=== design 1 ===
Figure 1. Sequential cells colored by netlist name (design 1).
(1 px per um)
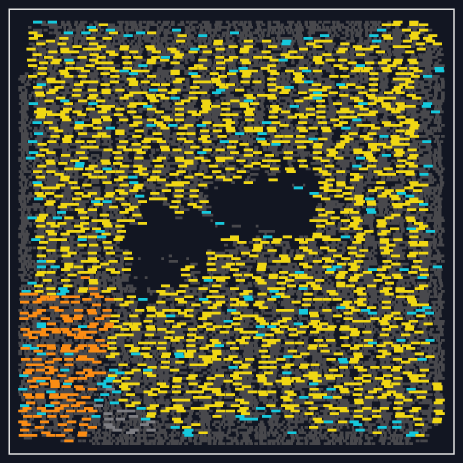

**src/rtl/vector_pkg.sv**
```systemverilog
// Shared types and constants for the vector writeback slice.
package vector_pkg;

    localparam int unsigned VW   = 192;
    localparam int unsigned SW   = 21;
    localparam int unsigned NREG = 8;
    localparam int unsigned AW   = 3;

    typedef enum logic [1:0] {
        WB_NONE  = 2'b00,
        WB_ADDVV = 2'b01,
        WB_MEM   = 2'b10,
        WB_ALU   = 2'b11
    } wb_code_t;

    typedef struct packed {
        wb_code_t          code;
        logic [AW-1:0]     dest;
        logic [VW-1:0]     vdata;
        logic [SW-1:0]     sdata;
    } wb_entry_t;

endpackage

```
**src/rtl/vector_regfile.sv**
```systemverilog
// Register file: one synchronous write port, two combinational read ports, async clear.
module vector_regfile
    import vector_pkg::*;
#(
    parameter int unsigned W = 8
) (
    input  logic          clk,
    input  logic          rst,
    input  logic          we,
    input  logic [AW-1:0] waddr,
    input  logic [W-1:0]  wdata,
    input  logic [AW-1:0] ra_addr,
    output logic [W-1:0]  ra_data,
    input  logic [AW-1:0] rb_addr,
    output logic [W-1:0]  rb_data
);

    logic [W-1:0] mem [NREG];

    always_ff @(posedge clk or posedge rst) begin
        if (rst) begin
            for (int unsigned i = 0; i < NREG; i++) begin
                mem[i] <= '0;
            end
        end else if (we) begin
            mem[waddr] <= wdata;
        end
    end

    assign ra_data = mem[ra_addr];
    assign rb_data = mem[rb_addr];

endmodule

```
**src/rtl/vector_writeback.sv**
```systemverilog
// Writeback stage: one-entry writeback register committing to vector and scalar
// register files, with read-port bypass of the pending entry and a retire counter.
module vector_writeback
    import vector_pkg::*;
(
    input  logic          clk,
    input  logic          rst,
    input  logic          in_valid,
    input  logic [1:0]    wb_in,
    input  logic [AW-1:0] dest_in,
    input  logic [VW-1:0] addervv_in,
    input  logic [VW-1:0] resALUve_in,
    input  logic [SW-1:0] resALUe_in,
    input  logic [VW-1:0] memData_in,
    input  logic [AW-1:0] va_addr,
    input  logic [AW-1:0] vb_addr,
    input  logic [AW-1:0] s_addr,
    output logic [VW-1:0] va_data,
    output logic [VW-1:0] vb_data,
    output logic [SW-1:0] s_data,
    output logic          wb_pending,
    output logic [15:0]   retired
);

    wb_entry_t     pend;
    wb_entry_t     nxt;
    logic          v_we;
    logic          s_we;
    logic [VW-1:0] va_file;
    logic [VW-1:0] vb_file;
    logic [SW-1:0] s_file;
    logic [SW-1:0] s_rb_unused;

    always_comb begin
        nxt = '0;
        if (in_valid && (wb_in != 2'b00)) begin
            nxt.code = wb_code_t'(wb_in);
            nxt.dest = dest_in;
            case (nxt.code)
                WB_ADDVV: nxt.vdata = addervv_in;
                WB_MEM:   nxt.vdata = memData_in;
                WB_ALU: begin
                    nxt.vdata = resALUve_in;
                    nxt.sdata = resALUe_in;
                end
                default: ;
            endcase
        end
    end

    always_ff @(posedge clk or posedge rst) begin
        if (rst) begin
            pend    <= '0;
            retired <= '0;
        end else begin
            pend <= nxt;
            if (pend.code != WB_NONE) begin
                retired <= retired + 16'd1;
            end
        end
    end

    assign wb_pending = (pend.code != WB_NONE);
    assign v_we       = wb_pending;
    assign s_we       = (pend.code == WB_ALU);

    vector_regfile #(.W(VW)) u_vrf (
        .clk     (clk),
        .rst     (rst),
        .we      (v_we),
        .waddr   (pend.dest),
        .wdata   (pend.vdata),
        .ra_addr (va_addr),
        .ra_data (va_file),
        .rb_addr (vb_addr),
        .rb_data (vb_file)
    );

    vector_regfile #(.W(SW)) u_srf (
        .clk     (clk),
        .rst     (rst),
        .we      (s_we),
        .waddr   (pend.dest),
        .wdata   (pend.sdata),
        .ra_addr (s_addr),
        .ra_data (s_file),
        .rb_addr (s_addr),
        .rb_data (s_rb_unused)
    );

    // Pending entry is younger than anything in the files, so it always wins.
    assign va_data = (v_we && (va_addr == pend.dest)) ? pend.vdata : va_file;
    assign vb_data = (v_we && (vb_addr == pend.dest)) ? pend.vdata : vb_file;
    assign s_data  = (s_we && (s_addr  == pend.dest)) ? pend.sdata : s_file;

endmodule

```
**config.mk**
```make
export PLATFORM = sky130hd
export DESIGN_NAME = vector_writeback
export DESIGN_NICKNAME = d
export VERILOG_FILES = /design/src/rtl/vector_pkg.sv /design/src/rtl/vector_regfile.sv /design/src/rtl/vector_writeback.sv
export SDC_FILE = /design/constraint.sdc
export NUM_CORES = 2
export LEC_CHECK = 0
export CAP_MARGIN = 20
export CORE_MARGIN = 8
export CORE_UTILIZATION = 58
export CTS_BUF_LIST = sky130_fd_sc_hd__clkbuf_8 sky130_fd_sc_hd__clkbuf_16
export DETAILED_ROUTE_END_ITERATION = 16
export PLACE_DENSITY = 0.77
export SLEW_MARGIN = 25
export SYNTH_ARGS = -nofsm -noshare
export SYNTH_HDL_FRONTEND = slang
export SYNTH_HIERARCHICAL = 1
export SYNTH_SLANG_ARGS = --single-unit
```
**constraint.sdc**
```tcl
create_clock -name clk -period 74.8 [get_ports clk]
set_input_delay 22.44 -clock clk [delete_from_list [all_inputs] [get_ports clk]]
set_output_delay 22.44 -clock clk [all_outputs]
set_load 0.005 [all_outputs]
```
=== design 2 ===
**src/rtl/frame_write_ctrl_if.sv**
```systemverilog
// Burst write channel between the frame write controller and the DDR2 burst wrapper.
interface frame_write_ctrl_if #(
   parameter int unsigned MEM_DATA_BITS = 64,
   parameter int unsigned ADDR_BITS     = 24
);
   logic                     wr_burst_req;
   logic [9:0]               wr_burst_len;
   logic [ADDR_BITS-1:0]     wr_burst_addr;
   logic                     wr_burst_data_req;
   logic [MEM_DATA_BITS-1:0] wr_burst_data;
   logic                     wr_burst_finish;

   modport master (
      output wr_burst_req, wr_burst_len, wr_burst_addr, wr_burst_data,
      input  wr_burst_data_req, wr_burst_finish
   );

   modport slave (
      input  wr_burst_req, wr_burst_len, wr_burst_addr, wr_burst_data,
      output wr_burst_data_req, wr_burst_finish
   );
endinterface

```
**src/rtl/frame_write_ctrl.sv**
```systemverilog
// Drains the pixel FIFO into DDR2 in fixed-length bursts, rotating among NUM_BUF frame
// buffers at each frame start and publishing the last completely written buffer.
module frame_write_ctrl #(
   parameter int unsigned MEM_DATA_BITS = 64,
   parameter int unsigned ADDR_BITS     = 24,
   parameter int unsigned BURST_LEN     = 128,
   parameter int unsigned FRAME_WORDS   = 230400,
   parameter int unsigned FRAME_STRIDE  = 24'h040000,
   parameter int unsigned NUM_BUF       = 3
) (
   input  logic                     mem_clk,
   input  logic                     rst,
   input  logic                     frame_start,
   input  logic [10:0]              fifo_rdusedw,
   input  logic [MEM_DATA_BITS-1:0] fifo_q,
   output logic                     fifo_rd_en,
   output logic                     fifo_clr,
   frame_write_ctrl_if.master       wr,
   output logic [1:0]               wr_buf,
   output logic [1:0]               done_buf,
   output logic                     frame_done
);

   localparam logic [ADDR_BITS-1:0] FrameWordsA = ADDR_BITS'(FRAME_WORDS);
   localparam logic [ADDR_BITS-1:0] StrideA     = ADDR_BITS'(FRAME_STRIDE);
   localparam logic [ADDR_BITS-1:0] BurstLenA   = ADDR_BITS'(BURST_LEN);
   localparam logic [2:0]           NumBufW     = 3'(NUM_BUF);
   localparam logic [1:0]           LastBuf     = 2'(NUM_BUF - 1);

   typedef enum logic [1:0] {StIdle, StReq, StBurst, StSwitch} state_e;

   state_e               state_q, state_d;
   logic [ADDR_BITS-1:0] word_cnt_q, word_cnt_d;
   logic [ADDR_BITS-1:0] addr_q, addr_d;
   logic [9:0]           len_q, len_d;
   logic [1:0]           wr_buf_q, wr_buf_d;
   logic [1:0]           done_buf_q, done_buf_d;
   logic                 sw_pending_q, sw_pending_d;
   logic                 req_q, req_d;
   logic                 frame_done_q, frame_done_d;

   logic [ADDR_BITS-1:0] remain;
   logic [9:0]           next_len;
   logic                 frame_full;
   logic [2:0]           next_buf;

   // Data path is a straight wire: the FIFO's one-cycle read latency matches the wrapper.
   assign fifo_rd_en       = wr.wr_burst_data_req;
   assign wr.wr_burst_data = fifo_q;
   assign wr.wr_burst_req  = req_q;
   assign wr.wr_burst_len  = len_q;
   assign wr.wr_burst_addr = addr_q;
   assign wr_buf           = wr_buf_q;
   assign done_buf         = done_buf_q;
   assign frame_done       = frame_done_q;
   assign fifo_clr         = (state_q == StSwitch);

   // Remaining-words burst sizing and next buffer selection.
   always_comb begin
      remain     = FrameWordsA - word_cnt_q;
      next_len   = (remain < BurstLenA) ? 10'(remain) : 10'(BURST_LEN);
      frame_full = (word_cnt_q == FrameWordsA);
      next_buf   = {1'b0, wr_buf_q} + 3'd1;
      if (next_buf >= NumBufW) next_buf = 3'd0;
      // Never start overwriting the buffer the read side is currently allowed to show.
      if ((NUM_BUF >= 3) && (next_buf[1:0] == done_buf_q)) begin
         next_buf = next_buf + 3'd1;
         if (next_buf >= NumBufW) next_buf = 3'd0;
      end
   end

   // Next-state and register-update logic for the burst/switch sequencer.
   always_comb begin
      state_d      = state_q;
      word_cnt_d   = word_cnt_q;
      addr_d       = addr_q;
      len_d        = len_q;
      wr_buf_d     = wr_buf_q;
      done_buf_d   = done_buf_q;
      sw_pending_d = sw_pending_q;
      req_d        = req_q;
      frame_done_d = 1'b0;
      unique case (state_q)
         StIdle: begin
            if (sw_pending_q || frame_start) begin
               state_d = StSwitch;
            end else if (!frame_full && ({1'b0, next_len} <= fifo_rdusedw)) begin
               state_d = StReq;
               len_d   = next_len;
               addr_d  = ADDR_BITS'(wr_buf_q) * StrideA + word_cnt_q;
               req_d   = 1'b1;
            end
         end
         StReq: begin
            if (frame_start) sw_pending_d = 1'b1;
            if (wr.wr_burst_data_req) begin
               req_d   = 1'b0;
               state_d = StBurst;
            end
         end
         StBurst: begin
            if (frame_start) sw_pending_d = 1'b1;
            if (wr.wr_burst_finish) begin
               word_cnt_d = word_cnt_q + ADDR_BITS'(len_q);
               if (word_cnt_d == FrameWordsA) begin
                  frame_done_d = 1'b1;
                  done_buf_d   = wr_buf_q;
               end
               state_d = StIdle;
            end
         end
         StSwitch: begin
            sw_pending_d = 1'b0;
            // A partial frame is rewritten into the same buffer.
            if (frame_full) wr_buf_d = next_buf[1:0];
            word_cnt_d = '0;
            state_d    = StIdle;
         end
         default: state_d = StIdle;
      endcase
   end

   // State registers with asynchronous reset.
   always_ff @(posedge mem_clk or posedge rst) begin
      if (rst) begin
         state_q      <= StIdle;
         word_cnt_q   <= '0;
         addr_q       <= '0;
         len_q        <= '0;
         wr_buf_q     <= '0;
         done_buf_q   <= LastBuf;
         sw_pending_q <= 1'b0;
         req_q        <= 1'b0;
         frame_done_q <= 1'b0;
      end else begin
         state_q      <= state_d;
         word_cnt_q   <= word_cnt_d;
         addr_q       <= addr_d;
         len_q        <= len_d;
         wr_buf_q     <= wr_buf_d;
         done_buf_q   <= done_buf_d;
         sw_pending_q <= sw_pending_d;
         req_q        <= req_d;
         frame_done_q <= frame_done_d;
      end
   end

endmodule

```
**src/flat_wrapper.sv**
```systemverilog
// flat-port wrapper written by rule: the top's interface ports become plain ports
module frame_write_ctrl_flat 
#(
   parameter int unsigned MEM_DATA_BITS = 64,
   parameter int unsigned ADDR_BITS     = 24,
   parameter int unsigned BURST_LEN     = 128,
   parameter int unsigned FRAME_WORDS   = 230400,
   parameter int unsigned FRAME_STRIDE  = 24'h040000,
   parameter int unsigned NUM_BUF       = 3
)
  (mem_clk, rst, frame_start, fifo_rdusedw, fifo_q, fifo_rd_en, fifo_clr, wr_buf, done_buf, frame_done, wr_wr_burst_req, wr_wr_burst_len, wr_wr_burst_addr, wr_wr_burst_data, wr_wr_burst_data_req, wr_wr_burst_finish);
  frame_write_ctrl_if #(.MEM_DATA_BITS(MEM_DATA_BITS), .ADDR_BITS(ADDR_BITS)) wr_i ();
  input  logic mem_clk;
  input  logic rst;
  input  logic frame_start;
  input  logic [10:0] fifo_rdusedw;
  input  logic [MEM_DATA_BITS-1:0] fifo_q;
  output logic fifo_rd_en;
  output logic fifo_clr;
  output logic [1:0] wr_buf;
  output logic [1:0] done_buf;
  output logic frame_done;
  output wire logic [$bits(wr_i.wr_burst_req)-1:0] wr_wr_burst_req;
  output wire logic [$bits(wr_i.wr_burst_len)-1:0] wr_wr_burst_len;
  output wire logic [$bits(wr_i.wr_burst_addr)-1:0] wr_wr_burst_addr;
  output wire logic [$bits(wr_i.wr_burst_data)-1:0] wr_wr_burst_data;
  input wire logic [$bits(wr_i.wr_burst_data_req)-1:0] wr_wr_burst_data_req;
  input wire logic [$bits(wr_i.wr_burst_finish)-1:0] wr_wr_burst_finish;
  assign wr_wr_burst_req = wr_i.wr_burst_req;
  assign wr_wr_burst_len = wr_i.wr_burst_len;
  assign wr_wr_burst_addr = wr_i.wr_burst_addr;
  assign wr_wr_burst_data = wr_i.wr_burst_data;
  assign wr_i.wr_burst_data_req = wr_wr_burst_data_req;
  assign wr_i.wr_burst_finish = wr_wr_burst_finish;
  frame_write_ctrl #(.MEM_DATA_BITS(MEM_DATA_BITS), .ADDR_BITS(ADDR_BITS), .BURST_LEN(BURST_LEN), .FRAME_WORDS(FRAME_WORDS), .FRAME_STRIDE(FRAME_STRIDE), .NUM_BUF(NUM_BUF)) u_core (.mem_clk(mem_clk), .rst(rst), .frame_start(frame_start), .fifo_rdusedw(fifo_rdusedw), .fifo_q(fifo_q), .fifo_rd_en(fifo_rd_en), .fifo_clr(fifo_clr), .wr(wr_i), .wr_buf(wr_buf), .done_buf(done_buf), .frame_done(frame_done));
endmodule
```
**config.mk**
```make
export PLATFORM = sky130hd
export DESIGN_NAME = frame_write_ctrl_flat
export DESIGN_NICKNAME = d
export VERILOG_FILES = /design/src/rtl/frame_write_ctrl_if.sv /design/src/rtl/frame_write_ctrl.sv /design/src/flat_wrapper.sv
export SDC_FILE = /design/constraint.sdc
export NUM_CORES = 1
export LEC_CHECK = 0
export CORE_MARGIN = 4
export CORE_UTILIZATION = 49
export CTS_CLUSTER_SIZE = 12
export DETAILED_ROUTE_END_ITERATION = 12
export PLACE_DENSITY = 0.94
export SYNTH_ARGS = -nofsm -noshare
export SYNTH_HDL_FRONTEND = slang
export SYNTH_SLANG_ARGS = --single-unit
```
**constraint.sdc**
```tcl
create_clock -name mem_clk -period 7.1 [get_ports mem_clk]
set_input_delay 0.71 -clock mem_clk [delete_from_list [all_inputs] [get_ports mem_clk]]
set_output_delay 0.71 -clock mem_clk [all_outputs]
set_load 0.005 [all_outputs]
```
=== design 3 ===
<file path="src/rtl/cache_control_if.sv">
// CPU port, physical memory port and datapath control bundle for the L1 cache controller.
// master = controller side, slave = CPU/memory/datapath side.
interface cache_control_if;
  logic        mem_read;
  logic        mem_write;
  logic        mem_resp;
  logic        pmem_read;
  logic        pmem_write;
  logic        pmem_resp;
  logic [1:0]  hit;
  logic [1:0]  dirty;
  logic        lru;
  logic        way_sel;
  logic        load_data;
  logic        data_src;
  logic        load_tag;
  logic        set_valid;
  logic        set_dirty;
  logic        clr_dirty;
  logic        load_lru;
  logic        lru_in;
  logic        pmem_addr_sel;
  logic [31:0] miss_count;
  logic [31:0] wb_count;

  modport master (
    input  mem_read, mem_write, pmem_resp, hit, dirty, lru,
    output mem_resp, pmem_read, pmem_write, way_sel, load_data, data_src, load_tag,
           set_valid, set_dirty, clr_dirty, load_lru, lru_in, pmem_addr_sel,
           miss_count, wb_count
  );

  modport slave (
    output mem_read, mem_write, pmem_resp, hit, dirty, lru,
    input  mem_resp, pmem_read, pmem_write, way_sel, load_data, data_src, load_tag,
           set_valid, set_dirty, clr_dirty, load_lru, lru_in, pmem_addr_sel,
           miss_count, wb_count
  );
endinterface

</file>
<file path="src/rtl/cache_control.sv">
// Control FSM for the 2-way set-associative write-back L1 cache: sequences hit service,
// dirty-victim writeback and line allocation, and counts misses and writebacks.
module cache_control (
  input logic             clk,
  input logic             rst,
  cache_control_if.master bus
);

  typedef enum logic [1:0] {StIdle, StCheck, StWriteback, StAllocate} state_e;

  state_e      state_q;
  logic        victim_q;
  logic [31:0] miss_count_q, miss_count_d;
  logic [31:0] wb_count_q, wb_count_d;

  logic hit_any;
  logic hit_way;
  logic is_write;

  assign hit_any  = |bus.hit;
  // Way 0 wins on the illegal double hit.
  assign hit_way  = ~bus.hit[0];
  assign is_write = bus.mem_write;

  always_comb begin
    miss_count_d = miss_count_q;
    wb_count_d   = wb_count_q;
    if (state_q == StCheck && !hit_any) miss_count_d = miss_count_q + 32'd1;
    if (state_q == StWriteback && bus.pmem_resp) wb_count_d = wb_count_q + 32'd1;
  end

  always_ff @(posedge clk) begin
    if (rst) begin
      state_q      <= StIdle;
      victim_q     <= 1'b0;
      miss_count_q <= '0;
      wb_count_q   <= '0;
    end else begin
      miss_count_q <= miss_count_d;
      wb_count_q   <= wb_count_d;
      unique case (state_q)
        StIdle: begin
          if (bus.mem_read || bus.mem_write) state_q <= StCheck;
        end
        StCheck: begin
          if (hit_any) begin
            state_q <= StIdle;
          end else begin
            // Victim is frozen here so later LRU updates cannot move it.
            victim_q <= bus.lru;
            state_q  <= bus.dirty[bus.lru] ? StWriteback : StAllocate;
          end
        end
        StWriteback: begin
          if (bus.pmem_resp) state_q <= StAllocate;
        end
        StAllocate: begin
          if (bus.pmem_resp) state_q <= StCheck;
        end
        default: state_q <= StIdle;
      endcase
    end
  end

  always_comb begin
    bus.mem_resp      = 1'b0;
    bus.pmem_read     = 1'b0;
    bus.pmem_write    = 1'b0;
    bus.way_sel       = 1'b0;
    bus.load_data     = 1'b0;
    bus.data_src      = 1'b0;
    bus.load_tag      = 1'b0;
    bus.set_valid     = 1'b0;
    bus.set_dirty     = 1'b0;
    bus.clr_dirty     = 1'b0;
    bus.load_lru      = 1'b0;
    bus.lru_in        = 1'b0;
    bus.pmem_addr_sel = 1'b0;
    unique case (state_q)
      StCheck: begin
        if (hit_any) begin
          bus.mem_resp = 1'b1;
          bus.load_lru = 1'b1;
          bus.lru_in   = ~hit_way;
          bus.way_sel  = hit_way;
          if (is_write) begin
            bus.load_data = 1'b1;
            bus.set_dirty = 1'b1;
          end
        end
      end
      StWriteback: begin
        bus.way_sel       = victim_q;
        bus.pmem_addr_sel = 1'b1;
        bus.pmem_write    = 1'b1;
      end
      StAllocate: begin
        bus.way_sel   = victim_q;
        bus.pmem_read = 1'b1;
        if (bus.pmem_resp) begin
          bus.load_data = 1'b1;
          bus.data_src  = 1'b1;
          bus.load_tag  = 1'b1;
          bus.set_valid = 1'b1;
          bus.clr_dirty = 1'b1;
        end
      end
      default: ;
    endcase
  end

  assign bus.miss_count = miss_count_q;
  assign bus.wb_count   = wb_count_q;

endmodule

</file>
<file path="src/flat_wrapper.sv">
// flat-port wrapper written by rule: the top's interface ports become plain ports
module cache_control_flat 
  (clk, rst, bus_mem_read, bus_mem_write, bus_pmem_resp, bus_hit, bus_dirty, bus_lru, bus_mem_resp, bus_pmem_read, bus_pmem_write, bus_way_sel, bus_load_data, bus_data_src, bus_load_tag, bus_set_valid, bus_set_dirty, bus_clr_dirty, bus_load_lru, bus_lru_in, bus_pmem_addr_sel, bus_miss_count, bus_wb_count);
  cache_control_if bus_i ();
  input logic clk;
  input logic rst;
  input wire logic [$bits(bus_i.mem_read)-1:0] bus_mem_read;
  input wire logic [$bits(bus_i.mem_write)-1:0] bus_mem_write;
  input wire logic [$bits(bus_i.pmem_resp)-1:0] bus_pmem_resp;
  input wire logic [$bits(bus_i.hit)-1:0] bus_hit;
  input wire logic [$bits(bus_i.dirty)-1:0] bus_dirty;
  input wire logic [$bits(bus_i.lru)-1:0] bus_lru;
  output wire logic [$bits(bus_i.mem_resp)-1:0] bus_mem_resp;
  output wire logic [$bits(bus_i.pmem_read)-1:0] bus_pmem_read;
  output wire logic [$bits(bus_i.pmem_write)-1:0] bus_pmem_write;
  output wire logic [$bits(bus_i.way_sel)-1:0] bus_way_sel;
  output wire logic [$bits(bus_i.load_data)-1:0] bus_load_data;
  output wire logic [$bits(bus_i.data_src)-1:0] bus_data_src;
  output wire logic [$bits(bus_i.load_tag)-1:0] bus_load_tag;
  output wire logic [$bits(bus_i.set_valid)-1:0] bus_set_valid;
  output wire logic [$bits(bus_i.set_dirty)-1:0] bus_set_dirty;
  output wire logic [$bits(bus_i.clr_dirty)-1:0] bus_clr_dirty;
  output wire logic [$bits(bus_i.load_lru)-1:0] bus_load_lru;
  output wire logic [$bits(bus_i.lru_in)-1:0] bus_lru_in;
  output wire logic [$bits(bus_i.pmem_addr_sel)-1:0] bus_pmem_addr_sel;
  output wire logic [$bits(bus_i.miss_count)-1:0] bus_miss_count;
  output wire logic [$bits(bus_i.wb_count)-1:0] bus_wb_count;
  assign bus_i.mem_read = bus_mem_read;
  assign bus_i.mem_write = bus_mem_write;
  assign bus_i.pmem_resp = bus_pmem_resp;
  assign bus_i.hit = bus_hit;
  assign bus_i.dirty = bus_dirty;
  assign bus_i.lru = bus_lru;
  assign bus_mem_resp = bus_i.mem_resp;
  assign bus_pmem_read = bus_i.pmem_read;
  assign bus_pmem_write = bus_i.pmem_write;
  assign bus_way_sel = bus_i.way_sel;
  assign bus_load_data = bus_i.load_data;
  assign bus_data_src = bus_i.data_src;
  assign bus_load_tag = bus_i.load_tag;
  assign bus_set_valid = bus_i.set_valid;
  assign bus_set_dirty = bus_i.set_dirty;
  assign bus_clr_dirty = bus_i.clr_dirty;
  assign bus_load_lru = bus_i.load_lru;
  assign bus_lru_in = bus_i.lru_in;
  assign bus_pmem_addr_sel = bus_i.pmem_addr_sel;
  assign bus_miss_count = bus_i.miss_count;
  assign bus_wb_count = bus_i.wb_count;
  cache_control u_core (.clk(clk), .rst(rst), .bus(bus_i));
endmodule
</file>
<file path="config.mk">
export PLATFORM = sky130hd
export DESIGN_NAME = cache_control_flat
export DESIGN_NICKNAME = d
export VERILOG_FILES = /design/src/rtl/cache_control_if.sv /design/src/rtl/cache_control.sv /design/src/flat_wrapper.sv
export SDC_FILE = /design/constraint.sdc
export NUM_CORES = 1
export LEC_CHECK = 0
export CAP_MARGIN = 40
export CORE_ASPECT_RATIO = 1.75
export CORE_MARGIN = 3
export CORE_UTILIZATION = 54
export CTS_BUF_LIST = sky130_fd_sc_hd__clkbuf_2 sky130_fd_sc_hd__clkbuf_4 sky130_fd_sc_hd__clkbuf_8
export DETAILED_ROUTE_END_ITERATION = 6
export GPL_TIMING_DRIVEN = 0
export PLACE_DENSITY = 0.92
export SETUP_SLACK_MARGIN = 0.5
export SYNTH_ARGS = -nofsm -noshare
export SYNTH_HDL_FRONTEND = slang
export SYNTH_SLANG_ARGS = --single-unit
export TNS_END_PERCENT = 20
</file>
<file path="constraint.sdc">
create_clock -name clk -period 6.45 [get_ports clk]
set_clock_uncertainty 0.05 [all_clocks]
set_input_delay 1.29 -clock clk [delete_from_list [all_inputs] [get_ports clk]]
set_output_delay 1.29 -clock clk [all_outputs]
set_load 0.1 [all_outputs]
</file>
Figure 2. The metal 3 layer (design 3).
(3 px per um) Cells faint in the background.
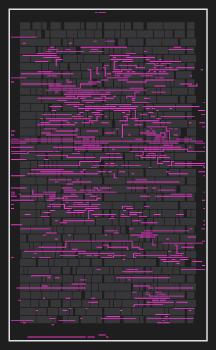
share of all routed wire: 11%
nets with wire on the layer: 232
wire length on this layer: 1980 um
total number of vias: 4831
Routed Wire Length: 18.8 mm
met3 Usage GRT: 26.4%

==> out/metrics.csv, design 3 <==
stage,metric,value,unit
placed_design,Post-DP HPWL,10.8,mm
worst_setup_path,CP most frequent cell,clkdlybuf4s50_1,
clock_tree,CTS tree,built,
synth,post-synthesis async set-or-reset flop share,0,%
worst_setup_path,CP endpoint,bus_load_data,
finish,Comb gate area,1830,um2
clock_tree,CTS Sinks,67,
grt,M1 GR Usage,49.1,%
grt,GRT overflow,0,
finish,Top Layout Cells,"85 x clkdlybuf4s50_1, 73 x buf_8, 67 x dfxtp_1, 44 x a21oi_1, 34 x or4_1",
grt,vias in the first global route,5130,
grt,Global Route Usage Sum,56.1,%
worst_setup_path,"Max FO, Critical Path",4,
clock_tree,Inserted Clock Buffers,9,
worst_setup_path,Worst EP arrival,3490,ps
outcome,violated checks,DRC,
synth,Post-synth top cells,"67 x dfxtp_1, 44 x a21oi_1, 34 x or4_1",
clock_tree,clock tree buffer depth,2,
routing,DR DRC count,2,
worst_setup_path,CP endpoint kind,output pin,
synth,synthesized area,3340,um2
final_timing,RSZ-0062 raised after global routing,false,
power,Max VDD drop,197,uV
power,Power Total,0.00101,W
finish,final instance area,5770,um2
worst_setup_path,R2R cell count,7,
die,FP Rows,37,
synth,Dominant cell area share,40.2,%
min_path,Min-Delay Path Class,register to register,
worst_setup_path,slowest cell delay on critical path,550,ps
finish,Layout Utilization,97.4,%
outcome,status,"finished, violations left",
final_timing,Pins Over Slew Limit,0,
worst_setup_path,WP buf/inv,3,
routing,WL met3,1.98,mm
clock_tree,Root Buffer,clkbuf_8,
worst_setup_path,critical path class,input pin to output pin,
power,PD cells,175,nW/um2
==> design 3: cells by family after synthesis <==
kind of cell	synth area share, %
DFF	40.2
and+or+nand+nor	29.2
buffers and inverters	4.95
xor gates and xnor gates	5.25
adders and majority gates	2.62
muxes	1.24
AOI/OAI and AO/OA	16.6
==> design 3: per-stage QoR <==
step | std cells | hold WS, ps
2_1_floorplan | 391 | 403
3_3_place_gp | 554 | 412
3_5_place_dp | 631 | 445
4_1_cts | 647 | 468
5_1_grt | 647 | 491
6_report | 647 | 496
==> design 3: sequential cells by signal, indices dropped and copies added (netlist names) <==
register               cells
u_core.victim_q            1
u_core.bus.miss_count     32
u_core.bus.wb_count       32
u_core.state_q             2
==> design 3: cell type report <==
class	count	share of cell area [%]
Buffer	27	2.28
Clock buffer	12	2.75
Clock inverter	4	2.08
Inverter	9	0.585
Multi-Input combinational cell	288	31.7
Sequential cell	67	23.2
Tap cell	78	1.69
Timing Repair Buffer	162	35.6
==> design 3: report_power, final <==
group | internal, W | switching [W] | leakage, nW
Sequential | 0.000415 | 0.00000251 | 0.540
Clock | 0.000322 | 0.000176 | 0.140
Combinational | 0.0000306 | 0.0000626 | 1.33
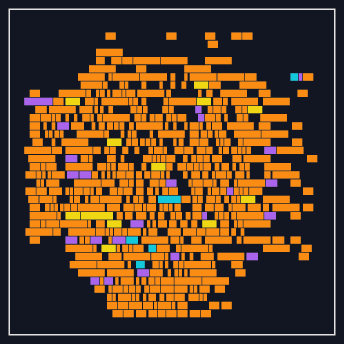
Figure 3: design 2, drive-strength map.
(3 px per um)
| size | color | cells | share |
|---|---|---|---|
| x1 and smaller | orange | 505 | 93% |
| x6 and larger | yellow | 12 | 2.2% |
| x2 | purple | 23 | 4.2% |
| x3 and x4 | cyan | 5 | 0.92% |
final instance area: 5270 um2
Area Growth Syn to Fin: 7.43%
Non-clock buffers: 59
post-route setup slack: 1610 ps

==> out/metrics.csv, design 2 <==
stage,metric,value,unit
synth,Post-synth EDFFs,0,
final_timing,TNS Setup,0,ps
finish,Final nets,651,
worst_setup_path,R2R cell count,18,
final_timing,Final Cycle Share,77.3,%
power,Max VDD drop,234,uV
grt,first-pass GRT wire length,19.4,mm
grt,GRT overflow,0,
finish,share of cells above drive strength 1,7.34,%
synth,cells in synth_stat.txt,560,
final_timing,Hold Slack,487,ps
outcome,status,finished clean,
placed_design,Post-DP HPWL,8.62,mm
placed_design,post-placement cell area,5070,um2
worst_setup_path,CP endpoint,u_core.wr.wr_burst_len[6],
worst_setup_path,Critical Path Start Type,register,
worst_setup_path,CP most frequent cell,ha_1,
min_path,Hold Path End,u_core.wr.wr_burst_addr[21],
-- design 2: layer usage --
metal,routed length (um),vias to the layer above
met5,0,-
met1,4690,1931
met3,1110,60
li1,-,1856
met2,5630,213
met4,411,0
-- design 2: sequential cells by signal (all words and copies together) (netlist names) --
register	count
u_core.sw_pending_q	1
u_core.frame_done	1
u_core.wr.wr_burst_len	10
u_core.wr_buf	2
u_core.word_cnt_q	24
u_core.done_buf	2
u_core.wr.wr_burst_req	1
u_core.wr.wr_burst_addr	24
u_core.state_q	2
-- design 2: Yosys cell counts (all sizes together) (7+ instances only) --
master   n
buf     67
dfrtp   66
nand2   62
o21ai   59
nor2    29
ha      28
inv     27
clkbuf  23
a21oi   21
xnor2   19
mux2    17
nand3   14
a21o     9
a31oi    9
nand4    9
xor2     9
a22o     7
o31ai    7
-- design 2: worst max-delay path, delay by kind of cell (launching register included) --
kind	cells	cell delay (ps)
compound gates	6	1780
xor+xnor	1	190
buf+inv	2	500
fa+ha+maj	2	480
simple gates	7	2020
flops	1	450
-- design 2: report_power, final --
part	leakage [nW]	internal [W]	switching [W]
logic	1.36	0.000125	0.000185
clock network	0.0995	0.000179	0.000143
registers	0.914	0.000406	0.0000315
total	2.37	0.000711	0.000360
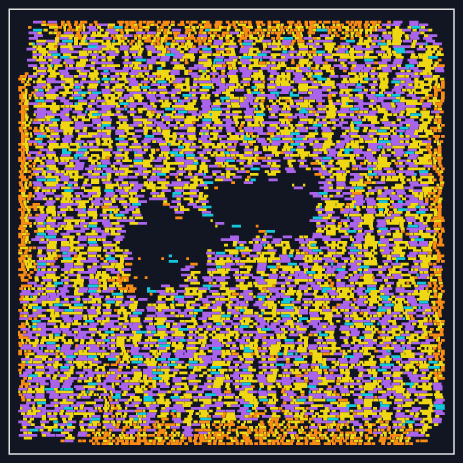
Figure 4: design 1, placement by cell class.
(1 px per um)
| class | color | cells | share of their area |
|---|---|---|---|
| sequential cells | purple | 1938 | 40% |
| clock drivers and dummy loads | cyan | 377 | 5.8% |
| remaining logic cells | yellow | 4007 | 45% |
| remaining buffers and delay cells | orange | 1134 | 9.5% |
Layout Utilization: 68.6%
final instance area: 124000 um2
fraction of area in registers: 39.1%

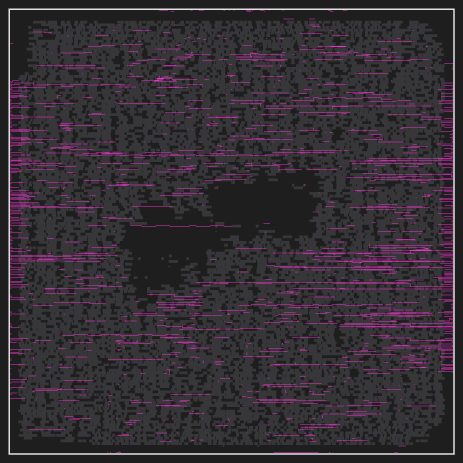
Figure 5: design 1, the metal 3 layer.
(1 px per um) Cells faint in the background.
nets with wire on the layer: 767
share of all routed wire: 5.4%
met3 Usage GRT: 4.99%
total number of vias: 64684
Routed Wire Length: 296 mm

About Figure 1:
| signal | color | flops | where |
|---|---|---|---|
| `u_srf/mem` | orange | 168 | lower left |
| `pend` | cyan | 218 | spread over the die |
| `u_vrf/mem` | yellow | 1536 | spread over the die |
not colored: 16
Seq group: 0.00126 W
register area: 48500 um2

==> out/metrics.csv, design 1 <==
stage,metric,value,unit
worst_setup_path,slowest cell delay on critical path,800,ps
final_timing,setup violators final,0,
worst_setup_path,WP buf/inv,6,
finish,Area Growth Syn to Fin,17.2,%
die,FP Rows,156,
finish,max reg flops,1536,
final_timing,Pins Over Slew Limit,0,
clock_tree,Inserted Clock Buffers,203,
routing,ANT nets after route,0,
min_path,Min-Delay Path Class,register to register,
clock_tree,worst skew pair latency,850,ps
power,Sw Ratio,25.7,%
power,part of the power in combinational logic,19.2,%
grt,grt met2 use,49.6,%
power,P_comb,0.000546,W
worst_setup_path,CP most frequent cell,buf_4,
outcome,status,finished clean,
worst_setup_path,"Req. time, crit path",52360,ps
worst_setup_path,critical path depth,9,
grt,Top Usage Layer GRT,met2,
grt,vias in the first global route,70432,
grt,GRT overflow,0,
power,Leakage,58.5,nW
finish,share of cells above drive strength 1,42.9,%
die,Core Region,181000,um2
## design 1: worst paths after layout
check | startpoint | endpoint | slack (ps)
min in group asynchronous | rst | retired[1] | 22380
max in group asynchronous | rst | u_vrf/mem[1047] | 48330
worst max-delay path | vb_addr[2] | vb_data[85] | 25160
worst min-delay path | retired[15] | retired[15] | 490
worst max register to register | pend[214] | u_vrf/mem[1070] | 70350
worst min register to register | retired[15] | retired[15] | 490
## design 1: placed cells by master (no fill, tap or decap), types with 53 or more instances in the layout
cell and n:
mux2_2 2436, dfrtp_1 1938, clkdlybuf4s50_1 1023, mux4_1 512, mux4_2 298, mux2_1 271
clkbuf_16 204, a22oi_1 192, nor2b_1 192, buf_4 69, clkbuf_8 53
## design 1: through the flow
step / std cells / utilization, %
after floorplan: 6487 / -
after global placement: 9446 / 64.6
after detailed placement: 9446 / 64.6
after CTS: 9823 / 68.5
after global routing: 9827 / 68.6
final: 9827 / 68.6
## design 1: layout make-up
type / instances / share of cell area (%)
antenna: 1 / 0.00202
clock buffer: 256 / 4.69
clock inverter: 121 / 0.932
inverter: 7 / 0.0373
multi-input combinational: 4000 / 43.6
sequential: 1938 / 39.1
tap: 2370 / 2.39
timing repair buffer: 1134 / 9.24

=== design 4 ===
**config.mk**
```make
export PLATFORM = sky130hd
export DESIGN_NAME = binary_div_19_10_bi
export DESIGN_NICKNAME = d
export VERILOG_FILES = /design/src/rtl/binary_div_pkg.sv /design/src/rtl/binary_div_step.sv /design/src/rtl/binary_div_19_10_bi.sv
export SDC_FILE = /design/constraint.sdc
export NUM_CORES = 1
export LEC_CHECK = 0
export ABC_AREA = 1
export CAP_MARGIN = 20
export CORE_ASPECT_RATIO = 2
export CORE_MARGIN = 5
export CORE_UTILIZATION = 35
export CTS_CLUSTER_SIZE = 12
export DETAILED_ROUTE_END_ITERATION = 16
export PLACE_DENSITY = 0.65
export REMOVE_ABC_BUFFERS = 1
export SETUP_SLACK_MARGIN = 0.02
export SKIP_LAST_GASP = 1
export SYNTH_ARGS = -nofsm -noshare
export SYNTH_HDL_FRONTEND = slang
export SYNTH_HIERARCHICAL = 1
export SYNTH_SLANG_ARGS = --single-unit
```
**constraint.sdc**
```tcl
create_clock -name clk -period 1.8 [get_ports clk]
set_input_delay 0.18 -clock clk [delete_from_list [all_inputs] [get_ports clk]]
set_output_delay 0.18 -clock clk [all_outputs]
set_load 0.005 [all_outputs]
```
**src/rtl/binary_div_pkg.sv**
```systemverilog
// Shared widths, FSM encoding and magnitude helpers for the 19/10 signed divider.
// Optional zero-operand bypass is selected in the top by BINARY_DIV_ZERO_BYPASS_EN.
package binary_div_pkg;

    localparam int unsigned N_W     = 19;
    localparam int unsigned D_W     = 10;
    localparam int unsigned LATENCY = 20;
    localparam int unsigned A_W     = N_W + 1;
    localparam int unsigned C_W     = 5;

    localparam logic signed [N_W-1:0] N_MIN = N_W'(-262144);

    typedef enum logic [1:0] {
        IDLE = 2'd0,
        CALC = 2'd1,
        FIX  = 2'd2
    } state_t;

    // |v| as unsigned; the most negative value maps onto its exact magnitude
    function automatic logic [N_W-1:0] mag_n(input logic [N_W-1:0] v);
        return v[N_W-1] ? (~v + N_W'(1)) : v;
    endfunction

    function automatic logic [D_W-1:0] mag_d(input logic [D_W-1:0] v);
        return v[D_W-1] ? (~v + D_W'(1)) : v;
    endfunction

endpackage

```
**src/rtl/binary_div_step.sv**
```systemverilog
// One restoring radix-2 step: shift the next dividend bit into the partial
// remainder and subtract the divisor magnitude when it fits.
module binary_div_step
    import binary_div_pkg::*;
(
    input  logic [D_W-1:0] rem,
    input  logic [A_W-1:0] nq,
    input  logic [D_W-1:0] dmag,
    output logic [D_W-1:0] rem_nxt_c,
    output logic [A_W-1:0] nq_nxt_c
);

    logic [D_W:0] shifted;
    logic [D_W:0] diff;

    always_comb begin
        shifted   = {rem, nq[A_W-1]};
        diff      = shifted - {1'b0, dmag};
        rem_nxt_c = shifted[D_W-1:0];
        nq_nxt_c  = {nq[A_W-2:0], 1'b0};
        if (shifted >= {1'b0, dmag}) begin
            rem_nxt_c = diff[D_W-1:0];
            nq_nxt_c  = {nq[A_W-2:0], 1'b1};
        end
    end

endmodule

```
**src/rtl/binary_div_19_10_bi.sv**
```systemverilog
// Sequential signed divider 19/10: truncating quotient, dividend-signed remainder.
// Define BINARY_DIV_ZERO_BYPASS_EN to skip the iteration when N==0 or D==0.
module binary_div_19_10_bi
    import binary_div_pkg::*;
(
    input  logic                  clk,
    input  logic                  rst_n,
    input  logic                  en,
    input  logic                  start,
    input  logic [N_W-1:0]        N,
    input  logic [D_W-1:0]        D,
    output logic [N_W-1:0]        Q,
    output logic [D_W-1:0]        R,
    output logic                  busy,
    output logic                  done,
    output logic                  dz,
    output logic                  ovf
);

    state_t         state;
    logic [C_W-1:0] cnt;
    logic [D_W-1:0] rem;
    logic [A_W-1:0] nq;
    logic [D_W-1:0] dmag;
    logic           sign_q;
    logic           sign_r;
    logic           dz_pend;

    logic [N_W-1:0] n_mag_c;
    logic [D_W-1:0] d_mag_c;
    logic [D_W-1:0] rem_nxt_c;
    logic [A_W-1:0] nq_nxt_c;
    logic [N_W-1:0] q_mag_c;
    logic           skip_c;

    assign n_mag_c = mag_n(N);
    assign d_mag_c = mag_d(D);
    // After 19 steps the pad bit has reached nq[19]; the quotient sits below it
    assign q_mag_c = nq[N_W-1:0];

`ifdef BINARY_DIV_ZERO_BYPASS_EN
    assign skip_c = (N == '0) || (D == '0);
`else
    assign skip_c = 1'b0;
`endif

    binary_div_step u_step (
        .rem       (rem),
        .nq        (nq),
        .dmag      (dmag),
        .rem_nxt_c (rem_nxt_c),
        .nq_nxt_c  (nq_nxt_c)
    );

    // Control FSM and datapath registers; en=0 freezes everything
    always_ff @(posedge clk or negedge rst_n) begin
        if (!rst_n) begin
            state   <= IDLE;
            cnt     <= '0;
            rem     <= '0;
            nq      <= '0;
            dmag    <= '0;
            sign_q  <= 1'b0;
            sign_r  <= 1'b0;
            dz_pend <= 1'b0;
            Q       <= '0;
            R       <= '0;
            busy    <= 1'b0;
            done    <= 1'b0;
            dz      <= 1'b0;
            ovf     <= 1'b0;
        end else if (en) begin
            done <= 1'b0;
            case (state)
                IDLE: begin
                    if (start) begin
                        // Low pad bit lets 19 steps consume exactly N's 19 magnitude bits
                        nq      <= {n_mag_c, 1'b0};
                        rem     <= '0;
                        dmag    <= d_mag_c;
                        sign_q  <= N[N_W-1] ^ D[D_W-1];
                        sign_r  <= N[N_W-1];
                        dz_pend <= (D == '0);
                        cnt     <= C_W'(LATENCY - 1);
                        busy    <= 1'b1;
                        state   <= skip_c ? FIX : CALC;
                    end
                end
                CALC: begin
                    rem <= rem_nxt_c;
                    nq  <= nq_nxt_c;
                    cnt <= cnt - C_W'(1);
                    if (cnt == C_W'(1)) begin
                        state <= FIX;
                    end
                end
                FIX: begin
                    if (dz_pend) begin
                        Q   <= '0;
                        R   <= '0;
                        ovf <= 1'b0;
                    end else begin
                        Q   <= sign_q ? (~q_mag_c + N_W'(1)) : q_mag_c;
                        R   <= sign_r ? (~rem + D_W'(1)) : rem;
                        // Only +2^18 cannot be represented; it wraps to N_MIN
                        ovf <= ~sign_q & q_mag_c[N_W-1];
                    end
                    dz    <= dz_pend;
                    done  <= 1'b1;
                    busy  <= 1'b0;
                    cnt   <= '0;
                    state <= IDLE;
                end
                default: begin
                    state <= IDLE;
                    busy  <= 1'b0;
                end
            endcase
        end
    end

endmodule
```
=== design 5 ===
<file path="src/rtl/alu_pkg.sv">
// Shared definitions for the ALU issue stage: ALU control codes, opcode/funct
// values, FSM states, operand-select and immediate-extend codes.
package alu_pkg;

  localparam int unsigned DATA_W_DEF = 32;
  localparam int unsigned IMM_W_DEF  = 16;
  localparam int unsigned CTRL_W     = 4;
  localparam int unsigned OP_W       = 6;
  localparam int unsigned SHAMT_W    = 5;

  // ALUControl codes understood by main_ALU
  typedef enum logic [CTRL_W-1:0] {
    ALU_ADD = 4'b0000,
    ALU_SUB = 4'b0001,
    ALU_MUL = 4'b0010,
    ALU_DIV = 4'b0011,
    ALU_XOR = 4'b0100,
    ALU_AND = 4'b0101,
    ALU_OR  = 4'b0110,
    ALU_NOT = 4'b0111,
    ALU_NOR = 4'b1000,
    ALU_SLT = 4'b1001,
    ALU_SLL = 4'b1010,
    ALU_SRL = 4'b1011,
    ALU_SRA = 4'b1100
  } alu_ctrl_e;

  // Opcodes
  localparam logic [OP_W-1:0] OP_RTYPE = 6'h00;
  localparam logic [OP_W-1:0] OP_BEQ   = 6'h04;
  localparam logic [OP_W-1:0] OP_BNE   = 6'h05;
  localparam logic [OP_W-1:0] OP_ADDI  = 6'h08;
  localparam logic [OP_W-1:0] OP_SLTI  = 6'h0A;
  localparam logic [OP_W-1:0] OP_ANDI  = 6'h0C;
  localparam logic [OP_W-1:0] OP_ORI   = 6'h0D;
  localparam logic [OP_W-1:0] OP_XORI  = 6'h0E;
  localparam logic [OP_W-1:0] OP_LW    = 6'h23;
  localparam logic [OP_W-1:0] OP_SW    = 6'h2B;

  // R-type function codes
  localparam logic [OP_W-1:0] FN_SLL = 6'h00;
  localparam logic [OP_W-1:0] FN_SRL = 6'h02;
  localparam logic [OP_W-1:0] FN_SRA = 6'h03;
  localparam logic [OP_W-1:0] FN_MUL = 6'h18;
  localparam logic [OP_W-1:0] FN_DIV = 6'h1A;
  localparam logic [OP_W-1:0] FN_ADD = 6'h20;
  localparam logic [OP_W-1:0] FN_SUB = 6'h22;
  localparam logic [OP_W-1:0] FN_AND = 6'h24;
  localparam logic [OP_W-1:0] FN_OR  = 6'h25;
  localparam logic [OP_W-1:0] FN_XOR = 6'h26;
  localparam logic [OP_W-1:0] FN_NOR = 6'h27;
  localparam logic [OP_W-1:0] FN_NOT = 6'h28;
  localparam logic [OP_W-1:0] FN_SLT = 6'h2A;

  // Issue FSM states
  typedef enum logic [2:0] {
    ST_IDLE    = 3'd0,
    ST_ISSUE   = 3'd1,
    ST_EXEC    = 3'd2,
    ST_CAPTURE = 3'd3,
    ST_RESP    = 3'd4
  } state_e;

  typedef enum logic {
    SRCA_RS = 1'b0,
    SRCA_RT = 1'b1
  } srca_sel_e;

  typedef enum logic [1:0] {
    SRCB_RT    = 2'd0,
    SRCB_SHAMT = 2'd1,
    SRCB_IMM   = 2'd2
  } srcb_sel_e;

  typedef enum logic {
    EXT_SIGN = 1'b0,
    EXT_ZERO = 1'b1
  } ext_mode_e;

  // Decoded control bundle handed from alu_decode to the issue stage
  typedef struct packed {
    alu_ctrl_e ctrl;
    srca_sel_e srca_sel;
    srcb_sel_e srcb_sel;
    ext_mode_e ext_mode;
    logic      illegal;
  } decode_t;

endpackage

</file>
<file path="src/rtl/alu_decode.sv">
// Combinational instruction decode: opcode/funct -> ALU control, operand
// selects, immediate extend mode and illegal flag.
// Optional feature: DIV_ZERO_TRAP_EN makes div with rt_data==0 illegal.
module alu_decode
  import alu_pkg::*;
(
  input  logic [OP_W-1:0] opcode,
  input  logic [OP_W-1:0] funct,
`ifdef DIV_ZERO_TRAP_EN
  input  logic            rt_is_zero,
`endif
  output decode_t         dec_c
);

  // Decode table; anything not listed is illegal
  always_comb begin
    dec_c = '{ctrl: ALU_ADD, srca_sel: SRCA_RS, srcb_sel: SRCB_RT,
              ext_mode: EXT_SIGN, illegal: 1'b0};
    case (opcode)
      OP_RTYPE: begin
        case (funct)
          FN_ADD: dec_c.ctrl = ALU_ADD;
          FN_SUB: dec_c.ctrl = ALU_SUB;
          FN_MUL: dec_c.ctrl = ALU_MUL;
          FN_DIV: begin
            dec_c.ctrl = ALU_DIV;
`ifdef DIV_ZERO_TRAP_EN
            dec_c.illegal = rt_is_zero;
`endif
          end
          FN_XOR: dec_c.ctrl = ALU_XOR;
          FN_AND: dec_c.ctrl = ALU_AND;
          FN_OR:  dec_c.ctrl = ALU_OR;
          FN_NOT: dec_c.ctrl = ALU_NOT;
          FN_NOR: dec_c.ctrl = ALU_NOR;
          FN_SLT: dec_c.ctrl = ALU_SLT;
          FN_SLL: begin
            dec_c.ctrl     = ALU_SLL;
            dec_c.srca_sel = SRCA_RT;
            dec_c.srcb_sel = SRCB_SHAMT;
          end
          FN_SRL: begin
            dec_c.ctrl     = ALU_SRL;
            dec_c.srca_sel = SRCA_RT;
            dec_c.srcb_sel = SRCB_SHAMT;
          end
          FN_SRA: begin
            dec_c.ctrl     = ALU_SRA;
            dec_c.srca_sel = SRCA_RT;
            dec_c.srcb_sel = SRCB_SHAMT;
          end
          default: dec_c.illegal = 1'b1;
        endcase
      end
      OP_ADDI, OP_LW, OP_SW: begin
        dec_c.ctrl     = ALU_ADD;
        dec_c.srcb_sel = SRCB_IMM;
      end
      OP_SLTI: begin
        dec_c.ctrl     = ALU_SLT;
        dec_c.srcb_sel = SRCB_IMM;
      end
      OP_ANDI: begin
        dec_c.ctrl     = ALU_AND;
        dec_c.srcb_sel = SRCB_IMM;
        dec_c.ext_mode = EXT_ZERO;
      end
      OP_ORI: begin
        dec_c.ctrl     = ALU_OR;
        dec_c.srcb_sel = SRCB_IMM;
        dec_c.ext_mode = EXT_ZERO;
      end
      OP_XORI: begin
        dec_c.ctrl     = ALU_XOR;
        dec_c.srcb_sel = SRCB_IMM;
        dec_c.ext_mode = EXT_ZERO;
      end
      OP_BEQ, OP_BNE: dec_c.ctrl = ALU_SUB;
      default: dec_c.illegal = 1'b1;
    endcase
  end

endmodule

</file>
<file path="src/rtl/alu_issue_stage.sv">
// Operand/control issue stage in front of main_ALU: accepts one decoded
// instruction, drives the ALU, waits out its registered output and returns
// the captured result over a valid/ready handshake.
// Optional feature: DIV_ZERO_TRAP_EN traps div-by-zero as illegal.
module alu_issue_stage
  import alu_pkg::*;
#(
  parameter int unsigned DATA_W = DATA_W_DEF,
  parameter int unsigned IMM_W  = IMM_W_DEF
) (
  input  logic               clk,
  input  logic               rst_n,
  input  logic               in_valid,
  output logic               in_ready,
  input  logic [OP_W-1:0]    opcode,
  input  logic [OP_W-1:0]    funct,
  input  logic [SHAMT_W-1:0] shamt,
  input  logic [IMM_W-1:0]   imm16,
  input  logic [DATA_W-1:0]  rs_data,
  input  logic [DATA_W-1:0]  rt_data,
  output logic [DATA_W-1:0]  srca,
  output logic [DATA_W-1:0]  srcb,
  output logic [CTRL_W-1:0]  alu_control,
  input  logic [DATA_W-1:0]  alu_out,
  input  logic               alu_zero,
  output logic               res_valid,
  input  logic               res_ready,
  output logic [DATA_W-1:0]  res_data,
  output logic               res_zero,
  output logic               res_illegal
);

  state_e              state_q, state_d;
  logic                in_ready_q, in_ready_d;
  logic [DATA_W-1:0]   srca_q, srca_d;
  logic [DATA_W-1:0]   srcb_q, srcb_d;
  alu_ctrl_e           ctrl_q, ctrl_d;
  logic                res_valid_q, res_valid_d;
  logic [DATA_W-1:0]   res_data_q, res_data_d;
  logic                res_zero_q, res_zero_d;
  logic                res_illegal_q, res_illegal_d;

  decode_t             dec_c;
  logic [DATA_W-1:0]   imm_ext_c;
  logic [DATA_W-1:0]   srca_iss_c;
  logic [DATA_W-1:0]   srcb_iss_c;

`ifdef DIV_ZERO_TRAP_EN
  logic rt_is_zero_c;
  assign rt_is_zero_c = (rt_data == '0);
`endif

  alu_decode u_decode (
    .opcode     (opcode),
    .funct      (funct),
`ifdef DIV_ZERO_TRAP_EN
    .rt_is_zero (rt_is_zero_c),
`endif
    .dec_c      (dec_c)
  );

  // Operand selection for the instruction being offered
  always_comb begin
    if (dec_c.ext_mode == EXT_ZERO) begin
      imm_ext_c = {{(DATA_W-IMM_W){1'b0}}, imm16};
    end else begin
      imm_ext_c = {{(DATA_W-IMM_W){imm16[IMM_W-1]}}, imm16};
    end
    srca_iss_c = (dec_c.srca_sel == SRCA_RT) ? rt_data : rs_data;
    case (dec_c.srcb_sel)
      SRCB_SHAMT: srcb_iss_c = {{(DATA_W-SHAMT_W){1'b0}}, shamt};
      SRCB_IMM:   srcb_iss_c = imm_ext_c;
      default:    srcb_iss_c = rt_data;
    endcase
  end

  // Next-state and registered-output logic
  always_comb begin
    state_d       = state_q;
    in_ready_d    = in_ready_q;
    srca_d        = srca_q;
    srcb_d        = srcb_q;
    ctrl_d        = ctrl_q;
    res_valid_d   = res_valid_q;
    res_data_d    = res_data_q;
    res_zero_d    = res_zero_q;
    res_illegal_d = res_illegal_q;
    case (state_q)
      ST_IDLE: begin
        if (in_valid && in_ready_q) begin
          srca_d     = srca_iss_c;
          srcb_d     = srcb_iss_c;
          ctrl_d     = dec_c.ctrl;
          in_ready_d = 1'b0;
          if (dec_c.illegal) begin
            state_d       = ST_RESP;
            res_valid_d   = 1'b1;
            res_illegal_d = 1'b1;
            res_data_d    = '0;
            res_zero_d    = 1'b0;
          end else begin
            state_d       = ST_ISSUE;
            res_illegal_d = 1'b0;
          end
        end
      end
      ST_ISSUE: state_d = ST_EXEC;
      ST_EXEC:  state_d = ST_CAPTURE;
      ST_CAPTURE: begin
        state_d     = ST_RESP;
        res_data_d  = alu_out;
        res_zero_d  = alu_zero;
        res_valid_d = 1'b1;
      end
      ST_RESP: begin
        if (res_ready) begin
          state_d     = ST_IDLE;
          res_valid_d = 1'b0;
          in_ready_d  = 1'b1;
        end
      end
      default: begin
        state_d     = ST_IDLE;
        res_valid_d = 1'b0;
        in_ready_d  = 1'b1;
      end
    endcase
  end

  // State register with synchronous active-low reset
  always_ff @(posedge clk) begin
    if (!rst_n) begin
      state_q       <= ST_IDLE;
      in_ready_q    <= 1'b1;
      srca_q        <= '0;
      srcb_q        <= '0;
      ctrl_q        <= ALU_ADD;
      res_valid_q   <= 1'b0;
      res_data_q    <= '0;
      res_zero_q    <= 1'b0;
      res_illegal_q <= 1'b0;
    end else begin
      state_q       <= state_d;
      in_ready_q    <= in_ready_d;
      srca_q        <= srca_d;
      srcb_q        <= srcb_d;
      ctrl_q        <= ctrl_d;
      res_valid_q   <= res_valid_d;
      res_data_q    <= res_data_d;
      res_zero_q    <= res_zero_d;
      res_illegal_q <= res_illegal_d;
    end
  end

  assign in_ready    = in_ready_q;
  assign srca        = srca_q;
  assign srcb        = srcb_q;
  assign alu_control = ctrl_q;
  assign res_valid   = res_valid_q;
  assign res_data    = res_data_q;
  assign res_zero    = res_zero_q;
  assign res_illegal = res_illegal_q;

endmodule
</file>
<file path="config.mk">
export PLATFORM = sky130hd
export DESIGN_NAME = alu_issue_stage
export DESIGN_NICKNAME = d
export VERILOG_FILES = /design/src/rtl/alu_pkg.sv /design/src/rtl/alu_decode.sv /design/src/rtl/alu_issue_stage.sv
export SDC_FILE = /design/constraint.sdc
export NUM_CORES = 1
export LEC_CHECK = 0
export CAP_MARGIN = 25
export CORE_MARGIN = 3
export CORE_UTILIZATION = 40
export DETAILED_ROUTE_END_ITERATION = 10
export PLACE_DENSITY = 0.85
export SYNTH_ARGS = -nofsm -noshare
export SYNTH_HDL_FRONTEND = slang
export SYNTH_HIERARCHICAL = 1
export SYNTH_SLANG_ARGS = --single-unit
</file>
<file path="constraint.sdc">
create_clock -name clk -period 3.5 [get_ports clk]
set_input_delay 0.525 -clock clk [delete_from_list [all_inputs] [get_ports clk]]
set_output_delay 0.525 -clock clk [all_outputs]
set_load 0.03 [all_outputs]
</file>
=== design 6 ===
### src/rtl/pad_bank_arbiter.sv
// Two-requester arbiter for a bank of OEN/I/O/PEN pad cells, with a tristate turnaround on every handover.
// Define PAD_BANK_INSYNC_EN to pass pad input data through a two-flop synchronizer instead of one register.
module pad_bank_arbiter #(
  parameter int NPADS       = 4,
  parameter int TURN_CYCLES = 2,
  parameter int TURN_W      = 4
) (
  input  logic             clk_i,
  input  logic             rst_i,
  input  logic [1:0]       req_i,
  output logic [1:0]       gnt_o,
  input  logic [NPADS-1:0] r0_oen_i,
  input  logic [NPADS-1:0] r0_out_i,
  input  logic [NPADS-1:0] r0_pen_i,
  input  logic [NPADS-1:0] r1_oen_i,
  input  logic [NPADS-1:0] r1_out_i,
  input  logic [NPADS-1:0] r1_pen_i,
  input  logic [NPADS-1:0] pad_in_i,
  output logic [NPADS-1:0] rd_data_o,
  output logic [NPADS-1:0] pad_oen_o,
  output logic [NPADS-1:0] pad_out_o,
  output logic [NPADS-1:0] pad_pen_o,
  output logic             busy_o
);

  // IDLE: bank free | OWN0/OWN1: requester k drives the pads | TURN: all pads tristated between owners
  typedef enum logic [1:0] {IDLE, OWN0, OWN1, TURN} state_e;

  localparam logic [TURN_W-1:0] TURN_LOAD = TURN_W'(TURN_CYCLES - 1);

  state_e            state_q;
  logic [1:0]        gnt_q;
  logic              last_q;
  logic [TURN_W-1:0] cnt_q;
  logic [NPADS-1:0]  oen_q;
  logic [NPADS-1:0]  out_q;
  logic [NPADS-1:0]  pen_q;
  logic [NPADS-1:0]  rd_q;
  state_e            arb_d;

  // Round-robin pick: on a tie the requester that was not served last wins.
  function automatic state_e pick(input logic [1:0] req, input logic last);
    if (req == 2'b11) return last ? OWN0 : OWN1;
    else if (req[0])  return OWN0;
    else if (req[1])  return OWN1;
    else              return IDLE;
  endfunction

  function automatic logic [1:0] gnt_of(input state_e s);
    case (s)
      OWN0:    return 2'b01;
      OWN1:    return 2'b10;
      default: return 2'b00;
    endcase
  endfunction

  always_comb begin
    arb_d = pick(req_i, last_q);
  end

  always_ff @(posedge clk_i) begin
    if (rst_i) begin
      state_q <= IDLE;
      gnt_q   <= 2'b00;
      last_q  <= 1'b1;
      cnt_q   <= '0;
      oen_q   <= '1;
      out_q   <= '0;
      pen_q   <= '1;
    end else begin
      // Pads fall back to safe (undriven, pulled) unless an owner keeps them this cycle.
      oen_q <= '1;
      out_q <= '0;
      pen_q <= '1;
      case (state_q)
        IDLE: begin
          state_q <= arb_d;
          gnt_q   <= gnt_of(arb_d);
        end
        OWN0: begin
          if (req_i[0]) begin
            oen_q <= r0_oen_i;
            out_q <= r0_out_i;
            pen_q <= r0_pen_i;
          end else begin
            state_q <= TURN;
            gnt_q   <= 2'b00;
            last_q  <= 1'b0;
            cnt_q   <= TURN_LOAD;
          end
        end
        OWN1: begin
          if (req_i[1]) begin
            oen_q <= r1_oen_i;
            out_q <= r1_out_i;
            pen_q <= r1_pen_i;
          end else begin
            state_q <= TURN;
            gnt_q   <= 2'b00;
            last_q  <= 1'b1;
            cnt_q   <= TURN_LOAD;
          end
        end
        TURN: begin
          if (cnt_q == '0) begin
            state_q <= arb_d;
            gnt_q   <= gnt_of(arb_d);
          end else begin
            cnt_q <= cnt_q - TURN_W'(1);
          end
        end
        default: begin
          state_q <= IDLE;
          gnt_q   <= 2'b00;
        end
      endcase
    end
  end

`ifdef PAD_BANK_INSYNC_EN
  logic [NPADS-1:0] sync_q;

  always_ff @(posedge clk_i) begin
    if (rst_i) begin
      sync_q <= '0;
      rd_q   <= '0;
    end else begin
      sync_q <= pad_in_i;
      rd_q   <= sync_q;
    end
  end
`else
  always_ff @(posedge clk_i) begin
    if (rst_i) rd_q <= '0;
    else       rd_q <= pad_in_i;
  end
`endif

  assign gnt_o     = gnt_q;
  assign pad_oen_o = oen_q;
  assign pad_out_o = out_q;
  assign pad_pen_o = pen_q;
  assign rd_data_o = rd_q;
  assign busy_o    = (state_q != IDLE);

endmodule

### config.mk
export PLATFORM = sky130hd
export DESIGN_NAME = pad_bank_arbiter
export DESIGN_NICKNAME = d
export VERILOG_FILES = /design/src/rtl/pad_bank_arbiter.sv
export SDC_FILE = /design/constraint.sdc
export NUM_CORES = 1
export LEC_CHECK = 0
export CORE_ASPECT_RATIO = 1.4
export CORE_MARGIN = 3
export CORE_UTILIZATION = 40
export CTS_CLUSTER_DIAMETER = 150
export DETAILED_ROUTE_END_ITERATION = 10
export PLACE_DENSITY_LB_ADDON = 0.1
export RECOVER_POWER = 25
export SYNTH_ARGS = -nofsm -noshare
export SYNTH_HDL_FRONTEND = slang
export SYNTH_SLANG_ARGS = --single-unit
### constraint.sdc
create_clock -name clk_i -period 1.96 [get_ports clk_i]
set_input_delay 0.196 -clock clk_i [delete_from_list [all_inputs] [get_ports clk_i]]
set_output_delay 0.196 -clock clk_i [all_outputs]
set_load 0.03 [all_outputs]
Figure 6. Cell placement (design 5).
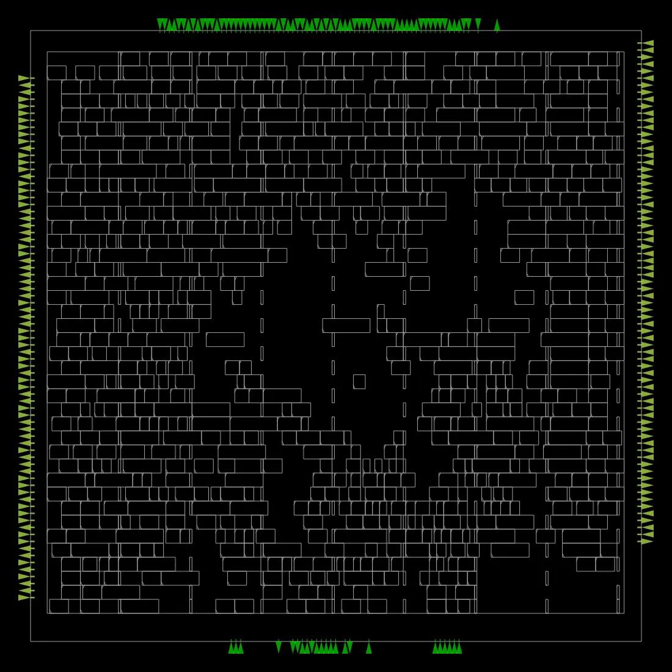
tap cells: 168
Layout Utilization: 64.4%
Core Region: 12200 um2
Fill cells: 943

==> out/metrics.csv, design 5 <==
stage,metric,value,unit
synth,cells in synth_stat.txt,520,
synth,Post-synth EDFFs,0,
grt,Global Route Usage Sum,24.5,%
synth,"FF+latch count, synth",107,
finish,Leading cell kind,combinational gates,
final_timing,setup violators final,0,
finish,Area Growth Syn to Fin,55.2,%
outcome,status,finished clean,
worst_setup_path,"Max FO, Critical Path",16,
routing,WL/cell,19.2,um
synth,synthesized area,5050,um2
final_timing,endpoints failing hold,0,
routing,iteration count of the initial detailed-routing pass,7,
clock_tree,CTS tree,built,
placed_design,DP Worst Slack,156,ps
routing,routed vias/inst,5.73,
synth,Yosys chip area,5050,um2
min_path,Hold Path End,res_valid,
die,Top Ports,238,
synth,Yosys cell types,63,
power,clk pwr,0.00110,W
synth,"Avg Cell Area, Syn",9.71,um2
worst_setup_path,worst reg2reg path endpoint,srca[31],
worst_setup_path,Worst EP arrival,3270,ps
finish,share of cells above drive strength 1,10.1,%
synth,"area leader, netlist",dfxtp_1,
finish,Finished Layout Cells,904,
power,Max power group,sequential cells,
min_path,hold path start,res_valid,
power,Clk network pwr share,32.0,%
clock_tree,Inserted Clock Buffers,9,
synth,adder share,0.496,%
job,Tool Warnings,27,
grt,GRT overflow,0,
final_timing,relative slew slack,30.9,%
finish,non-clock inverter count,12,
grt,initial antenna violation count,0,
finish,Inserted Diodes,0,
worst_setup_path,R2R setup slack,1290,ps
worst_setup_path,"Req. time, crit path",3770,ps
power,P_sw,0.00106,W
final_timing,Pins Over Slew Limit,0,
finish,NonClk Buf Share,32.2,%
min_path,WHS Path Cells,2,
finish,Comb gate area,2590,um2
==> design 5: metal layers <==
metal | wire length (um) | vias to the layer above
met5 | 0 | -
met1 | 6750 | 2459
met2 | 8350 | 281
met3 | 1870 | 32
met4 | 405 | 0
li1 | - | 2407
==> design 5: worst max-delay path, cell delays in order <==
cell	delay, ps
clkdlybuf4s50_1	480
nor2_2	230
nand3_1	270
a2111oi_2	470
inv_1	80
ha_1	380
nor4bb_4	270
buf_4	250
a21oi_1	70
a211oi_1	240
==> design 5: placed cells by master (no fill, tap or decap), drive strengths merged, types with 7 or more instances in the layout <==
| cell type | count |
|---|---|
| buf | 18 |
| dfxtp | 107 |
| nor2 | 11 |
| o21ai | 12 |
| mux2i | 32 |
| inv | 14 |
| a21oi | 91 |
| nand2 | 14 |
| a22oi | 10 |
| clkdlybuf4s50 | 237 |
| a211oi | 62 |
| nor2b | 10 |
| clkbuf | 9 |
| a22o | 35 |
| nand3 | 7 |
==> design 5: cell usage after synthesis (9+ instances only) <==
master    instances
dfxtp_1         107
nor2b_1          10
a211oi_2         24
inv_1            11
nor2_1            9
a21oi_1          90
nand2_1          14
buf_2            15
mux2i_1          32
clkbuf_1         22
a22oi_1          10
a22o_1           35
a211oi_1         38
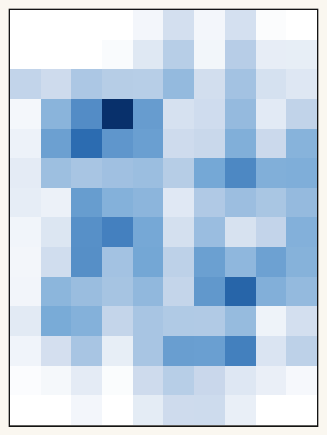
Figure 7: design 6, wire density map.
(6 px per um) 10 x 14 tiles, from white (low) to dark blue (high), scaled to the fullest tile. Values are wire area over tile area, all layers added.
emptiest ninth of the die: lower left
densest ninth of the die: middle right
fullest tile: 0.48
mean over tiles: 0.14
nearly empty tiles: 11%
tiles over half the peak: 16%
Routed Wire Length: 2.99 mm
total number of vias: 1130
Global Route Usage Sum: 17.2%
WL/cell: 13.9 um

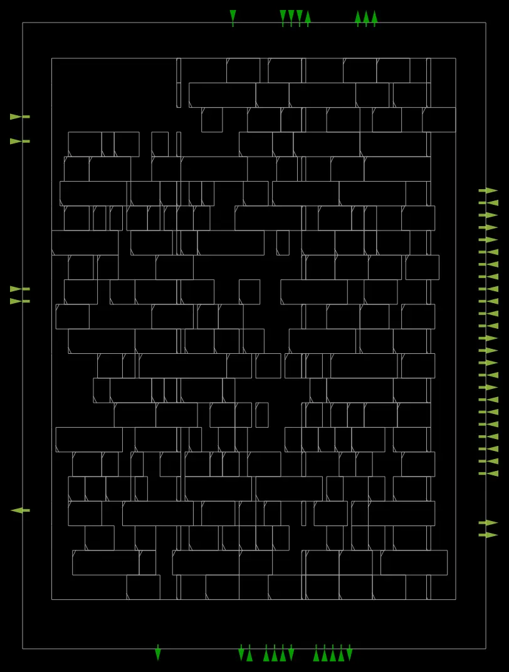
Figure 8: design 6, cell placement.
Finished Layout Cells: 216
tap cells: 36

==> out/metrics.csv, design 6 <==
stage,metric,value,unit
clock_tree,clock tree buffer depth,2,
placed_design,Port Buffers,50,
outcome,status,finished clean,
power,Power Total,0.00223,W
worst_setup_path,critical path class,register to register,
routing,iteration count of the initial detailed-routing pass,4,
clock_tree,Inserted Clock Buffers,3,
synth,Post-synth seq share,43.8,%
power,PD cells,1280,nW/um2
grt,met3 Usage GRT,3.44,%
worst_setup_path,worst reg2reg path endpoint,gnt_o[0],
placed_design,post-placement cell area,1700,um2
synth,Dominant cell area share,43.8,%
clock_tree,Clock Pin Slew Worst Setup and Hold Paths,140,ps
grt,Top Usage Layer GRT,met2,
finish,multi-input gates,88,
synth,yosys warns,0,
finish,Leading cell kind,combinational gates,
power,P_comb,0.00127,W
min_path,Min-Delay Path Class,input pin to register,
grt,initial antenna violation count,0,
job,max cap viols,0,
final_timing,worst slew pin tran,623,ps
worst_setup_path,Worst EP arrival,2100,ps
final_timing,Final Cycle Share,94.4,%
clock_tree,hold buffer count at CTS,0,
routing,ANT nets after route,0,
finish,combinational share of cell area,34.5,%
finish,Inserted Diodes,0,
routing,DR DRC count,0,
final_timing,post-route setup slack,109,ps
die,Core Region,2670,um2
grt,GRT overflow,0,
clock_tree,Post-CTS Resized,1,
worst_setup_path,"Max FO, Critical Path",8,
design 6: cell usage in the layout, fill, tap and decap left out, types with 3 or more instances in the layout:
cell type        count
clkdlybuf4s50_1     46
dfxtp_1             24
o21ai_0             17
inv_1                9
nand3_1              9
nor2_1               9
ha_1                 9
a21oi_1              8
nor2b_1              5
nand2b_1             4
a32oi_1              4
buf_4                4
nand2_1              3
nand4b_1             3
a211oi_1             3
clkbuf_4             3
dlygate4sd3_1        3
design 6: cells in the mapped netlist (all sizes together):
cell	number
dfxtp	25
o21ai	17
ha	9
inv	9
nand3	9
nor2	9
a21oi	8
nor2b	5
a32oi	4
nand2b	4
a211oi	3
clkbuf	3
nand2	3
nand4b	3
a221oi	2
a31oi	2
a221o	1
and2	1
buf	1
nor3	1
nor3b	1
o21a	1
o21bai	1
o31ai	1
o32ai	1
or3	1
or3b	1
design 6: critical path: stages (launching register included):
cell and delay (ps):
dfxtp_1 350, inv_1 80, ha_1 250, or3b_4 420, a221oi_4 390, nand4b_1 150
a21oi_1 160
design 6: registers in the layout, summed over array words and instances (netlist names):
register	count
last_q	1
pad_oen_o	4
rd_data_o	4
pad_pen_o	4
pad_out_o	4
gnt_o	2
cnt_q	4
state_q	2
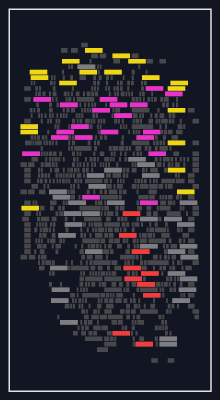
Figure 9: design 4, sequential cells colored by netlist name.
(2 px per um)
| signal | color | flops |
|---|---|---|
| `Q` | yellow | 19 |
| `rem` | red | 10 |
| `nq` | magenta | 20 |
not colored: 34
fraction of area in registers: 28.0%
Seq group: 0.00342 W
Layout Utilization: 46.1%
register area: 2080 um2

==> out/metrics.csv, design 4 <==
stage,metric,value,unit
clock_tree,Post-CTS Resized,24,
placed_design,Post-DP HPWL,11.8,mm
placed_design,post-placement cell area,6780,um2
final_timing,setup violators final,2,
final_timing,post-route setup slack,-32.0,ps
die,Top Ports,66,
synth,Largest cells by area,"dfrtp_1 37%, nand2_1 15%, o21ai_0 6.7%",
outcome,violated checks,setup timing,
worst_setup_path,Worst Setup SP,rem[0],
final_timing,Max Freq,546,MHz
worst_setup_path,critical path depth,8,
routing,routed vias/inst,4.98,
power,PD cells,1820,nW/um2
worst_setup_path,crit path cell chain,"ha_1, nand3_1, nand3_2, nand2_4, nand4_4, buf_4, nand3_1, o21ai_0",
worst_setup_path,Critical Path Start Type,register,
grt,largest net degree at the start of global routing,36,
synth,Yosys cell types,42,
placed_design,dpl cells,1100,
final_timing,worst clock skew,6.39,ps
synth,Dominant cell area share,36.5,%
job,Tool Warnings,31,
routing,DRT iter0 DRCs,335,
outcome,status,"finished, violations left",
die,FP Rows,66,
final_timing,Pins Over Slew Limit,0,
final_timing,RSZ-0062 raised after global routing,true,
clock_tree,CTS tree,built,
worst_setup_path,"Max FO, Critical Path",8,
design 4: power breakdown:
group          switching [W]  internal (W)  total (W)
clock network       0.000781       0.00134    0.00212
registers           0.000738       0.00268    0.00342
logic                0.00440       0.00357    0.00797
total                0.00592       0.00759     0.0135
design 4: routing by layer:
layer	global-route usage (%)	up-vias	part of all wire (%)
li1	-	2823	-
met1	22.9	2577	45
met2	27.8	154	48
met3	2.35	29	4.7
met4	5.29	0	2.1
met5	0	-	0
design 4: final cells by class:
type                    count  area, um2  share of cell area [%]
multi-input cells         596       3220                    43.4
flip-flops and latches     83       2080                    28.0
repair buffers            131       1180                    15.9
inverters                  94        363                    4.89
well taps                 204        255                    3.44
clock buffers               9        225                    3.04
clock inverters             5        104                    1.40
design 4: cells in the mapped netlist, types with 2 or more instances:
cell type	count
o21ai_1	5
buf_4	19
a32o_1	3
xnor2_1	4
nor3_1	10
ha_1	20
nand3b_1	6
inv_1	85
a21oi_1	32
dfrtp_1	83
nand2_2	2
buf_1	2
nand3_1	66
nand4_1	18
a21oi_2	2
inv_2	8
clkbuf_1	16
o211ai_1	4
nand2_1	231
nor2_2	2
nand3_2	7
xor2_1	10
buf_6	2
a22oi_1	3
nor2_1	81
o21ai_0	76
buf_2	4

==> layout pictures side by side <==
The metal 3 layer.
image #1
(2 px per um) Cells faint in the background.
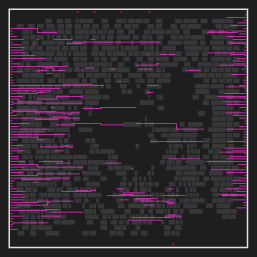
image #2
(2 px per um) Cells faint in the background.
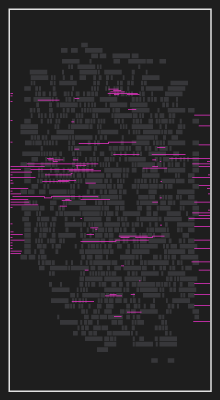
image #3
(4 px per um) Cells faint in the background.
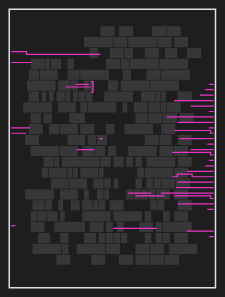
image #2: design 4
image #1: design 5
image #3: design 6
- smallest die: image #3
- largest die: image #2


=== design 7 ===
--- src/rtl/regfile_sb.sv ---
// rtl/regfile_sb.sv - parametrised register file with busy scoreboard and post-reset clear sweep (option: REGFILE_BYPASS_EN)
module regfile_sb #(
    parameter int DATA_W   = 32,
    parameter int ADDR_W   = 6,
    parameter int NUM_RD   = 2,
    parameter int ZERO_REG = 1
) (
    input  logic                       clk,
    input  logic                       rstn,
    output logic                       init_done,
    input  logic [NUM_RD*ADDR_W-1:0]   rd_addr,
    output logic [NUM_RD*DATA_W-1:0]   rd_data,
    output logic [NUM_RD-1:0]          rd_busy,
    input  logic                       we,
    input  logic [ADDR_W-1:0]          wr_addr,
    input  logic [DATA_W-1:0]          wr_data,
    input  logic                       claim_en,
    input  logic [ADDR_W-1:0]          claim_addr,
    output logic [ADDR_W:0]            busy_cnt
);

    localparam int DEPTH = 2 ** ADDR_W;

    typedef enum logic {ST_CLEAR, ST_RUN} state_t;

    state_t              state;
    logic [ADDR_W-1:0]   clr_ptr;
    logic [DATA_W-1:0]   mem [DEPTH];
    logic [DEPTH-1:0]    busy;

    logic run;
    logic wr_ok;
    logic claim_ok;
    logic cnt_inc;
    logic cnt_dec;

    assign run = (state == ST_RUN);

    // Qualify write/claim (RUN only, entry 0 inert when hardwired) and derive busy population deltas
    always_comb begin
        wr_ok    = run && we && !((ZERO_REG != 0) && (wr_addr == '0));
        claim_ok = run && claim_en && !((ZERO_REG != 0) && (claim_addr == '0));
        // Only a genuine 0->1 or 1->0 transition moves the count; a claim on the written entry keeps it busy
        cnt_inc  = claim_ok && !busy[claim_addr];
        cnt_dec  = wr_ok && busy[wr_addr] && !(claim_ok && (claim_addr == wr_addr));
    end

    // Control state: sweep pointer, mode, scoreboard bits and their population count
    always_ff @(posedge clk) begin
        if (!rstn) begin
            state     <= ST_CLEAR;
            clr_ptr   <= '0;
            busy      <= '0;
            busy_cnt  <= '0;
            init_done <= 1'b0;
        end else if (state == ST_CLEAR) begin
            clr_ptr <= clr_ptr + ADDR_W'(1);
            if (clr_ptr == {ADDR_W{1'b1}}) begin
                state     <= ST_RUN;
                init_done <= 1'b1;
            end
        end else begin
            // Claim is applied after the write so a same-entry claim leaves the entry busy
            if (wr_ok)
                busy[wr_addr] <= 1'b0;
            if (claim_ok)
                busy[claim_addr] <= 1'b1;
            if (cnt_inc && !cnt_dec)
                busy_cnt <= busy_cnt + (ADDR_W+1)'(1);
            else if (cnt_dec && !cnt_inc)
                busy_cnt <= busy_cnt - (ADDR_W+1)'(1);
        end
    end

    // Storage: zeroed one entry per cycle during the sweep, then written from writeback
    always_ff @(posedge clk) begin
        if (rstn) begin
            if (!run)
                mem[clr_ptr] <= '0;
            else if (wr_ok)
                mem[wr_addr] <= wr_data;
        end
    end

    // Asynchronous read ports; everything reads 0/idle until the sweep has finished
    always_comb begin
        logic [ADDR_W-1:0] ra;
        rd_data = '0;
        rd_busy = '0;
        ra      = '0;
        for (int i = 0; i < NUM_RD; i++) begin
            ra = rd_addr[i*ADDR_W +: ADDR_W];
            if (run && !((ZERO_REG != 0) && (ra == '0))) begin
                rd_data[i*DATA_W +: DATA_W] = mem[ra];
                rd_busy[i]                  = busy[ra];
`ifdef REGFILE_BYPASS_EN
                if (wr_ok && (ra == wr_addr)) begin
                    rd_data[i*DATA_W +: DATA_W] = wr_data;
                    rd_busy[i]                  = claim_ok && (claim_addr == wr_addr);
                end
`else
`endif
            end
        end
    end

endmodule

--- config.mk ---
export PLATFORM = sky130hd
export DESIGN_NAME = regfile_sb
export DESIGN_NICKNAME = d
export VERILOG_FILES = /design/src/rtl/regfile_sb.sv
export SDC_FILE = /design/constraint.sdc
export NUM_CORES = 2
export LEC_CHECK = 0
export CORE_ASPECT_RATIO = 0.6
export CORE_MARGIN = 3
export CORE_UTILIZATION = 30
export CTS_BUF_LIST = sky130_fd_sc_hd__clkbuf_4
export DETAILED_ROUTE_END_ITERATION = 7
export GPL_TIMING_DRIVEN = 0
export PLACE_DENSITY = 0.48
export SKIP_LAST_GASP = 1
export SLEW_MARGIN = 20
export SYNTH_ARGS = -nofsm -noshare
export SYNTH_HDL_FRONTEND = slang
export SYNTH_SLANG_ARGS = --single-unit
export TNS_END_PERCENT = 100
--- constraint.sdc ---
create_clock -name clk -period 5.5 [get_ports clk]
set_input_delay 1.65 -clock clk [delete_from_list [all_inputs] [get_ports clk]]
set_output_delay 1.65 -clock clk [all_outputs]
set_load 0.01 [all_outputs]
=== design 8 ===
### src/rtl/controle_seed.sv
// Seed-selection control FSM for PoliLobinho: counter clear, gated advance, ROM wait, seed load.
// Optional auto-confirm on idle timeout is built only when SEED_TIMEOUT_EN is defined.
module controle_seed #(
  parameter int TIMEOUT = 1000,
  parameter int TW      = 10
) (
  input  logic       clock,
  input  logic       reset,
  input  logic       iniciar,
  input  logic       confirmar,
  input  logic       seed_pulso,
  input  logic       fim_jogo,
  output logic       zera_CS,
  output logic       conta_CS_en,
  output logic       e_seed_reg,
  output logic       seed_pronto,
  output logic       seed_auto,
  output logic [3:0] db_estado
);

  typedef enum logic [3:0] {
    INICIAL    = 4'd0,
    PREPARA    = 4'd1,
    SELECIONA  = 4'd2,
    ESPERA_ROM = 4'd3,
    REGISTRA   = 4'd4,
    PRONTO     = 4'd5
  } state_t;

  state_t state, next;
  logic   timeout_hit;

  if ((2 ** TW) < TIMEOUT) begin : g_tw_check
    $error("TW too narrow for TIMEOUT");
  end

`ifdef SEED_TIMEOUT_EN
  logic [TW-1:0] cnt;
  assign timeout_hit = (cnt == TW'(TIMEOUT - 1));

  // Counter only advances while staying in SELECIONA; any exit or button press restarts it.
  always_ff @(posedge clock or posedge reset) begin
    if (reset) begin
      cnt <= '0;
    end else if (state == SELECIONA && next == SELECIONA && !seed_pulso) begin
      if (!timeout_hit) cnt <= cnt + 1'b1;
    end else begin
      cnt <= '0;
    end
  end

  always_ff @(posedge clock or posedge reset) begin
    if (reset) begin
      seed_auto <= 1'b0;
    end else if (next == INICIAL || next == PREPARA) begin
      seed_auto <= 1'b0;
    end else if (state == SELECIONA && next == ESPERA_ROM && !confirmar) begin
      seed_auto <= 1'b1;
    end
  end
`else
  assign timeout_hit = 1'b0;
  assign seed_auto   = 1'b0;
`endif

  // NOTE: every signal written in always_comb gets a default first, so no path can infer a latch.
  always_comb begin
    next = state;
    case (state)
      INICIAL:    if (iniciar) next = PREPARA;
      PREPARA:    next = SELECIONA;
      SELECIONA:  if (confirmar || (timeout_hit && !seed_pulso)) next = ESPERA_ROM;
      ESPERA_ROM: next = REGISTRA;
      REGISTRA:   next = PRONTO;
      PRONTO:     next = PRONTO;
      default:    next = INICIAL;
    endcase
    if (fim_jogo) next = INICIAL;
  end

  // NOTE: sequential state uses non-blocking assignments so all flops update together at the edge.
  // Outputs are registered from the next state, so they track the state register with no input path.
  always_ff @(posedge clock or posedge reset) begin
    if (reset) begin
      state       <= INICIAL;
      db_estado   <= 4'd0;
      zera_CS     <= 1'b0;
      conta_CS_en <= 1'b0;
      e_seed_reg  <= 1'b0;
      seed_pronto <= 1'b0;
    end else begin
      state       <= next;
      db_estado   <= next;
      zera_CS     <= (next == PREPARA);
      conta_CS_en <= (next == SELECIONA);
      e_seed_reg  <= (next == REGISTRA);
      seed_pronto <= (next == PRONTO);
    end
  end

endmodule

### config.mk
export PLATFORM = sky130hd
export DESIGN_NAME = controle_seed
export DESIGN_NICKNAME = d
export VERILOG_FILES = /design/src/rtl/controle_seed.sv
export SDC_FILE = /design/constraint.sdc
export NUM_CORES = 1
export LEC_CHECK = 0
export ABC_AREA = 1
export CAP_MARGIN = 5
export CORE_AREA = 2 2 39 41
export DETAILED_ROUTE_END_ITERATION = 8
export DIE_AREA = 0 0 41 43
export SKIP_CTS_REPAIR_TIMING = 1
export SYNTH_ARGS = -nofsm -noshare
export SYNTH_HDL_FRONTEND = slang
export SYNTH_SLANG_ARGS = --single-unit
### constraint.sdc
create_clock -name clock -period 3.01 [get_ports clock]
set_clock_uncertainty 0.1 [all_clocks]
set_input_delay 0.602 -clock clock [delete_from_list [all_inputs] [get_ports clock]]
set_output_delay 0.602 -clock clock [all_outputs]
set_load 0.02 [all_outputs]
=== design 9 ===
**config.mk**
```make
export PLATFORM = sky130hd
export DESIGN_NAME = system_setting_bank_flat
export DESIGN_NICKNAME = d
export VERILOG_FILES = /design/src/rtl/system_setting_bank_if.sv /design/src/rtl/system_setting_bank.sv /design/src/flat_wrapper.sv
export SDC_FILE = /design/constraint.sdc
export NUM_CORES = 1
export LEC_CHECK = 0
export ABC_CLOCK_PERIOD_IN_PS = 14700
export CORE_MARGIN = 2
export CORE_UTILIZATION = 31
export DETAILED_ROUTE_END_ITERATION = 6
export PLACE_DENSITY_LB_ADDON = 0.15
export SYNTH_ARGS = -nofsm -noshare
export SYNTH_HDL_FRONTEND = slang
export SYNTH_SLANG_ARGS = --single-unit
```
**constraint.sdc**
```tcl
create_clock -name clk -period 14.7 [get_ports clk]
set_input_delay 2.94 -clock clk [delete_from_list [all_inputs] [get_ports clk]]
set_output_delay 2.94 -clock clk [all_outputs]
set_load 0.1 [all_outputs]
```
**src/rtl/system_setting_bank_if.sv**
```systemverilog
`default_nettype none
// ============================================================================
//  Module      : system_setting_bank_if
//  Description : Command/status bundle between the command decoder (master)
//                and the multi-channel setting bank (slave).
//                master drives : turn_on, turn_off, toggle, timed_mode,
//                                timeout, lock
//                slave drives  : out, changed, any_on
//  Revision    : 1.0 - initial release
// ============================================================================
interface system_setting_bank_if #(
  parameter int NUM_CH    = 8,
  parameter int TIMEOUT_W = 16
);
  logic [NUM_CH-1:0]    turn_on;
  logic [NUM_CH-1:0]    turn_off;
  logic [NUM_CH-1:0]    toggle;
  logic [NUM_CH-1:0]    timed_mode;
  logic [TIMEOUT_W-1:0] timeout;
  logic                 lock;
  logic [NUM_CH-1:0]    out;
  logic [NUM_CH-1:0]    changed;
  logic                 any_on;

  modport master (
    output turn_on, turn_off, toggle, timed_mode, timeout, lock,
    input  out, changed, any_on
  );

  modport slave (
    input  turn_on, turn_off, toggle, timed_mode, timeout, lock,
    output out, changed, any_on
  );
endinterface
`default_nettype wire

```
**src/rtl/system_setting_bank.sv**
```systemverilog
`default_nettype none
// ============================================================================
//  Module      : system_setting_bank
//  Description : NUM_CH independent setting bits driven by on/off/toggle
//                strobes, each optionally auto-clearing after a shared
//                timeout (timed mode). A global lock masks on/toggle.
//  Ports       : clk  - system clock, rising edge
//                rst  - asynchronous active-high reset
//                bus  - system_setting_bank_if.slave
//                       (strobes, timed_mode, timeout, lock in;
//                        out, changed, any_on out)
//  Revision    : 1.0 - initial release
// ============================================================================
module system_setting_bank #(
  parameter int                NUM_CH    = 8,
  parameter int                TIMEOUT_W = 16,
  parameter logic [NUM_CH-1:0] RESET_VAL = '0
) (
  input  wire                   clk,
  input  wire                   rst,
  system_setting_bank_if.slave  bus
);

  localparam logic [TIMEOUT_W-1:0] C_ONE = TIMEOUT_W'(1);

  logic [NUM_CH-1:0]    out_q, out_d;
  logic [NUM_CH-1:0]    changed_q;
  logic                 any_on_q;
  logic [TIMEOUT_W-1:0] timer_q [NUM_CH];
  logic [TIMEOUT_W-1:0] timer_d [NUM_CH];

  // Per-channel next state. Priority: off > on > toggle > expiry.
  always_comb begin
    logic on_v;
    logic tg_v;
    logic exp_v;
    on_v  = 1'b0;
    tg_v  = 1'b0;
    exp_v = 1'b0;
    out_d = out_q;
    for (int i = 0; i < NUM_CH; i++) begin
      on_v  = bus.turn_on[i] & ~bus.lock;
      tg_v  = bus.toggle[i]  & ~bus.lock;
      // Expiry only while still in timed mode; a falling timed_mode latches.
      exp_v = bus.timed_mode[i] && (timer_q[i] == C_ONE);

      if (bus.turn_off[i])  out_d[i] = 1'b0;
      else if (on_v)        out_d[i] = 1'b1;
      else if (tg_v)        out_d[i] = ~out_q[i];
      else if (exp_v)       out_d[i] = 1'b0;
      else                  out_d[i] = out_q[i];

      if (!out_d[i] || !bus.timed_mode[i]) begin
        // Any clear, or leaving timed mode, idles the timer.
        timer_d[i] = '0;
      end else if (!out_q[i] || on_v) begin
        // Rising edge loads; turn_on on a set bit retriggers. A zero
        // timeout leaves the timer idle, so the channel simply latches.
        timer_d[i] = bus.timeout;
      end else if (timer_q[i] != '0) begin
        timer_d[i] = timer_q[i] - C_ONE;
      end else begin
        timer_d[i] = timer_q[i];
      end
    end
  end

  always_ff @(posedge clk or posedge rst) begin
    if (rst) begin
      out_q     <= RESET_VAL;
      changed_q <= '0;
      any_on_q  <= |RESET_VAL;
      for (int i = 0; i < NUM_CH; i++) timer_q[i] <= '0;
    end else begin
      out_q     <= out_d;
      changed_q <= out_d ^ out_q;
      any_on_q  <= |out_d;
      for (int i = 0; i < NUM_CH; i++) timer_q[i] <= timer_d[i];
    end
  end

  assign bus.out     = out_q;
  assign bus.changed = changed_q;
  assign bus.any_on  = any_on_q;

endmodule
`default_nettype wire

```
**src/flat_wrapper.sv**
```systemverilog
// flat-port wrapper written by rule: the top's interface ports become plain ports
module system_setting_bank_flat 
#(
  parameter int                NUM_CH    = 8,
  parameter int                TIMEOUT_W = 16,
  parameter logic [NUM_CH-1:0] RESET_VAL = '0
)
  (clk, rst, bus_turn_on, bus_turn_off, bus_toggle, bus_timed_mode, bus_timeout, bus_lock, bus_out, bus_changed, bus_any_on);
  system_setting_bank_if #(.NUM_CH(NUM_CH), .TIMEOUT_W(TIMEOUT_W)) bus_i ();
  input  wire clk;
  input  wire rst;
  input wire logic [$bits(bus_i.turn_on)-1:0] bus_turn_on;
  input wire logic [$bits(bus_i.turn_off)-1:0] bus_turn_off;
  input wire logic [$bits(bus_i.toggle)-1:0] bus_toggle;
  input wire logic [$bits(bus_i.timed_mode)-1:0] bus_timed_mode;
  input wire logic [$bits(bus_i.timeout)-1:0] bus_timeout;
  input wire logic [$bits(bus_i.lock)-1:0] bus_lock;
  output wire logic [$bits(bus_i.out)-1:0] bus_out;
  output wire logic [$bits(bus_i.changed)-1:0] bus_changed;
  output wire logic [$bits(bus_i.any_on)-1:0] bus_any_on;
  assign bus_i.turn_on = bus_turn_on;
  assign bus_i.turn_off = bus_turn_off;
  assign bus_i.toggle = bus_toggle;
  assign bus_i.timed_mode = bus_timed_mode;
  assign bus_i.timeout = bus_timeout;
  assign bus_i.lock = bus_lock;
  assign bus_out = bus_i.out;
  assign bus_changed = bus_i.changed;
  assign bus_any_on = bus_i.any_on;
  system_setting_bank #(.NUM_CH(NUM_CH), .TIMEOUT_W(TIMEOUT_W), .RESET_VAL(RESET_VAL)) u_core (.clk(clk), .rst(rst), .bus(bus_i));
endmodule
```
=== design 10 ===
[config.mk]
export PLATFORM = sky130hd
export DESIGN_NAME = stream_progress_monitor
export DESIGN_NICKNAME = d
export VERILOG_FILES = /design/src/rtl/stream_progress_monitor.sv
export SDC_FILE = /design/constraint.sdc
export NUM_CORES = 1
export LEC_CHECK = 0
export CAP_MARGIN = 20
export CORE_ASPECT_RATIO = 2
export CORE_MARGIN = 4
export CORE_UTILIZATION = 54
export DETAILED_ROUTE_END_ITERATION = 16
export PLACE_DENSITY = 0.78
export SLEW_MARGIN = 25
export SYNTH_ARGS = -nofsm -noshare
export SYNTH_HDL_FRONTEND = slang
export SYNTH_SLANG_ARGS = --single-unit
[constraint.sdc]
create_clock -name clk_pc -period 8.4 [get_ports clk_pc]
set_input_delay 1.26 -clock clk_pc [delete_from_list [all_inputs] [get_ports clk_pc]]
set_output_delay 1.26 -clock clk_pc [all_outputs]
set_load 0.01 [all_outputs]
[src/rtl/stream_progress_monitor.sv]
// Purpose: watches NCH valid/ready streams. Per channel it tracks the handshake
// index inside the current frame, the number of completed frames and how long
// the channel has gone without progress. A small run-control FSM ends the run
// when the producer signals done, when any channel stalls (deadlock), or when
// the run cycle budget is used up (timeout).
// Ports:
//   clk_pc, rstn_nw  monitor clock; asynchronous active-low reset
//   start_i          IDLE->RUN request (ignored outside IDLE)
//   clear_i          synchronous return to IDLE; zeroes every counter and flag
//   valid_i/ready_i  per-channel handshake pair
//   done_i           all-tiles-done indication
//   addr_o           per-channel in-frame handshake index, packed NCH x CNT_W
//   frame_cnt_o      per-channel completed frame count, packed NCH x 16
//   stall_o          per-channel stall flag
//   state_o          0 IDLE, 1 RUN, 2 DONE, 3 DEADLOCK, 4 TIMEOUT
//   quit_o           one-cycle pulse on entering a terminal state
module stream_progress_monitor #(
  parameter int unsigned NCH            = 4,
  parameter int unsigned FRAME_LEN      = 1024,
  parameter int unsigned STALL_THRESH   = 1000000,
  parameter int unsigned STALL_MODE     = 0,
  parameter int unsigned TIMEOUT_CYCLES = 32'hFFFF_FFFF,
  localparam int unsigned CNT_W         = $clog2(FRAME_LEN)
) (
  input  logic                 clk_pc,
  input  logic                 rstn_nw,
  input  logic                 start_i,
  input  logic                 clear_i,
  input  logic [NCH-1:0]       valid_i,
  input  logic [NCH-1:0]       ready_i,
  input  logic                 done_i,
  output logic [NCH*CNT_W-1:0] addr_o,
  output logic [NCH*16-1:0]    frame_cnt_o,
  output logic [NCH-1:0]       stall_o,
  output logic [2:0]           state_o,
  output logic                 quit_o
);

  localparam int unsigned FRM_W   = 16;
  localparam int unsigned STALL_W = 24;
  localparam int unsigned TMO_W   = 32;

  typedef enum logic [2:0] {
    ST_IDLE     = 3'd0,
    ST_RUN      = 3'd1,
    ST_DONE     = 3'd2,
    ST_DEADLOCK = 3'd3,
    ST_TIMEOUT  = 3'd4
  } state_e;

  state_e             state_q, state_d;
  logic               quit_q, quit_d;
  logic [CNT_W-1:0]   addr_q  [NCH];
  logic [CNT_W-1:0]   addr_d  [NCH];
  logic [FRM_W-1:0]   frame_q [NCH];
  logic [FRM_W-1:0]   frame_d [NCH];
  logic [STALL_W-1:0] scnt_q  [NCH];
  logic [STALL_W-1:0] scnt_d  [NCH];
  logic [NCH-1:0]     stall_q, stall_d;
  logic [TMO_W-1:0]   tcnt_q, tcnt_d;
  logic [NCH-1:0]     hs_c;
  logic [NCH-1:0]     nop_c;
  logic               run_c;

  assign hs_c  = valid_i & ready_i;
  assign run_c = (state_q == ST_RUN);

  // No-progress condition; mode 0 ignores back-pressure at a frame boundary
  always_comb begin
    nop_c = '0;
    for (int i = 0; i < int'(NCH); i++) begin
      if (STALL_MODE == 0) begin
        nop_c[i] = valid_i[i] & ~ready_i[i] & (addr_q[i] != '0);
      end else begin
        nop_c[i] = valid_i[i] & ~ready_i[i];
      end
    end
  end

  // Per-channel address, frame and stall counters; frozen outside RUN
  always_comb begin
    stall_d = '0;
    for (int i = 0; i < int'(NCH); i++) begin
      addr_d[i]  = addr_q[i];
      frame_d[i] = frame_q[i];
      scnt_d[i]  = scnt_q[i];
      if (clear_i) begin
        addr_d[i]  = '0;
        frame_d[i] = '0;
        scnt_d[i]  = '0;
      end else if (run_c) begin
        if (hs_c[i]) begin
          scnt_d[i] = '0;
          if (addr_q[i] == CNT_W'(FRAME_LEN - 1)) begin
            addr_d[i]  = '0;
            frame_d[i] = frame_q[i] + FRM_W'(1);
          end else begin
            addr_d[i] = addr_q[i] + CNT_W'(1);
          end
        end else if (nop_c[i] && (scnt_q[i] != STALL_W'(STALL_THRESH))) begin
          scnt_d[i] = scnt_q[i] + STALL_W'(1);
        end
      end
      // Flag tracks the registered counter exactly
      stall_d[i] = (scnt_d[i] == STALL_W'(STALL_THRESH));
    end
  end

  // Run cycle budget; restarts on every IDLE->RUN transition
  always_comb begin
    tcnt_d = tcnt_q;
    if (clear_i) begin
      tcnt_d = '0;
    end else if ((state_q == ST_IDLE) && start_i) begin
      tcnt_d = '0;
    end else if (run_c && (tcnt_q != TMO_W'(TIMEOUT_CYCLES))) begin
      tcnt_d = tcnt_q + TMO_W'(1);
    end
  end

  // Run-control next state; exit priority done > deadlock > timeout
  always_comb begin
    state_d = state_q;
    quit_d  = 1'b0;
    if (clear_i) begin
      state_d = ST_IDLE;
    end else begin
      unique case (state_q)
        ST_IDLE: if (start_i) state_d = ST_RUN;
        ST_RUN: begin
          if (done_i) begin
            state_d = ST_DONE;
          end else if (|stall_q) begin
            state_d = ST_DEADLOCK;
          end else if (tcnt_q == TMO_W'(TIMEOUT_CYCLES)) begin
            state_d = ST_TIMEOUT;
          end
        end
        ST_DONE, ST_DEADLOCK, ST_TIMEOUT: state_d = state_q;
        default: state_d = ST_IDLE;
      endcase
      quit_d = run_c && (state_d != ST_RUN);
    end
  end

  always_ff @(posedge clk_pc or negedge rstn_nw) begin
    if (!rstn_nw) begin
      state_q <= ST_IDLE;
      quit_q  <= 1'b0;
      tcnt_q  <= '0;
      stall_q <= '0;
      for (int i = 0; i < int'(NCH); i++) begin
        addr_q[i]  <= '0;
        frame_q[i] <= '0;
        scnt_q[i]  <= '0;
      end
    end else begin
      state_q <= state_d;
      quit_q  <= quit_d;
      tcnt_q  <= tcnt_d;
      stall_q <= stall_d;
      for (int i = 0; i < int'(NCH); i++) begin
        addr_q[i]  <= addr_d[i];
        frame_q[i] <= frame_d[i];
        scnt_q[i]  <= scnt_d[i];
      end
    end
  end

  for (genvar g = 0; g < int'(NCH); g++) begin : g_pack
    assign addr_o[g*CNT_W +: CNT_W]      = addr_q[g];
    assign frame_cnt_o[g*FRM_W +: FRM_W] = frame_q[g];
  end

  assign stall_o = stall_q;
  assign state_o = 3'(state_q);
  assign quit_o  = quit_q;

endmodule

=== design 11 ===
$ cat src/rtl/lsu_dmem_adapter.sv
// lsu_dmem_adapter
// Load/store adapter between the rv32 memory stage and a word-only data
// memory (combinational read, synchronous word write, no byte enables).
// Byte/half/word loads are extracted and extended from the addressed word;
// sub-word stores are done as read-modify-write.
//
// Ports:
//   clk, reset        clock and synchronous active-high reset
//   req_valid/ready   request handshake (ready only in IDLE)
//   req_we            1 = store, 0 = load
//   req_size          00 byte, 01 half, 10 word, 11 illegal
//   req_unsigned      loads: zero-extend when 1, sign-extend when 0
//   req_addr          byte address
//   req_wdata         store data (sub-word data taken from the low bits)
//   resp_valid        one-cycle completion pulse
//   resp_rdata        extended load data, 0 for stores and errors
//   resp_err          misaligned/illegal request flag
//   mem_we/addr/wdata to dmem
//   mem_rdata         from dmem (combinational)
//
// Build option: define LSU_MISALIGN_TRAP_EN to report misaligned halves/words
// and size 11 as errors. Without it, misaligned addresses are aligned down,
// size 11 behaves as a word and resp_err stays 0.

module lsu_dmem_adapter #(
  parameter int DATA_LENGTH = 32,
  parameter int ADDR_LENGTH = 10
) (
  input  logic                   clk,
  input  logic                   reset,
  input  logic                   req_valid,
  output logic                   req_ready,
  input  logic                   req_we,
  input  logic [1:0]             req_size,
  input  logic                   req_unsigned,
  input  logic [31:0]            req_addr,
  input  logic [DATA_LENGTH-1:0] req_wdata,
  output logic                   resp_valid,
  output logic [DATA_LENGTH-1:0] resp_rdata,
  output logic                   resp_err,
  output logic                   mem_we,
  output logic [ADDR_LENGTH-1:0] mem_addr,
  output logic [DATA_LENGTH-1:0] mem_wdata,
  input  logic [DATA_LENGTH-1:0] mem_rdata
);

  typedef enum logic [1:0] {IDLE, WRITE, RESP} state_t;

  state_t                 state;
  logic [ADDR_LENGTH-1:0] addr_q;
  logic [DATA_LENGTH-1:0] wdata_q;

  logic [ADDR_LENGTH-1:0] req_index;
  logic [1:0]             size_eff;
  logic                   req_err;
  logic [7:0]             byte_sel;
  logic [15:0]            half_sel;
  logic [DATA_LENGTH-1:0] load_data;
  logic [DATA_LENGTH-1:0] merged_word;

  // Address bits above the dmem index are deliberately ignored (wrap-around).
  logic unused_addr_bits;
  assign unused_addr_bits = ^req_addr[31:ADDR_LENGTH+2];

  assign req_index = req_addr[ADDR_LENGTH+1:2];
  // Size 11 only reaches the datapath as a word when it is not trapped.
  assign size_eff  = (req_size == 2'b11) ? 2'b10 : req_size;

`ifdef LSU_MISALIGN_TRAP_EN
  assign req_err = (req_size == 2'b11) ||
                   ((req_size == 2'b01) && req_addr[0]) ||
                   ((req_size == 2'b10) && (req_addr[1:0] != 2'b00));
`else
  assign req_err = 1'b0;
`endif

  assign req_ready = (state == IDLE) && !reset;
  // Gating with reset drops a write that is in flight when reset arrives.
  assign mem_we    = (state == WRITE) && !reset;
  // In IDLE the memory is addressed straight from the request so the old
  // word is visible during the accept cycle.
  assign mem_addr  = (state == IDLE) ? req_index : addr_q;
  assign mem_wdata = wdata_q;

  // Lane extraction/extension for loads and lane merge for sub-word stores,
  // both working on the word currently on mem_rdata (little-endian lanes).
  always_comb begin
    byte_sel    = mem_rdata[8*req_addr[1:0] +: 8];
    half_sel    = req_addr[1] ? mem_rdata[31:16] : mem_rdata[15:0];
    load_data   = mem_rdata;
    merged_word = mem_rdata;
    case (size_eff)
      2'b00: begin
        load_data = {{24{~req_unsigned & byte_sel[7]}}, byte_sel};
        merged_word[8*req_addr[1:0] +: 8] = req_wdata[7:0];
      end
      2'b01: begin
        load_data = {{16{~req_unsigned & half_sel[15]}}, half_sel};
        if (req_addr[1]) merged_word[31:16] = req_wdata[15:0];
        else             merged_word[15:0]  = req_wdata[15:0];
      end
      default: begin
        load_data   = mem_rdata;
        merged_word = req_wdata;
      end
    endcase
  end

  // Control FSM; the response outputs are registered and only change when a
  // state is entered.
  always_ff @(posedge clk) begin
    if (reset) begin
      state      <= IDLE;
      addr_q     <= '0;
      wdata_q    <= '0;
      resp_valid <= 1'b0;
      resp_rdata <= '0;
      resp_err   <= 1'b0;
    end else begin
      case (state)
        IDLE: begin
          if (req_valid) begin
            addr_q  <= req_index;
            wdata_q <= merged_word;
            if (req_err) begin
              state      <= RESP;
              resp_valid <= 1'b1;
              resp_rdata <= '0;
              resp_err   <= 1'b1;
            end else if (req_we) begin
              state <= WRITE;
            end else begin
              state      <= RESP;
              resp_valid <= 1'b1;
              resp_rdata <= load_data;
              resp_err   <= 1'b0;
            end
          end
        end
        WRITE: begin
          state      <= RESP;
          resp_valid <= 1'b1;
          resp_rdata <= '0;
          resp_err   <= 1'b0;
        end
        RESP: begin
          state      <= IDLE;
          resp_valid <= 1'b0;
          resp_rdata <= '0;
          resp_err   <= 1'b0;
        end
        default: begin
          state      <= IDLE;
          resp_valid <= 1'b0;
        end
      endcase
    end
  end

endmodule

$ cat config.mk
export PLATFORM = sky130hd
export DESIGN_NAME = lsu_dmem_adapter
export DESIGN_NICKNAME = d
export VERILOG_FILES = /design/src/rtl/lsu_dmem_adapter.sv
export SDC_FILE = /design/constraint.sdc
export NUM_CORES = 1
export LEC_CHECK = 0
export CAP_MARGIN = 20
export CORE_ASPECT_RATIO = 0.6
export CORE_MARGIN = 4
export CORE_UTILIZATION = 44
export DETAILED_ROUTE_END_ITERATION = 12
export PLACE_DENSITY = 0.83
export REMOVE_ABC_BUFFERS = 1
export SLEW_MARGIN = 10
export SYNTH_ARGS = -nofsm -noshare
export SYNTH_HDL_FRONTEND = slang
export SYNTH_SLANG_ARGS = --single-unit
$ cat constraint.sdc
create_clock -name clk -period 2.9 [get_ports clk]
set_input_delay 0.725 -clock clk [delete_from_list [all_inputs] [get_ports clk]]
set_output_delay 0.725 -clock clk [all_outputs]
set_load 0.005 [all_outputs]
Figure 10. The metal 3 layer (design 11).
(3 px per um) Cells faint in the background.
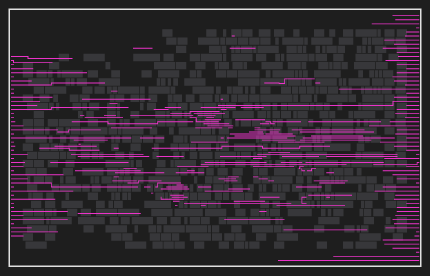
share of all routed wire: 14%
nets with wire on the layer: 180
main direction: horizontal
total number of vias: 4978
met3 Usage GRT: 10.4%
Routed Wire Length: 16.9 mm

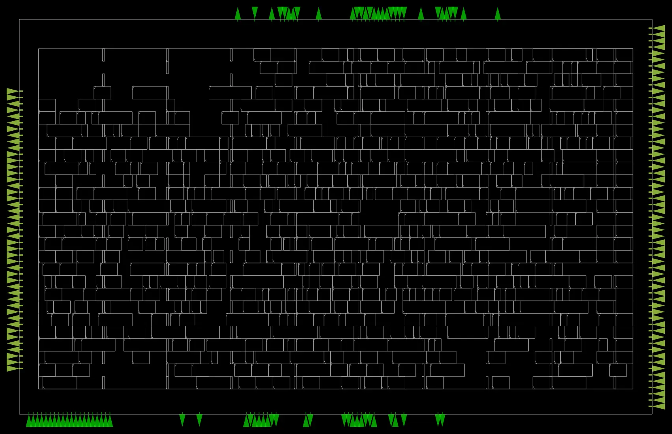
Figure 11: design 11, cell placement.
tap cells: 130
fraction of area in registers: 23.8%

==> out/metrics.csv, design 11 <==
stage,metric,value,unit
clock_tree,hold buffer count at CTS,0,
finish,Top Layout Cells,"158 x clkdlybuf4s50_1, 77 x dfxtp_1, 65 x nand2_1, 43 x o21ai_0",
die,Top Ports,181,
placed_design,DP Worst Slack,-90.7,ps
grt,GRT overflow,0,
final_timing,Tmin final,2690,ps
grt,vias in the first global route,4742,
synth,Largest logic family,AND-OR/OR-AND gates,
grt,first-pass GRT wire length,26.2,mm
power,Max power group,clock,
routing,met2 WL,7.16,mm
synth,"Compound Share, Synth",32.3,%
power,Sw Ratio,28.0,%
clock_tree,CTS tree,built,
finish,Final nets,768,
synth,Yosys cell types,55,
synth,cells in synth_stat.txt,508,
final_timing,worst slew pin tran,676,ps
outcome,status,finished clean,
die,Die W,137,um
finish,share of cells above drive strength 1,10.3,%
worst_setup_path,CP endpoint,req_ready,
synth,Syn Inst Count,508,
worst_setup_path,worst reg2reg path endpoint,resp_rdata[31],
design 11: routing by layer:
layer	vias to the layer above	global-route usage (%)
met5	-	0
met3	28	10.4
met1	2371	40.1
met2	357	43.1
met4	0	6.40
li1	2222	-
design 11: area by class of cell:
class	instances	area (um2)	area share, %
clock inverter	7	124	1.92
inverter	20	75.1	1.16
tap	130	163	2.52
multi-input combinational	371	2560	39.6
timing repair buffer	179	1770	27.4
clock buffer	9	225	3.48
sequential	77	1540	23.8
design 11: cell usage after synthesis (all sizes together) (5+ instances only):
cell | instances | share of area (%)
a21oi | 30 | 3.4
a221o | 10 | 2.3
a221oi | 31 | 6.2
a22o | 19 | 3.8
a22oi | 18 | 3.1
a31oi | 6 | 0.86
buf | 21 | 2.9
clkbuf | 19 | 1.6
dfxtp | 77 | 35
ha | 7 | 2.0
inv | 20 | 1.7
mux2 | 12 | 3.1
mux2i | 15 | 3.4
mux4 | 5 | 2.6
nand2 | 65 | 5.6
nand2b | 9 | 1.5
nor2 | 31 | 2.7
nor2b | 7 | 1.0
o211ai | 6 | 1.0
o21ai | 47 | 5.4
o22ai | 11 | 1.7
o32ai | 5 | 1.0
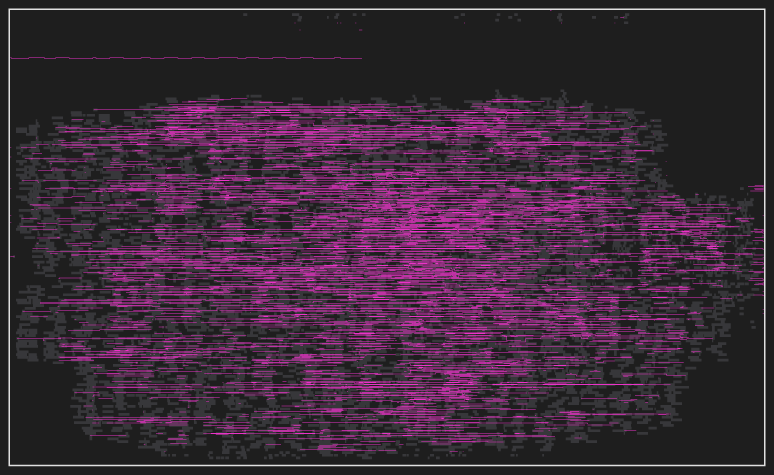
Figure 12: design 7, the metal 3 layer.
(1 px per um) Cells faint in the background.
main direction: horizontal
longest straight run: 393 um
wire length on this layer: 80.9 mm
met3 Usage GRT: 13.1%
total number of vias: 68689
Routed Wire Length: 476 mm

==> out/metrics.csv, design 7 <==
stage,metric,value,unit
grt,M1 GR Usage,39.8,%
final_timing,setup violators final,66,
placed_design,post-placement cell area,112000,um2
worst_setup_path,critical path depth,10,
synth,cells in synth_stat.txt,5019,
finish,Finished Layout Cells,11077,
outcome,status,"finished, violations left",
power,Power Total,0.0344,W
synth,Largest logic family,multiplexers,
routing,DRT iter0 DRCs,11619,
placed_design,Port Buffers,116,
synth,Post-synth EDFFs,2048,
synth,adder share,0.119,%
worst_setup_path,WP buf/inv,5,
clock_tree,Inserted Clock Buffers,528,
outcome,violated checks,setup timing,
synth,"FF+latch count, synth",2127,
min_path,Min-Delay Path Class,register to register,
synth,yosys warns,0,
final_timing,post-route setup slack,-488,ps
synth,"Compound Share, Synth",3.08,%
finish,share of cells above drive strength 1,52.0,%
worst_setup_path,Critical Path Start Type,input pin,
power,Seq group,0.0175,W
## design 7: area by class of cell
class / instances / area (um2)
antenna: 15 / 37.5
timing repair buffer: 709 / 10100
multi-input combinational: 2424 / 38200
buffer: 386 / 5600
inverter: 68 / 273
fill: 30281 / 204000
clock inverter: 129 / 722
tap: 4482 / 5610
clock buffer: 737 / 5530
sequential: 2127 / 63100
## design 7: registers in the layout, summed over array words and instances, names as in the netlist
signal,count
run,1
busy_cnt,7
init_done,1
mem,2048
busy,64
clr_ptr,6
## design 7: synthesized netlist by cell type, drive strengths merged (5+ instances only)
library cell	instances	area, um2
a211oi	13	97.6
a21oi	80	400
a221o	5	50.1
a221oi	6	52.6
a22oi	99	743
a31oi	5	31.3
and2	48	300
buf	253	1360
clkbuf	147	553
dfxtp	79	1580
edfxtp	2048	61500
ha	8	100
inv	68	255
mux2	20	225
mux2i	279	2790
mux4	1191	26800
nand2	142	533
nand2b	16	100
nand3	67	335
nand3b	10	75.1
nand4	6	37.5
nor2	97	367
nor2b	34	213
nor3	10	50.1
nor3b	5	42.5
nor4	5	31.3
o211ai	26	195
o21ai	67	335
o221ai	74	648
o22ai	32	200
or3	11	68.8
xnor2	10	87.6
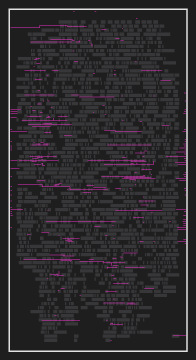
Figure 13: design 10, the metal 3 layer.
(1.5 px per um) Cells faint in the background.
main direction: horizontal
wire length on this layer: 1300 um
longest straight run: 46.2 um
nets with wire on the layer: 156
total number of vias: 11085
met3 Usage GRT: 2.78%
Routed Wire Length: 34.6 mm

==> out/metrics.csv, design 10 <==
stage,metric,value,unit
outcome,status,finished clean,
synth,post-synthesis async set-or-reset flop share,100,%
clock_tree,hold buffer count at CTS,0,
power,P_sw,0.000553,W
synth,"FF+latch count, synth",240,
clock_tree,Clock Pin Slew Worst Setup and Hold Paths,70,ps
synth,Yosys cell types,67,
clock_tree,Root Buffer,clkbuf_16,
finish,Non-clock buffers,137,
final_timing,worst slew pin tran,951,ps
die,Die Ht,227,um
worst_setup_path,WP buf/inv,0,
power,Leakage,6.25,nW
finish,non-clock inverter count,43,
die,chip area,26700,um2
finish,Leading cell kind,combinational gates,
finish,Inserted Diodes,1,
worst_setup_path,reg-to-reg startpoint,state_o[0],
power,Max power group,sequential cells,
clock_tree,clock tree buffer depth,3,
clock_tree,worst skew pair latency,520,ps
final_timing,worst clock skew,17.2,ps
routing,routed vias/inst,6.05,
final_timing,RSZ-0062 raised after global routing,false,
synth,Largest logic family,simple AND/OR/NAND/NOR gates,
synth,synthesized area,12900,um2
synth,Post-synth EDFFs,0,
power,P_comb,0.000120,W
power,PD cells,159,nW/um2
job,max cap viols,0,
placed_design,Routability Congestion,0.932,
power,Power Total,0.00244,W
grt,Global Route Usage Sum,25.7,%
synth,yosys xor share,12.4,%
finish,Fill cells,1901,
worst_setup_path,Worst Setup SP,state_o[0],
synth,"area leader, netlist",dfrtp_1,
worst_setup_path,Top delay family on crit path,simple AND/OR/NAND/NOR gates,
finish,Comb gate area,6600,um2
grt,GRT overflow,0,
power,clk pwr,0.00115,W
power,internal power,0.00189,W
finish,Flop Count,240,
final_timing,endpoints failing hold,0,
finish,Commonest Layout Cell,nor2_1,
finish,Top Layout Cells,"249 x nor2_1, 240 x dfrtp_1, 127 x xor2_1, 122 x clkdlybuf4s50_1, 104 x nand2_1",
synth,Dominant cell area share,46.4,%
final_timing,post-route setup slack,4340,ps
## design 10: final timing paths
path | end | slack (ps) | cells after the start
max reg2reg | stall_o[2] | 4340 | 8
max in group asynchronous | scnt_q[40] | 6220 | 3
max | stall_o[2] | 4340 | 8
min reg2reg | tcnt_q[29] | 550 | 2
min in group asynchronous | addr_o[13] | 580 | 1
min | tcnt_q[29] | 550 | 2
## design 10: per-stage QoR
| stage | utilization [%] | instance area [um2] | hold slack (ps) | instances |
|---|---|---|---|---|
| after floorplan | - | 12900 | 497 | 1418 |
| after global placement | 61.7 | 14500 | 513 | 1788 |
| after detailed placement | 61.7 | 14500 | 531 | 1788 |
| after CTS | 65.2 | 15300 | 548 | 1829 |
| after global routing | 65.4 | 15300 | 570 | 1831 |
| final | 65.4 | 15300 | 555 | 1831 |
## design 10: worst min-delay path: cells and delay by family, from the launching register on
family / cells / cell delay, ps
flops: 1 / 360
simple gates: 1 / 80
xor+xnor: 1 / 70
## design 10: per-layer routing
layer / GRT usage [%] / vias up
li1: - / 5188
met1: 28.1 / 5483
met2: 49.2 / 305
met3: 2.78 / 109
met4: 13.1 / 0
met5: 0 / -
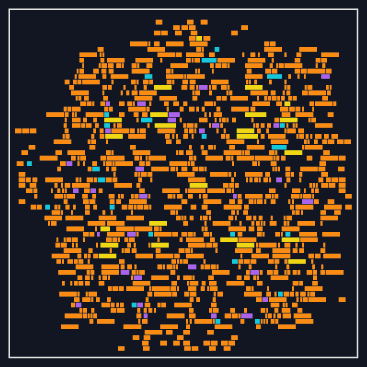
Figure 14: design 9, drive-strength map.
(2 px per um)
| size | color | cells | share |
|---|---|---|---|
| x1 and smaller | orange | 959 | 93% |
| x6 and larger | yellow | 23 | 2.2% |
| x3 and x4 | cyan | 23 | 2.2% |
| x2 | purple | 30 | 2.9% |
post-route setup slack: 8950 ps
Non-clock buffers: 76
final instance area: 10500 um2
Area Growth Syn to Fin: 18.5%

==> out/metrics.csv, design 9 <==
stage,metric,value,unit
routing,Highest Signal Layer,met4,
grt,Top Usage Layer GRT,met2,
power,internal power,0.000825,W
clock_tree,Clock Pin Slew Worst Setup and Hold Paths,60,ps
power,Power Total,0.00125,W
grt,vias in the first global route,7192,
grt,GRT overflow,0,
clock_tree,Inserted Clock Buffers,17,
power,part of the power in combinational logic,28.4,%
die,Core Region,28000,um2
final_timing,Pins Over Slew Limit,0,
placed_design,Routability Congestion,0.779,
synth,"Avg Cell Area, Syn",9.10,um2
worst_setup_path,critical path class,input pin to register,
worst_setup_path,CP endpoint kind,register,
worst_setup_path,CP endpoint,u_core.timer_q[126],
die,Top Ports,68,
power,Seq group,0.000445,W
worst_setup_path,Worst path slowest cell,a21oi_2,
placed_design,Port Buffers,67,
routing,met2 WL,12.3,mm
die,chip area,30000,um2
finish,register area,3630,um2
routing,DRT iter0 DRCs,489,
worst_setup_path,"Req. time, crit path",14940,ps
grt,grt met2 use,28.5,%
synth,Simple-Gate Area Share,24.5,%
power,Sw Ratio,34.0,%
power,clk pwr,0.000449,W
synth,Post-synth EDFFs,0,
synth,Synth mux share,0.225,%
finish,non-clock inverter count,39,
synth,Yosys cell types,65,
synth,adder share,3.38,%
worst_setup_path,Worst Setup SP,bus_lock,
clock_tree,Post-CTS Setup Bufs,0,
outcome,status,finished clean,
[design 9: cells by family (layout without fill, tap and decap cells)]
family                     Yosys count  in the layout
and+or+nand+nor                    409            409
AOI/OAI and AO/OA                  209            209
DFF                                145            145
xor gates and xnor gates            99             99
buffers and inverters               89            147
adders and majority gates           24             24
muxes                                2              2
[design 9: cell usage after synthesis (all sizes together) (14+ instances only)]
cell type | count | area share (%)
nand4 | 16 | 1.1
a21oi | 26 | 1.5
nand3 | 23 | 1.3
nor4 | 30 | 3.1
buf | 14 | 0.76
xor2 | 31 | 3.1
xnor2 | 68 | 6.7
nand2 | 49 | 2.1
dfrtp | 145 | 41
ha | 24 | 3.4
or3 | 17 | 1.3
or4 | 18 | 1.6
inv | 39 | 1.6
nor3 | 35 | 2.1
a31oi | 17 | 1.2
clkbuf | 36 | 1.5
a211oi | 102 | 8.8
nor2 | 157 | 6.7
[design 9: critical path: cells and delay by family]
family | cells | cell delay, ps
compound gates | 2 | 1180
buf+inv | 3 | 1240
simple gates | 2 | 620
[design 9: metrics by stage]
stage,instances,setup slack [ps]
5_1_grt,1413,8550
3_3_place_gp,1381,8550
2_1_floorplan,977,7870
6_report,1413,8950
4_1_cts,1413,8950
3_5_place_dp,1381,8500
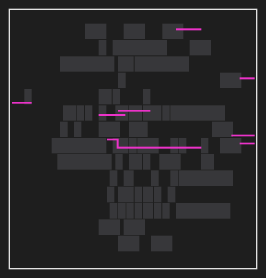
Figure 15: design 8, the metal 3 layer.
(6 px per um) Cells faint in the background.
wire length on this layer: 40.8 um
main direction: horizontal
share of all routed wire: 5.6%
longest straight run: 13.8 um
Routed Wire Length: 731 um
met3 Usage GRT: 3.14%
total number of vias: 343

==> out/metrics.csv, design 8 <==
stage,metric,value,unit
finish,max reg flops,4,
final_timing,Tmin final,2030,ps
routing,iteration count of the initial detailed-routing pass,4,
synth,"Avg Cell Area, Syn",7.97,um2
clock_tree,H-Tree Depth,1,
finish,Non-clock buffers,12,
worst_setup_path,Worst path slowest cell,clkdlybuf4s50_1,
final_timing,TNS Setup,0,ps
worst_setup_path,CP endpoint,db_estado[1],
finish,Flop Count,8,
worst_setup_path,Top delay family on crit path,buffers and inverters,
finish,Fill cells,148,
final_timing,Pins Over Slew Limit,0,
placed_design,DP Worst Slack,1250,ps
worst_setup_path,critical path depth,1,
synth,top_reg_cell synth,dfrtp_1,
outcome,status,finished clean,
power,Sw Ratio,24.9,%
worst_setup_path,crit path cell chain,clkdlybuf4s50_1,
placed_design,Routability Congestion,0.750,
clock_tree,CTS tree,built,
power,sequential power share,49.9,%
worst_setup_path,critical path class,register to output pin,
==> design 8: metrics by stage <==
stage	power (W)	instances	util, %
floorplan	0.000135	52	-
global placement	0.000148	79	39.2
detailed placement	0.000148	79	39.2
CTS	0.000230	82	40.9
global route	0.000241	82	40.9
finish	0.000226	82	40.9
==> design 8: metal layers <==
layer  GRT usage [%]  vias up
met1            10.5      155
met3            3.14        2
met2            15.6       10
met5               0        -
li1                -      176
met4            12.0        0
==> design 8: cells by family (layout without fill, tap and decap cells) <==
family / Yosys count / after routing / synth area share (%)
flops: 8 / 8 / 49.2
simple gates: 26 / 26 / 31.7
other cells: 1 / 2 / 0.922
compound gates: 2 / 2 / 4.31
buf+inv: 14 / 28 / 13.8
==> design 8: power groups by stage <==
stage | Clock, W | Combinational [W] | Sequential, W
5_1_grt | 0.0000916 | 0.0000363 | 0.000113
3_3_place_gp | 0 | 0.0000328 | 0.000115
3_5_place_dp | 0 | 0.0000330 | 0.000115
6_report | 0.0000808 | 0.0000326 | 0.000113
2_1_floorplan | 0 | 0.0000163 | 0.000118
4_1_cts | 0.0000836 | 0.0000331 | 0.000113

==> screenshots <==
Placement by cell class.
panel A
(3 px per um)
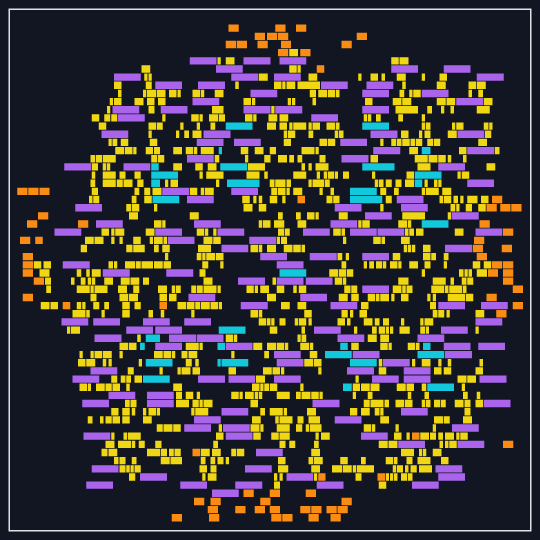
panel B
(1 px per um)
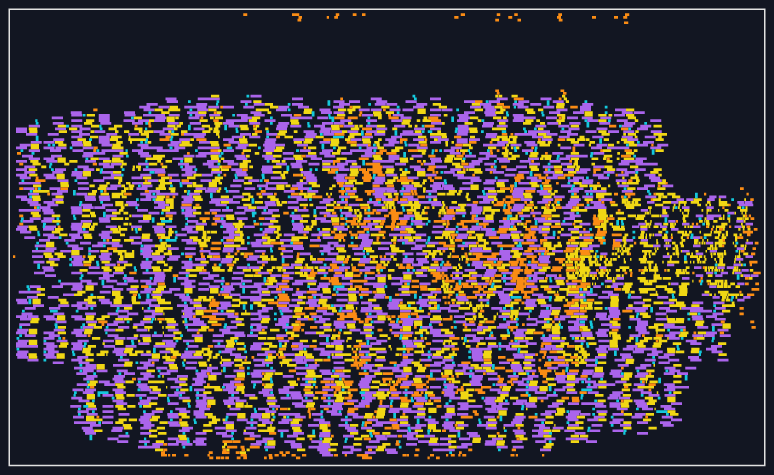
panel C
(12 px per um)
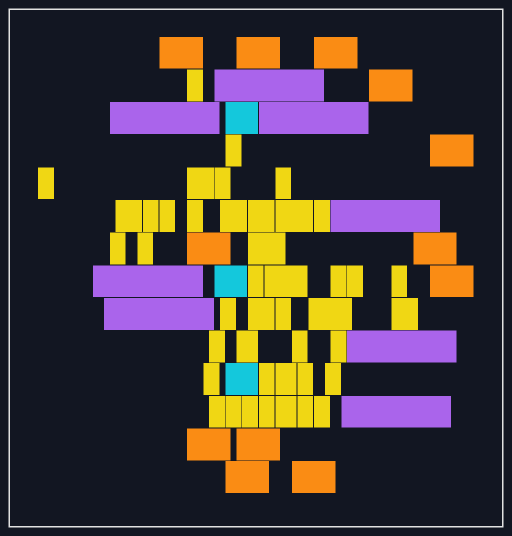
panel D
(4 px per um)
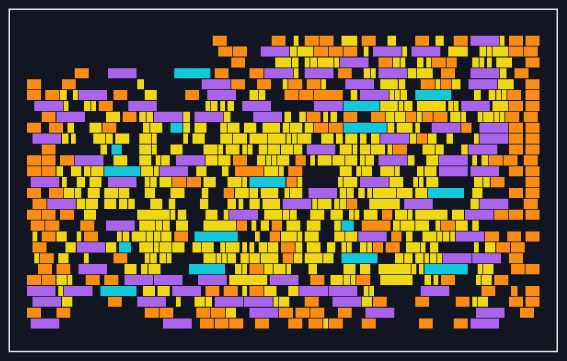
panel E
(3 px per um)
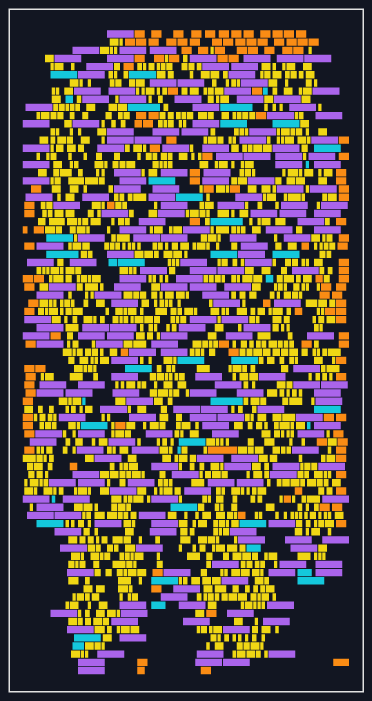
Design 8 is panel C.
Design 10 is panel E.
Design 7 is panel B.
Design 11 is panel D.
Design 9 is panel A.
- most cells: panel B
- largest die: panel B

Key to panel D:
| class | color | cells | share of their area |
|---|---|---|---|
| clock drivers and dummy loads | cyan | 16 | 5.5% |
| remaining logic cells | yellow | 391 | 42% |
| sequential cells | purple | 77 | 24% |
| remaining buffers and delay cells | orange | 179 | 28% |


=== design 12 ===
Figure 16. Cell placement (design 12).
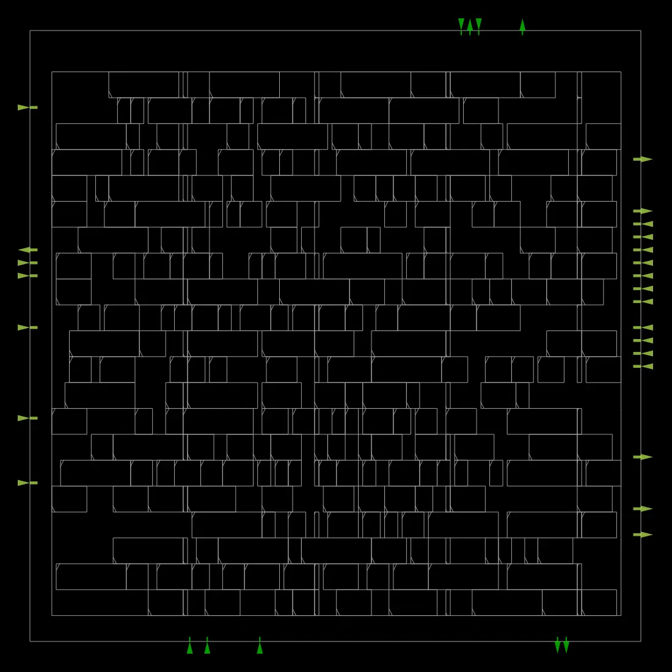

### src/rtl/gumnut_timer_port_if.sv
// Gumnut I/O port bus: one core-side master, responders hang off the slave modport.
// Read data from idle responders is 0 so several can be OR-combined upstream.
interface gumnut_timer_port_if;
  logic       port_cyc_i;
  logic       port_stb_i;
  logic       port_we_i;
  logic [7:0] port_adr_i;
  logic [7:0] port_dat_i;
  logic       port_ack_o;
  logic [7:0] port_dat_o;

  modport master (
    output port_cyc_i,
    output port_stb_i,
    output port_we_i,
    output port_adr_i,
    output port_dat_i,
    input  port_ack_o,
    input  port_dat_o
  );

  modport slave (
    input  port_cyc_i,
    input  port_stb_i,
    input  port_we_i,
    input  port_adr_i,
    input  port_dat_i,
    output port_ack_o,
    output port_dat_o
  );
endinterface

### src/rtl/gumnut_timer_port.sv
// Programmable interval timer on the Gumnut port bus: 4-register window,
// prescaled 8-bit reloadable down-counter, sticky interrupt request.
module gumnut_timer_port #(
  parameter logic [7:0] BASE_ADDR  = 8'h10,
  parameter int         PRESCALE   = 4,
  parameter int         PRESCALE_W = 8
) (
  input  logic                clk_i,
  input  logic                rst_ni,
  gumnut_timer_port_if.slave  bus,
  output logic                int_req,
  input  logic                int_ack
);

  localparam logic [1:0] OFS_CTRL   = 2'd0;
  localparam logic [1:0] OFS_STATUS = 2'd1;
  localparam logic [1:0] OFS_RELOAD = 2'd2;
  localparam logic [1:0] OFS_COUNT  = 2'd3;

  localparam logic [PRESCALE_W-1:0] PRESC_LAST = PRESCALE_W'(PRESCALE - 1);

  logic                  en, auto_rl, ie, expd;
  logic [7:0]            reload, count;
  logic [PRESCALE_W-1:0] presc;

  logic                  en_nxt, auto_nxt, ie_nxt, exp_nxt, int_req_nxt;
  logic [7:0]            reload_nxt, count_nxt;
  logic [PRESCALE_W-1:0] presc_nxt;
  logic [7:0]            rd_val;

  logic sel, xfer, wr, rd;
  logic wr_ctrl, wr_status, wr_reload, wr_count;
  logic tick, expire, en_rise;

  // Ack toggles while the strobe is held, so a held strobe gets one transfer per two cycles.
  assign sel  = bus.port_cyc_i & bus.port_stb_i & (bus.port_adr_i[7:2] == BASE_ADDR[7:2]);
  assign xfer = sel & ~bus.port_ack_o;
  assign wr   = xfer & bus.port_we_i;
  assign rd   = xfer & ~bus.port_we_i;

  assign wr_ctrl   = wr & (bus.port_adr_i[1:0] == OFS_CTRL);
  assign wr_status = wr & (bus.port_adr_i[1:0] == OFS_STATUS);
  assign wr_reload = wr & (bus.port_adr_i[1:0] == OFS_RELOAD);
  assign wr_count  = wr & (bus.port_adr_i[1:0] == OFS_COUNT);

  assign tick    = en & (presc == PRESC_LAST);
  assign expire  = tick & (count == 8'd0);
  assign en_rise = wr_ctrl & bus.port_dat_i[0] & ~en;

  always_comb begin
    en_nxt   = en;
    auto_nxt = auto_rl;
    ie_nxt   = ie;
    if (wr_ctrl) begin
      en_nxt   = bus.port_dat_i[0];
      auto_nxt = bus.port_dat_i[1];
      ie_nxt   = bus.port_dat_i[2];
    end else if (expire && !auto_rl) begin
      en_nxt = 1'b0;
    end

    reload_nxt = wr_reload ? bus.port_dat_i : reload;

    // Any bus write to COUNT or CTRL discards the tick's decrement/reload.
    count_nxt = count;
    if (wr_count) begin
      count_nxt = bus.port_dat_i;
    end else if (wr_ctrl) begin
      if (en_rise) count_nxt = reload;
    end else if (tick) begin
      if (count != 8'd0)  count_nxt = count - 8'd1;
      else if (auto_rl)   count_nxt = reload;
    end

    if (!en_nxt || !en || tick) presc_nxt = '0;
    else                        presc_nxt = presc + 1'b1;

    exp_nxt = expd;
    if (expire)                               exp_nxt = 1'b1;
    else if (wr_status && bus.port_dat_i[0])  exp_nxt = 1'b0;

    int_req_nxt = int_req;
    if (expire && ie)                                 int_req_nxt = 1'b1;
    else if (int_ack || (wr_ctrl && !bus.port_dat_i[2])) int_req_nxt = 1'b0;
  end

  always_comb begin
    rd_val = 8'h00;
    case (bus.port_adr_i[1:0])
      OFS_CTRL:   rd_val = {5'b0, ie, auto_rl, en};
      OFS_STATUS: rd_val = {6'b0, en, expd};
      OFS_RELOAD: rd_val = reload;
      OFS_COUNT:  rd_val = count;
      default:    rd_val = 8'h00;
    endcase
  end

  always_ff @(posedge clk_i) begin
    if (!rst_ni) begin
      bus.port_ack_o <= 1'b0;
      bus.port_dat_o <= 8'h00;
      int_req        <= 1'b0;
      en             <= 1'b0;
      auto_rl        <= 1'b0;
      ie             <= 1'b0;
      expd           <= 1'b0;
      reload         <= 8'h00;
      count          <= 8'h00;
      presc          <= '0;
    end else begin
      bus.port_ack_o <= xfer;
      bus.port_dat_o <= rd ? rd_val : 8'h00;
      int_req        <= int_req_nxt;
      en             <= en_nxt;
      auto_rl        <= auto_nxt;
      ie             <= ie_nxt;
      expd           <= exp_nxt;
      reload         <= reload_nxt;
      count          <= count_nxt;
      presc          <= presc_nxt;
    end
  end

endmodule

### src/flat_wrapper.sv
// flat-port wrapper written by rule: the top's interface ports become plain ports
module gumnut_timer_port_flat 
#(
  parameter logic [7:0] BASE_ADDR  = 8'h10,
  parameter int         PRESCALE   = 4,
  parameter int         PRESCALE_W = 8
)
  (clk_i, rst_ni, int_req, int_ack, bus_port_cyc_i, bus_port_stb_i, bus_port_we_i, bus_port_adr_i, bus_port_dat_i, bus_port_ack_o, bus_port_dat_o);
  gumnut_timer_port_if bus_i ();
  input  logic clk_i;
  input  logic rst_ni;
  output logic int_req;
  input  logic int_ack;
  input wire logic [$bits(bus_i.port_cyc_i)-1:0] bus_port_cyc_i;
  input wire logic [$bits(bus_i.port_stb_i)-1:0] bus_port_stb_i;
  input wire logic [$bits(bus_i.port_we_i)-1:0] bus_port_we_i;
  input wire logic [$bits(bus_i.port_adr_i)-1:0] bus_port_adr_i;
  input wire logic [$bits(bus_i.port_dat_i)-1:0] bus_port_dat_i;
  output wire logic [$bits(bus_i.port_ack_o)-1:0] bus_port_ack_o;
  output wire logic [$bits(bus_i.port_dat_o)-1:0] bus_port_dat_o;
  assign bus_i.port_cyc_i = bus_port_cyc_i;
  assign bus_i.port_stb_i = bus_port_stb_i;
  assign bus_i.port_we_i = bus_port_we_i;
  assign bus_i.port_adr_i = bus_port_adr_i;
  assign bus_i.port_dat_i = bus_port_dat_i;
  assign bus_port_ack_o = bus_i.port_ack_o;
  assign bus_port_dat_o = bus_i.port_dat_o;
  gumnut_timer_port #(.BASE_ADDR(BASE_ADDR), .PRESCALE(PRESCALE), .PRESCALE_W(PRESCALE_W)) u_core (.clk_i(clk_i), .rst_ni(rst_ni), .bus(bus_i), .int_req(int_req), .int_ack(int_ack));
endmodule
### config.mk
export PLATFORM = sky130hd
export DESIGN_NAME = gumnut_timer_port_flat
export DESIGN_NICKNAME = d
export VERILOG_FILES = /design/src/rtl/gumnut_timer_port_if.sv /design/src/rtl/gumnut_timer_port.sv /design/src/flat_wrapper.sv
export SDC_FILE = /design/constraint.sdc
export NUM_CORES = 1
export LEC_CHECK = 0
export CAP_MARGIN = 10
export CORE_MARGIN = 2
export CORE_UTILIZATION = 55
export DETAILED_ROUTE_END_ITERATION = 6
export PLACE_DENSITY = 0.79
export SETUP_SLACK_MARGIN = 0.05
export SYNTH_ARGS = -nofsm -noshare
export SYNTH_HDL_FRONTEND = slang
export SYNTH_SLANG_ARGS = --single-unit
### constraint.sdc
create_clock -name clk_i -period 4.2 [get_ports clk_i]
set_clock_uncertainty 0.05 [all_clocks]
set_input_delay 0.84 -clock clk_i [delete_from_list [all_inputs] [get_ports clk_i]]
set_output_delay 0.84 -clock clk_i [all_outputs]
set_load 0.05 [all_outputs]
=== design 13 ===
--- config.mk ---
export PLATFORM = sky130hd
export DESIGN_NAME = ifq_wide_flat
export DESIGN_NICKNAME = d
export VERILOG_FILES = /design/src/rtl/ifq_wide_if.sv /design/src/rtl/ifq_wide.sv /design/src/flat_wrapper.sv
export SDC_FILE = /design/constraint.sdc
export NUM_CORES = 1
export LEC_CHECK = 0
export ABC_AREA = 1
export CAP_MARGIN = 20
export CORE_ASPECT_RATIO = 0.5
export CORE_UTILIZATION = 30
export CTS_CLUSTER_DIAMETER = 40
export CTS_CLUSTER_SIZE = 14
export DETAILED_ROUTE_END_ITERATION = 6
export MAX_ROUTING_LAYER = met4
export PLACE_DENSITY_LB_ADDON = 0.2
export SETUP_SLACK_MARGIN = 0.02
export SLEW_MARGIN = 20
export SYNTH_ARGS = -nofsm -noshare
export SYNTH_HDL_FRONTEND = slang
export SYNTH_SLANG_ARGS = --single-unit
--- constraint.sdc ---
create_clock -name clk -period 11.4 [get_ports clk]
set_input_delay 2.28 -clock clk [delete_from_list [all_inputs] [get_ports clk]]
set_output_delay 2.28 -clock clk [all_outputs]
set_load 0.03 [all_outputs]
--- src/rtl/ifq_wide_if.sv ---
// Bundles the instruction-cache request/response side and the dispatch side of ifq_wide.
// master is the queue itself; slave is the cache/dispatch environment around it.
interface ifq_wide_if #(
  parameter int WORDS = 4,
  parameter int CW    = 5
);
  // Handshake rules:
  // - icache_rd_en requests the line at icache_pc_in.
  // - icache_dout_valid presents a line, which is accepted only when the queue is not full
  //   and no redirect is active; otherwise it is dropped, never stalled.
  // - dispatch_rd_en pops the head word only when dispatch_empty is low.
  // - dispatch_branch_valid is a one-cycle strobe that overrides everything else.
  logic [31:0]         icache_pc_in;
  logic                icache_rd_en;
  logic                icache_abort;
  logic [32*WORDS-1:0] icache_dout;
  logic                icache_dout_valid;
  logic [31:0]         dispatch_pc_out;
  logic [31:0]         dispatch_inst;
  logic                dispatch_empty;
  logic                dispatch_rd_en;
  logic [31:0]         dispatch_branch_addr;
  logic                dispatch_branch_valid;
  logic [CW-1:0]       ifq_count;

  modport master (
    output icache_pc_in, icache_rd_en, icache_abort,
    output dispatch_pc_out, dispatch_inst, dispatch_empty, ifq_count,
    input  icache_dout, icache_dout_valid,
    input  dispatch_rd_en, dispatch_branch_addr, dispatch_branch_valid
  );

  modport slave (
    input  icache_pc_in, icache_rd_en, icache_abort,
    input  dispatch_pc_out, dispatch_inst, dispatch_empty, ifq_count,
    output icache_dout, icache_dout_valid,
    output dispatch_rd_en, dispatch_branch_addr, dispatch_branch_valid
  );
endinterface

--- src/rtl/ifq_wide.sv ---
// Instruction fetch queue: stores whole cache lines, dispatches one 32-bit word per pop,
// and restarts fetch on a dispatch redirect.
module ifq_wide #(
  parameter int          DEPTH    = 4,
  parameter int          WORDS    = 4,
  parameter logic [31:0] RESET_PC = 32'h0
) (
  input logic      clk,
  input logic      reset,
  ifq_wide_if.master bus
);
  localparam int LW = $clog2(WORDS);
  localparam int DW = $clog2(DEPTH);
  localparam int CW = $clog2(DEPTH*WORDS) + 1;
  localparam int PW = DW + 1 + LW;
  localparam logic [31:0] LINE_BYTES = 32'(4*WORDS);

  logic [32*WORDS-1:0] line_mem [DEPTH];

  logic [DW:0]    wptr_r;
  logic [PW-1:0]  rptr_r;
  logic [31:0]    pc_out_r;
  logic [31:0]    fetch_pc_r;

  logic [DW:0]    rline;
  logic [DW-1:0]  rslot;
  logic [LW-1:0]  rword;
  logic           empty;
  logic           full;
  logic           branch;
  logic           wr_fire;
  logic           rd_fire;
  logic [31:0]    branch_line;
  logic [CW-1:0]  count_raw;

  assign rline  = rptr_r[DW+LW:LW];
  assign rslot  = rptr_r[DW+LW-1:LW];
  assign rword  = rptr_r[LW-1:0];
  assign branch = bus.dispatch_branch_valid;

  // Line-granular comparison: a partly consumed head line still occupies its slot.
  assign empty = (rline == wptr_r);
  assign full  = ((rline ^ wptr_r) == {1'b1, {DW{1'b0}}});

  assign branch_line = {bus.dispatch_branch_addr[31:LW+2], {(LW+2){1'b0}}};

  assign wr_fire = bus.icache_dout_valid & ~full & ~branch & ~reset;
  assign rd_fire = bus.dispatch_rd_en & ~empty & ~branch & ~reset;

  assign count_raw = {wptr_r, {LW{1'b0}}} - rptr_r;

  assign bus.icache_rd_en    = ~full & ~branch & ~reset;
  assign bus.icache_pc_in    = branch ? branch_line : fetch_pc_r;
  assign bus.icache_abort    = branch & ~reset;
  assign bus.dispatch_empty  = empty | branch | reset;
  assign bus.ifq_count       = reset ? '0 : count_raw;
  assign bus.dispatch_pc_out = pc_out_r;
  assign bus.dispatch_inst   = line_mem[rslot][{rword, 5'd0} +: 32];

  always_ff @(posedge clk) begin
    if (reset) begin
      wptr_r     <= '0;
      rptr_r     <= '0;
      pc_out_r   <= RESET_PC;
      fetch_pc_r <= RESET_PC;
    end else if (branch) begin
      // Starting the read pointer mid-line skips the words ahead of the target.
      wptr_r     <= '0;
      rptr_r     <= {{(DW+1){1'b0}}, bus.dispatch_branch_addr[LW+1:2]};
      pc_out_r   <= bus.dispatch_branch_addr;
      fetch_pc_r <= branch_line + LINE_BYTES;
    end else begin
      if (wr_fire) begin
        wptr_r     <= wptr_r + 1'b1;
        fetch_pc_r <= fetch_pc_r + LINE_BYTES;
      end
      if (rd_fire) begin
        rptr_r   <= rptr_r + 1'b1;
        pc_out_r <= pc_out_r + 32'd4;
      end
    end
  end

  // Line storage carries no reset; the pointers alone decide what is valid.
  always_ff @(posedge clk) begin
    if (wr_fire) begin
      line_mem[wptr_r[DW-1:0]] <= bus.icache_dout;
    end
  end
endmodule

--- src/flat_wrapper.sv ---
// flat-port wrapper written by rule: the top's interface ports become plain ports
module ifq_wide_flat 
#(
  parameter int          DEPTH    = 4,
  parameter int          WORDS    = 4,
  parameter logic [31:0] RESET_PC = 32'h0
)
  (clk, reset, bus_icache_pc_in, bus_icache_rd_en, bus_icache_abort, bus_dispatch_pc_out, bus_dispatch_inst, bus_dispatch_empty, bus_ifq_count, bus_icache_dout, bus_icache_dout_valid, bus_dispatch_rd_en, bus_dispatch_branch_addr, bus_dispatch_branch_valid);
  ifq_wide_if #(.WORDS(WORDS)) bus_i ();
  input logic clk;
  input logic reset;
  output wire logic [$bits(bus_i.icache_pc_in)-1:0] bus_icache_pc_in;
  output wire logic [$bits(bus_i.icache_rd_en)-1:0] bus_icache_rd_en;
  output wire logic [$bits(bus_i.icache_abort)-1:0] bus_icache_abort;
  output wire logic [$bits(bus_i.dispatch_pc_out)-1:0] bus_dispatch_pc_out;
  output wire logic [$bits(bus_i.dispatch_inst)-1:0] bus_dispatch_inst;
  output wire logic [$bits(bus_i.dispatch_empty)-1:0] bus_dispatch_empty;
  output wire logic [$bits(bus_i.ifq_count)-1:0] bus_ifq_count;
  input wire logic [$bits(bus_i.icache_dout)-1:0] bus_icache_dout;
  input wire logic [$bits(bus_i.icache_dout_valid)-1:0] bus_icache_dout_valid;
  input wire logic [$bits(bus_i.dispatch_rd_en)-1:0] bus_dispatch_rd_en;
  input wire logic [$bits(bus_i.dispatch_branch_addr)-1:0] bus_dispatch_branch_addr;
  input wire logic [$bits(bus_i.dispatch_branch_valid)-1:0] bus_dispatch_branch_valid;
  assign bus_icache_pc_in = bus_i.icache_pc_in;
  assign bus_icache_rd_en = bus_i.icache_rd_en;
  assign bus_icache_abort = bus_i.icache_abort;
  assign bus_dispatch_pc_out = bus_i.dispatch_pc_out;
  assign bus_dispatch_inst = bus_i.dispatch_inst;
  assign bus_dispatch_empty = bus_i.dispatch_empty;
  assign bus_ifq_count = bus_i.ifq_count;
  assign bus_i.icache_dout = bus_icache_dout;
  assign bus_i.icache_dout_valid = bus_icache_dout_valid;
  assign bus_i.dispatch_rd_en = bus_dispatch_rd_en;
  assign bus_i.dispatch_branch_addr = bus_dispatch_branch_addr;
  assign bus_i.dispatch_branch_valid = bus_dispatch_branch_valid;
  ifq_wide #(.DEPTH(DEPTH), .WORDS(WORDS), .RESET_PC(RESET_PC)) u_core (.clk(clk), .reset(reset), .bus(bus_i));
endmodule

==> screenshots <==
The metal 3 layer.
(a)
(1 px per um) Cells faint in the background.
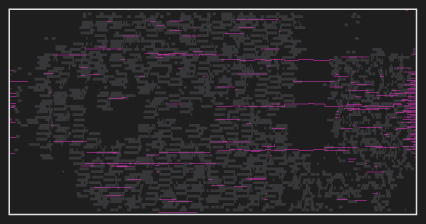
(b)
(4 px per um) Cells faint in the background.
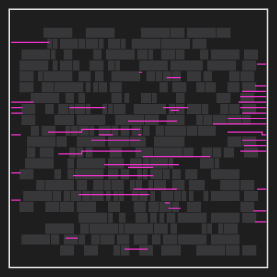
(a) -> design 13
(b) -> design 12
- largest die: (a)

Key to (b):
nets with wire on the layer: 39
longest straight run: 19.8 um
wire length on this layer: 311 um
share of all routed wire: 7.1%

Figure 17. Wire density map (design 12).
(6 px per um) 13 x 13 tiles, from white (low) to dark blue (high), scaled to the fullest tile. Values are wire area over tile area, all layers added.
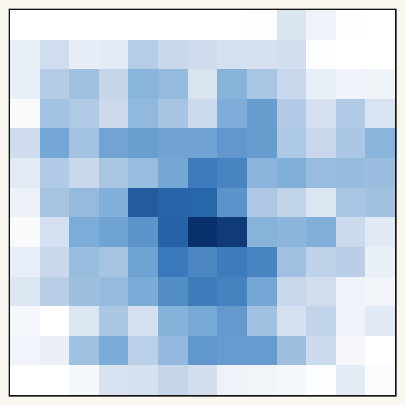
nearly empty tiles: 11%
tiles over half the peak: 20%
fullest tile: 0.56
mean over tiles: 0.17
densest ninth of the die: center
WL/cell: 14.8 um
Routed Wire Length: 4.38 mm
total number of vias: 1705
Global Route Usage Sum: 23.5%

## Picture notes: Figure 16
FP Rows: 21
Finished Layout Cells: 296

==> out/metrics.csv, design 12 <==
stage,metric,value,unit
clock_tree,clock tree buffer depth,2,
die,Die Ht,64.2,um
outcome,status,finished clean,
synth,Dominant cell area share,38.2,%
worst_setup_path,Worst Setup SP,bus_port_adr_i[3],
worst_setup_path,"Max FO, Critical Path",10,
die,Core Region,3420,um2
routing,ANT nets after route,0,
synth,Syn Inst Count,218,
finish,Top Layout Cells,"38 x dfxtp_1, 31 x clkdlybuf4s50_1, 20 x nor2_1, 15 x nand2_1",
finish,share of cells above drive strength 1,10.4,%
power,Max VDD drop,224,uV
synth,Largest logic family,simple AND/OR/NAND/NOR gates,
power,Sw Ratio,21.0,%
power,sequential power share,56.9,%
worst_setup_path,R2R setup slack,1770,ps
routing,iteration count of the initial detailed-routing pass,4,
design 12: final cells by class:
| type | count | area, um2 |
|---|---|---|
| flip-flops and latches | 38 | 761 |
| clock buffers | 8 | 78.8 |
| inverters | 3 | 11.3 |
| repair buffers | 35 | 340 |
| multi-input cells | 166 | 1170 |
| fillers | 279 | 1000 |
| well taps | 46 | 57.6 |
design 12: critical path, delay by kind of cell:
family                 cells  cell delay, ps
buffers and inverters      1             400
AND/OR/NAND/NOR            2            1170
AND-OR/OR-AND              2             540
multiplexers               1             340
design 12: worst min-delay path by stage:
stage	depth (start not counted)	slack [ps]	from	endpoint
after detailed placement	1	400	u_core.presc[0]	u_core.presc[0]
final	1	420	u_core.presc[0]	u_core.presc[0]
after floorplan	1	380	u_core.presc[0]	u_core.presc[0]
after global routing	1	450	u_core.presc[0]	u_core.presc[0]
after global placement	1	400	u_core.presc[0]	u_core.presc[0]
after CTS	1	430	u_core.presc[0]	u_core.presc[0]
design 12: per-layer routing:
metal | part of all wire [%] | vias to the layer above | global-route usage [%]
met5 | 0 | - | 0
li1 | - | 862 | -
met2 | 44 | 63 | 34.8
met1 | 48 | 774 | 33.7
met4 | 1.2 | 0 | 7.18
met3 | 7.1 | 6 | 5.81
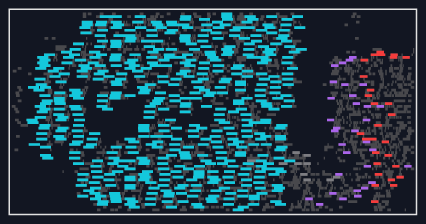
Figure 18: design 13, sequential cells colored by netlist name.
(1 px per um)
| signal | color | flops |
|---|---|---|
| `u_core.bus.dispatch_pc_out` | purple | 32 |
| `u_core.line_mem` | cyan | 512 |
| `u_core.fetch_pc_r` | red | 28 |
not colored: 10
Layout Utilization: 37.9%
Seq group: 0.00237 W
register area: 16800 um2
fraction of area in registers: 55.4%

==> out/metrics.csv, design 13 <==
stage,metric,value,unit
outcome,status,finished clean,
die,Core Region,80000,um2
clock_tree,CTS tree,built,
worst_setup_path,"Req. time, crit path",9120,ps
power,Max VDD drop,90.2,uV
power,Clk network pwr share,43.7,%
synth,Syn Inst Count,2175,
power,P_comb,0.000364,W
worst_setup_path,CP endpoint kind,output pin,
final_timing,TNS Setup,0,ps
finish,max reg flops,512,
worst_setup_path,Critical Path Start Type,register,
synth,yosys warns,0,
grt,largest net degree at the start of global routing,131,
die,Die W,406,um
clock_tree,CTS Sinks,582,
clock_tree,Inserted Clock Buffers,66,
grt,met3 Usage GRT,3.17,%
clock_tree,clock tree buffer depth,3,
synth,cells in synth_stat.txt,2175,
power,Power Total,0.00486,W
die,Init Core Util,30.6,%
die,Die Ht,204,um
routing,DRT iter0 DRCs,1176,
final_timing,setup violators final,0,
synth,yosys xor share,0.717,%
clock_tree,Root Buffer,clkbuf_16,
placed_design,post-placement cell area,28200,um2
synth,"Avg Cell Area, Syn",11.2,um2
finish,share of cells above drive strength 1,7.69,%
job,Tool Warnings,38,
worst_setup_path,Worst EP arrival,4410,ps
routing,Routed Wire Length,67.6,mm
design 13: final cells by class:
type                            count  area (um2)
Fill cell                        7823       49700
Sequential cell                   582       16800
Multi-Input combinational cell   1374        6800
Timing Repair Buffer              286        2840
Clock buffer                       75        1770
Tap cell                         1087        1360
Inverter                           98         375
Clock inverter                     31         362
Antenna cell                        2        5.00
design 13: synthesized netlist by cell type, types with 8 or more instances:
master,n
o32ai_1,128
inv_1,96
ha_1,10
xnor2_1,8
a21oi_1,41
nor3_1,9
dfxtp_1,70
a31oi_1,12
nand2_2,23
nand4_1,42
xor2_1,12
nor2_1,473
nor2_2,13
nand3_1,48
edfxtp_1,512
buf_4,11
buf_2,20
clkbuf_1,86
nand2_1,339
o21ai_0,168
design 13: cell usage in the layout (no fill, tap or decap), types with 48 or more instances in the layout:
master,instances
edfxtp_1,512
inv_1,94
o21ai_0,168
o32ai_1,128
clkdlybuf4s50_1,262
dfxtp_1,68
clkbuf_16,70
nand2_1,339
nor2_1,466
nand3_1,48
design 13: worst max-delay path, delay by kind of cell (launching register included):
family,cells,cell delay (ps)
buffers and inverters,3,2180
AOI/OAI and AO/OA,1,430
and+or+nand+nor,3,390
DFF,1,740

=== design 14 ===
<file path="src/rtl/datapath_scsi_packer.sv">
// SCSI <-> FIFO width converter: packs SCSI beats into FIFO words (S2F) and
// unpacks FIFO words into SCSI beats (F2S), with partial-word flush and a
// saturating beat counter.
module datapath_scsi_packer #(
  parameter int SCSI_W     = 8,
  parameter int WORD_W     = 32,
  parameter int BIG_ENDIAN = 1,
  parameter int CNT_W      = 16
) (
  input  logic                       i_clk,
  input  logic                       i_rst,
  input  logic                       i_start,
  input  logic                       i_dir,
  input  logic                       i_flush,
  input  logic [SCSI_W-1:0]          i_scsi_data_in,
  input  logic                       i_scsi_in_vld,
  output logic                       o_scsi_in_rdy,
  output logic [SCSI_W-1:0]          o_scsi_data_out,
  output logic                       o_scsi_out_vld,
  input  logic                       i_scsi_out_rdy,
  output logic [WORD_W-1:0]          o_fifo_wd,
  output logic                       o_fifo_wr,
  output logic [WORD_W/SCSI_W-1:0]   o_fifo_be,
  input  logic                       i_fifo_full,
  output logic                       o_fifo_rd,
  input  logic [WORD_W-1:0]          i_fifo_od,
  input  logic                       i_fifo_empty,
  output logic [CNT_W-1:0]           o_beat_cnt,
  output logic                       o_busy
);

  localparam int LANES  = WORD_W / SCSI_W;
  localparam int LANE_W = (LANES > 1) ? $clog2(LANES) : 1;

  typedef enum logic [2:0] {
    S_IDLE, S_RX, S_RX_WR, S_RX_FL, S_TX_RD, S_TX_LD, S_TX_SH
  } state_t;

  state_t              r_state, w_next;
  logic [LANE_W-1:0]   r_lane;
  logic [WORD_W-1:0]   r_hold;
  logic [CNT_W-1:0]    r_cnt;
  logic                r_flush_pend;   // FLUSH seen while a full word is still waiting to be written
  logic                w_last_lane;
  logic                w_in_acc;
  logic                w_out_acc;

  // Bit offset of a lane inside the word; lane 0 sits at the top in 68k order.
  function automatic int lane_off(input int lane);
    if (BIG_ENDIAN != 0) return (LANES - 1 - lane) * SCSI_W;
    return lane * SCSI_W;
  endfunction

  // Beat counter holds at all-ones instead of wrapping.
  function automatic logic [CNT_W-1:0] sat_inc(input logic [CNT_W-1:0] v);
    return (&v) ? v : v + 1'b1;
  endfunction

  assign w_last_lane = (int'(r_lane) == LANES - 1);
  assign w_in_acc    = (r_state == S_RX) && i_scsi_in_vld;
  assign w_out_acc   = (r_state == S_TX_SH) && i_scsi_out_rdy;
  assign o_beat_cnt  = r_cnt;
  assign o_busy      = (r_state != S_IDLE);

  // State register; reset drops any transfer in flight.
  always_ff @(posedge i_clk or posedge i_rst) begin
    if (i_rst) r_state <= S_IDLE;
    else       r_state <= w_next;
  end

  // Next-state and handshake/strobe outputs.
  always_comb begin
    w_next          = r_state;
    o_scsi_in_rdy   = 1'b0;
    o_scsi_out_vld  = 1'b0;
    o_scsi_data_out = '0;
    o_fifo_wr       = 1'b0;
    o_fifo_wd       = '0;
    o_fifo_be       = '0;
    o_fifo_rd       = 1'b0;
    case (r_state)
      S_IDLE: begin
        if (i_start) w_next = i_dir ? S_RX : S_TX_RD;
      end
      S_RX: begin
        o_scsi_in_rdy = 1'b1;
        // A beat accepted alongside FLUSH still lands in the word.
        if (w_in_acc && w_last_lane)                w_next = S_RX_WR;
        else if (i_flush && (r_lane == '0) && !w_in_acc) w_next = S_IDLE;
        else if (i_flush)                           w_next = S_RX_FL;
      end
      S_RX_WR: begin
        o_fifo_wr = ~i_fifo_full;
        o_fifo_wd = r_hold;
        o_fifo_be = '1;
        if (!i_fifo_full) w_next = (r_flush_pend || i_flush) ? S_IDLE : S_RX;
      end
      S_RX_FL: begin
        o_fifo_wr = ~i_fifo_full;
        // Unfilled lanes may hold stale data from an earlier word; force them to 0.
        for (int i = 0; i < LANES; i++) begin
          if (i < int'(r_lane)) begin
            o_fifo_wd[lane_off(i) +: SCSI_W] = r_hold[lane_off(i) +: SCSI_W];
            o_fifo_be[i] = 1'b1;
          end
        end
        if (!i_fifo_full) w_next = S_IDLE;
      end
      S_TX_RD: begin
        // No read is issued on an abort, so no FIFO word is consumed and lost.
        if (i_flush) w_next = S_IDLE;
        else if (!i_fifo_empty) begin
          o_fifo_rd = 1'b1;
          w_next    = S_TX_LD;
        end
      end
      S_TX_LD: begin
        w_next = i_flush ? S_IDLE : S_TX_SH;
      end
      S_TX_SH: begin
        o_scsi_out_vld  = 1'b1;
        o_scsi_data_out = r_hold[lane_off(int'(r_lane)) +: SCSI_W];
        if (i_flush)                   w_next = S_IDLE;
        else if (w_out_acc && w_last_lane) w_next = S_TX_RD;
      end
      default: w_next = S_IDLE;
    endcase
  end

  // Lane pointer, holding register, beat counter and pending-flush flag.
  always_ff @(posedge i_clk or posedge i_rst) begin
    if (i_rst) begin
      r_lane       <= '0;
      r_hold       <= '0;
      r_cnt        <= '0;
      r_flush_pend <= 1'b0;
    end else begin
      case (r_state)
        S_IDLE: begin
          if (i_start) begin
            r_cnt        <= '0;
            r_lane       <= '0;
            r_flush_pend <= 1'b0;
          end
        end
        S_RX: begin
          if (w_in_acc) begin
            r_hold[lane_off(int'(r_lane)) +: SCSI_W] <= i_scsi_data_in;
            r_lane <= w_last_lane ? '0 : r_lane + 1'b1;
            r_cnt  <= sat_inc(r_cnt);
            if (i_flush && w_last_lane) r_flush_pend <= 1'b1;
          end
        end
        S_RX_WR: begin
          if (i_flush) r_flush_pend <= 1'b1;
        end
        S_RX_FL: begin
          if (!i_fifo_full) r_lane <= '0;
        end
        S_TX_LD: begin
          r_hold <= i_fifo_od;
          r_lane <= '0;
        end
        S_TX_SH: begin
          if (w_out_acc) begin
            r_lane <= w_last_lane ? '0 : r_lane + 1'b1;
            r_cnt  <= sat_inc(r_cnt);
          end
        end
        default: ;
      endcase
    end
  end

endmodule

</file>
<file path="config.mk">
export PLATFORM = sky130hd
export DESIGN_NAME = datapath_scsi_packer
export DESIGN_NICKNAME = d
export VERILOG_FILES = /design/src/rtl/datapath_scsi_packer.sv
export SDC_FILE = /design/constraint.sdc
export NUM_CORES = 1
export LEC_CHECK = 0
export ABC_CLOCK_PERIOD_IN_PS = 2300
export CORE_ASPECT_RATIO = 1.4
export CORE_MARGIN = 1
export CORE_UTILIZATION = 46
export DETAILED_ROUTE_END_ITERATION = 7
export PLACE_DENSITY = 0.76
export SLEW_MARGIN = 5
export SYNTH_ARGS = -nofsm -noshare
export SYNTH_HDL_FRONTEND = slang
export SYNTH_SLANG_ARGS = --single-unit
</file>
<file path="constraint.sdc">
create_clock -name i_clk -period 2.3 [get_ports i_clk]
set_input_delay 0.46 -clock i_clk [delete_from_list [all_inputs] [get_ports i_clk]]
set_output_delay 0.46 -clock i_clk [all_outputs]
set_load 0.01 [all_outputs]
</file>
=== design 15 ===
File: src/rtl/fifo_arb_pkg.sv
// Shared types and parameter defaults for the FIFO write arbiter.
// Holds the arbiter FSM encoding and the default WIDTH / NREQ / MAX_BURST values.
package fifo_arb_pkg;

   localparam int unsigned DEF_WIDTH     = 32;
   localparam int unsigned DEF_NREQ      = 4;
   localparam int unsigned DEF_MAX_BURST = 8;

   typedef enum logic {
      IDLE  = 1'b0,
      BURST = 1'b1
   } arb_state_e;

endpackage : fifo_arb_pkg

File: src/rtl/fifo_rr_pick.sv
// Combinational round-robin picker: searches upward from last_grant+1 with wrap-around.
// The first requester found with its request high wins.
module fifo_rr_pick #(
   parameter int unsigned NREQ = 4,
   parameter int unsigned IDW  = $clog2(NREQ)
) (
   input  logic [NREQ-1:0] req,
   input  logic [IDW-1:0]  last_grant,
   output logic [IDW-1:0]  winner,
   output logic            any_req
);

   int unsigned     cand;
   logic [IDW-1:0]  cand_idx;

   always_comb begin
      winner   = '0;
      any_req  = 1'b0;
      cand     = 0;
      cand_idx = '0;
      // Offset NREQ revisits last_grant itself, so a lone requester can win again.
      for (int unsigned k = 1; k <= NREQ; k++) begin
         cand     = (32'(last_grant) + k) % NREQ;
         cand_idx = IDW'(cand);
         if (!any_req && req[cand_idx]) begin
            any_req = 1'b1;
            winner  = cand_idx;
         end
      end
   end

endmodule : fifo_rr_pick

File: src/rtl/fifo_wr_arbiter.sv
// Round-robin arbiter granting one requester at a time a burst of FIFO writes.
// Data and handshakes pass combinationally; grant, burst length and priority are registered.
module fifo_wr_arbiter
   import fifo_arb_pkg::*;
#(
   parameter int unsigned WIDTH     = DEF_WIDTH,
   parameter int unsigned NREQ      = DEF_NREQ,
   parameter int unsigned MAX_BURST = DEF_MAX_BURST
) (
   input  logic                    clk,
   input  logic                    reset,
   input  logic [NREQ-1:0]         req_valid,
   input  logic [NREQ*WIDTH-1:0]   req_data,
   output logic [NREQ-1:0]         req_ready,
   input  logic                    fifo_full,
   output logic                    fifo_w_enb,
   output logic [WIDTH-1:0]        fifo_d_in,
   output logic [$clog2(NREQ)-1:0] grant_id,
   output logic                    busy
);

   localparam int unsigned IDW  = $clog2(NREQ);
   localparam int unsigned CNTW = $clog2(MAX_BURST + 1);

   arb_state_e       state_q, state_d;
   logic [IDW-1:0]   grant_q, grant_d;
   logic [IDW-1:0]   last_q, last_d;
   logic [CNTW-1:0]  cnt_q, cnt_d;

   logic [IDW-1:0]   winner;
   logic             any_req;
   logic [CNTW-1:0]  cnt_inc;
   logic             gnt_valid;
   logic             xfer;
   logic [WIDTH-1:0] data_arr [NREQ];

   for (genvar i = 0; i < NREQ; i++) begin : g_unpack
      assign data_arr[i] = req_data[i*WIDTH +: WIDTH];
   end

   fifo_rr_pick #(
      .NREQ (NREQ),
      .IDW  (IDW)
   ) u_pick (
      .req        (req_valid),
      .last_grant (last_q),
      .winner     (winner),
      .any_req    (any_req)
   );

   assign gnt_valid = req_valid[grant_q];
   assign cnt_inc   = cnt_q + CNTW'(1);
   assign fifo_d_in = data_arr[grant_q];
   assign grant_id  = grant_q;
   assign busy      = (state_q == BURST);

   // Next-state and handshake logic; only the granted requester is ever served.
   always_comb begin
      state_d    = state_q;
      grant_d    = grant_q;
      last_d     = last_q;
      cnt_d      = cnt_q;
      req_ready  = '0;
      fifo_w_enb = 1'b0;
      xfer       = 1'b0;
      case (state_q)
         IDLE: begin
            if (any_req) begin
               state_d = BURST;
               grant_d = winner;
               cnt_d   = '0;
            end
         end
         BURST: begin
            req_ready[grant_q] = !fifo_full;
            xfer               = gnt_valid && !fifo_full;
            fifo_w_enb         = xfer;
            if (!gnt_valid) begin
               state_d = IDLE;
               last_d  = grant_q;
            end else if (xfer) begin
               cnt_d = cnt_inc;
               if (cnt_inc == CNTW'(MAX_BURST)) begin
                  state_d = IDLE;
                  last_d  = grant_q;
               end
            end
         end
         default: state_d = IDLE;
      endcase
   end

   // Reset leaves last_grant at NREQ-1 so requester 0 is searched first.
   always_ff @(posedge clk or posedge reset) begin
      if (reset) begin
         state_q <= IDLE;
         grant_q <= '0;
         last_q  <= IDW'(NREQ - 1);
         cnt_q   <= '0;
      end else begin
         state_q <= state_d;
         grant_q <= grant_d;
         last_q  <= last_d;
         cnt_q   <= cnt_d;
      end
   end

endmodule : fifo_wr_arbiter

File: config.mk
export PLATFORM = sky130hd
export DESIGN_NAME = fifo_wr_arbiter
export DESIGN_NICKNAME = d
export VERILOG_FILES = /design/src/rtl/fifo_arb_pkg.sv /design/src/rtl/fifo_rr_pick.sv /design/src/rtl/fifo_wr_arbiter.sv
export SDC_FILE = /design/constraint.sdc
export NUM_CORES = 1
export LEC_CHECK = 0
export ABC_AREA = 1
export CORE_MARGIN = 4
export CORE_UTILIZATION = 28
export DETAILED_ROUTE_END_ITERATION = 6
export HOLD_SLACK_MARGIN = 0.1
export PLACE_DENSITY = 0.82
export SYNTH_ARGS = -nofsm -noshare
export SYNTH_HDL_FRONTEND = slang
export SYNTH_SLANG_ARGS = --single-unit
File: constraint.sdc
create_clock -name clk -period 2.1 [get_ports clk]
set_input_delay 0.63 -clock clk [delete_from_list [all_inputs] [get_ports clk]]
set_output_delay 0.63 -clock clk [all_outputs]
set_load 0.02 [all_outputs]
Figure 19. Drive-strength map (design 15).
(4 px per um)
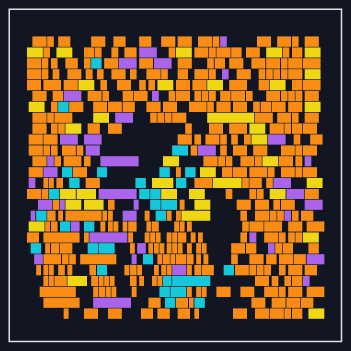
| size | color | cells | share |
|---|---|---|---|
| x2 | purple | 39 | 8.6% |
| x1 and smaller | orange | 350 | 77% |
| x6 and larger | yellow | 36 | 7.9% |
| x3 and x4 | cyan | 31 | 6.8% |
Area Growth Syn to Fin: 139%
Non-clock buffers: 205
post-route setup slack: -20.1 ps

==> out/metrics.csv, design 15 <==
stage,metric,value,unit
outcome,status,"finished, violations left",
outcome,violated checks,setup timing,
routing,iteration count of the initial detailed-routing pass,4,
clock_tree,Inserted Clock Buffers,3,
worst_setup_path,worst reg2reg path endpoint,cnt_q[0],
min_path,Min-Delay Path Class,register to register,
synth,"area leader, netlist",nand3_1,
routing,total number of vias,2780,
synth,Simple-Gate Area Share,54.5,%
clock_tree,Post-CTS Resized,214,
finish,Flop Count,9,
final_timing,Tmin final,2120,ps
finish,combinational share of cell area,34.1,%
routing,routed vias/inst,5.28,
final_timing,TNS Setup,-61.6,ps
worst_setup_path,CP endpoint kind,output pin,
die,Die W,82.7,um
synth,Dominant cell area share,34.9,%
synth,Post-Syn Nets,406,
final_timing,setup violators final,8,
final_timing,post-route setup slack,-20.1,ps
finish,clock-cell share of area,1.20,%
[design 15: routing by layer]
layer,vias to the layer above,global-route usage [%],part of all wire (%)
met3,22,4.23,9.3
met5,-,0,0
met1,1284,24.4,35
li1,1337,-,-
met2,137,45.8,52
met4,0,7.84,3.1
[design 15: synth_stat cells]
master and count:
a21oi_1 1, nand2_4 1, nor2_2 3, a21boi_0 1
nand2_2 1, clkbuf_1 9, nor2_1 3, inv_4 1
inv_1 14, buf_2 9, buf_6 1, xor2_1 1
ha_1 1, dfstp_2 2, buf_4 1, nand3_1 109
dfrtp_1 7, or2_0 1, nand3_2 1, nand4_1 3
nand2_1 57, inv_2 2, a22oi_1 32, o21ai_0 1
o2111ai_2 1, buf_1 3, nor3_1 2, o21ai_1 1
xnor2_1 1
[design 15: critical path: cells and delay by family (launching register included)]
family | cells | cell delay, ps
buffers and inverters | 3 | 550
flip-flops | 1 | 400
AND/OR/NAND/NOR | 2 | 310
[design 15: where the power goes]
part,internal (W),switching [W],total [W],leakage [nW]
Combinational,0.00200,0.00244,0.00444,1.67
Clock,0.000132,0.0000652,0.000197,0.0228
Sequential,0.000256,0.0000962,0.000352,0.110
Total,0.00239,0.00260,0.00499,1.80
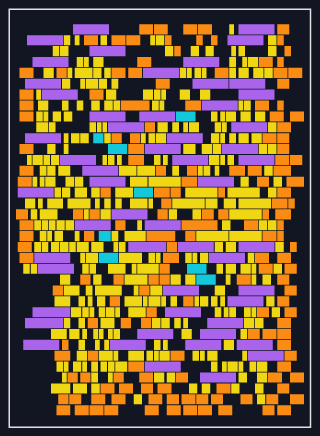
Figure 20: design 14, placement by cell class.
(4 px per um)
| class | color | cells | share of their area |
|---|---|---|---|
| remaining buffers and delay cells | orange | 161 | 30% |
| clock drivers and dummy loads | cyan | 8 | 2.0% |
| remaining logic cells | yellow | 311 | 41% |
| sequential cells | purple | 54 | 27% |
Layout Utilization: 71.9%
Core Region: 7070 um2
FP Rows: 36
final instance area: 5080 um2

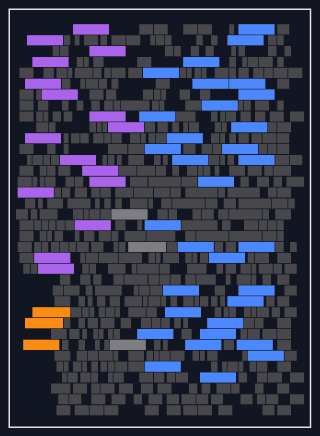
Figure 21: design 14, sequential cells colored by netlist name.
(4 px per um)
| signal | color | flops |
|---|---|---|
| `o_beat_cnt` | purple | 16 |
| `r_state` | orange | 3 |
| `r_hold` | blue | 32 |
register area: 1360 um2
fraction of area in registers: 26.7%

==> out/metrics.csv, design 14 <==
stage,metric,value,unit
synth,adder share,2.56,%
synth,"area leader, netlist",dfrtp_1,
final_timing,setup violators final,1,
final_timing,RSZ-0062 raised after global routing,true,
worst_setup_path,Critical Path Start Type,register,
final_timing,Max Freq,432,MHz
final_timing,post-route setup slack,-15.8,ps
routing,DRT iter0 DRCs,272,
die,Init Core Util,48.5,%
outcome,status,"finished, violations left",
grt,Global Route Usage Sum,29.2,%
power,sequential power share,31.1,%
final_timing,Final Cycle Share,101,%
outcome,violated checks,setup timing,
worst_setup_path,CP most frequent cell,buf_4,
worst_setup_path,Worst EP arrival,1860,ps
worst_setup_path,"Req. time, crit path",1840,ps
routing,total number of vias,3585,
worst_setup_path,Top delay family on crit path,buffers and inverters,
routing,WL/cell,18.0,um
die,Top Ports,114,
-- design 14: final cells by class --
cell class / count / share of cell area, %
multi-input cells: 302 / 39.5
repair buffers: 161 / 28.9
flip-flops and latches: 54 / 26.7
clock buffers: 6 / 1.62
clock inverters: 2 / 0.320
inverters: 9 / 0.665
well taps: 95 / 2.34
-- design 14: sequential cells by signal (all words and copies together), names as in the netlist --
register      flops
r_state           3
r_flush_pend      1
o_beat_cnt       16
r_hold           32
r_lane            2
-- design 14: Yosys cell counts, types with 7 or more instances --
cell type and count:
ha_1 7, a31oi_1 7, nor2_1 16, mux4_2 8
nand2_1 52, o21ai_1 45, o31ai_1 7, nand3_1 7
a22oi_1 31, a21oi_1 21, clkbuf_1 8, and2_1 39
dfrtp_1 54, and3_1 12, buf_2 12, o21ai_0 8
-- design 14: worst paths after layout --
check / endpoint / slack (ps) / depth (start not counted)
min in group i_clk: r_hold[22] / 530 / 2
hold reg to reg: r_hold[22] / 530 / 2
hold / removal: r_hold[12] / 440 / 2
setup / recovery: o_scsi_data_out[6] / -20 / 6
max in group asynchronous: r_state[1] / 1330 / 3
setup reg to reg: r_hold[28] / 150 / 9

=== design 16 ===
Figure 22. Drive-strength map (design 16).
(8 px per um)
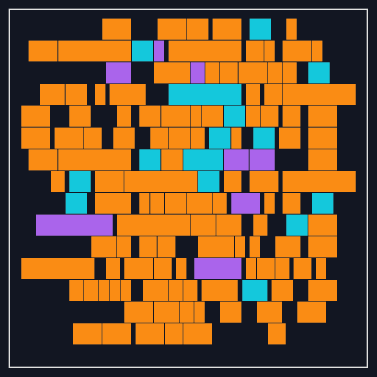

File: config.mk
export PLATFORM = sky130hd
export DESIGN_NAME = mod_n_counter
export DESIGN_NICKNAME = d
export VERILOG_FILES = /design/src/rtl/counter_pkg.sv /design/src/rtl/counter_digit.sv /design/src/rtl/mod_n_counter.sv
export SDC_FILE = /design/constraint.sdc
export NUM_CORES = 1
export LEC_CHECK = 0
export CORE_UTILIZATION = 50
export CTS_BUF_LIST = sky130_fd_sc_hd__clkbuf_4 sky130_fd_sc_hd__clkbuf_8
export DETAILED_ROUTE_END_ITERATION = 8
export GPL_ROUTABILITY_DRIVEN = 0
export PLACE_DENSITY = 0.81
export SLEW_MARGIN = 20
export SYNTH_ARGS = -nofsm -noshare
export SYNTH_HDL_FRONTEND = slang
export SYNTH_HIERARCHICAL = 1
export SYNTH_SLANG_ARGS = --single-unit
File: constraint.sdc
create_clock -name clk -period 2.3 [get_ports clk]
set_clock_uncertainty 0.05 [all_clocks]
set_input_delay 0.23 -clock clk [delete_from_list [all_inputs] [get_ports clk]]
set_output_delay 0.23 -clock clk [all_outputs]
set_load 0.03 [all_outputs]
File: src/rtl/counter_pkg.sv
// Shared definitions for the cascadable modulo-RADIX counter family:
// digit-width helper and direction encoding.
package counter_pkg;

  localparam logic DIR_UP   = 1'b1;
  localparam logic DIR_DOWN = 1'b0;

  // Ceiling log2, never below 1 so a RADIX of 2 still gets a 1-bit digit.
  function automatic int clog2(input int value);
    int r;
    r = 1;
    for (int i = 1; i < 31; i++) begin
      if ((1 << i) < value) r = i + 1;
    end
    return r;
  endfunction

endpackage

File: src/rtl/counter_digit.sv
// One modulo-RADIX digit: load (with clamp) beats enable-in beats hold.
// The terminal flag marks the value at which this digit passes a carry/borrow on.
module counter_digit
  import counter_pkg::*;
#(
  parameter int RADIX = 10,
  parameter int DW    = clog2(RADIX)
) (
  input  logic          clk,
  input  logic          reset,
  input  logic          en_in,
  input  logic          up,
  input  logic          load,
  input  logic [DW-1:0] load_digit,
  output logic [DW-1:0] digit,
  output logic          term
);

  localparam logic [DW-1:0] MAX_V   = DW'(RADIX - 1);
  localparam logic [DW:0]   RADIX_V = (DW + 1)'(RADIX);

  logic [DW-1:0] digit_q;
  logic [DW-1:0] digit_d;

  always_comb begin
    term = (up == DIR_UP) ? (digit_q == MAX_V) : (digit_q == '0);
  end

  always_comb begin
    digit_d = digit_q;
    if (load) begin
      // Out-of-range load digits saturate rather than alias modulo RADIX.
      digit_d = ({1'b0, load_digit} >= RADIX_V) ? MAX_V : load_digit;
    end else if (en_in) begin
      if (up == DIR_UP) digit_d = term ? '0 : digit_q + DW'(1);
      else              digit_d = term ? MAX_V : digit_q - DW'(1);
    end
  end

  always_ff @(posedge clk or negedge reset) begin
    if (!reset) digit_q <= '0;
    else        digit_q <= digit_d;
  end

  assign digit = digit_q;

endmodule

File: src/rtl/mod_n_counter.sv
// Multi-digit modulo-RADIX up/down counter with parallel load, combinational
// cascade output c and a registered one-cycle wrap pulse.
module mod_n_counter
  import counter_pkg::*;
#(
  parameter int RADIX  = 10,
  parameter int DIGITS = 2,
  parameter int DW     = clog2(RADIX)
) (
  input  logic                 clk,
  input  logic                 reset,
  input  logic                 d,
  input  logic                 up,
  input  logic                 load,
  input  logic [DIGITS*DW-1:0] load_val,
  output logic [DIGITS*DW-1:0] q,
  output logic                 c,
  output logic                 wrap
);

  logic [DIGITS-1:0] term;
  logic [DIGITS:0]   chain;
  logic              wrap_q;
  logic              wrap_d;

  // chain[k] enables digit k: d AND every lower digit sitting at its terminal value.
  always_comb begin
    chain    = '0;
    chain[0] = d;
    for (int k = 0; k < DIGITS; k++) begin
      chain[k+1] = chain[k] & term[k];
    end
  end

  for (genvar gi = 0; gi < DIGITS; gi++) begin : g_digit
    counter_digit #(
      .RADIX (RADIX),
      .DW    (DW)
    ) u_digit (
      .clk        (clk),
      .reset      (reset),
      .en_in      (chain[gi]),
      .up         (up),
      .load       (load),
      .load_digit (load_val[gi*DW +: DW]),
      .digit      (q[gi*DW +: DW]),
      .term       (term[gi])
    );
  end

  assign c = chain[DIGITS] & ~load;

  // A full wrap happens exactly on the edges where the cascade output is high.
  always_comb begin
    wrap_d = c;
  end

  always_ff @(posedge clk or negedge reset) begin
    if (!reset) wrap_q <= 1'b0;
    else        wrap_q <= wrap_d;
  end

  assign wrap = wrap_q;

endmodule

=== design 17 ===
===== src/rtl/stopwatch_pkg.sv =====
// Shared types and digit limits for the MM:SS.CC stopwatch.
package stopwatch_pkg;

  typedef enum logic [1:0] {
    IDLE,
    RUNNING,
    PAUSED
  } sw_state_t;

  typedef logic [3:0] bcd_digit_t;

  // Limits are held as tens/units digit pairs so no counter ever leaves BCD.
  localparam bcd_digit_t CS_MAX_TENS   = 4'd9;
  localparam bcd_digit_t CS_MAX_UNITS  = 4'd9;
  localparam bcd_digit_t SEC_MAX_TENS  = 4'd5;
  localparam bcd_digit_t SEC_MAX_UNITS = 4'd9;

endpackage


===== src/rtl/stopwatch_counter_if.sv =====
// Control/status bundle between the stopwatch and its user.
// The LAP_HOLD_EN macro adds the i_lap pulse.
interface stopwatch_counter_if;

  logic       i_startstop;
  logic       i_clear;
  logic       i_base_tick;
`ifdef LAP_HOLD_EN
  logic       i_lap;
`endif
  logic       o_timerenb;
  logic       o_running;
  logic [7:0] o_min_bcd;
  logic [7:0] o_sec_bcd;
  logic [7:0] o_cs_bcd;
  logic       o_overflow;

  modport master (
`ifdef LAP_HOLD_EN
    output i_lap,
`endif
    output i_startstop, i_clear, i_base_tick,
    input  o_timerenb, o_running, o_min_bcd, o_sec_bcd, o_cs_bcd, o_overflow
  );

  modport slave (
`ifdef LAP_HOLD_EN
    input  i_lap,
`endif
    input  i_startstop, i_clear, i_base_tick,
    output o_timerenb, o_running, o_min_bcd, o_sec_bcd, o_cs_bcd, o_overflow
  );

endinterface


===== src/rtl/bcd_digit_counter.sv =====
// Two-digit packed-BCD counter that wraps to 00 after {MAX_TENS, MAX_UNITS}.
module bcd_digit_counter
  import stopwatch_pkg::*;
#(
  parameter bcd_digit_t MAX_TENS  = 4'd9,
  parameter bcd_digit_t MAX_UNITS = 4'd9
) (
  input  logic       clk,
  input  logic       reset,
  input  logic       clear,
  input  logic       inc,
  output logic [7:0] value,
  output logic       carry_out
);

  bcd_digit_t tens;
  bcd_digit_t units;
  logic       at_max;

  assign at_max    = (tens == MAX_TENS) && (units == MAX_UNITS);
  assign carry_out = inc && at_max;
  assign value     = {tens, units};

  // Units roll 9->0 into tens except at the limit, where the pair returns to 00.
  always_ff @(posedge clk) begin
    if (reset || clear) begin
      tens  <= '0;
      units <= '0;
    end else if (inc) begin
      if (at_max) begin
        tens  <= '0;
        units <= '0;
      end else if (units == 4'd9) begin
        tens  <= tens + 4'd1;
        units <= '0;
      end else begin
        units <= units + 4'd1;
      end
    end
  end

endmodule


===== src/rtl/stopwatch_counter.sv =====
// Run/pause stopwatch counting 10 ms base-tick level changes into MM:SS.CC BCD.
// LAP_HOLD_EN adds a lap-hold display freeze driven by i_lap.
module stopwatch_counter
  import stopwatch_pkg::*;
#(
  parameter int MAX_MINUTES = 59,
  parameter int WRAP        = 1
) (
  input logic               i_sclk,
  input logic               i_reset,
  stopwatch_counter_if.slave sw
);

  localparam bcd_digit_t MIN_TENS  = bcd_digit_t'(MAX_MINUTES / 10);
  localparam bcd_digit_t MIN_UNITS = bcd_digit_t'(MAX_MINUTES % 10);
  localparam bit         SATURATE  = (WRAP == 0);

  sw_state_t  state;
  sw_state_t  next_state;
  logic       running;
  logic       tick_q;
  logic       tick_edge;
  logic       count_en;
  logic       at_full;
  logic       full_hit;
  logic       saturate_hit;
  logic       do_clear;
  logic       cs_inc;
  logic       cs_carry;
  logic       sec_carry;
  logic       min_carry;
  logic       overflow;
  logic [7:0] cs_bcd;
  logic [7:0] sec_bcd;
  logic [7:0] min_bcd;

  assign tick_edge    = sw.i_base_tick ^ tick_q;
  assign count_en     = tick_edge && (state == RUNNING);
  assign at_full      = (cs_bcd == {CS_MAX_TENS, CS_MAX_UNITS})
                     && (sec_bcd == {SEC_MAX_TENS, SEC_MAX_UNITS})
                     && (min_bcd == {MIN_TENS, MIN_UNITS});
  assign full_hit     = count_en && at_full;
  // In saturating mode the count is frozen at its maximum instead of wrapping.
  assign saturate_hit = SATURATE && full_hit;
  assign cs_inc       = count_en && !saturate_hit;
  assign do_clear     = sw.i_clear && (state != RUNNING);

  always_ff @(posedge i_sclk) begin
    if (i_reset) tick_q <= 1'b0;
    else         tick_q <= sw.i_base_tick;
  end

  always_ff @(posedge i_sclk) begin
    if (i_reset) state <= IDLE;
    else         state <= next_state;
  end

  // Clear beats startstop outside RUNNING; inside RUNNING clear is ignored.
  always_comb begin
    next_state = state;
    case (state)
      IDLE: begin
        if (sw.i_clear)          next_state = IDLE;
        else if (sw.i_startstop) next_state = RUNNING;
      end
      RUNNING: begin
        if (sw.i_startstop || saturate_hit) next_state = PAUSED;
      end
      PAUSED: begin
        if (sw.i_clear)          next_state = IDLE;
        else if (sw.i_startstop) next_state = RUNNING;
      end
      default: next_state = IDLE;
    endcase
  end

  always_comb begin
    running = (state == RUNNING);
  end

  always_ff @(posedge i_sclk) begin
    if (i_reset || do_clear) overflow <= 1'b0;
    else if (SATURATE)       overflow <= overflow | full_hit;
    else                     overflow <= full_hit;
  end

  bcd_digit_counter #(.MAX_TENS(CS_MAX_TENS), .MAX_UNITS(CS_MAX_UNITS)) u_cs (
    .clk(i_sclk), .reset(i_reset), .clear(do_clear),
    .inc(cs_inc), .value(cs_bcd), .carry_out(cs_carry)
  );

  bcd_digit_counter #(.MAX_TENS(SEC_MAX_TENS), .MAX_UNITS(SEC_MAX_UNITS)) u_sec (
    .clk(i_sclk), .reset(i_reset), .clear(do_clear),
    .inc(cs_carry), .value(sec_bcd), .carry_out(sec_carry)
  );

  bcd_digit_counter #(.MAX_TENS(MIN_TENS), .MAX_UNITS(MIN_UNITS)) u_min (
    .clk(i_sclk), .reset(i_reset), .clear(do_clear),
    .inc(sec_carry), .value(min_bcd), .carry_out(min_carry)
  );

  assign sw.o_timerenb = running;
  assign sw.o_running  = running;
  assign sw.o_overflow = overflow;

`ifdef LAP_HOLD_EN
  logic       hold;
  logic [7:0] snap_cs;
  logic [7:0] snap_sec;
  logic [7:0] snap_min;
  logic       unused_min_carry;

  assign unused_min_carry = min_carry;

  // Any path into IDLE drops the hold; outside RUNNING a lap can only release.
  always_ff @(posedge i_sclk) begin
    if (i_reset || (next_state == IDLE)) begin
      hold <= 1'b0;
    end else if (sw.i_lap) begin
      if (state == RUNNING) begin
        hold     <= !hold;
        snap_cs  <= cs_bcd;
        snap_sec <= sec_bcd;
        snap_min <= min_bcd;
      end else begin
        hold <= 1'b0;
      end
    end
  end

  assign sw.o_cs_bcd  = hold ? snap_cs  : cs_bcd;
  assign sw.o_sec_bcd = hold ? snap_sec : sec_bcd;
  assign sw.o_min_bcd = hold ? snap_min : min_bcd;
`else
  logic unused_min_carry;

  assign unused_min_carry = min_carry;
  assign sw.o_cs_bcd      = cs_bcd;
  assign sw.o_sec_bcd     = sec_bcd;
  assign sw.o_min_bcd     = min_bcd;
`endif

endmodule

===== src/flat_wrapper.sv =====
// flat-port wrapper written by rule: the top's interface ports become plain ports
module stopwatch_counter_flat import stopwatch_pkg::*;
#(
  parameter int MAX_MINUTES = 59,
  parameter int WRAP        = 1
)
  (i_sclk, i_reset, sw_i_startstop, sw_i_clear, sw_i_base_tick, sw_o_timerenb, sw_o_running, sw_o_min_bcd, sw_o_sec_bcd, sw_o_cs_bcd, sw_o_overflow);
  stopwatch_counter_if sw_i ();
  input logic i_sclk;
  input logic i_reset;
  input wire logic [$bits(sw_i.i_startstop)-1:0] sw_i_startstop;
  input wire logic [$bits(sw_i.i_clear)-1:0] sw_i_clear;
  input wire logic [$bits(sw_i.i_base_tick)-1:0] sw_i_base_tick;
  output wire logic [$bits(sw_i.o_timerenb)-1:0] sw_o_timerenb;
  output wire logic [$bits(sw_i.o_running)-1:0] sw_o_running;
  output wire logic [$bits(sw_i.o_min_bcd)-1:0] sw_o_min_bcd;
  output wire logic [$bits(sw_i.o_sec_bcd)-1:0] sw_o_sec_bcd;
  output wire logic [$bits(sw_i.o_cs_bcd)-1:0] sw_o_cs_bcd;
  output wire logic [$bits(sw_i.o_overflow)-1:0] sw_o_overflow;
  assign sw_i.i_startstop = sw_i_startstop;
  assign sw_i.i_clear = sw_i_clear;
  assign sw_i.i_base_tick = sw_i_base_tick;
  assign sw_o_timerenb = sw_i.o_timerenb;
  assign sw_o_running = sw_i.o_running;
  assign sw_o_min_bcd = sw_i.o_min_bcd;
  assign sw_o_sec_bcd = sw_i.o_sec_bcd;
  assign sw_o_cs_bcd = sw_i.o_cs_bcd;
  assign sw_o_overflow = sw_i.o_overflow;
  stopwatch_counter #(.MAX_MINUTES(MAX_MINUTES), .WRAP(WRAP)) u_core (.i_sclk(i_sclk), .i_reset(i_reset), .sw(sw_i));
endmodule

===== config.mk =====
export PLATFORM = sky130hd
export DESIGN_NAME = stopwatch_counter_flat
export DESIGN_NICKNAME = d
export VERILOG_FILES = /design/src/rtl/stopwatch_pkg.sv /design/src/rtl/stopwatch_counter_if.sv /design/src/rtl/bcd_digit_counter.sv /design/src/rtl/stopwatch_counter.sv /design/src/flat_wrapper.sv
export SDC_FILE = /design/constraint.sdc
export NUM_CORES = 1
export LEC_CHECK = 0
export ABC_AREA = 1
export CORE_MARGIN = 2
export CORE_UTILIZATION = 30
export CTS_BUF_LIST = sky130_fd_sc_hd__clkbuf_8
export CTS_CLUSTER_DIAMETER = 40
export CTS_CLUSTER_SIZE = 16
export DETAILED_ROUTE_END_ITERATION = 8
export GPL_TIMING_DRIVEN = 0
export PLACE_DENSITY_LB_ADDON = 0.1
export SLEW_MARGIN = 20
export SYNTH_ARGS = -nofsm -noshare
export SYNTH_HDL_FRONTEND = slang
export SYNTH_SLANG_ARGS = --single-unit

===== constraint.sdc =====
create_clock -name i_sclk -period 3 [get_ports i_sclk]
set_clock_uncertainty 0.1 [all_clocks]
set_input_delay 0.6 -clock i_sclk [delete_from_list [all_inputs] [get_ports i_sclk]]
set_output_delay 0.6 -clock i_sclk [all_outputs]
set_load 0.02 [all_outputs]

=== design 18 ===
File: src/rtl/cbuf_acq_sequencer.sv
// cbuf_acq_sequencer: steps the ADC data mux through header/data/checksum per trigger and
// tracks fill number and DDR3 burst start address.
module cbuf_acq_sequencer (
  input  logic        clk,
  input  logic        rst_n,
  input  logic [1:0]  acq_enable,
  input  logic        acq_trig,
  input  logic [13:0] async_num_bursts,
  input  logic        fifo_almost_full,
  output logic        select_fill_hdr,
  output logic        select_waveform_hdr,
  output logic        select_dat,
  output logic        checksum_update,
  output logic        select_checksum,
  output logic        fifo_wr_en,
  output logic [1:0]  fill_type,
  output logic [23:0] fill_num,
  output logic [22:0] burst_start_adr,
  output logic        acq_busy,
  output logic        acq_done,
  output logic        missed_trig,
  output logic        config_err
);
  typedef enum logic [2:0] {IDLE, FHDR, WHDR, DATA, CSUM, DONE} state_t;
  state_t state, state_nxt;
  logic [13:0] n_q, cnt;
  logic        go, armed;
  assign armed = (state == IDLE) && acq_trig && (acq_enable != 2'b00) && !fifo_almost_full;
  assign go    = armed && (async_num_bursts != 14'd0);
  always_ff @(posedge clk or negedge rst_n)
    if (!rst_n) state <= IDLE;
    else state <= state_nxt;
  always_comb begin
    state_nxt = state;
    case (state)
      IDLE:    state_nxt = go ? FHDR : IDLE;
      FHDR:    state_nxt = WHDR;
      WHDR:    state_nxt = DATA;
      DATA:    state_nxt = (cnt == n_q - 14'd1) ? CSUM : DATA;
      CSUM:    state_nxt = DONE;
      default: state_nxt = IDLE;
    endcase
  end
  always_comb begin
    select_fill_hdr     = state == FHDR;
    select_waveform_hdr = state == WHDR;
    select_dat          = state == DATA;
    checksum_update     = state == DATA;
    select_checksum     = state == CSUM;
    acq_busy            = state != IDLE;
    acq_done            = state == DONE;
  end
  // fifo_wr_en lags the selects by one cycle to line up with the mux output register
  always_ff @(posedge clk or negedge rst_n)
    if (!rst_n) begin
      n_q             <= '0;
      cnt             <= '0;
      fill_type       <= '0;
      fill_num        <= '0;
      burst_start_adr <= '0;
      fifo_wr_en      <= 1'b0;
      missed_trig     <= 1'b0;
      config_err      <= 1'b0;
    end else begin
      fifo_wr_en  <= select_fill_hdr | select_waveform_hdr | select_dat | select_checksum;
      missed_trig <= acq_trig && ((state != IDLE) || ((acq_enable != 2'b00) && fifo_almost_full));
      config_err  <= armed && (async_num_bursts == 14'd0);
      if (go) begin
        n_q       <= async_num_bursts;
        fill_type <= acq_enable;
        cnt       <= '0;
      end
      if (state == DATA) cnt <= cnt + 14'd1;
      if (state == DONE) begin
        fill_num        <= fill_num + 24'd1;
        burst_start_adr <= burst_start_adr + 23'(n_q) + 23'd3;
      end
    end
endmodule
File: config.mk
export PLATFORM = sky130hd
export DESIGN_NAME = cbuf_acq_sequencer
export DESIGN_NICKNAME = d
export VERILOG_FILES = /design/src/rtl/cbuf_acq_sequencer.sv
export SDC_FILE = /design/constraint.sdc
export NUM_CORES = 1
export LEC_CHECK = 0
export CAP_MARGIN = 20
export CORE_UTILIZATION = 54
export DETAILED_ROUTE_END_ITERATION = 7
export GPL_TIMING_DRIVEN = 0
export PLACE_DENSITY = 0.88
export SETUP_SLACK_MARGIN = 0.2
export SLEW_MARGIN = 15
export SYNTH_ARGS = -nofsm -noshare
export SYNTH_HDL_FRONTEND = slang
export SYNTH_SLANG_ARGS = --single-unit
export TNS_END_PERCENT = 50
File: constraint.sdc
create_clock -name clk -period 2.9 [get_ports clk]
set_clock_uncertainty 0.1 [all_clocks]
set_input_delay 0.29 -clock clk [delete_from_list [all_inputs] [get_ports clk]]
set_output_delay 0.29 -clock clk [all_outputs]
set_load 0.02 [all_outputs]

==> gallery <==
Placement by cell class.
picture 1
(4 px per um)
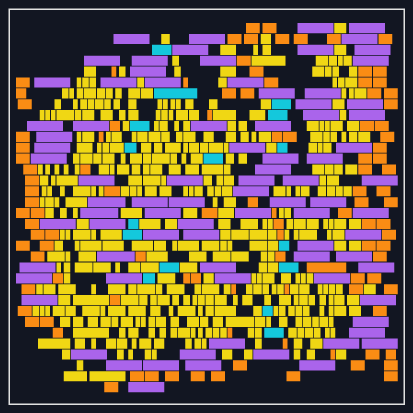
picture 2
(12 px per um)
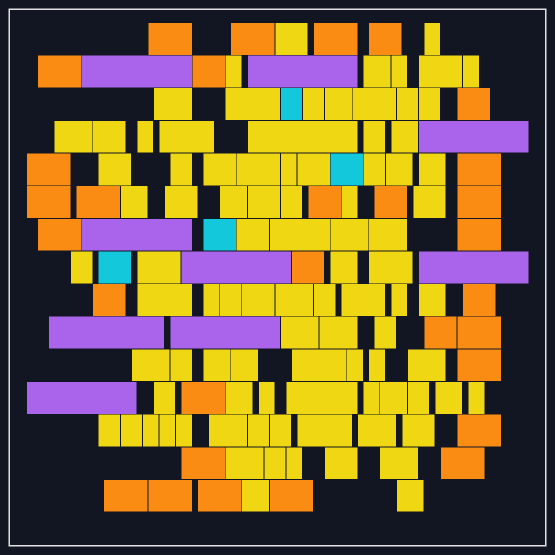
picture 3
(6 px per um)
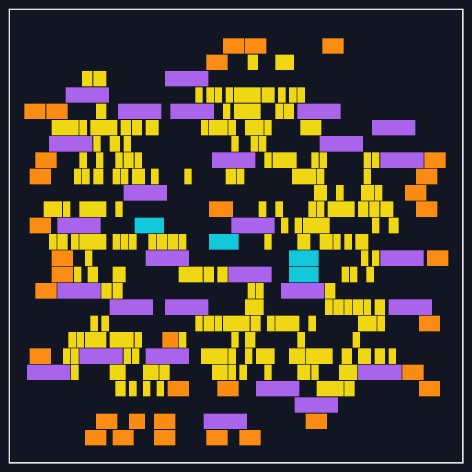
| picture | from |
|---|---|
| picture 3 | design 17 |
| picture 1 | design 18 |
| picture 2 | design 16 |

Figure 23. Cell placement (design 18).
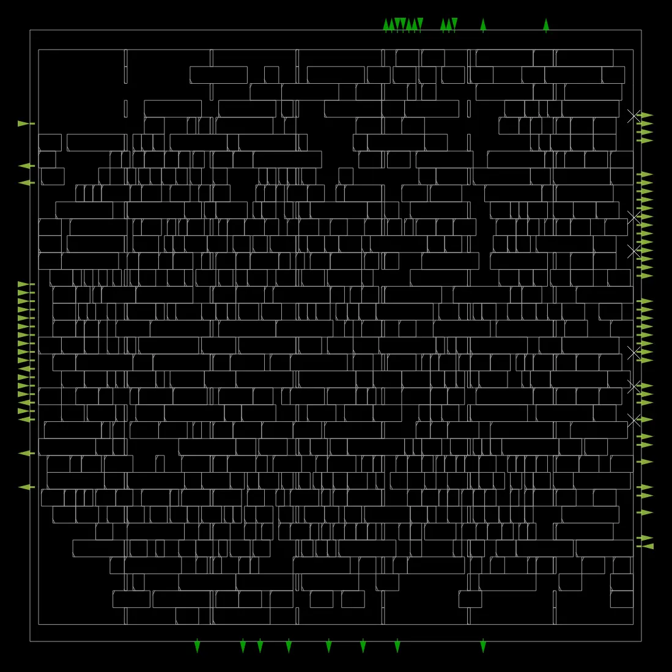
tap cells: 108
Fill cells: 625
FP Rows: 34
Core Region: 8850 um2

==> out/metrics.csv, design 18 <==
stage,metric,value,unit
synth,Largest cells by area,"dfrtp_1 41%, ha_1 7.7%, xnor2_1 6.1%",
finish,non-clock inverter count,19,
clock_tree,clock tree buffer depth,2,
outcome,status,"finished, violations left",
finish,register area,2080,um2
die,chip area,9680,um2
synth,Yosys cell types,60,
finish,clock-cell share of area,3.19,%
synth,Dominant cell area share,41.4,%
grt,grt met2 use,43.9,%
die,Top Ports,79,
routing,iteration count of the initial detailed-routing pass,8,
worst_setup_path,CP endpoint,state[1],
synth,top_reg_cell synth,dfrtp_1,
synth,Post-Syn Nets,571,
routing,DR DRC count,6,
synth,synthesized area,5010,um2
die,Die W,98.4,um
synth,Post-synth top cells,"83 x dfrtp_1, 59 x nand2_1, 35 x xnor2_1",
final_timing,endpoints failing hold,0,
finish,Area Growth Syn to Fin,26.1,%
worst_setup_path,"Req. time, crit path",3020,ps
grt,met3 Usage GRT,5.15,%
synth,yosys warns,0,
synth,Simple-Gate Area Share,21.0,%
grt,largest net degree at the start of global routing,64,
finish,Inserted Diodes,0,
final_timing,Pins Over Slew Limit,0,
final_timing,worst slew pin tran,650,ps
grt,Global Route Usage Sum,26.1,%
synth,"area leader, netlist",dfrtp_1,
finish,Top Layout Cells,"80 x dfrtp_1, 77 x clkdlybuf4s50_1, 59 x nand2_1, 35 x xnor2_1, 28 x ha_1",
grt,initial antenna violation count,0,
worst_setup_path,"Max FO, Critical Path",5,
job,max cap viols,0,
clock_tree,CTS tree,built,
outcome,violated checks,DRC,
synth,"Avg Cell Area, Syn",9.66,um2
power,PD cells,482,nW/um2
routing,routed vias/inst,6.02,
finish,max reg flops,24,
routing,DRT iter0 DRCs,235,
synth,Post-synth seq share,41.4,%
routing,WL met3,790,um
routing,ANT nets after route,0,
placed_design,Routability Congestion,0.866,
routing,Highest Signal Layer,met4,
grt,GRT overflow,0,
finish,Commonest Layout Cell,dfrtp_1,
==> design 18: metrics by stage <==
stage	worst slack, ps	area (um2)	std cells	TNS (ps)	util [%]
6_report	236	6320	732	0	71.5
3_3_place_gp	-1470	5930	705	-121270	67.0
4_1_cts	202	6180	723	0	69.9
5_1_grt	89.6	6320	732	0	71.5
3_5_place_dp	-8.17	5960	706	-8.17	67.3
2_1_floorplan	359	5010	519	0	-
==> design 18: worst max-delay path, delay by kind of cell (launching register included) <==
kind | cells | cell delay (ps)
simple gates | 3 | 840
compound gates | 2 | 620
flops | 1 | 430
fa+ha+maj | 1 | 240
xor+xnor | 1 | 190
buf+inv | 1 | 110
==> design 18: power by group <==
group | total, W | internal, W | switching (W)
Sequential | 0.00141 | 0.00126 | 0.000144
Combinational | 0.000782 | 0.000362 | 0.000420
Clock | 0.000859 | 0.000402 | 0.000457
Total | 0.00305 | 0.00203 | 0.00102
==> design 18: repair_timing <==
action	in CTS	in global routing
endpoints found under the setup margin	5	17
hold buffers	1	0
pin swaps	0	10
setup buffers	0	9
resized	4	20
endpoints found under the hold margin	20	0
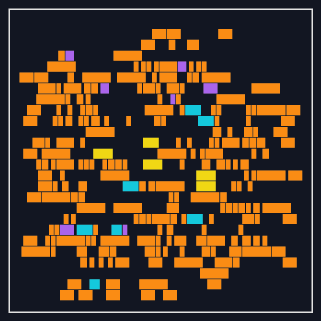
Figure 24: design 17, drive-strength map.
(4 px per um)
| size | color | cells | share |
|---|---|---|---|
| x6 and larger | yellow | 5 | 2.1% |
| x3 and x4 | cyan | 7 | 2.9% |
| x2 | purple | 7 | 2.9% |
| x1 and smaller | orange | 222 | 92% |
Non-clock buffers: 34
post-route setup slack: 771 ps
final instance area: 1980 um2

==> out/metrics.csv, design 17 <==
stage,metric,value,unit
final_timing,setup violators final,0,
power,Leakage,0.790,nW
synth,Syn Inst Count,206,
power,PD cells,335,nW/um2
grt,grt met2 use,21.0,%
min_path,WHS Path Cells,2,
placed_design,Port Buffers,31,
synth,cells in synth_stat.txt,206,
die,tap cells,67,
finish,clock buffers,4,
final_timing,RSZ-0062 raised after global routing,false,
power,part of the power in combinational logic,6.9,%
finish,Comb gate area,843,um2
worst_setup_path,CP endpoint,sw_o_timerenb,
die,Die Ht,75.4,um
routing,iteration count of the initial detailed-routing pass,4,
routing,Routed Wire Length,3.15,mm
finish,combinational share of cell area,42.7,%
finish,multi-input gates,149,
grt,vias in the first global route,1262,
synth,"Avg Cell Area, Syn",7.42,um2
routing,WL met3,117,um
clock_tree,Post-CTS Resized,0,
placed_design,Routability Congestion,0.726,
grt,Global Route Usage Sum,12.8,%
synth,"area leader, netlist",dfxtp_1,
finish,Final nets,259,
outcome,status,finished clean,
grt,first-pass GRT wire length,5.64,mm
finish,fraction of area in registers,28.4,%
## design 17: critical path: cells and delay by family (launching register included)
kind	cells	cell delay, ps
DFF	1	370
and+or+nand+nor	1	110
buffers and inverters	3	780
## design 17: Yosys cell counts, drive strengths merged
cell type / number
a211oi: 2
a21oi: 12
and3: 2
buf: 3
dfxtp: 28
ha: 12
inv: 26
nand2: 43
nand3: 13
nand3b: 1
nand4: 7
nor2: 35
nor3: 3
nor3b: 1
o21ai: 7
o22ai: 1
or2: 2
xnor2: 3
xor2: 5
## design 17: cells by family (layout without fill, tap and decap cells)
group,count (synthesis),in the layout,synth area share (%)
buf+inv,29,64,8.11
flops,28,28,36.7
fa+ha+maj,12,12,9.83
compound gates,22,22,7.62
xor+xnor,8,8,4.59
simple gates,107,107,33.2
## design 17: layout by cell type, fill, tap and decap left out, types with 3 or more instances in the layout
cell type and instances:
inv_1 24, nor2_1 30, a21oi_1 12, xnor2_1 3, nand3_1 12, nand4_1 7, nand2_1 42, clkdlybuf4s50_1 31
xor2_1 5, ha_1 12, nor2_4 4, dfxtp_1 28, clkbuf_8 4, o21ai_0 7
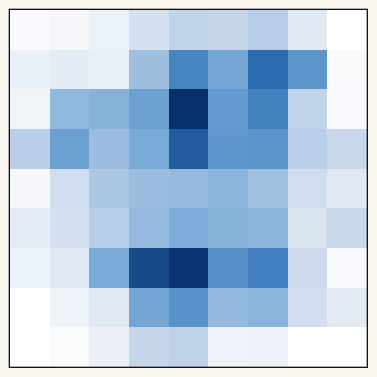
Figure 25: design 16, wire density map.
(8 px per um) 9 x 9 tiles, from white (low) to dark blue (high), scaled to the fullest tile. Values are wire area over tile area, all layers added.
nearly empty tiles: 6.2%
emptiest ninth of the die: lower left
tiles over half the peak: 22%
fullest tile: 0.60
mean over tiles: 0.19
Global Route Usage Sum: 23.7%
Routed Wire Length: 2.28 mm
total number of vias: 928
WL/cell: 14.2 um

## Picture notes: Figure 22
| size | color | cells | share |
|---|---|---|---|
| x1 and smaller | orange | 112 | 83% |
| x3 and x4 | cyan | 15 | 11% |
| x2 | purple | 8 | 5.9% |
Non-clock buffers: 30
Area Growth Syn to Fin: 33.3%
final instance area: 1210 um2
post-route setup slack: 92.8 ps

==> out/metrics.csv, design 16 <==
stage,metric,value,unit
die,Init Core Util,53.0,%
finish,Inserted Diodes,0,
grt,vias in the first global route,766,
routing,Highest Signal Layer,met3,
die,tap cells,25,
placed_design,Post-DP HPWL,1.66,mm
grt,grt met2 use,31.8,%
synth,yosys warns,6,
synth,Post-synth top cells,"9 x dfrtp_1, 7 x inv_1, 7 x nand3_1, 7 x nor2_1, 7 x nor2b_1",
grt,GRT overflow,0,
finish,Comb gate area,618,um2
clock_tree,Post-CTS Setup Bufs,0,
finish,NonClk Buf Share,23.0,%
routing,ANT nets after route,0,
min_path,Min-Delay Path Class,input pin to async pin,
die,Die Ht,44.6,um
finish,fraction of area in registers,18.8,%
job,Tool Warnings,30,
finish,Layout Utilization,70.7,%
placed_design,Port Buffers,22,
outcome,status,finished clean,
finish,share of cells above drive strength 1,17.0,%
worst_setup_path,Top delay family on crit path,simple AND/OR/NAND/NOR gates,
final_timing,Pins Over Slew Limit,0,
power,PD cells,525,nW/um2
finish,Final nets,155,
finish,clock-cell share of area,2.28,%
clock_tree,CTS Sinks,9,
clock_tree,Post-CTS Resized,0,
grt,largest net degree at the start of global routing,14,
clock_tree,Inserted Clock Buffers,3,
routing,met2 WL,984,um
worst_setup_path,"Max FO, Critical Path",5,
routing,DR DRC count,0,
job,max cap viols,0,
worst_setup_path,slowest cell delay on critical path,450,ps
final_timing,relative slew slack,69.8,%
synth,Syn Inst Count,108,
worst_setup_path,CP endpoint kind,output pin,
die,FP Rows,15,
finish,Flop Count,9,
final_timing,Max Freq,453,MHz
-- design 16: path summary, 6_finish.rpt --
path | endpoint | slack (ps) | depth (start not counted)
hold reg to reg | g_digit[1].u_digit/digit[0] | 670 | 3
hold / removal | g_digit[1].u_digit/digit[1] | 230 | 1
min in group clk | g_digit[1].u_digit/digit[2] | 510 | 3
setup reg to reg | g_digit[1].u_digit/digit[0] | 240 | 9
setup / recovery | c | 90 | 6
max in group asynchronous | g_digit[0].u_digit/digit[0] | 1640 | 1
-- design 16: kinds of logic (layout without fill, tap and decap cells) --
group / count (synthesis) / in the layout / synth area share, %
simple gates: 47 / 47 / 31.6
compound gates: 30 / 30 / 24.9
buf+inv: 14 / 41 / 8.29
flops: 9 / 9 / 24.9
fa+ha+maj: 6 / 6 / 8.29
xor+xnor: 1 / 1 / 0.967
mux: 1 / 1 / 1.11
-- design 16: power breakdown --
group | switching (W) | total [W] | internal (W)
logic | 0.000160 | 0.000303 | 0.000143
registers | 0.0000275 | 0.000203 | 0.000176
clock network | 0.0000630 | 0.000127 | 0.0000644
total | 0.000251 | 0.000634 | 0.000383

=== design 19 ===
<file path="src/rtl/light_phase_sequencer_pkg.sv">
// -----------------------------------------------------------------------------
// light_phase_sequencer_pkg
//
// Shared definitions for the two-way intersection phase controller:
//   - PHASE_W and the phase/state encodings (N_GRN .. ARED_EN). The codes are
//     visible on the debug 'phase' output, so their values are fixed here.
//   - Default timing constants, in timebase ticks, used as parameter defaults.
//   - The lamp bundle type and the Moore lamp decode for a phase.
// -----------------------------------------------------------------------------
package light_phase_sequencer_pkg;

   localparam int PHASE_W = 3;

   // Codes 6 and 7 are unused; the sequencer treats them as illegal and
   // recovers to N_GRN.
   typedef enum logic [PHASE_W-1:0] {
      N_GRN   = 3'd0,
      N_YEL   = 3'd1,
      ARED_NE = 3'd2,
      E_GRN   = 3'd3,
      E_YEL   = 3'd4,
      ARED_EN = 3'd5
   } phase_e;

   // Default timing, in ticks of the external timebase.
   localparam int DEF_CNT_W  = 8;
   localparam int DEF_T_GMIN = 20;
   localparam int DEF_T_GMAX = 60;
   localparam int DEF_T_YEL  = 4;
   localparam int DEF_T_ARED = 2;
   localparam int DEF_T_WALK = 10;

   // One red/yellow/green triple per direction.
   typedef struct packed {
      logic n_r;
      logic n_y;
      logic n_g;
      logic e_r;
      logic e_y;
      logic e_g;
   } lamps_t;

   // Exactly one lamp per direction for every code. Illegal codes show red
   // both ways for the single cycle before the state register recovers.
   function automatic lamps_t decode_lamps(input phase_e p);
      lamps_t l;
      l = '0;
      case (p)
         N_GRN: begin
            l.n_g = 1'b1;
            l.e_r = 1'b1;
         end
         N_YEL: begin
            l.n_y = 1'b1;
            l.e_r = 1'b1;
         end
         E_GRN: begin
            l.n_r = 1'b1;
            l.e_g = 1'b1;
         end
         E_YEL: begin
            l.n_r = 1'b1;
            l.e_y = 1'b1;
         end
         default: begin
            // ARED_NE, ARED_EN and illegal codes
            l.n_r = 1'b1;
            l.e_r = 1'b1;
         end
      endcase
      return l;
   endfunction

endpackage

</file>
<file path="src/rtl/light_phase_sequencer_interval_timer.sv">
// -----------------------------------------------------------------------------
// interval_timer
//
// Shared phase interval counter. It restarts from zero on request and
// otherwise counts timebase ticks. It saturates at all-ones, so a phase that
// is held indefinitely (N_GRN with no demand) never wraps back below a
// threshold.
//
// Ports:
//   clk      in   system clock, rising edge
//   CLR      in   asynchronous active-low reset (count -> 0)
//   restart  in   synchronous clear; wins over tick
//   tick     in   one-cycle timebase strobe; count advances only when high
//   cnt      out  CNT_W-bit current count
// -----------------------------------------------------------------------------
module interval_timer
   import light_phase_sequencer_pkg::*;
#(
   parameter int CNT_W = DEF_CNT_W
) (
   input  logic             clk,
   input  logic             CLR,
   input  logic             restart,
   input  logic             tick,
   output logic [CNT_W-1:0] cnt
);

   localparam logic [CNT_W-1:0] CNT_MAX = '1;

   logic [CNT_W-1:0] cnt_reg;

   always_ff @(posedge clk or negedge CLR) begin
      if (!CLR) begin
         cnt_reg <= '0;
      end else if (restart) begin
         cnt_reg <= '0;
      end else if (tick && (cnt_reg != CNT_MAX)) begin
         cnt_reg <= cnt_reg + CNT_W'(1);
      end
   end

   assign cnt = cnt_reg;

endmodule

</file>
<file path="src/rtl/light_phase_sequencer.sv">
// -----------------------------------------------------------------------------
// light_phase_sequencer
//
// Two-way intersection phase controller. North (main street) rests in green;
// East (side street) is served only on demand from the car sensor or a
// pending pedestrian call. The cycle is
//   N_GRN -> N_YEL -> ARED_NE -> E_GRN -> E_YEL -> ARED_EN -> N_GRN
// timed by one shared interval counter that restarts on every phase change.
//
// All transitions are evaluated only on tick cycles and compare the count
// before that tick's increment, so "cnt >= T-1" means T ticks in the phase.
//
// Ports:
//   clk         in   system clock, rising edge
//   CLR         in   asynchronous active-low reset
//   tick        in   one-cycle timebase strobe
//   S           in   East car-sensor level (already synchronised)
//   PB_N, PB_E  in   North / East crosswalk button pulses
//   NR NY NG    out  North lamps (Moore decode of the phase register)
//   ER EY EG    out  East lamps
//   WALK_N      out  North pedestrian WALK
//   WALK_E      out  East pedestrian WALK
//   IC          out  one-cycle pulse while the counter sits at 0 after a
//                    phase change
//   phase       out  current phase code, for monitoring
// -----------------------------------------------------------------------------
module light_phase_sequencer
   import light_phase_sequencer_pkg::*;
#(
   parameter int CNT_W  = DEF_CNT_W,
   parameter int T_GMIN = DEF_T_GMIN,  // must be >= T_WALK
   parameter int T_GMAX = DEF_T_GMAX,  // must be >  T_GMIN
   parameter int T_YEL  = DEF_T_YEL,
   parameter int T_ARED = DEF_T_ARED,
   parameter int T_WALK = DEF_T_WALK
) (
   input  logic               clk,
   input  logic               CLR,
   input  logic               tick,
   input  logic               S,
   input  logic               PB_N,
   input  logic               PB_E,
   output logic               NR,
   output logic               NY,
   output logic               NG,
   output logic               ER,
   output logic               EY,
   output logic               EG,
   output logic               WALK_N,
   output logic               WALK_E,
   output logic               IC,
   output logic [PHASE_W-1:0] phase
);

   // Last count value of each interval (pre-increment compare).
   localparam logic [CNT_W-1:0] GMIN_LAST = CNT_W'(T_GMIN - 1);
   localparam logic [CNT_W-1:0] GMAX_LAST = CNT_W'(T_GMAX - 1);
   localparam logic [CNT_W-1:0] YEL_LAST  = CNT_W'(T_YEL - 1);
   localparam logic [CNT_W-1:0] ARED_LAST = CNT_W'(T_ARED - 1);
   localparam logic [CNT_W-1:0] WALK_LEN  = CNT_W'(T_WALK);

   // Pedestrian channel index: 0 = North, 1 = East.
   localparam int PED_N = 0;
   localparam int PED_E = 1;

   phase_e           state_reg;
   phase_e           state_next;
   logic             state_change;
   logic [CNT_W-1:0] cnt;
   logic             ic_reg;
   logic             demand;
   lamps_t           lamps;

   logic [1:0]       pb;
   logic [1:0]       enter_grn;
   logic [1:0]       in_grn;
   logic [1:0]       pend;
   logic [1:0]       walk;
   logic             walk_window;

   // --------------------------------------------------------------------
   // Interval counter
   // --------------------------------------------------------------------
   interval_timer #(
      .CNT_W (CNT_W)
   ) u_timer (
      .clk     (clk),
      .CLR     (CLR),
      .restart (state_change),
      .tick    (tick),
      .cnt     (cnt)
   );

   // --------------------------------------------------------------------
   // Phase FSM
   // --------------------------------------------------------------------
   always_ff @(posedge clk or negedge CLR) begin
      if (!CLR) begin
         state_reg <= N_GRN;
      end else begin
         state_reg <= state_next;
      end
   end

   // A North pedestrian call is demand too: it forces a full cycle so the
   // call is served at the next N_GRN entry.
   assign demand = S | pend[PED_E] | pend[PED_N];

   always_comb begin
      state_next = state_reg;
      case (state_reg)
         N_GRN: begin
            if (tick && (cnt >= GMIN_LAST) && demand) begin
               state_next = N_YEL;
            end
         end
         N_YEL: begin
            if (tick && (cnt >= YEL_LAST)) begin
               state_next = ARED_NE;
            end
         end
         ARED_NE: begin
            if (tick && (cnt >= ARED_LAST)) begin
               state_next = E_GRN;
            end
         end
         E_GRN: begin
            // Max-out always ends East green; gap-out needs the sensor
            // clear and no East pedestrian call still waiting.
            if (tick && ((cnt >= GMAX_LAST) ||
                         ((cnt >= GMIN_LAST) && !S && !pend[PED_E]))) begin
               state_next = E_YEL;
            end
         end
         E_YEL: begin
            if (tick && (cnt >= YEL_LAST)) begin
               state_next = ARED_EN;
            end
         end
         ARED_EN: begin
            if (tick && (cnt >= ARED_LAST)) begin
               state_next = N_GRN;
            end
         end
         default: begin
            state_next = N_GRN;
         end
      endcase
   end

   assign state_change = (state_next != state_reg);

   // IC is the registered phase-change flag, so it lines up with cnt == 0
   // in the first cycle of the new phase.
   always_ff @(posedge clk or negedge CLR) begin
      if (!CLR) begin
         ic_reg <= 1'b0;
      end else begin
         ic_reg <= state_change;
      end
   end

   // --------------------------------------------------------------------
   // Pedestrian latches and WALK
   // --------------------------------------------------------------------
   assign pb[PED_N]        = PB_N;
   assign pb[PED_E]        = PB_E;
   assign enter_grn[PED_N] = state_change && (state_next == N_GRN);
   assign enter_grn[PED_E] = state_change && (state_next == E_GRN);
   assign in_grn[PED_N]    = (state_reg == N_GRN);
   assign in_grn[PED_E]    = (state_reg == E_GRN);

   // The counter restarts on green entry, so cnt < T_WALK is the WALK
   // window measured from that entry.
   assign walk_window = (cnt < WALK_LEN);

   genvar gi;
   generate
      for (gi = 0; gi < 2; gi++) begin : g_ped
         logic pend_reg;
         logic walk_arm_reg;

         always_ff @(posedge clk or negedge CLR) begin
            if (!CLR) begin
               pend_reg     <= 1'b0;
               walk_arm_reg <= 1'b0;
            end else begin
               // A press on the entry edge itself stays pending: the set
               // term wins over the clear.
               pend_reg <= pb[gi] | (pend_reg & ~enter_grn[gi]);
               // Arm only from a call that was already pending before the
               // entry edge; disarm on any phase change otherwise.
               if (enter_grn[gi]) begin
                  walk_arm_reg <= pend_reg;
               end else if (state_change) begin
                  walk_arm_reg <= 1'b0;
               end
            end
         end

         assign pend[gi] = pend_reg;
         assign walk[gi] = walk_arm_reg & in_grn[gi] & walk_window;
      end
   endgenerate

   // --------------------------------------------------------------------
   // Outputs
   // --------------------------------------------------------------------
   assign lamps  = decode_lamps(state_reg);
   assign NR     = lamps.n_r;
   assign NY     = lamps.n_y;
   assign NG     = lamps.n_g;
   assign ER     = lamps.e_r;
   assign EY     = lamps.e_y;
   assign EG     = lamps.e_g;
   assign WALK_N = walk[PED_N];
   assign WALK_E = walk[PED_E];
   assign IC     = ic_reg;
   assign phase  = state_reg;

endmodule
</file>
<file path="config.mk">
export PLATFORM = sky130hd
export DESIGN_NAME = light_phase_sequencer
export DESIGN_NICKNAME = d
export VERILOG_FILES = /design/src/rtl/light_phase_sequencer_pkg.sv /design/src/rtl/light_phase_sequencer_interval_timer.sv /design/src/rtl/light_phase_sequencer.sv
export SDC_FILE = /design/constraint.sdc
export NUM_CORES = 1
export LEC_CHECK = 0
export ABC_AREA = 1
export CORE_MARGIN = 2
export CORE_UTILIZATION = 56
export CTS_CLUSTER_SIZE = 40
export DETAILED_ROUTE_END_ITERATION = 8
export PLACE_DENSITY = 0.83
export SLEW_MARGIN = 20
export SYNTH_ARGS = -nofsm -noshare
export SYNTH_HDL_FRONTEND = slang
export SYNTH_HIERARCHICAL = 1
export SYNTH_SLANG_ARGS = --single-unit
export TNS_END_PERCENT = 5
</file>
<file path="constraint.sdc">
create_clock -name clk -period 5.3 [get_ports clk]
set_clock_uncertainty 0.15 [all_clocks]
set_input_delay 1.06 -clock clk [delete_from_list [all_inputs] [get_ports clk]]
set_output_delay 1.06 -clock clk [all_outputs]
set_load 0.01 [all_outputs]
</file>
=== design 20 ===
==> config.mk <==
export PLATFORM = sky130hd
export DESIGN_NAME = dma_rd_burst_splitter
export DESIGN_NICKNAME = d
export VERILOG_FILES = /design/src/rtl/dma_rd_burst_splitter.sv
export SDC_FILE = /design/constraint.sdc
export NUM_CORES = 1
export LEC_CHECK = 0
export CAP_MARGIN = 5
export CORE_AREA = 2 2 149 151
export DETAILED_ROUTE_END_ITERATION = 8
export DIE_AREA = 0 0 151 153
export GPL_ROUTABILITY_DRIVEN = 0
export PLACE_DENSITY = 0.79
export SLEW_MARGIN = 20
export SYNTH_ARGS = -nofsm -noshare
export SYNTH_HDL_FRONTEND = slang
export SYNTH_SLANG_ARGS = --single-unit
==> constraint.sdc <==
create_clock -name clk -period 12.9 [get_ports clk]
set_input_delay 2.58 -clock clk [delete_from_list [all_inputs] [get_ports clk]]
set_output_delay 2.58 -clock clk [all_outputs]
set_load 0.02 [all_outputs]
==> src/rtl/dma_rd_burst_splitter.sv <==
// Read DMA burst splitter: turns one (addr, len) descriptor into AXI4 INCR read
// bursts bounded by MAX_BURST_BEATS and 4 KB pages, and streams R data out as AXI-Stream.
module dma_rd_burst_splitter #(
  parameter int AXI_ADDR_WIDTH  = 32,
  parameter int AXI_DATA_WIDTH  = 128,
  parameter int AXI_LEN_WIDTH   = 32,
  parameter int MAX_BURST_BEATS = 16,
  parameter int MAX_OUTSTANDING = 4
) (
  input  logic                      clk,
  input  logic                      rst,
  input  logic [AXI_ADDR_WIDTH-1:0] s_desc_addr,
  input  logic [AXI_LEN_WIDTH-1:0]  s_desc_len,
  input  logic                      s_desc_valid,
  output logic                      s_desc_ready,
  output logic [AXI_ADDR_WIDTH-1:0] m_araddr,
  output logic [7:0]                m_arlen,
  output logic [2:0]                m_arsize,
  output logic [1:0]                m_arburst,
  output logic                      m_arvalid,
  input  logic                      m_arready,
  input  logic [AXI_DATA_WIDTH-1:0] m_rdata,
  input  logic [1:0]                m_rresp,
  input  logic                      m_rlast,
  input  logic                      m_rvalid,
  output logic                      m_rready,
  output logic [AXI_DATA_WIDTH-1:0] m_axis_tdata,
  output logic                      m_axis_tlast,
  output logic                      m_axis_tvalid,
  input  logic                      m_axis_tready,
  output logic                      st_valid,
  output logic [3:0]                st_error
);

  localparam int BPB     = AXI_DATA_WIDTH / 8;
  localparam int LOG_BPB = $clog2(BPB);
  localparam int BW      = AXI_LEN_WIDTH - LOG_BPB;
  localparam int OW      = $clog2(MAX_OUTSTANDING + 1);

  typedef enum logic [1:0] {IDLE, ISSUE, DRAIN, STATUS} state_t;

  state_t                    state, state_nxt;
  logic                      rdy_q;
  logic [AXI_ADDR_WIDTH-1:0] addr_q;
  logic [BW-1:0]             rem_ar_q, rem_r_q;
  logic [7:0]                arlen_q;
  logic [OW-1:0]             outst_q;
  logic                      err_q;
  logic [1:0]                chk_code_q;

  logic                      r_active, ar_hs, r_hs, desc_hs;
  logic                      misaligned, zero_len;
  logic [BW-1:0]             desc_beats, rem_ar_nxt;
  logic [AXI_ADDR_WIDTH-1:0] addr_nxt;
  logic [8:0]                nb_cur;

  // Beats in the next burst: limited by what is left, the burst cap and the 4 KB page end.
  function automatic logic [8:0] calc_nb(input logic [AXI_ADDR_WIDTH-1:0] a,
                                         input logic [BW-1:0] rem);
    logic [12:0]   room;
    logic [BW-1:0] n;
    room = 13'h1000 - {1'b0, a[11:0]};
    n    = rem;
    if (n > BW'(MAX_BURST_BEATS)) n = BW'(MAX_BURST_BEATS);
    if (n > BW'(room >> LOG_BPB)) n = BW'(room >> LOG_BPB);
    return n[8:0];
  endfunction

  assign desc_beats = BW'(s_desc_len >> LOG_BPB);
  assign misaligned = ((s_desc_addr & AXI_ADDR_WIDTH'(BPB - 1)) != '0) ||
                      ((s_desc_len & AXI_LEN_WIDTH'(BPB - 1)) != '0);
  assign zero_len   = (s_desc_len == '0);
  assign desc_hs    = s_desc_valid && s_desc_ready;

  assign nb_cur     = {1'b0, arlen_q} + 9'd1;
  assign addr_nxt   = addr_q + (AXI_ADDR_WIDTH'(nb_cur) << LOG_BPB);
  assign rem_ar_nxt = rem_ar_q - BW'(nb_cur);

  assign m_arvalid  = (state == ISSUE) && (outst_q < OW'(MAX_OUTSTANDING));
  assign m_araddr   = addr_q;
  assign m_arlen    = arlen_q;
  assign m_arsize   = 3'(LOG_BPB);
  assign m_arburst  = 2'b01;
  assign ar_hs      = m_arvalid && m_arready;

  // R channel is a straight wire to the stream while a descriptor is in flight.
  assign r_active      = (state == ISSUE) || (state == DRAIN);
  assign m_rready      = r_active && m_axis_tready;
  assign m_axis_tvalid = r_active && m_rvalid;
  assign m_axis_tdata  = r_active ? m_rdata : '0;
  assign m_axis_tlast  = r_active && m_rvalid && (rem_r_q == BW'(1));
  assign r_hs          = m_rvalid && m_rready;

  assign s_desc_ready  = rdy_q;

  always_ff @(posedge clk or posedge rst) begin
    if (rst) begin
      state <= IDLE;
      rdy_q <= 1'b0;
    end else begin
      state <= state_nxt;
      rdy_q <= (state_nxt == IDLE);
    end
  end

  always_comb begin
    state_nxt = state;
    st_valid  = 1'b0;
    st_error  = 4'd0;
    case (state)
      IDLE:   if (s_desc_valid && rdy_q) state_nxt = (misaligned || zero_len) ? STATUS : ISSUE;
      ISSUE:  if (ar_hs && (rem_ar_q == BW'(nb_cur))) state_nxt = DRAIN;
      DRAIN:  if ((rem_r_q == '0) || (r_hs && (rem_r_q == BW'(1)))) state_nxt = STATUS;
      STATUS: begin
        st_valid  = 1'b1;
        st_error  = (chk_code_q != 2'd0) ? {2'b00, chk_code_q} : (err_q ? 4'd3 : 4'd0);
        state_nxt = IDLE;
      end
      default: state_nxt = IDLE;
    endcase
  end

  always_ff @(posedge clk or posedge rst) begin
    if (rst) begin
      addr_q     <= '0;
      rem_ar_q   <= '0;
      rem_r_q    <= '0;
      arlen_q    <= '0;
      err_q      <= 1'b0;
      chk_code_q <= 2'd0;
    end else if (desc_hs) begin
      addr_q     <= s_desc_addr;
      rem_ar_q   <= desc_beats;
      rem_r_q    <= desc_beats;
      arlen_q    <= 8'(calc_nb(s_desc_addr, desc_beats) - 9'd1);
      err_q      <= 1'b0;
      chk_code_q <= misaligned ? 2'd1 : (zero_len ? 2'd2 : 2'd0);
    end else begin
      // arlen for the following burst is precomputed so it is a clean register output.
      if (ar_hs) begin
        addr_q   <= addr_nxt;
        rem_ar_q <= rem_ar_nxt;
        arlen_q  <= 8'(calc_nb(addr_nxt, rem_ar_nxt) - 9'd1);
      end
      if (r_hs) begin
        rem_r_q <= rem_r_q - BW'(1);
        if (m_rresp != 2'b00) err_q <= 1'b1;
      end
    end
  end

  always_ff @(posedge clk or posedge rst) begin
    if (rst) begin
      outst_q <= '0;
    end else begin
      case ({ar_hs, r_hs && m_rlast})
        2'b10:   outst_q <= outst_q + OW'(1);
        2'b01:   outst_q <= outst_q - OW'(1);
        default: outst_q <= outst_q;
      endcase
    end
  end

endmodule


## Gallery

Sequential cells colored by netlist name.
Plate I
(8 px per um)
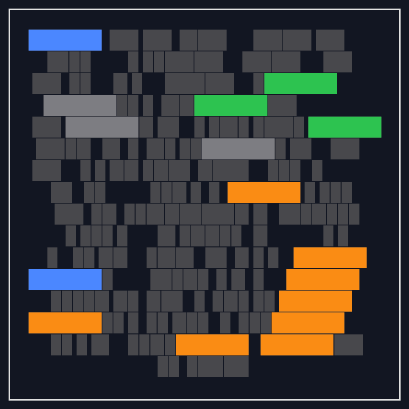
Plate II
(2 px per um)
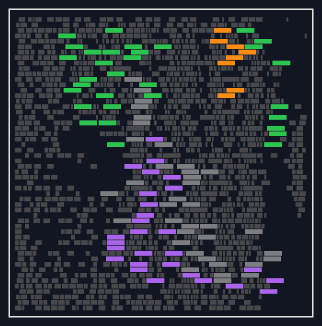
Plate II -> design 20
Plate I -> design 19
- largest die: Plate II
- most sequential cells: Plate II

Key to Plate II:
| signal | color | flops |
|---|---|---|
| `m_arlen` | orange | 8 |
| `m_araddr` | green | 32 |
| `rem_r_q` | purple | 28 |
not colored: 37

Figure 26. The metal 3 layer (design 20).
(2 px per um) Cells faint in the background.
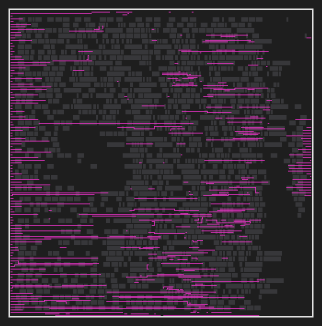
nets with wire on the layer: 282
share of all routed wire: 10%
met3 Usage GRT: 10.2%
total number of vias: 9742
Routed Wire Length: 36.7 mm

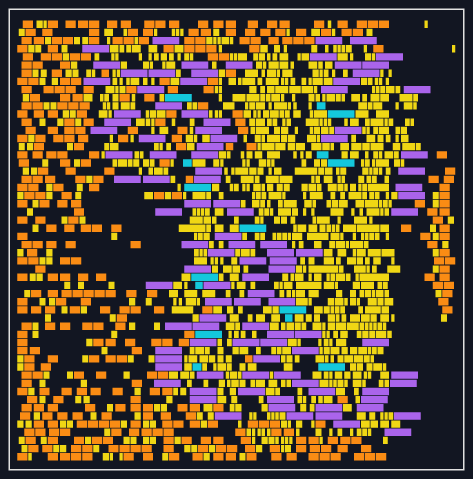
Figure 27: design 20, placement by cell class.
(3 px per um)
| class | color | cells | share of their area |
|---|---|---|---|
| clock drivers and dummy loads | cyan | 15 | 2.2% |
| sequential cells | purple | 105 | 21% |
| remaining logic cells | yellow | 956 | 47% |
| remaining buffers and delay cells | orange | 380 | 30% |
Core Region: 21500 um2
fraction of area in registers: 20.2%
final instance area: 13000 um2
FP Rows: 54
Layout Utilization: 60.7%

==> out/metrics.csv, design 20 <==
stage,metric,value,unit
worst_setup_path,slowest cell delay on critical path,570,ps
clock_tree,H-Tree Depth,3,
worst_setup_path,Worst path slowest cell,or4_1,
synth,Syn Inst Count,1106,
clock_tree,Post-CTS Setup Bufs,0,
finish,Area Growth Syn to Fin,47.5,%
finish,Top Layout Cells,"376 x clkdlybuf4s50_1, 138 x and2_1, 120 x nand2_1, 105 x dfrtp_1, 99 x nor2_1",
finish,NonClk Buf Share,29.1,%
synth,"FF+latch count, synth",105,
outcome,status,finished clean,
worst_setup_path,CP endpoint,m_arlen[7],
power,P_sw,0.00195,W
finish,clock-cell share of area,2.13,%
placed_design,Post-DP HPWL,29.3,mm
finish,non-clock inverter count,37,
power,PD cells,292,nW/um2
grt,largest net degree at the start of global routing,132,
grt,grt met2 use,50.6,%
grt,initial antenna violation count,6,
worst_setup_path,R2R cell count,26,
worst_setup_path,"Max FO, Critical Path",8,
finish,Flop Count,105,
design 20: registers in the layout, indices dropped and copies added (netlist names):
name,cells
chk_code_q,2
outst_q,3
s_desc_ready,1
m_araddr,32
state,2
err_q,1
rem_r_q,28
m_arlen,8
rem_ar_q,28
design 20: kinds of logic after synthesis:
family                   share of synthesized area [%]
AND-OR/OR-AND                                     16.1
buffers and inverters                             5.03
multiplexers                                     0.850
other                                           0.0850
flip-flops                                        29.7
XOR/XNOR                                          9.52
AND/OR/NAND/NOR                                   31.7
adder cells (fa/ha/maj)                           7.05
design 20: per-stage QoR:
stage / cell area, um2 / power (W) / utilization (%) / hold WS, ps / instances
finish: 13000 / 0.00381 / 60.7 / 470 / 1741
CTS: 13000 / 0.00378 / 60.6 / 475 / 1736
global route: 13000 / 0.00408 / 60.6 / 481 / 1739
global placement: 12700 / 0.00344 / 59.3 / 458 / 1721
floorplan: 8880 / 0.00249 / - / 442 / 1119
detailed placement: 12700 / 0.00348 / 59.3 / 465 / 1721
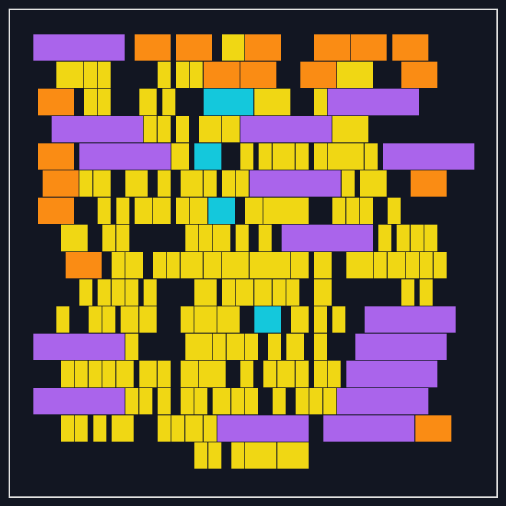
Figure 28: design 19, placement by cell class.
(10 px per um)
| class | color | cells | share of their area |
|---|---|---|---|
| remaining buffers and delay cells | orange | 17 | 13% |
| remaining logic cells | yellow | 151 | 54% |
| sequential cells | purple | 16 | 31% |
| clock drivers and dummy loads | cyan | 4 | 2.8% |
Core Region: 1920 um2
FP Rows: 16
fraction of area in registers: 29.8%
Layout Utilization: 70.0%
final instance area: 1350 um2

==> out/metrics.csv, design 19 <==
stage,metric,value,unit
worst_setup_path,R2R setup slack,2770,ps
synth,Dominant cell area share,35.9,%
synth,Synth mux share,0,%
grt,met3 Usage GRT,4.01,%
routing,Routed Wire Length,2.76,mm
min_path,hold path start,g_ped[0].pend_reg,
outcome,status,finished clean,
synth,"Avg Cell Area, Syn",6.64,um2
clock_tree,CTS tree,built,
power,internal power,0.000338,W
finish,Finished Layout Cells,215,
grt,initial antenna violation count,0,
die,Die Ht,48.6,um
final_timing,TNS Setup,0,ps
synth,"count leader, synth",nand2_1,
worst_setup_path,WP buf/inv,2,
grt,GRT overflow,0,
placed_design,dpl cells,211,
final_timing,Max Freq,308,MHz
grt,largest net degree at the start of global routing,17,
synth,yosys xor share,0,%
[design 19: power by group through the flow]
stage | Sequential [W] | Combinational [W] | Clock (W)
floorplan | 0.000196 | 0.000234 | 0
global placement | 0.000198 | 0.000348 | 0
detailed placement | 0.000200 | 0.000361 | 0
CTS | 0.000198 | 0.000368 | 0.0000826
global route | 0.000205 | 0.000408 | 0.0000894
finish | 0.000198 | 0.000375 | 0.0000826
[design 19: cell usage in the layout (no fill, tap or decap)]
master           count
nand2_1             53
nand3_1             17
nor2_2               2
o21ai_0              1
clkinv_4             1
nand2_2              7
nand3b_1             2
a21o_1               1
o211ai_1             1
inv_2                4
o21ai_1              1
inv_1               23
nand4_1              1
dfrtp_1             16
a21oi_2              1
nor2_1              18
nor3_2               4
clkdlybuf4s50_1     17
o21bai_1             3
ha_1                 1
clkbuf_8             1
clkbuf_4             3
nand2_4              1
a21oi_1              6
nor3_1               3
[design 19: final cells by class]
class,instances,area (um2)
multi-input combinational,123,594
fill,172,577
inverter,28,110
clock buffer,4,36.3
timing repair buffer,17,170
sequential,16,400
tap,27,33.8

=== design 21 ===
Figure 29. The metal 3 layer (design 21).
(4 px per um) Cells faint in the background.
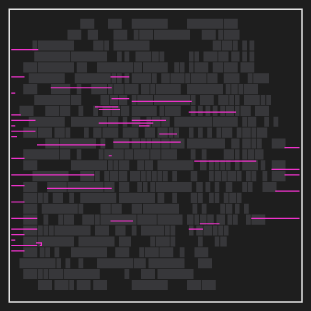

**src/rtl/interrupt_ack_sequencer_pkg.sv**
```systemverilog
// Shared types and widths for the interrupt acknowledge sequencer.
package interrupt_ack_sequencer_pkg;

    localparam int unsigned NUM_IRQ     = 8;
    localparam int unsigned VEC_BASE_W  = 5;
    localparam int unsigned VEC_LEVEL_W = 3;

    // Acknowledge sequence: waiting for first INTA, waiting for second INTA, vector presented.
    typedef enum logic [1:0] {
        ST_IDLE  = 2'd0,
        ST_WAIT2 = 2'd1,
        ST_VEC   = 2'd2
    } ack_state_e;

    // Vector byte driven to the CPU on the second acknowledge.
    typedef struct packed {
        logic [VEC_BASE_W-1:0]  base;
        logic [VEC_LEVEL_W-1:0] level;
    } vector_t;

    // One-hot mask for an interrupt level.
    function automatic logic [NUM_IRQ-1:0] level_mask(input logic [VEC_LEVEL_W-1:0] level);
        level_mask = NUM_IRQ'(1) << level;
    endfunction

endpackage

```
**src/rtl/intr_priority_select.sv**
```systemverilog
// Fixed-priority pick: lowest-index request strictly below the lowest-index block bit.
module intr_priority_select
    import interrupt_ack_sequencer_pkg::*;
(
    input  logic [NUM_IRQ-1:0]     req,
    input  logic [NUM_IRQ-1:0]     block,
    output logic                   found_c,
    output logic [VEC_LEVEL_W-1:0] level_c
);

    logic open_c;

    // Scan from bit 0 upward; the first block bit closes the window for itself and above.
    always_comb begin
        found_c = 1'b0;
        level_c = '0;
        open_c  = 1'b1;
        for (int i = 0; i < NUM_IRQ; i++) begin
            if (block[i]) begin
                open_c = 1'b0;
            end
            if (open_c && req[i] && !found_c) begin
                found_c = 1'b1;
                level_c = VEC_LEVEL_W'(i);
            end
        end
    end

endmodule

```
**src/rtl/interrupt_ack_sequencer.sv**
```systemverilog
// Two-INTA interrupt acknowledge sequencer with IRR/ISR bookkeeping and EOI handling.
module interrupt_ack_sequencer
    import interrupt_ack_sequencer_pkg::*;
#(
    parameter bit          AUTO_EOI       = 1'b0,
    parameter int unsigned SPURIOUS_LEVEL = 7
) (
    input  logic                              clk,
    input  logic                              reset,
    input  logic [NUM_IRQ-1:0]                irqIn,
    input  logic                              inta,
    input  logic                              eoiValid,
    input  logic                              eoiSpecific,
    input  logic [VEC_LEVEL_W-1:0]            eoiLevel,
    input  logic [VEC_BASE_W-1:0]             vectorBase,
    output logic                              intOut,
    output logic [VEC_BASE_W+VEC_LEVEL_W-1:0] dataOut,
    output logic                              dataOutValid,
    output logic [NUM_IRQ-1:0]                IRR,
    output logic [NUM_IRQ-1:0]                ISR
);

    localparam logic [VEC_LEVEL_W-1:0] SPUR_LEVEL = VEC_LEVEL_W'(SPURIOUS_LEVEL);

    ack_state_e                        state_q, state_d;
    logic [NUM_IRQ-1:0]                irq_hist_q;
    logic                              hist_valid_q;
    logic [NUM_IRQ-1:0]                irr_q, irr_d;
    logic [NUM_IRQ-1:0]                isr_q, isr_d;
    logic                              int_q, int_d;
    logic [VEC_BASE_W+VEC_LEVEL_W-1:0] data_q, data_d;
    logic                              valid_q, valid_d;
    logic [VEC_LEVEL_W-1:0]            level_q, level_d;
    logic                              spur_q, spur_d;

    logic [NUM_IRQ-1:0]                rise_c;
    logic [NUM_IRQ-1:0]                irr_clr_c;
    logic [NUM_IRQ-1:0]                isr_set_c;
    logic [NUM_IRQ-1:0]                isr_clr_c;
    logic                              sel_found_c;
    logic [VEC_LEVEL_W-1:0]            sel_level_c;
    logic                              eoi_found_c;
    logic [VEC_LEVEL_W-1:0]            eoi_level_c;
    vector_t                           vec_c;

    // Highest-priority request not masked by an in-service level of equal or higher priority.
    intr_priority_select u_req_select (
        .req     (irr_q),
        .block   (isr_q),
        .found_c (sel_found_c),
        .level_c (sel_level_c)
    );

    // Highest-priority in-service level, target of a non-specific EOI.
    intr_priority_select u_eoi_select (
        .req     (isr_q),
        .block   ('0),
        .found_c (eoi_found_c),
        .level_c (eoi_level_c)
    );

    // Rising edges are only trusted once a post-reset history sample exists,
    // so a line held high across reset release never raises a request.
    assign rise_c = hist_valid_q ? (irqIn & ~irq_hist_q) : '0;

    // Next-state, register updates and output values for the acknowledge sequence.
    always_comb begin
        state_d   = state_q;
        level_d   = level_q;
        spur_d    = spur_q;
        data_d    = data_q;
        valid_d   = 1'b0;
        int_d     = 1'b0;
        irr_clr_c = '0;
        isr_set_c = '0;
        isr_clr_c = '0;
        vec_c     = '0;

        if (eoiValid) begin
            if (eoiSpecific) begin
                isr_clr_c = level_mask(eoiLevel);
            end else if (eoi_found_c) begin
                isr_clr_c = level_mask(eoi_level_c);
            end
        end

        case (state_q)
            ST_IDLE: begin
                int_d = sel_found_c;
                if (inta) begin
                    int_d   = 1'b0;
                    state_d = ST_WAIT2;
                    if (sel_found_c) begin
                        level_d   = sel_level_c;
                        spur_d    = 1'b0;
                        isr_set_c = level_mask(sel_level_c);
                        irr_clr_c = level_mask(sel_level_c);
                    end else begin
                        level_d = SPUR_LEVEL;
                        spur_d  = 1'b1;
                    end
                end
            end
            ST_WAIT2: begin
                if (inta) begin
                    vec_c.base  = vectorBase;
                    vec_c.level = level_q;
                    data_d      = vec_c;
                    valid_d     = 1'b1;
                    state_d     = ST_VEC;
                end
            end
            ST_VEC: begin
                state_d = ST_IDLE;
                if (AUTO_EOI && !spur_q) begin
                    isr_clr_c = isr_clr_c | level_mask(level_q);
                end
            end
            default: begin
                state_d = ST_IDLE;
            end
        endcase

        // Sets take precedence over same-cycle clears on the same bit.
        irr_d = (irr_q & ~irr_clr_c) | rise_c;
        isr_d = (isr_q & ~isr_clr_c) | isr_set_c;
    end

    // State and output registers.
    always_ff @(posedge clk or posedge reset) begin
        if (reset) begin
            state_q      <= ST_IDLE;
            irq_hist_q   <= '0;
            hist_valid_q <= 1'b0;
            irr_q        <= '0;
            isr_q        <= '0;
            int_q        <= 1'b0;
            data_q       <= '0;
            valid_q      <= 1'b0;
            level_q      <= '0;
            spur_q       <= 1'b0;
        end else begin
            state_q      <= state_d;
            irq_hist_q   <= irqIn;
            hist_valid_q <= 1'b1;
            irr_q        <= irr_d;
            isr_q        <= isr_d;
            int_q        <= int_d;
            data_q       <= data_d;
            valid_q      <= valid_d;
            level_q      <= level_d;
            spur_q       <= spur_d;
        end
    end

    assign intOut       = int_q;
    assign dataOut      = data_q;
    assign dataOutValid = valid_q;
    assign IRR          = irr_q;
    assign ISR          = isr_q;

endmodule

```
**config.mk**
```make
export PLATFORM = sky130hd
export DESIGN_NAME = interrupt_ack_sequencer
export DESIGN_NICKNAME = d
export VERILOG_FILES = /design/src/rtl/interrupt_ack_sequencer_pkg.sv /design/src/rtl/intr_priority_select.sv /design/src/rtl/interrupt_ack_sequencer.sv
export SDC_FILE = /design/constraint.sdc
export NUM_CORES = 1
export LEC_CHECK = 0
export ABC_AREA = 1
export CAP_MARGIN = 30
export CORE_MARGIN = 2
export CORE_UTILIZATION = 46
export DETAILED_ROUTE_END_ITERATION = 16
export PLACE_DENSITY = 0.76
export SLEW_MARGIN = 25
export SYNTH_ARGS = -nofsm -noshare
export SYNTH_HDL_FRONTEND = slang
export SYNTH_HIERARCHICAL = 1
export SYNTH_SLANG_ARGS = --single-unit
export TNS_END_PERCENT = 50
```
**constraint.sdc**
```tcl
create_clock -name clk -period 1.8 [get_ports clk]
set_input_delay 0.27 -clock clk [delete_from_list [all_inputs] [get_ports clk]]
set_output_delay 0.27 -clock clk [all_outputs]
set_load 0.005 [all_outputs]
```
=== design 22 ===
File: config.mk
export PLATFORM = sky130hd
export DESIGN_NAME = sram_port_arbiter
export DESIGN_NICKNAME = d
export VERILOG_FILES = /design/src/rtl/sram_port_arbiter.sv
export SDC_FILE = /design/constraint.sdc
export NUM_CORES = 1
export LEC_CHECK = 0
export CORE_MARGIN = 3
export CORE_UTILIZATION = 42
export CTS_BUF_LIST = sky130_fd_sc_hd__clkbuf_2
export CTS_CLUSTER_SIZE = 16
export DETAILED_ROUTE_END_ITERATION = 16
export PLACE_DENSITY = 0.88
export SLEW_MARGIN = 20
export SYNTH_ARGS = -nofsm -noshare
export SYNTH_HDL_FRONTEND = slang
export SYNTH_SLANG_ARGS = --single-unit
export TNS_END_PERCENT = 20
File: constraint.sdc
create_clock -name clk -period 3.9 [get_ports clk]
set_clock_uncertainty 0.15 [all_clocks]
set_input_delay 1.17 -clock clk [delete_from_list [all_inputs] [get_ports clk]]
set_output_delay 1.17 -clock clk [all_outputs]
set_load 0.005 [all_outputs]
File: src/rtl/sram_port_arbiter.sv
// sram_port_arbiter
//   Round-robin arbiter sharing one SRAM port between three requesters:
//   LD (SRAM -> register file load), ST (register -> SRAM store) and
//   BS (APB read buffer -> SRAM store). One transfer is in flight at a
//   time. Loaded words are written back through a dedicated register-file
//   write port. Every output is driven straight from a flop.
//
// Ports
//   clk, rst                     clock, synchronous active-high reset
//   ld_req/addr/dest, ld_ack     load requester (req held until ack)
//   st_req/addr/data, st_ack     register-store requester
//   bs_req/addr/data, bs_ack     buffer-store requester
//   sram_read_enable, sram_write_enable, sram_address,
//   sram_write_data, sram_read_data   SRAM port
//   reg_w_en/sel/data            register-file write port
//   busy                         high whenever the FSM is not IDLE
module sram_port_arbiter #(
    parameter int ADDR_W   = 8,
    parameter int DATA_W   = 32,
    parameter int REG_W    = 4,
    parameter int READ_LAT = 1
) (
    input  logic              clk,
    input  logic              rst,
    input  logic              ld_req,
    input  logic [ADDR_W-1:0] ld_addr,
    input  logic [REG_W-1:0]  ld_dest,
    output logic              ld_ack,
    input  logic              st_req,
    input  logic [ADDR_W-1:0] st_addr,
    input  logic [DATA_W-1:0] st_data,
    output logic              st_ack,
    input  logic              bs_req,
    input  logic [ADDR_W-1:0] bs_addr,
    input  logic [DATA_W-1:0] bs_data,
    output logic              bs_ack,
    output logic              sram_read_enable,
    output logic              sram_write_enable,
    output logic [ADDR_W-1:0] sram_address,
    output logic [DATA_W-1:0] sram_write_data,
    input  logic [DATA_W-1:0] sram_read_data,
    output logic              reg_w_en,
    output logic [REG_W-1:0]  reg_w_sel,
    output logic [DATA_W-1:0] reg_w_data,
    output logic              busy
);

    typedef enum logic [1:0] {S_IDLE, S_WRITE, S_READ, S_WB} state_t;

    localparam logic [1:0] P_LD = 2'd0;
    localparam logic [1:0] P_ST = 2'd1;
    localparam logic [1:0] P_BS = 2'd2;
    localparam logic [2:0] LAST_RD = 3'(READ_LAT - 1);

    state_t            state_q, state_d;
    logic [1:0]        ptr_q, ptr_d;
    logic [2:0]        cnt_q, cnt_d;
    logic [ADDR_W-1:0] addr_q, addr_d;
    logic [REG_W-1:0]  dest_q, dest_d;

    logic              ld_ack_q, ld_ack_d, st_ack_q, st_ack_d, bs_ack_q, bs_ack_d;
    logic              re_q, re_d, we_q, we_d, wen_q, wen_d, busy_q, busy_d;
    logic [ADDR_W-1:0] saddr_q, saddr_d;
    logic [DATA_W-1:0] wdata_q, wdata_d, rdata_q, rdata_d;
    logic [REG_W-1:0]  wsel_q, wsel_d;

    // Rotating priority: the first requester at or after ptr_q wins.
    logic [2:0] req_v;
    logic [1:0] gnt;
    logic       gnt_vld;

    assign req_v = {bs_req, st_req, ld_req};

    always_comb begin
        int idx;
        gnt     = ptr_q;
        gnt_vld = 1'b0;
        idx     = 0;
        // Scan from farthest to nearest so the nearest hit overwrites.
        for (int k = 2; k >= 0; k--) begin
            idx = int'(ptr_q) + k;
            if (idx >= 3) idx = idx - 3;
            if (req_v[idx]) begin
                gnt     = 2'(idx);
                gnt_vld = 1'b1;
            end
        end
    end

    always_comb begin
        state_d  = state_q;
        ptr_d    = ptr_q;
        cnt_d    = cnt_q;
        addr_d   = addr_q;
        dest_d   = dest_q;
        ld_ack_d = 1'b0;
        st_ack_d = 1'b0;
        bs_ack_d = 1'b0;
        re_d     = 1'b0;
        we_d     = 1'b0;
        wen_d    = 1'b0;
        saddr_d  = '0;
        wdata_d  = '0;
        rdata_d  = '0;
        wsel_d   = '0;
        case (state_q)
            S_IDLE: begin
                if (gnt_vld) begin
                    ptr_d = (gnt == P_BS) ? P_LD : gnt + 2'd1;
                    case (gnt)
                        P_LD: begin
                            state_d  = S_READ;
                            cnt_d    = '0;
                            addr_d   = ld_addr;
                            dest_d   = ld_dest;
                            ld_ack_d = 1'b1;
                            re_d     = 1'b1;
                            saddr_d  = ld_addr;
                        end
                        P_ST: begin
                            state_d  = S_WRITE;
                            st_ack_d = 1'b1;
                            we_d     = 1'b1;
                            saddr_d  = st_addr;
                            wdata_d  = st_data;
                        end
                        default: begin
                            state_d  = S_WRITE;
                            bs_ack_d = 1'b1;
                            we_d     = 1'b1;
                            saddr_d  = bs_addr;
                            wdata_d  = bs_data;
                        end
                    endcase
                end
            end
            S_WRITE: state_d = S_IDLE;
            S_READ: begin
                if (cnt_q == LAST_RD) begin
                    // Final read cycle: the word on sram_read_data is taken now.
                    state_d = S_WB;
                    wen_d   = 1'b1;
                    wsel_d  = dest_q;
                    rdata_d = sram_read_data;
                end else begin
                    cnt_d   = cnt_q + 3'd1;
                    re_d    = 1'b1;
                    saddr_d = addr_q;
                end
            end
            default: state_d = S_IDLE;
        endcase
        busy_d = (state_d != S_IDLE);
    end

    always_ff @(posedge clk) begin
        if (rst) begin
            state_q  <= S_IDLE;
            ptr_q    <= P_LD;
            cnt_q    <= '0;
            addr_q   <= '0;
            dest_q   <= '0;
            ld_ack_q <= 1'b0;
            st_ack_q <= 1'b0;
            bs_ack_q <= 1'b0;
            re_q     <= 1'b0;
            we_q     <= 1'b0;
            wen_q    <= 1'b0;
            busy_q   <= 1'b0;
            saddr_q  <= '0;
            wdata_q  <= '0;
            rdata_q  <= '0;
            wsel_q   <= '0;
        end else begin
            state_q  <= state_d;
            ptr_q    <= ptr_d;
            cnt_q    <= cnt_d;
            addr_q   <= addr_d;
            dest_q   <= dest_d;
            ld_ack_q <= ld_ack_d;
            st_ack_q <= st_ack_d;
            bs_ack_q <= bs_ack_d;
            re_q     <= re_d;
            we_q     <= we_d;
            wen_q    <= wen_d;
            busy_q   <= busy_d;
            saddr_q  <= saddr_d;
            wdata_q  <= wdata_d;
            rdata_q  <= rdata_d;
            wsel_q   <= wsel_d;
        end
    end

    assign ld_ack            = ld_ack_q;
    assign st_ack            = st_ack_q;
    assign bs_ack            = bs_ack_q;
    assign sram_read_enable  = re_q;
    assign sram_write_enable = we_q;
    assign sram_address      = saddr_q;
    assign sram_write_data   = wdata_q;
    assign reg_w_en          = wen_q;
    assign reg_w_sel         = wsel_q;
    assign reg_w_data        = rdata_q;
    assign busy              = busy_q;

endmodule

==> notes/layouts.md <==
Pictures saved along the way, in no particular order.

Sequential cells colored by netlist name.
(4 px per um)
shot_01.png
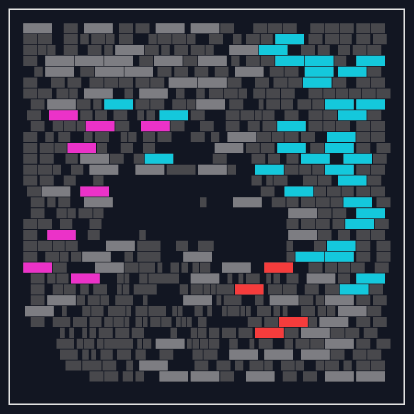
shot_02.png
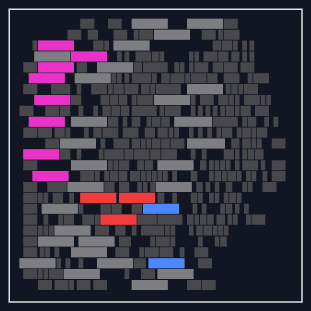
shot_01.png: design 22
shot_02.png: design 21
The one with the most cells is shot_01.png.
The one with the most sequential cells is shot_01.png.

Figure 30. Placement by cell class (design 22).
(4 px per um)
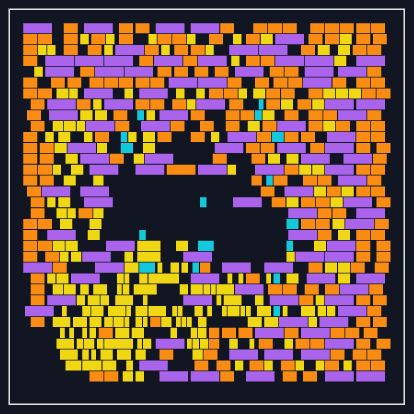
| class | color | cells | share of their area |
|---|---|---|---|
| remaining logic cells | yellow | 198 | 25% |
| clock drivers and dummy loads | cyan | 16 | 1.8% |
| remaining buffers and delay cells | orange | 217 | 38% |
| sequential cells | purple | 102 | 35% |
fraction of area in registers: 34.5%
final instance area: 5910 um2
FP Rows: 33
Layout Utilization: 71.6%
Core Region: 8260 um2

==> out/metrics.csv, design 22 <==
stage,metric,value,unit
finish,Area Growth Syn to Fin,64.9,%
grt,vias in the first global route,3135,
synth,"area leader, netlist",dfxtp_1,
min_path,WHS Path Cells,1,
synth,Largest cells by area,"dfxtp_1 57%, a22o_1 9.8%, and2_1 8.0%",
worst_setup_path,"Max FO, Critical Path",30,
finish,Comb gate area,1440,um2
final_timing,worst slew pin tran,690,ps
routing,DRT iter0 DRCs,110,
synth,post-synthesis async set-or-reset flop share,0,%
synth,Post-synth seq share,56.9,%
job,max cap viols,0,
worst_setup_path,worst reg2reg path endpoint,sram_write_data[16],
finish,Finished Layout Cells,638,
grt,met3 Usage GRT,6.14,%
routing,Routed Wire Length,10.9,mm
power,Max VDD drop,401,uV
finish,NonClk Buf Share,36.7,%
finish,Inserted Diodes,0,
die,chip area,9680,um2
die,Init Core Util,43.4,%
synth,Simple-Gate Area Share,15.2,%
finish,Fill cells,606,
synth,"Avg Cell Area, Syn",11.3,um2
routing,iteration count of the initial detailed-routing pass,4,
power,Seq group,0.00141,W
clock_tree,Root Buffer,clkbuf_2,
job,Tool Warnings,29,
final_timing,relative slew slack,53.9,%
final_timing,setup violators final,0,
clock_tree,clock tree buffer depth,2,
worst_setup_path,R2R cell count,9,
synth,"count leader, synth",dfxtp_1,
finish,share of cells above drive strength 1,6.94,%
final_timing,RSZ-0062 raised after global routing,false,
synth,"Compound Share, Synth",20.1,%
worst_setup_path,CP endpoint kind,register,
min_path,Hold Path End,reg_w_sel[3],
placed_design,Post-DP HPWL,8.60,mm
outcome,status,finished clean,
routing,WL/cell,17.0,um
synth,Synth mux share,2.62,%
routing,ANT nets after route,0,
grt,largest net degree at the start of global routing,38,
## design 22: sequential cells by signal, indices dropped and copies added (netlist names)
signal / cells
busy: 1
reg_w_data: 32
sram_write_data: 32
reg_w_en: 1
sram_write_enable: 1
sram_address: 8
bs_ack: 1
state_q: 2
addr_q: 8
st_ack: 1
sram_read_enable: 1
dest_q: 4
ld_ack: 1
ptr_q: 2
cnt_q: 3
reg_w_sel: 4
## design 22: stage by stage
step | instance area (um2) | power [W] | setup slack [ps]
final | 5910 | 0.00333 | 684
after global routing | 5910 | 0.00355 | 450
after CTS | 5910 | 0.00336 | 716
after detailed placement | 5810 | 0.00289 | 167
after global placement | 5810 | 0.00285 | 290
after floorplan | 3590 | 0.00220 | 1000
## design 22: worst register-to-register path: stages, from the launching register on
cell,delay (ps)
dfxtp_1,500
inv_1,120
ha_1,550
mux2i_1,340
o22ai_4,170
nor2_1,140
a32oi_1,170
nor3_4,580
buf_12,270
a22o_1,160
## design 22: per-layer routing
| layer | part of all wire [%] | wire, um |
|---|---|---|
| met1 | 41 | 4430 |
| met2 | 50 | 5450 |
| met3 | 7.5 | 811 |
| met4 | 1.4 | 156 |
| met5 | 0 | 0 |
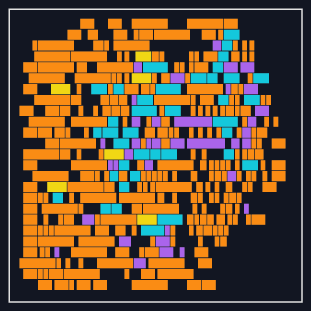
Figure 31: design 21, drive-strength map.
(4 px per um)
| size | color | cells | share |
|---|---|---|---|
| x6 and larger | yellow | 6 | 1.7% |
| x2 | purple | 36 | 10% |
| x3 and x4 | cyan | 38 | 11% |
| x1 and smaller | orange | 269 | 77% |
final instance area: 3040 um2
post-route setup slack: -108 ps
Non-clock buffers: 63
Area Growth Syn to Fin: 39.7%

## Picture notes: Figure 29
wire length on this layer: 279 um
longest straight run: 20.5 um
share of all routed wire: 5.6%
total number of vias: 2023
met3 Usage GRT: 5.39%
Routed Wire Length: 4.99 mm

==> out/metrics.csv, design 21 <==
stage,metric,value,unit
final_timing,Max Freq,524,MHz
clock_tree,Inserted Clock Buffers,5,
clock_tree,worst skew pair latency,290,ps
grt,vias in the first global route,1874,
synth,"Avg Cell Area, Syn",7.86,um2
grt,grt met2 use,34.8,%
outcome,status,"finished, violations left",
routing,routed vias/inst,5.02,
outcome,violated checks,setup timing,
finish,Flop Count,40,
worst_setup_path,"Max FO, Critical Path",4,
finish,Finished Layout Cells,403,
worst_setup_path,WP buf/inv,3,
worst_setup_path,"Req. time, crit path",1980,ps
final_timing,setup violators final,16,
routing,ANT nets after route,0,
worst_setup_path,Worst path slowest cell,dfrtp_1,
power,Leakage,1.51,nW
finish,Leading cell kind,combinational gates,
synth,Post-synth seq share,46.0,%
worst_setup_path,Top delay family on crit path,simple AND/OR/NAND/NOR gates,
synth,Syn Inst Count,277,
synth,Largest cells by area,"dfrtp_1 46%, nand2_1 16%, inv_1 5.5%",
placed_design,dpl cells,390,
worst_setup_path,reg-to-reg startpoint,ISR[2],
finish,Comb gate area,1160,um2
final_timing,post-route setup slack,-108,ps
finish,register area,1000,um2
synth,Yosys chip area,2180,um2
clock_tree,clock tree buffer depth,2,
synth,Dominant cell area share,46.0,%
synth,Post-synth EDFFs,0,
synth,"count leader, synth",nand2_1,
worst_setup_path,worst reg2reg path endpoint,IRR[2],
synth,top_reg_cell synth,dfrtp_1,
power,PD cells,1570,nW/um2
finish,combinational share of cell area,38.1,%
final_timing,endpoints failing hold,0,
placed_design,Post-DP HPWL,3.57,mm
grt,largest net degree at the start of global routing,41,
clock_tree,CTS tree,built,
die,Top Ports,47,
[design 21: how the worst min path moves through the flow]
stage	cells after the start	slack [ps]	endpoint	startpoint
2_1_floorplan	0	300	irq_hist_q[0]	irqIn[0]
3_3_place_gp	2	460	dataOut[4]	dataOut[4]
3_5_place_dp	2	460	dataOut[4]	dataOut[4]
4_1_cts	3	410	irq_hist_q[0]	reset
5_1_grt	1	450	irq_hist_q[3]	irqIn[3]
6_report	3	400	level_q[1]	reset
[design 21: sequential cells by signal (all words and copies together), names as in the netlist]
register,flops
IRR,8
ISR,8
dataOut,8
dataOutValid,1
hist_valid_q,1
intOut,1
irq_hist_q,8
level_q,3
state_q,2
[design 21: stage by stage]
stage          power (W)  setup TNS, ps  instance area [um2]  setup WS (ps)
4_1_cts          0.00436           -443                 2900          -76.3
2_1_floorplan    0.00266              0                 2210           50.7
5_1_grt          0.00512          -3370                 3040           -254
3_5_place_dp     0.00366           -441                 2780           -128
3_3_place_gp     0.00362           -307                 2780          -90.5
6_report         0.00478           -937                 3040           -108
[design 21: timing repair]
action	4_1_cts	5_1_grt
gates resized	14	27
setup buffers	3	5
setup endpoints to repair	17	20
pin swaps	10	14

=== design 23 ===
Figure 32. Cell placement (design 23).
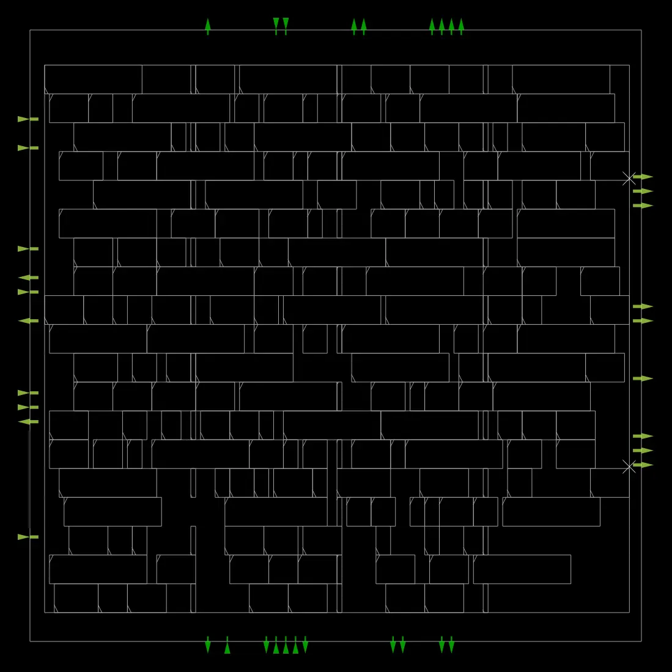
Figure 33. Drive-strength map (design 23).
(6 px per um)
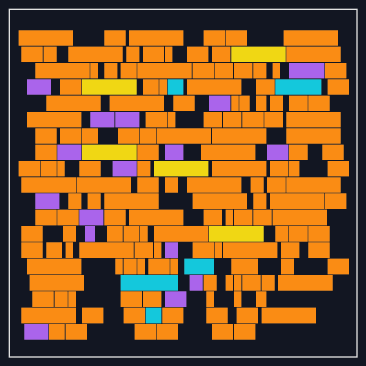
==> config.mk <==
export PLATFORM = sky130hd
export DESIGN_NAME = fifo_read_stream
export DESIGN_NICKNAME = d
export VERILOG_FILES = /design/src/rtl/fifo_read_stream.sv
export SDC_FILE = /design/constraint.sdc
export NUM_CORES = 1
export LEC_CHECK = 0
export CAP_MARGIN = 40
export CORE_UTILIZATION = 53
export CTS_BUF_LIST = sky130_fd_sc_hd__clkbuf_16
export DETAILED_ROUTE_END_ITERATION = 16
export HOLD_SLACK_MARGIN = 0.1
export PLACE_DENSITY_LB_ADDON = 0.12
export SYNTH_ARGS = -nofsm -noshare
export SYNTH_HDL_FRONTEND = slang
export SYNTH_SLANG_ARGS = --single-unit
export TNS_END_PERCENT = 20
==> constraint.sdc <==
create_clock -name read_clk -period 3.35 [get_ports read_clk]
set_input_delay 0.67 -clock read_clk [delete_from_list [all_inputs] [get_ports read_clk]]
set_output_delay 0.67 -clock read_clk [all_outputs]
set_load 0.005 [all_outputs]
==> src/rtl/fifo_read_stream.sv <==
// fifo_read_stream
// Read-side drain stage for the async FIFO, entirely in the read_clk domain.
// Pops words from the FIFO and re-presents them on a valid/ready stream using
// a 2-entry buffer (slot0 = output register, slot1 = skid slot). Because of
// the skid slot, read_inc never depends on out_ready.
//
// Ports:
//   read_clk       read-domain clock (rising edge)
//   read_reset     asynchronous, active-high reset
//   fifo_empty     FIFO empty flag
//   fifo_data      FIFO read data, valid whenever fifo_empty=0
//   read_inc       FIFO pop strobe
//   flush          synchronous discard of all buffered words
//   out_data       stream data (slot0)
//   out_valid      stream valid
//   out_ready      stream ready from the consumer
//   deliver_count  completed handshakes, wraps modulo 2^CNT_SIZE
//   stall_count    (FIFO_STREAM_STATS_EN only) saturating stall-cycle counter
//   starve_count   (FIFO_STREAM_STATS_EN only) saturating starve-cycle counter
//
// Optional feature macro: FIFO_STREAM_STATS_EN
module fifo_read_stream #(
  parameter int DATA_SIZE = 8,
  parameter int CNT_SIZE  = 16
) (
  input  logic                 read_clk,
  input  logic                 read_reset,
  input  logic                 fifo_empty,
  input  logic [DATA_SIZE-1:0] fifo_data,
  output logic                 read_inc,
  input  logic                 flush,
  output logic [DATA_SIZE-1:0] out_data,
  output logic                 out_valid,
  input  logic                 out_ready,
  output logic [CNT_SIZE-1:0]  deliver_count
`ifdef FIFO_STREAM_STATS_EN
  ,
  output logic [CNT_SIZE-1:0]  stall_count,
  output logic [CNT_SIZE-1:0]  starve_count
`endif
);

  localparam logic [1:0] EMPTY = 2'd0;
  localparam logic [1:0] ONE   = 2'd1;
  localparam logic [1:0] TWO   = 2'd2;

  logic [1:0]           count;
  logic [DATA_SIZE-1:0] slot0;
  logic [DATA_SIZE-1:0] slot1;
  logic                 push;
  logic                 pop;

  assign out_valid = (count != EMPTY);
  assign out_data  = slot0;
  assign read_inc  = !fifo_empty && (count != TWO) && !flush && !read_reset;
  assign push      = read_inc;
  assign pop       = out_valid && out_ready;

  always_ff @(posedge read_clk or posedge read_reset) begin
    if (read_reset) begin
      count <= EMPTY;
      slot0 <= '0;
      slot1 <= '0;
    end else if (flush) begin
      count <= EMPTY;
      slot0 <= '0;
      slot1 <= '0;
    end else begin
      case (count)
        EMPTY: begin
          if (push) begin
            count <= ONE;
            slot0 <= fifo_data;
          end
        end
        ONE: begin
          if (push && !pop) begin
            count <= TWO;
            slot1 <= fifo_data;
          end else if (push && pop) begin
            slot0 <= fifo_data;
          end else if (pop) begin
            count <= EMPTY;
          end
        end
        TWO: begin
          // push cannot occur here: read_inc is masked while count is TWO
          if (pop) begin
            count <= ONE;
            slot0 <= slot1;
          end
        end
        default: count <= EMPTY;
      endcase
    end
  end

  // Handshakes in a flush cycle still count, so this is independent of flush.
  always_ff @(posedge read_clk or posedge read_reset) begin
    if (read_reset) begin
      deliver_count <= '0;
    end else if (pop) begin
      deliver_count <= deliver_count + 1'b1;
    end
  end

`ifdef FIFO_STREAM_STATS_EN
  always_ff @(posedge read_clk or posedge read_reset) begin
    if (read_reset) begin
      stall_count  <= '0;
      starve_count <= '0;
    end else begin
      if (out_valid && !out_ready && (stall_count != '1))
        stall_count <= stall_count + 1'b1;
      if (out_ready && !out_valid && !flush && (starve_count != '1))
        starve_count <= starve_count + 1'b1;
    end
  end
`endif

endmodule

==> out/metrics.csv <==
stage,metric,value,unit
power,Seq group,0.000479,W
min_path,Hold Path End,deliver_count[15],
synth,Post-synth EDFFs,0,
power,P_comb,0.000167,W
power,P_sw,0.000255,W
die,Die W,57.7,um
routing,DR DRC count,2,
synth,Post-synth top cells,"34 x dfrtp_1, 14 x nand2_1, 10 x xnor2_1",
routing,Routed Wire Length,3.22,mm
outcome,status,"finished, violations left",
outcome,violated checks,DRC,
power,sequential power share,44.8,%
grt,Top Usage Layer GRT,met2,
final_timing,Max Freq,376,MHz
worst_setup_path,critical path class,input pin to output pin,
final_timing,TNS Setup,0,ps
power,Max power group,sequential cells,
synth,post-synthesis async set-or-reset flop share,100,%
routing,met2 WL,1.78,mm
final_timing,setup violators final,0,
final_timing,worst slew pin tran,690,ps
grt,initial antenna violation count,0,
clock_tree,CTS Sinks,34,
power,Max VDD drop,369,uV
clock_tree,clock tree buffer depth,2,
worst_setup_path,"Req. time, crit path",2680,ps
power,Sw Ratio,23.8,%
finish,Inserted Diodes,0,
synth,"count leader, synth",dfrtp_1,
final_timing,RSZ-0062 raised after global routing,false,
synth,Largest cells by area,"dfrtp_1 52%, mux2_2 5.5%, xnor2_1 5.3%",
final_timing,relative slew slack,54.0,%
grt,M1 GR Usage,26.2,%
About Figure 32:
Layout Utilization: 76.4%
Fill cells: 212
Flop Count: 34
Core Region: 2850 um2

About Figure 33:
| size | color | cells | share |
|---|---|---|---|
| x2 | purple | 16 | 9.0% |
| x1 and smaller | orange | 152 | 85% |
| x3 and x4 | cyan | 5 | 2.8% |
| x6 and larger | yellow | 5 | 2.8% |
Area Growth Syn to Fin: 32.4%
final instance area: 2180 um2
post-route setup slack: 691 ps

stage by stage:
step / area (um2) / setup slack, ps / hold WS (ps) / std cells / utilization (%)
floorplan: 1650 / 1500 / 467 / 136 / -
global placement: 2040 / 768 / 459 / 201 / 71.5
detailed placement: 2040 / 686 / 463 / 201 / 71.5
CTS: 2180 / 686 / 472 / 209 / 76.4
global route: 2180 / 553 / 501 / 209 / 76.4
finish: 2180 / 691 / 467 / 209 / 76.4
worst max-delay path, stage by stage:
cell             delay (ps)
clkdlybuf4s50_1         450
nor4_1                  310
clkdlybuf4s50_1         550
state kept, by name (all words and copies together) (netlist names):
signal and count:
out_data 8, slot1 8, count 2, deliver_count 16
logic make-up after synthesis:
family                   synth area share [%]
AND-OR/OR-AND                            6.84
multiplexers                             10.3
buffers and inverters                    2.58
adder cells (fa/ha/maj)                 0.760
AND/OR/NAND/NOR                          18.8
XOR/XNOR                                 8.97
flip-flops                               51.7
cell type report:
type                       count  area, um2  share of cell area [%]
clock buffer                   5        125                    5.74
clock inverter                 3       12.5                   0.574
inverter                       1       3.75                   0.172
multi-input combinational     95        752                    34.5
sequential                    34        851                    39.1
tap                           31       38.8                    1.78
timing repair buffer          40        395                    18.2


## Gallery

Sequential cells colored by netlist name.
Plate I
(6 px per um)
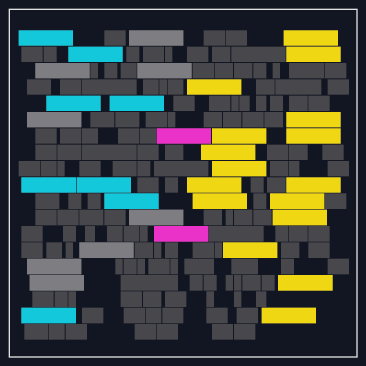
Plate II
(2 px per um)
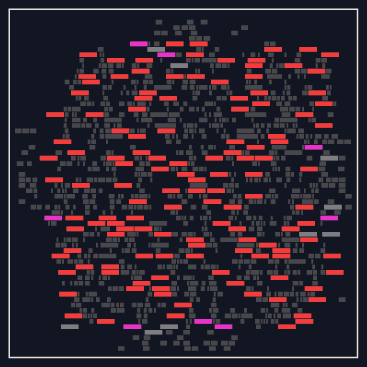
Plate III
(4 px per um)
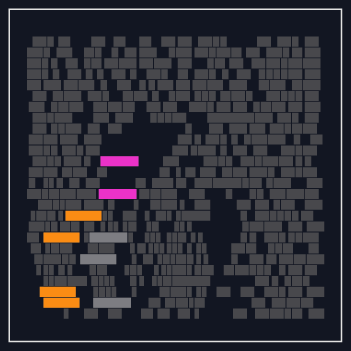
Plate IV
(3 px per um)
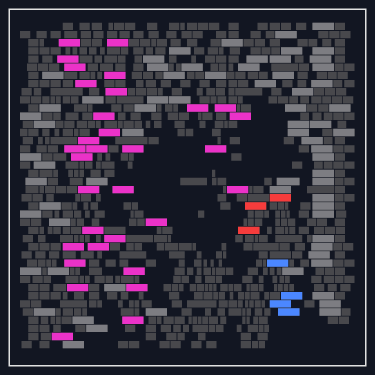
Plate V
(1 px per um)
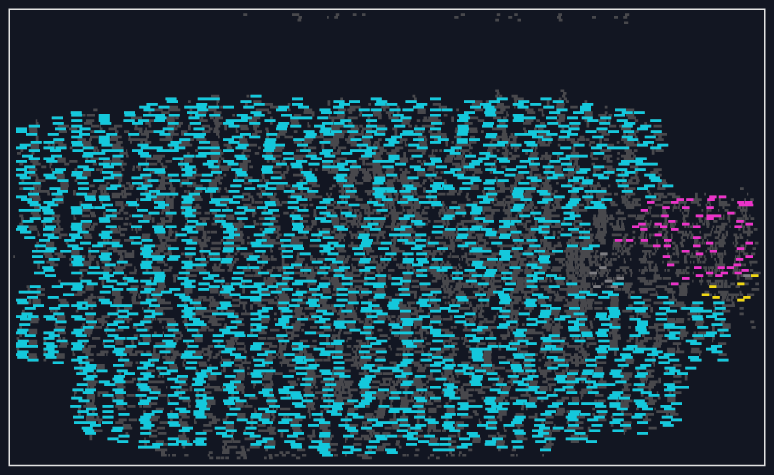
Plate VI
(4 px per um)
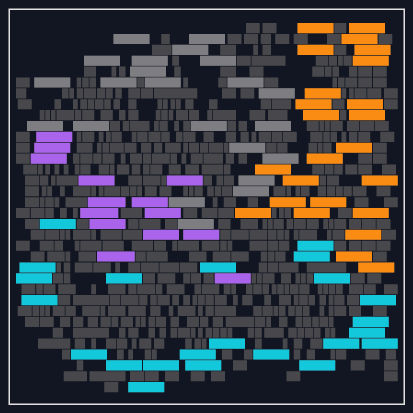
For design 23, see Plate I.
For design 7, see Plate V.
For design 18, see Plate VI.
For design 5, see Plate IV.
For design 15, see Plate III.
For design 9, see Plate II.
Of these, fewest sequential cells: Plate III
Of these, most cells: Plate V


==> notes/layouts.md <==
Pictures saved along the way, in no particular order.

Sequential cells colored by netlist name.
panel A
(3 px per um)
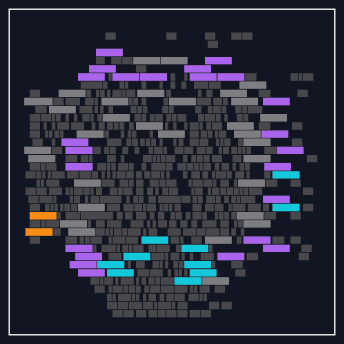
panel B
(4 px per um)
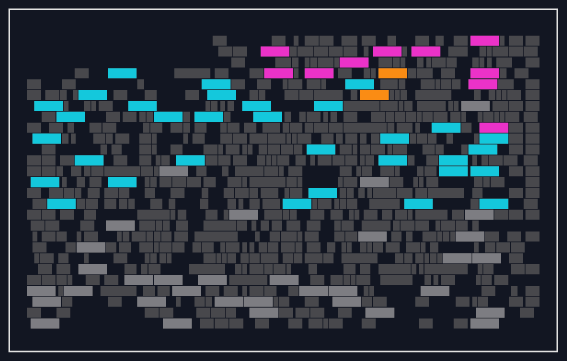
panel C
(4 px per um)
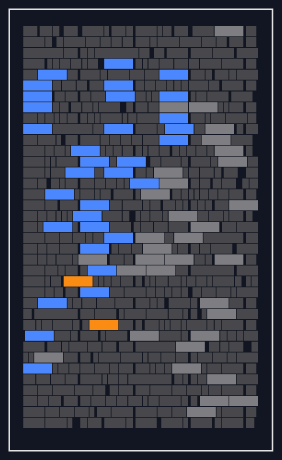
panel D
(2 px per um)
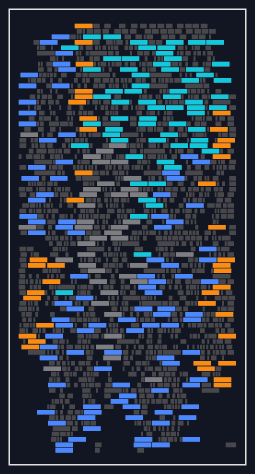
design 3 -> panel C
design 10 -> panel D
design 11 -> panel B
design 2 -> panel A
- largest die: panel D
- most cells: panel D

Key to panel A:
| signal | color | flops |
|---|---|---|
| `u_core.wr.wr_burst_len` | cyan | 10 |
| `u_core.state_q` | orange | 2 |
| `u_core.wr.wr_burst_addr` | purple | 24 |
not colored: 31

Power and IR drop assume default switching activity.
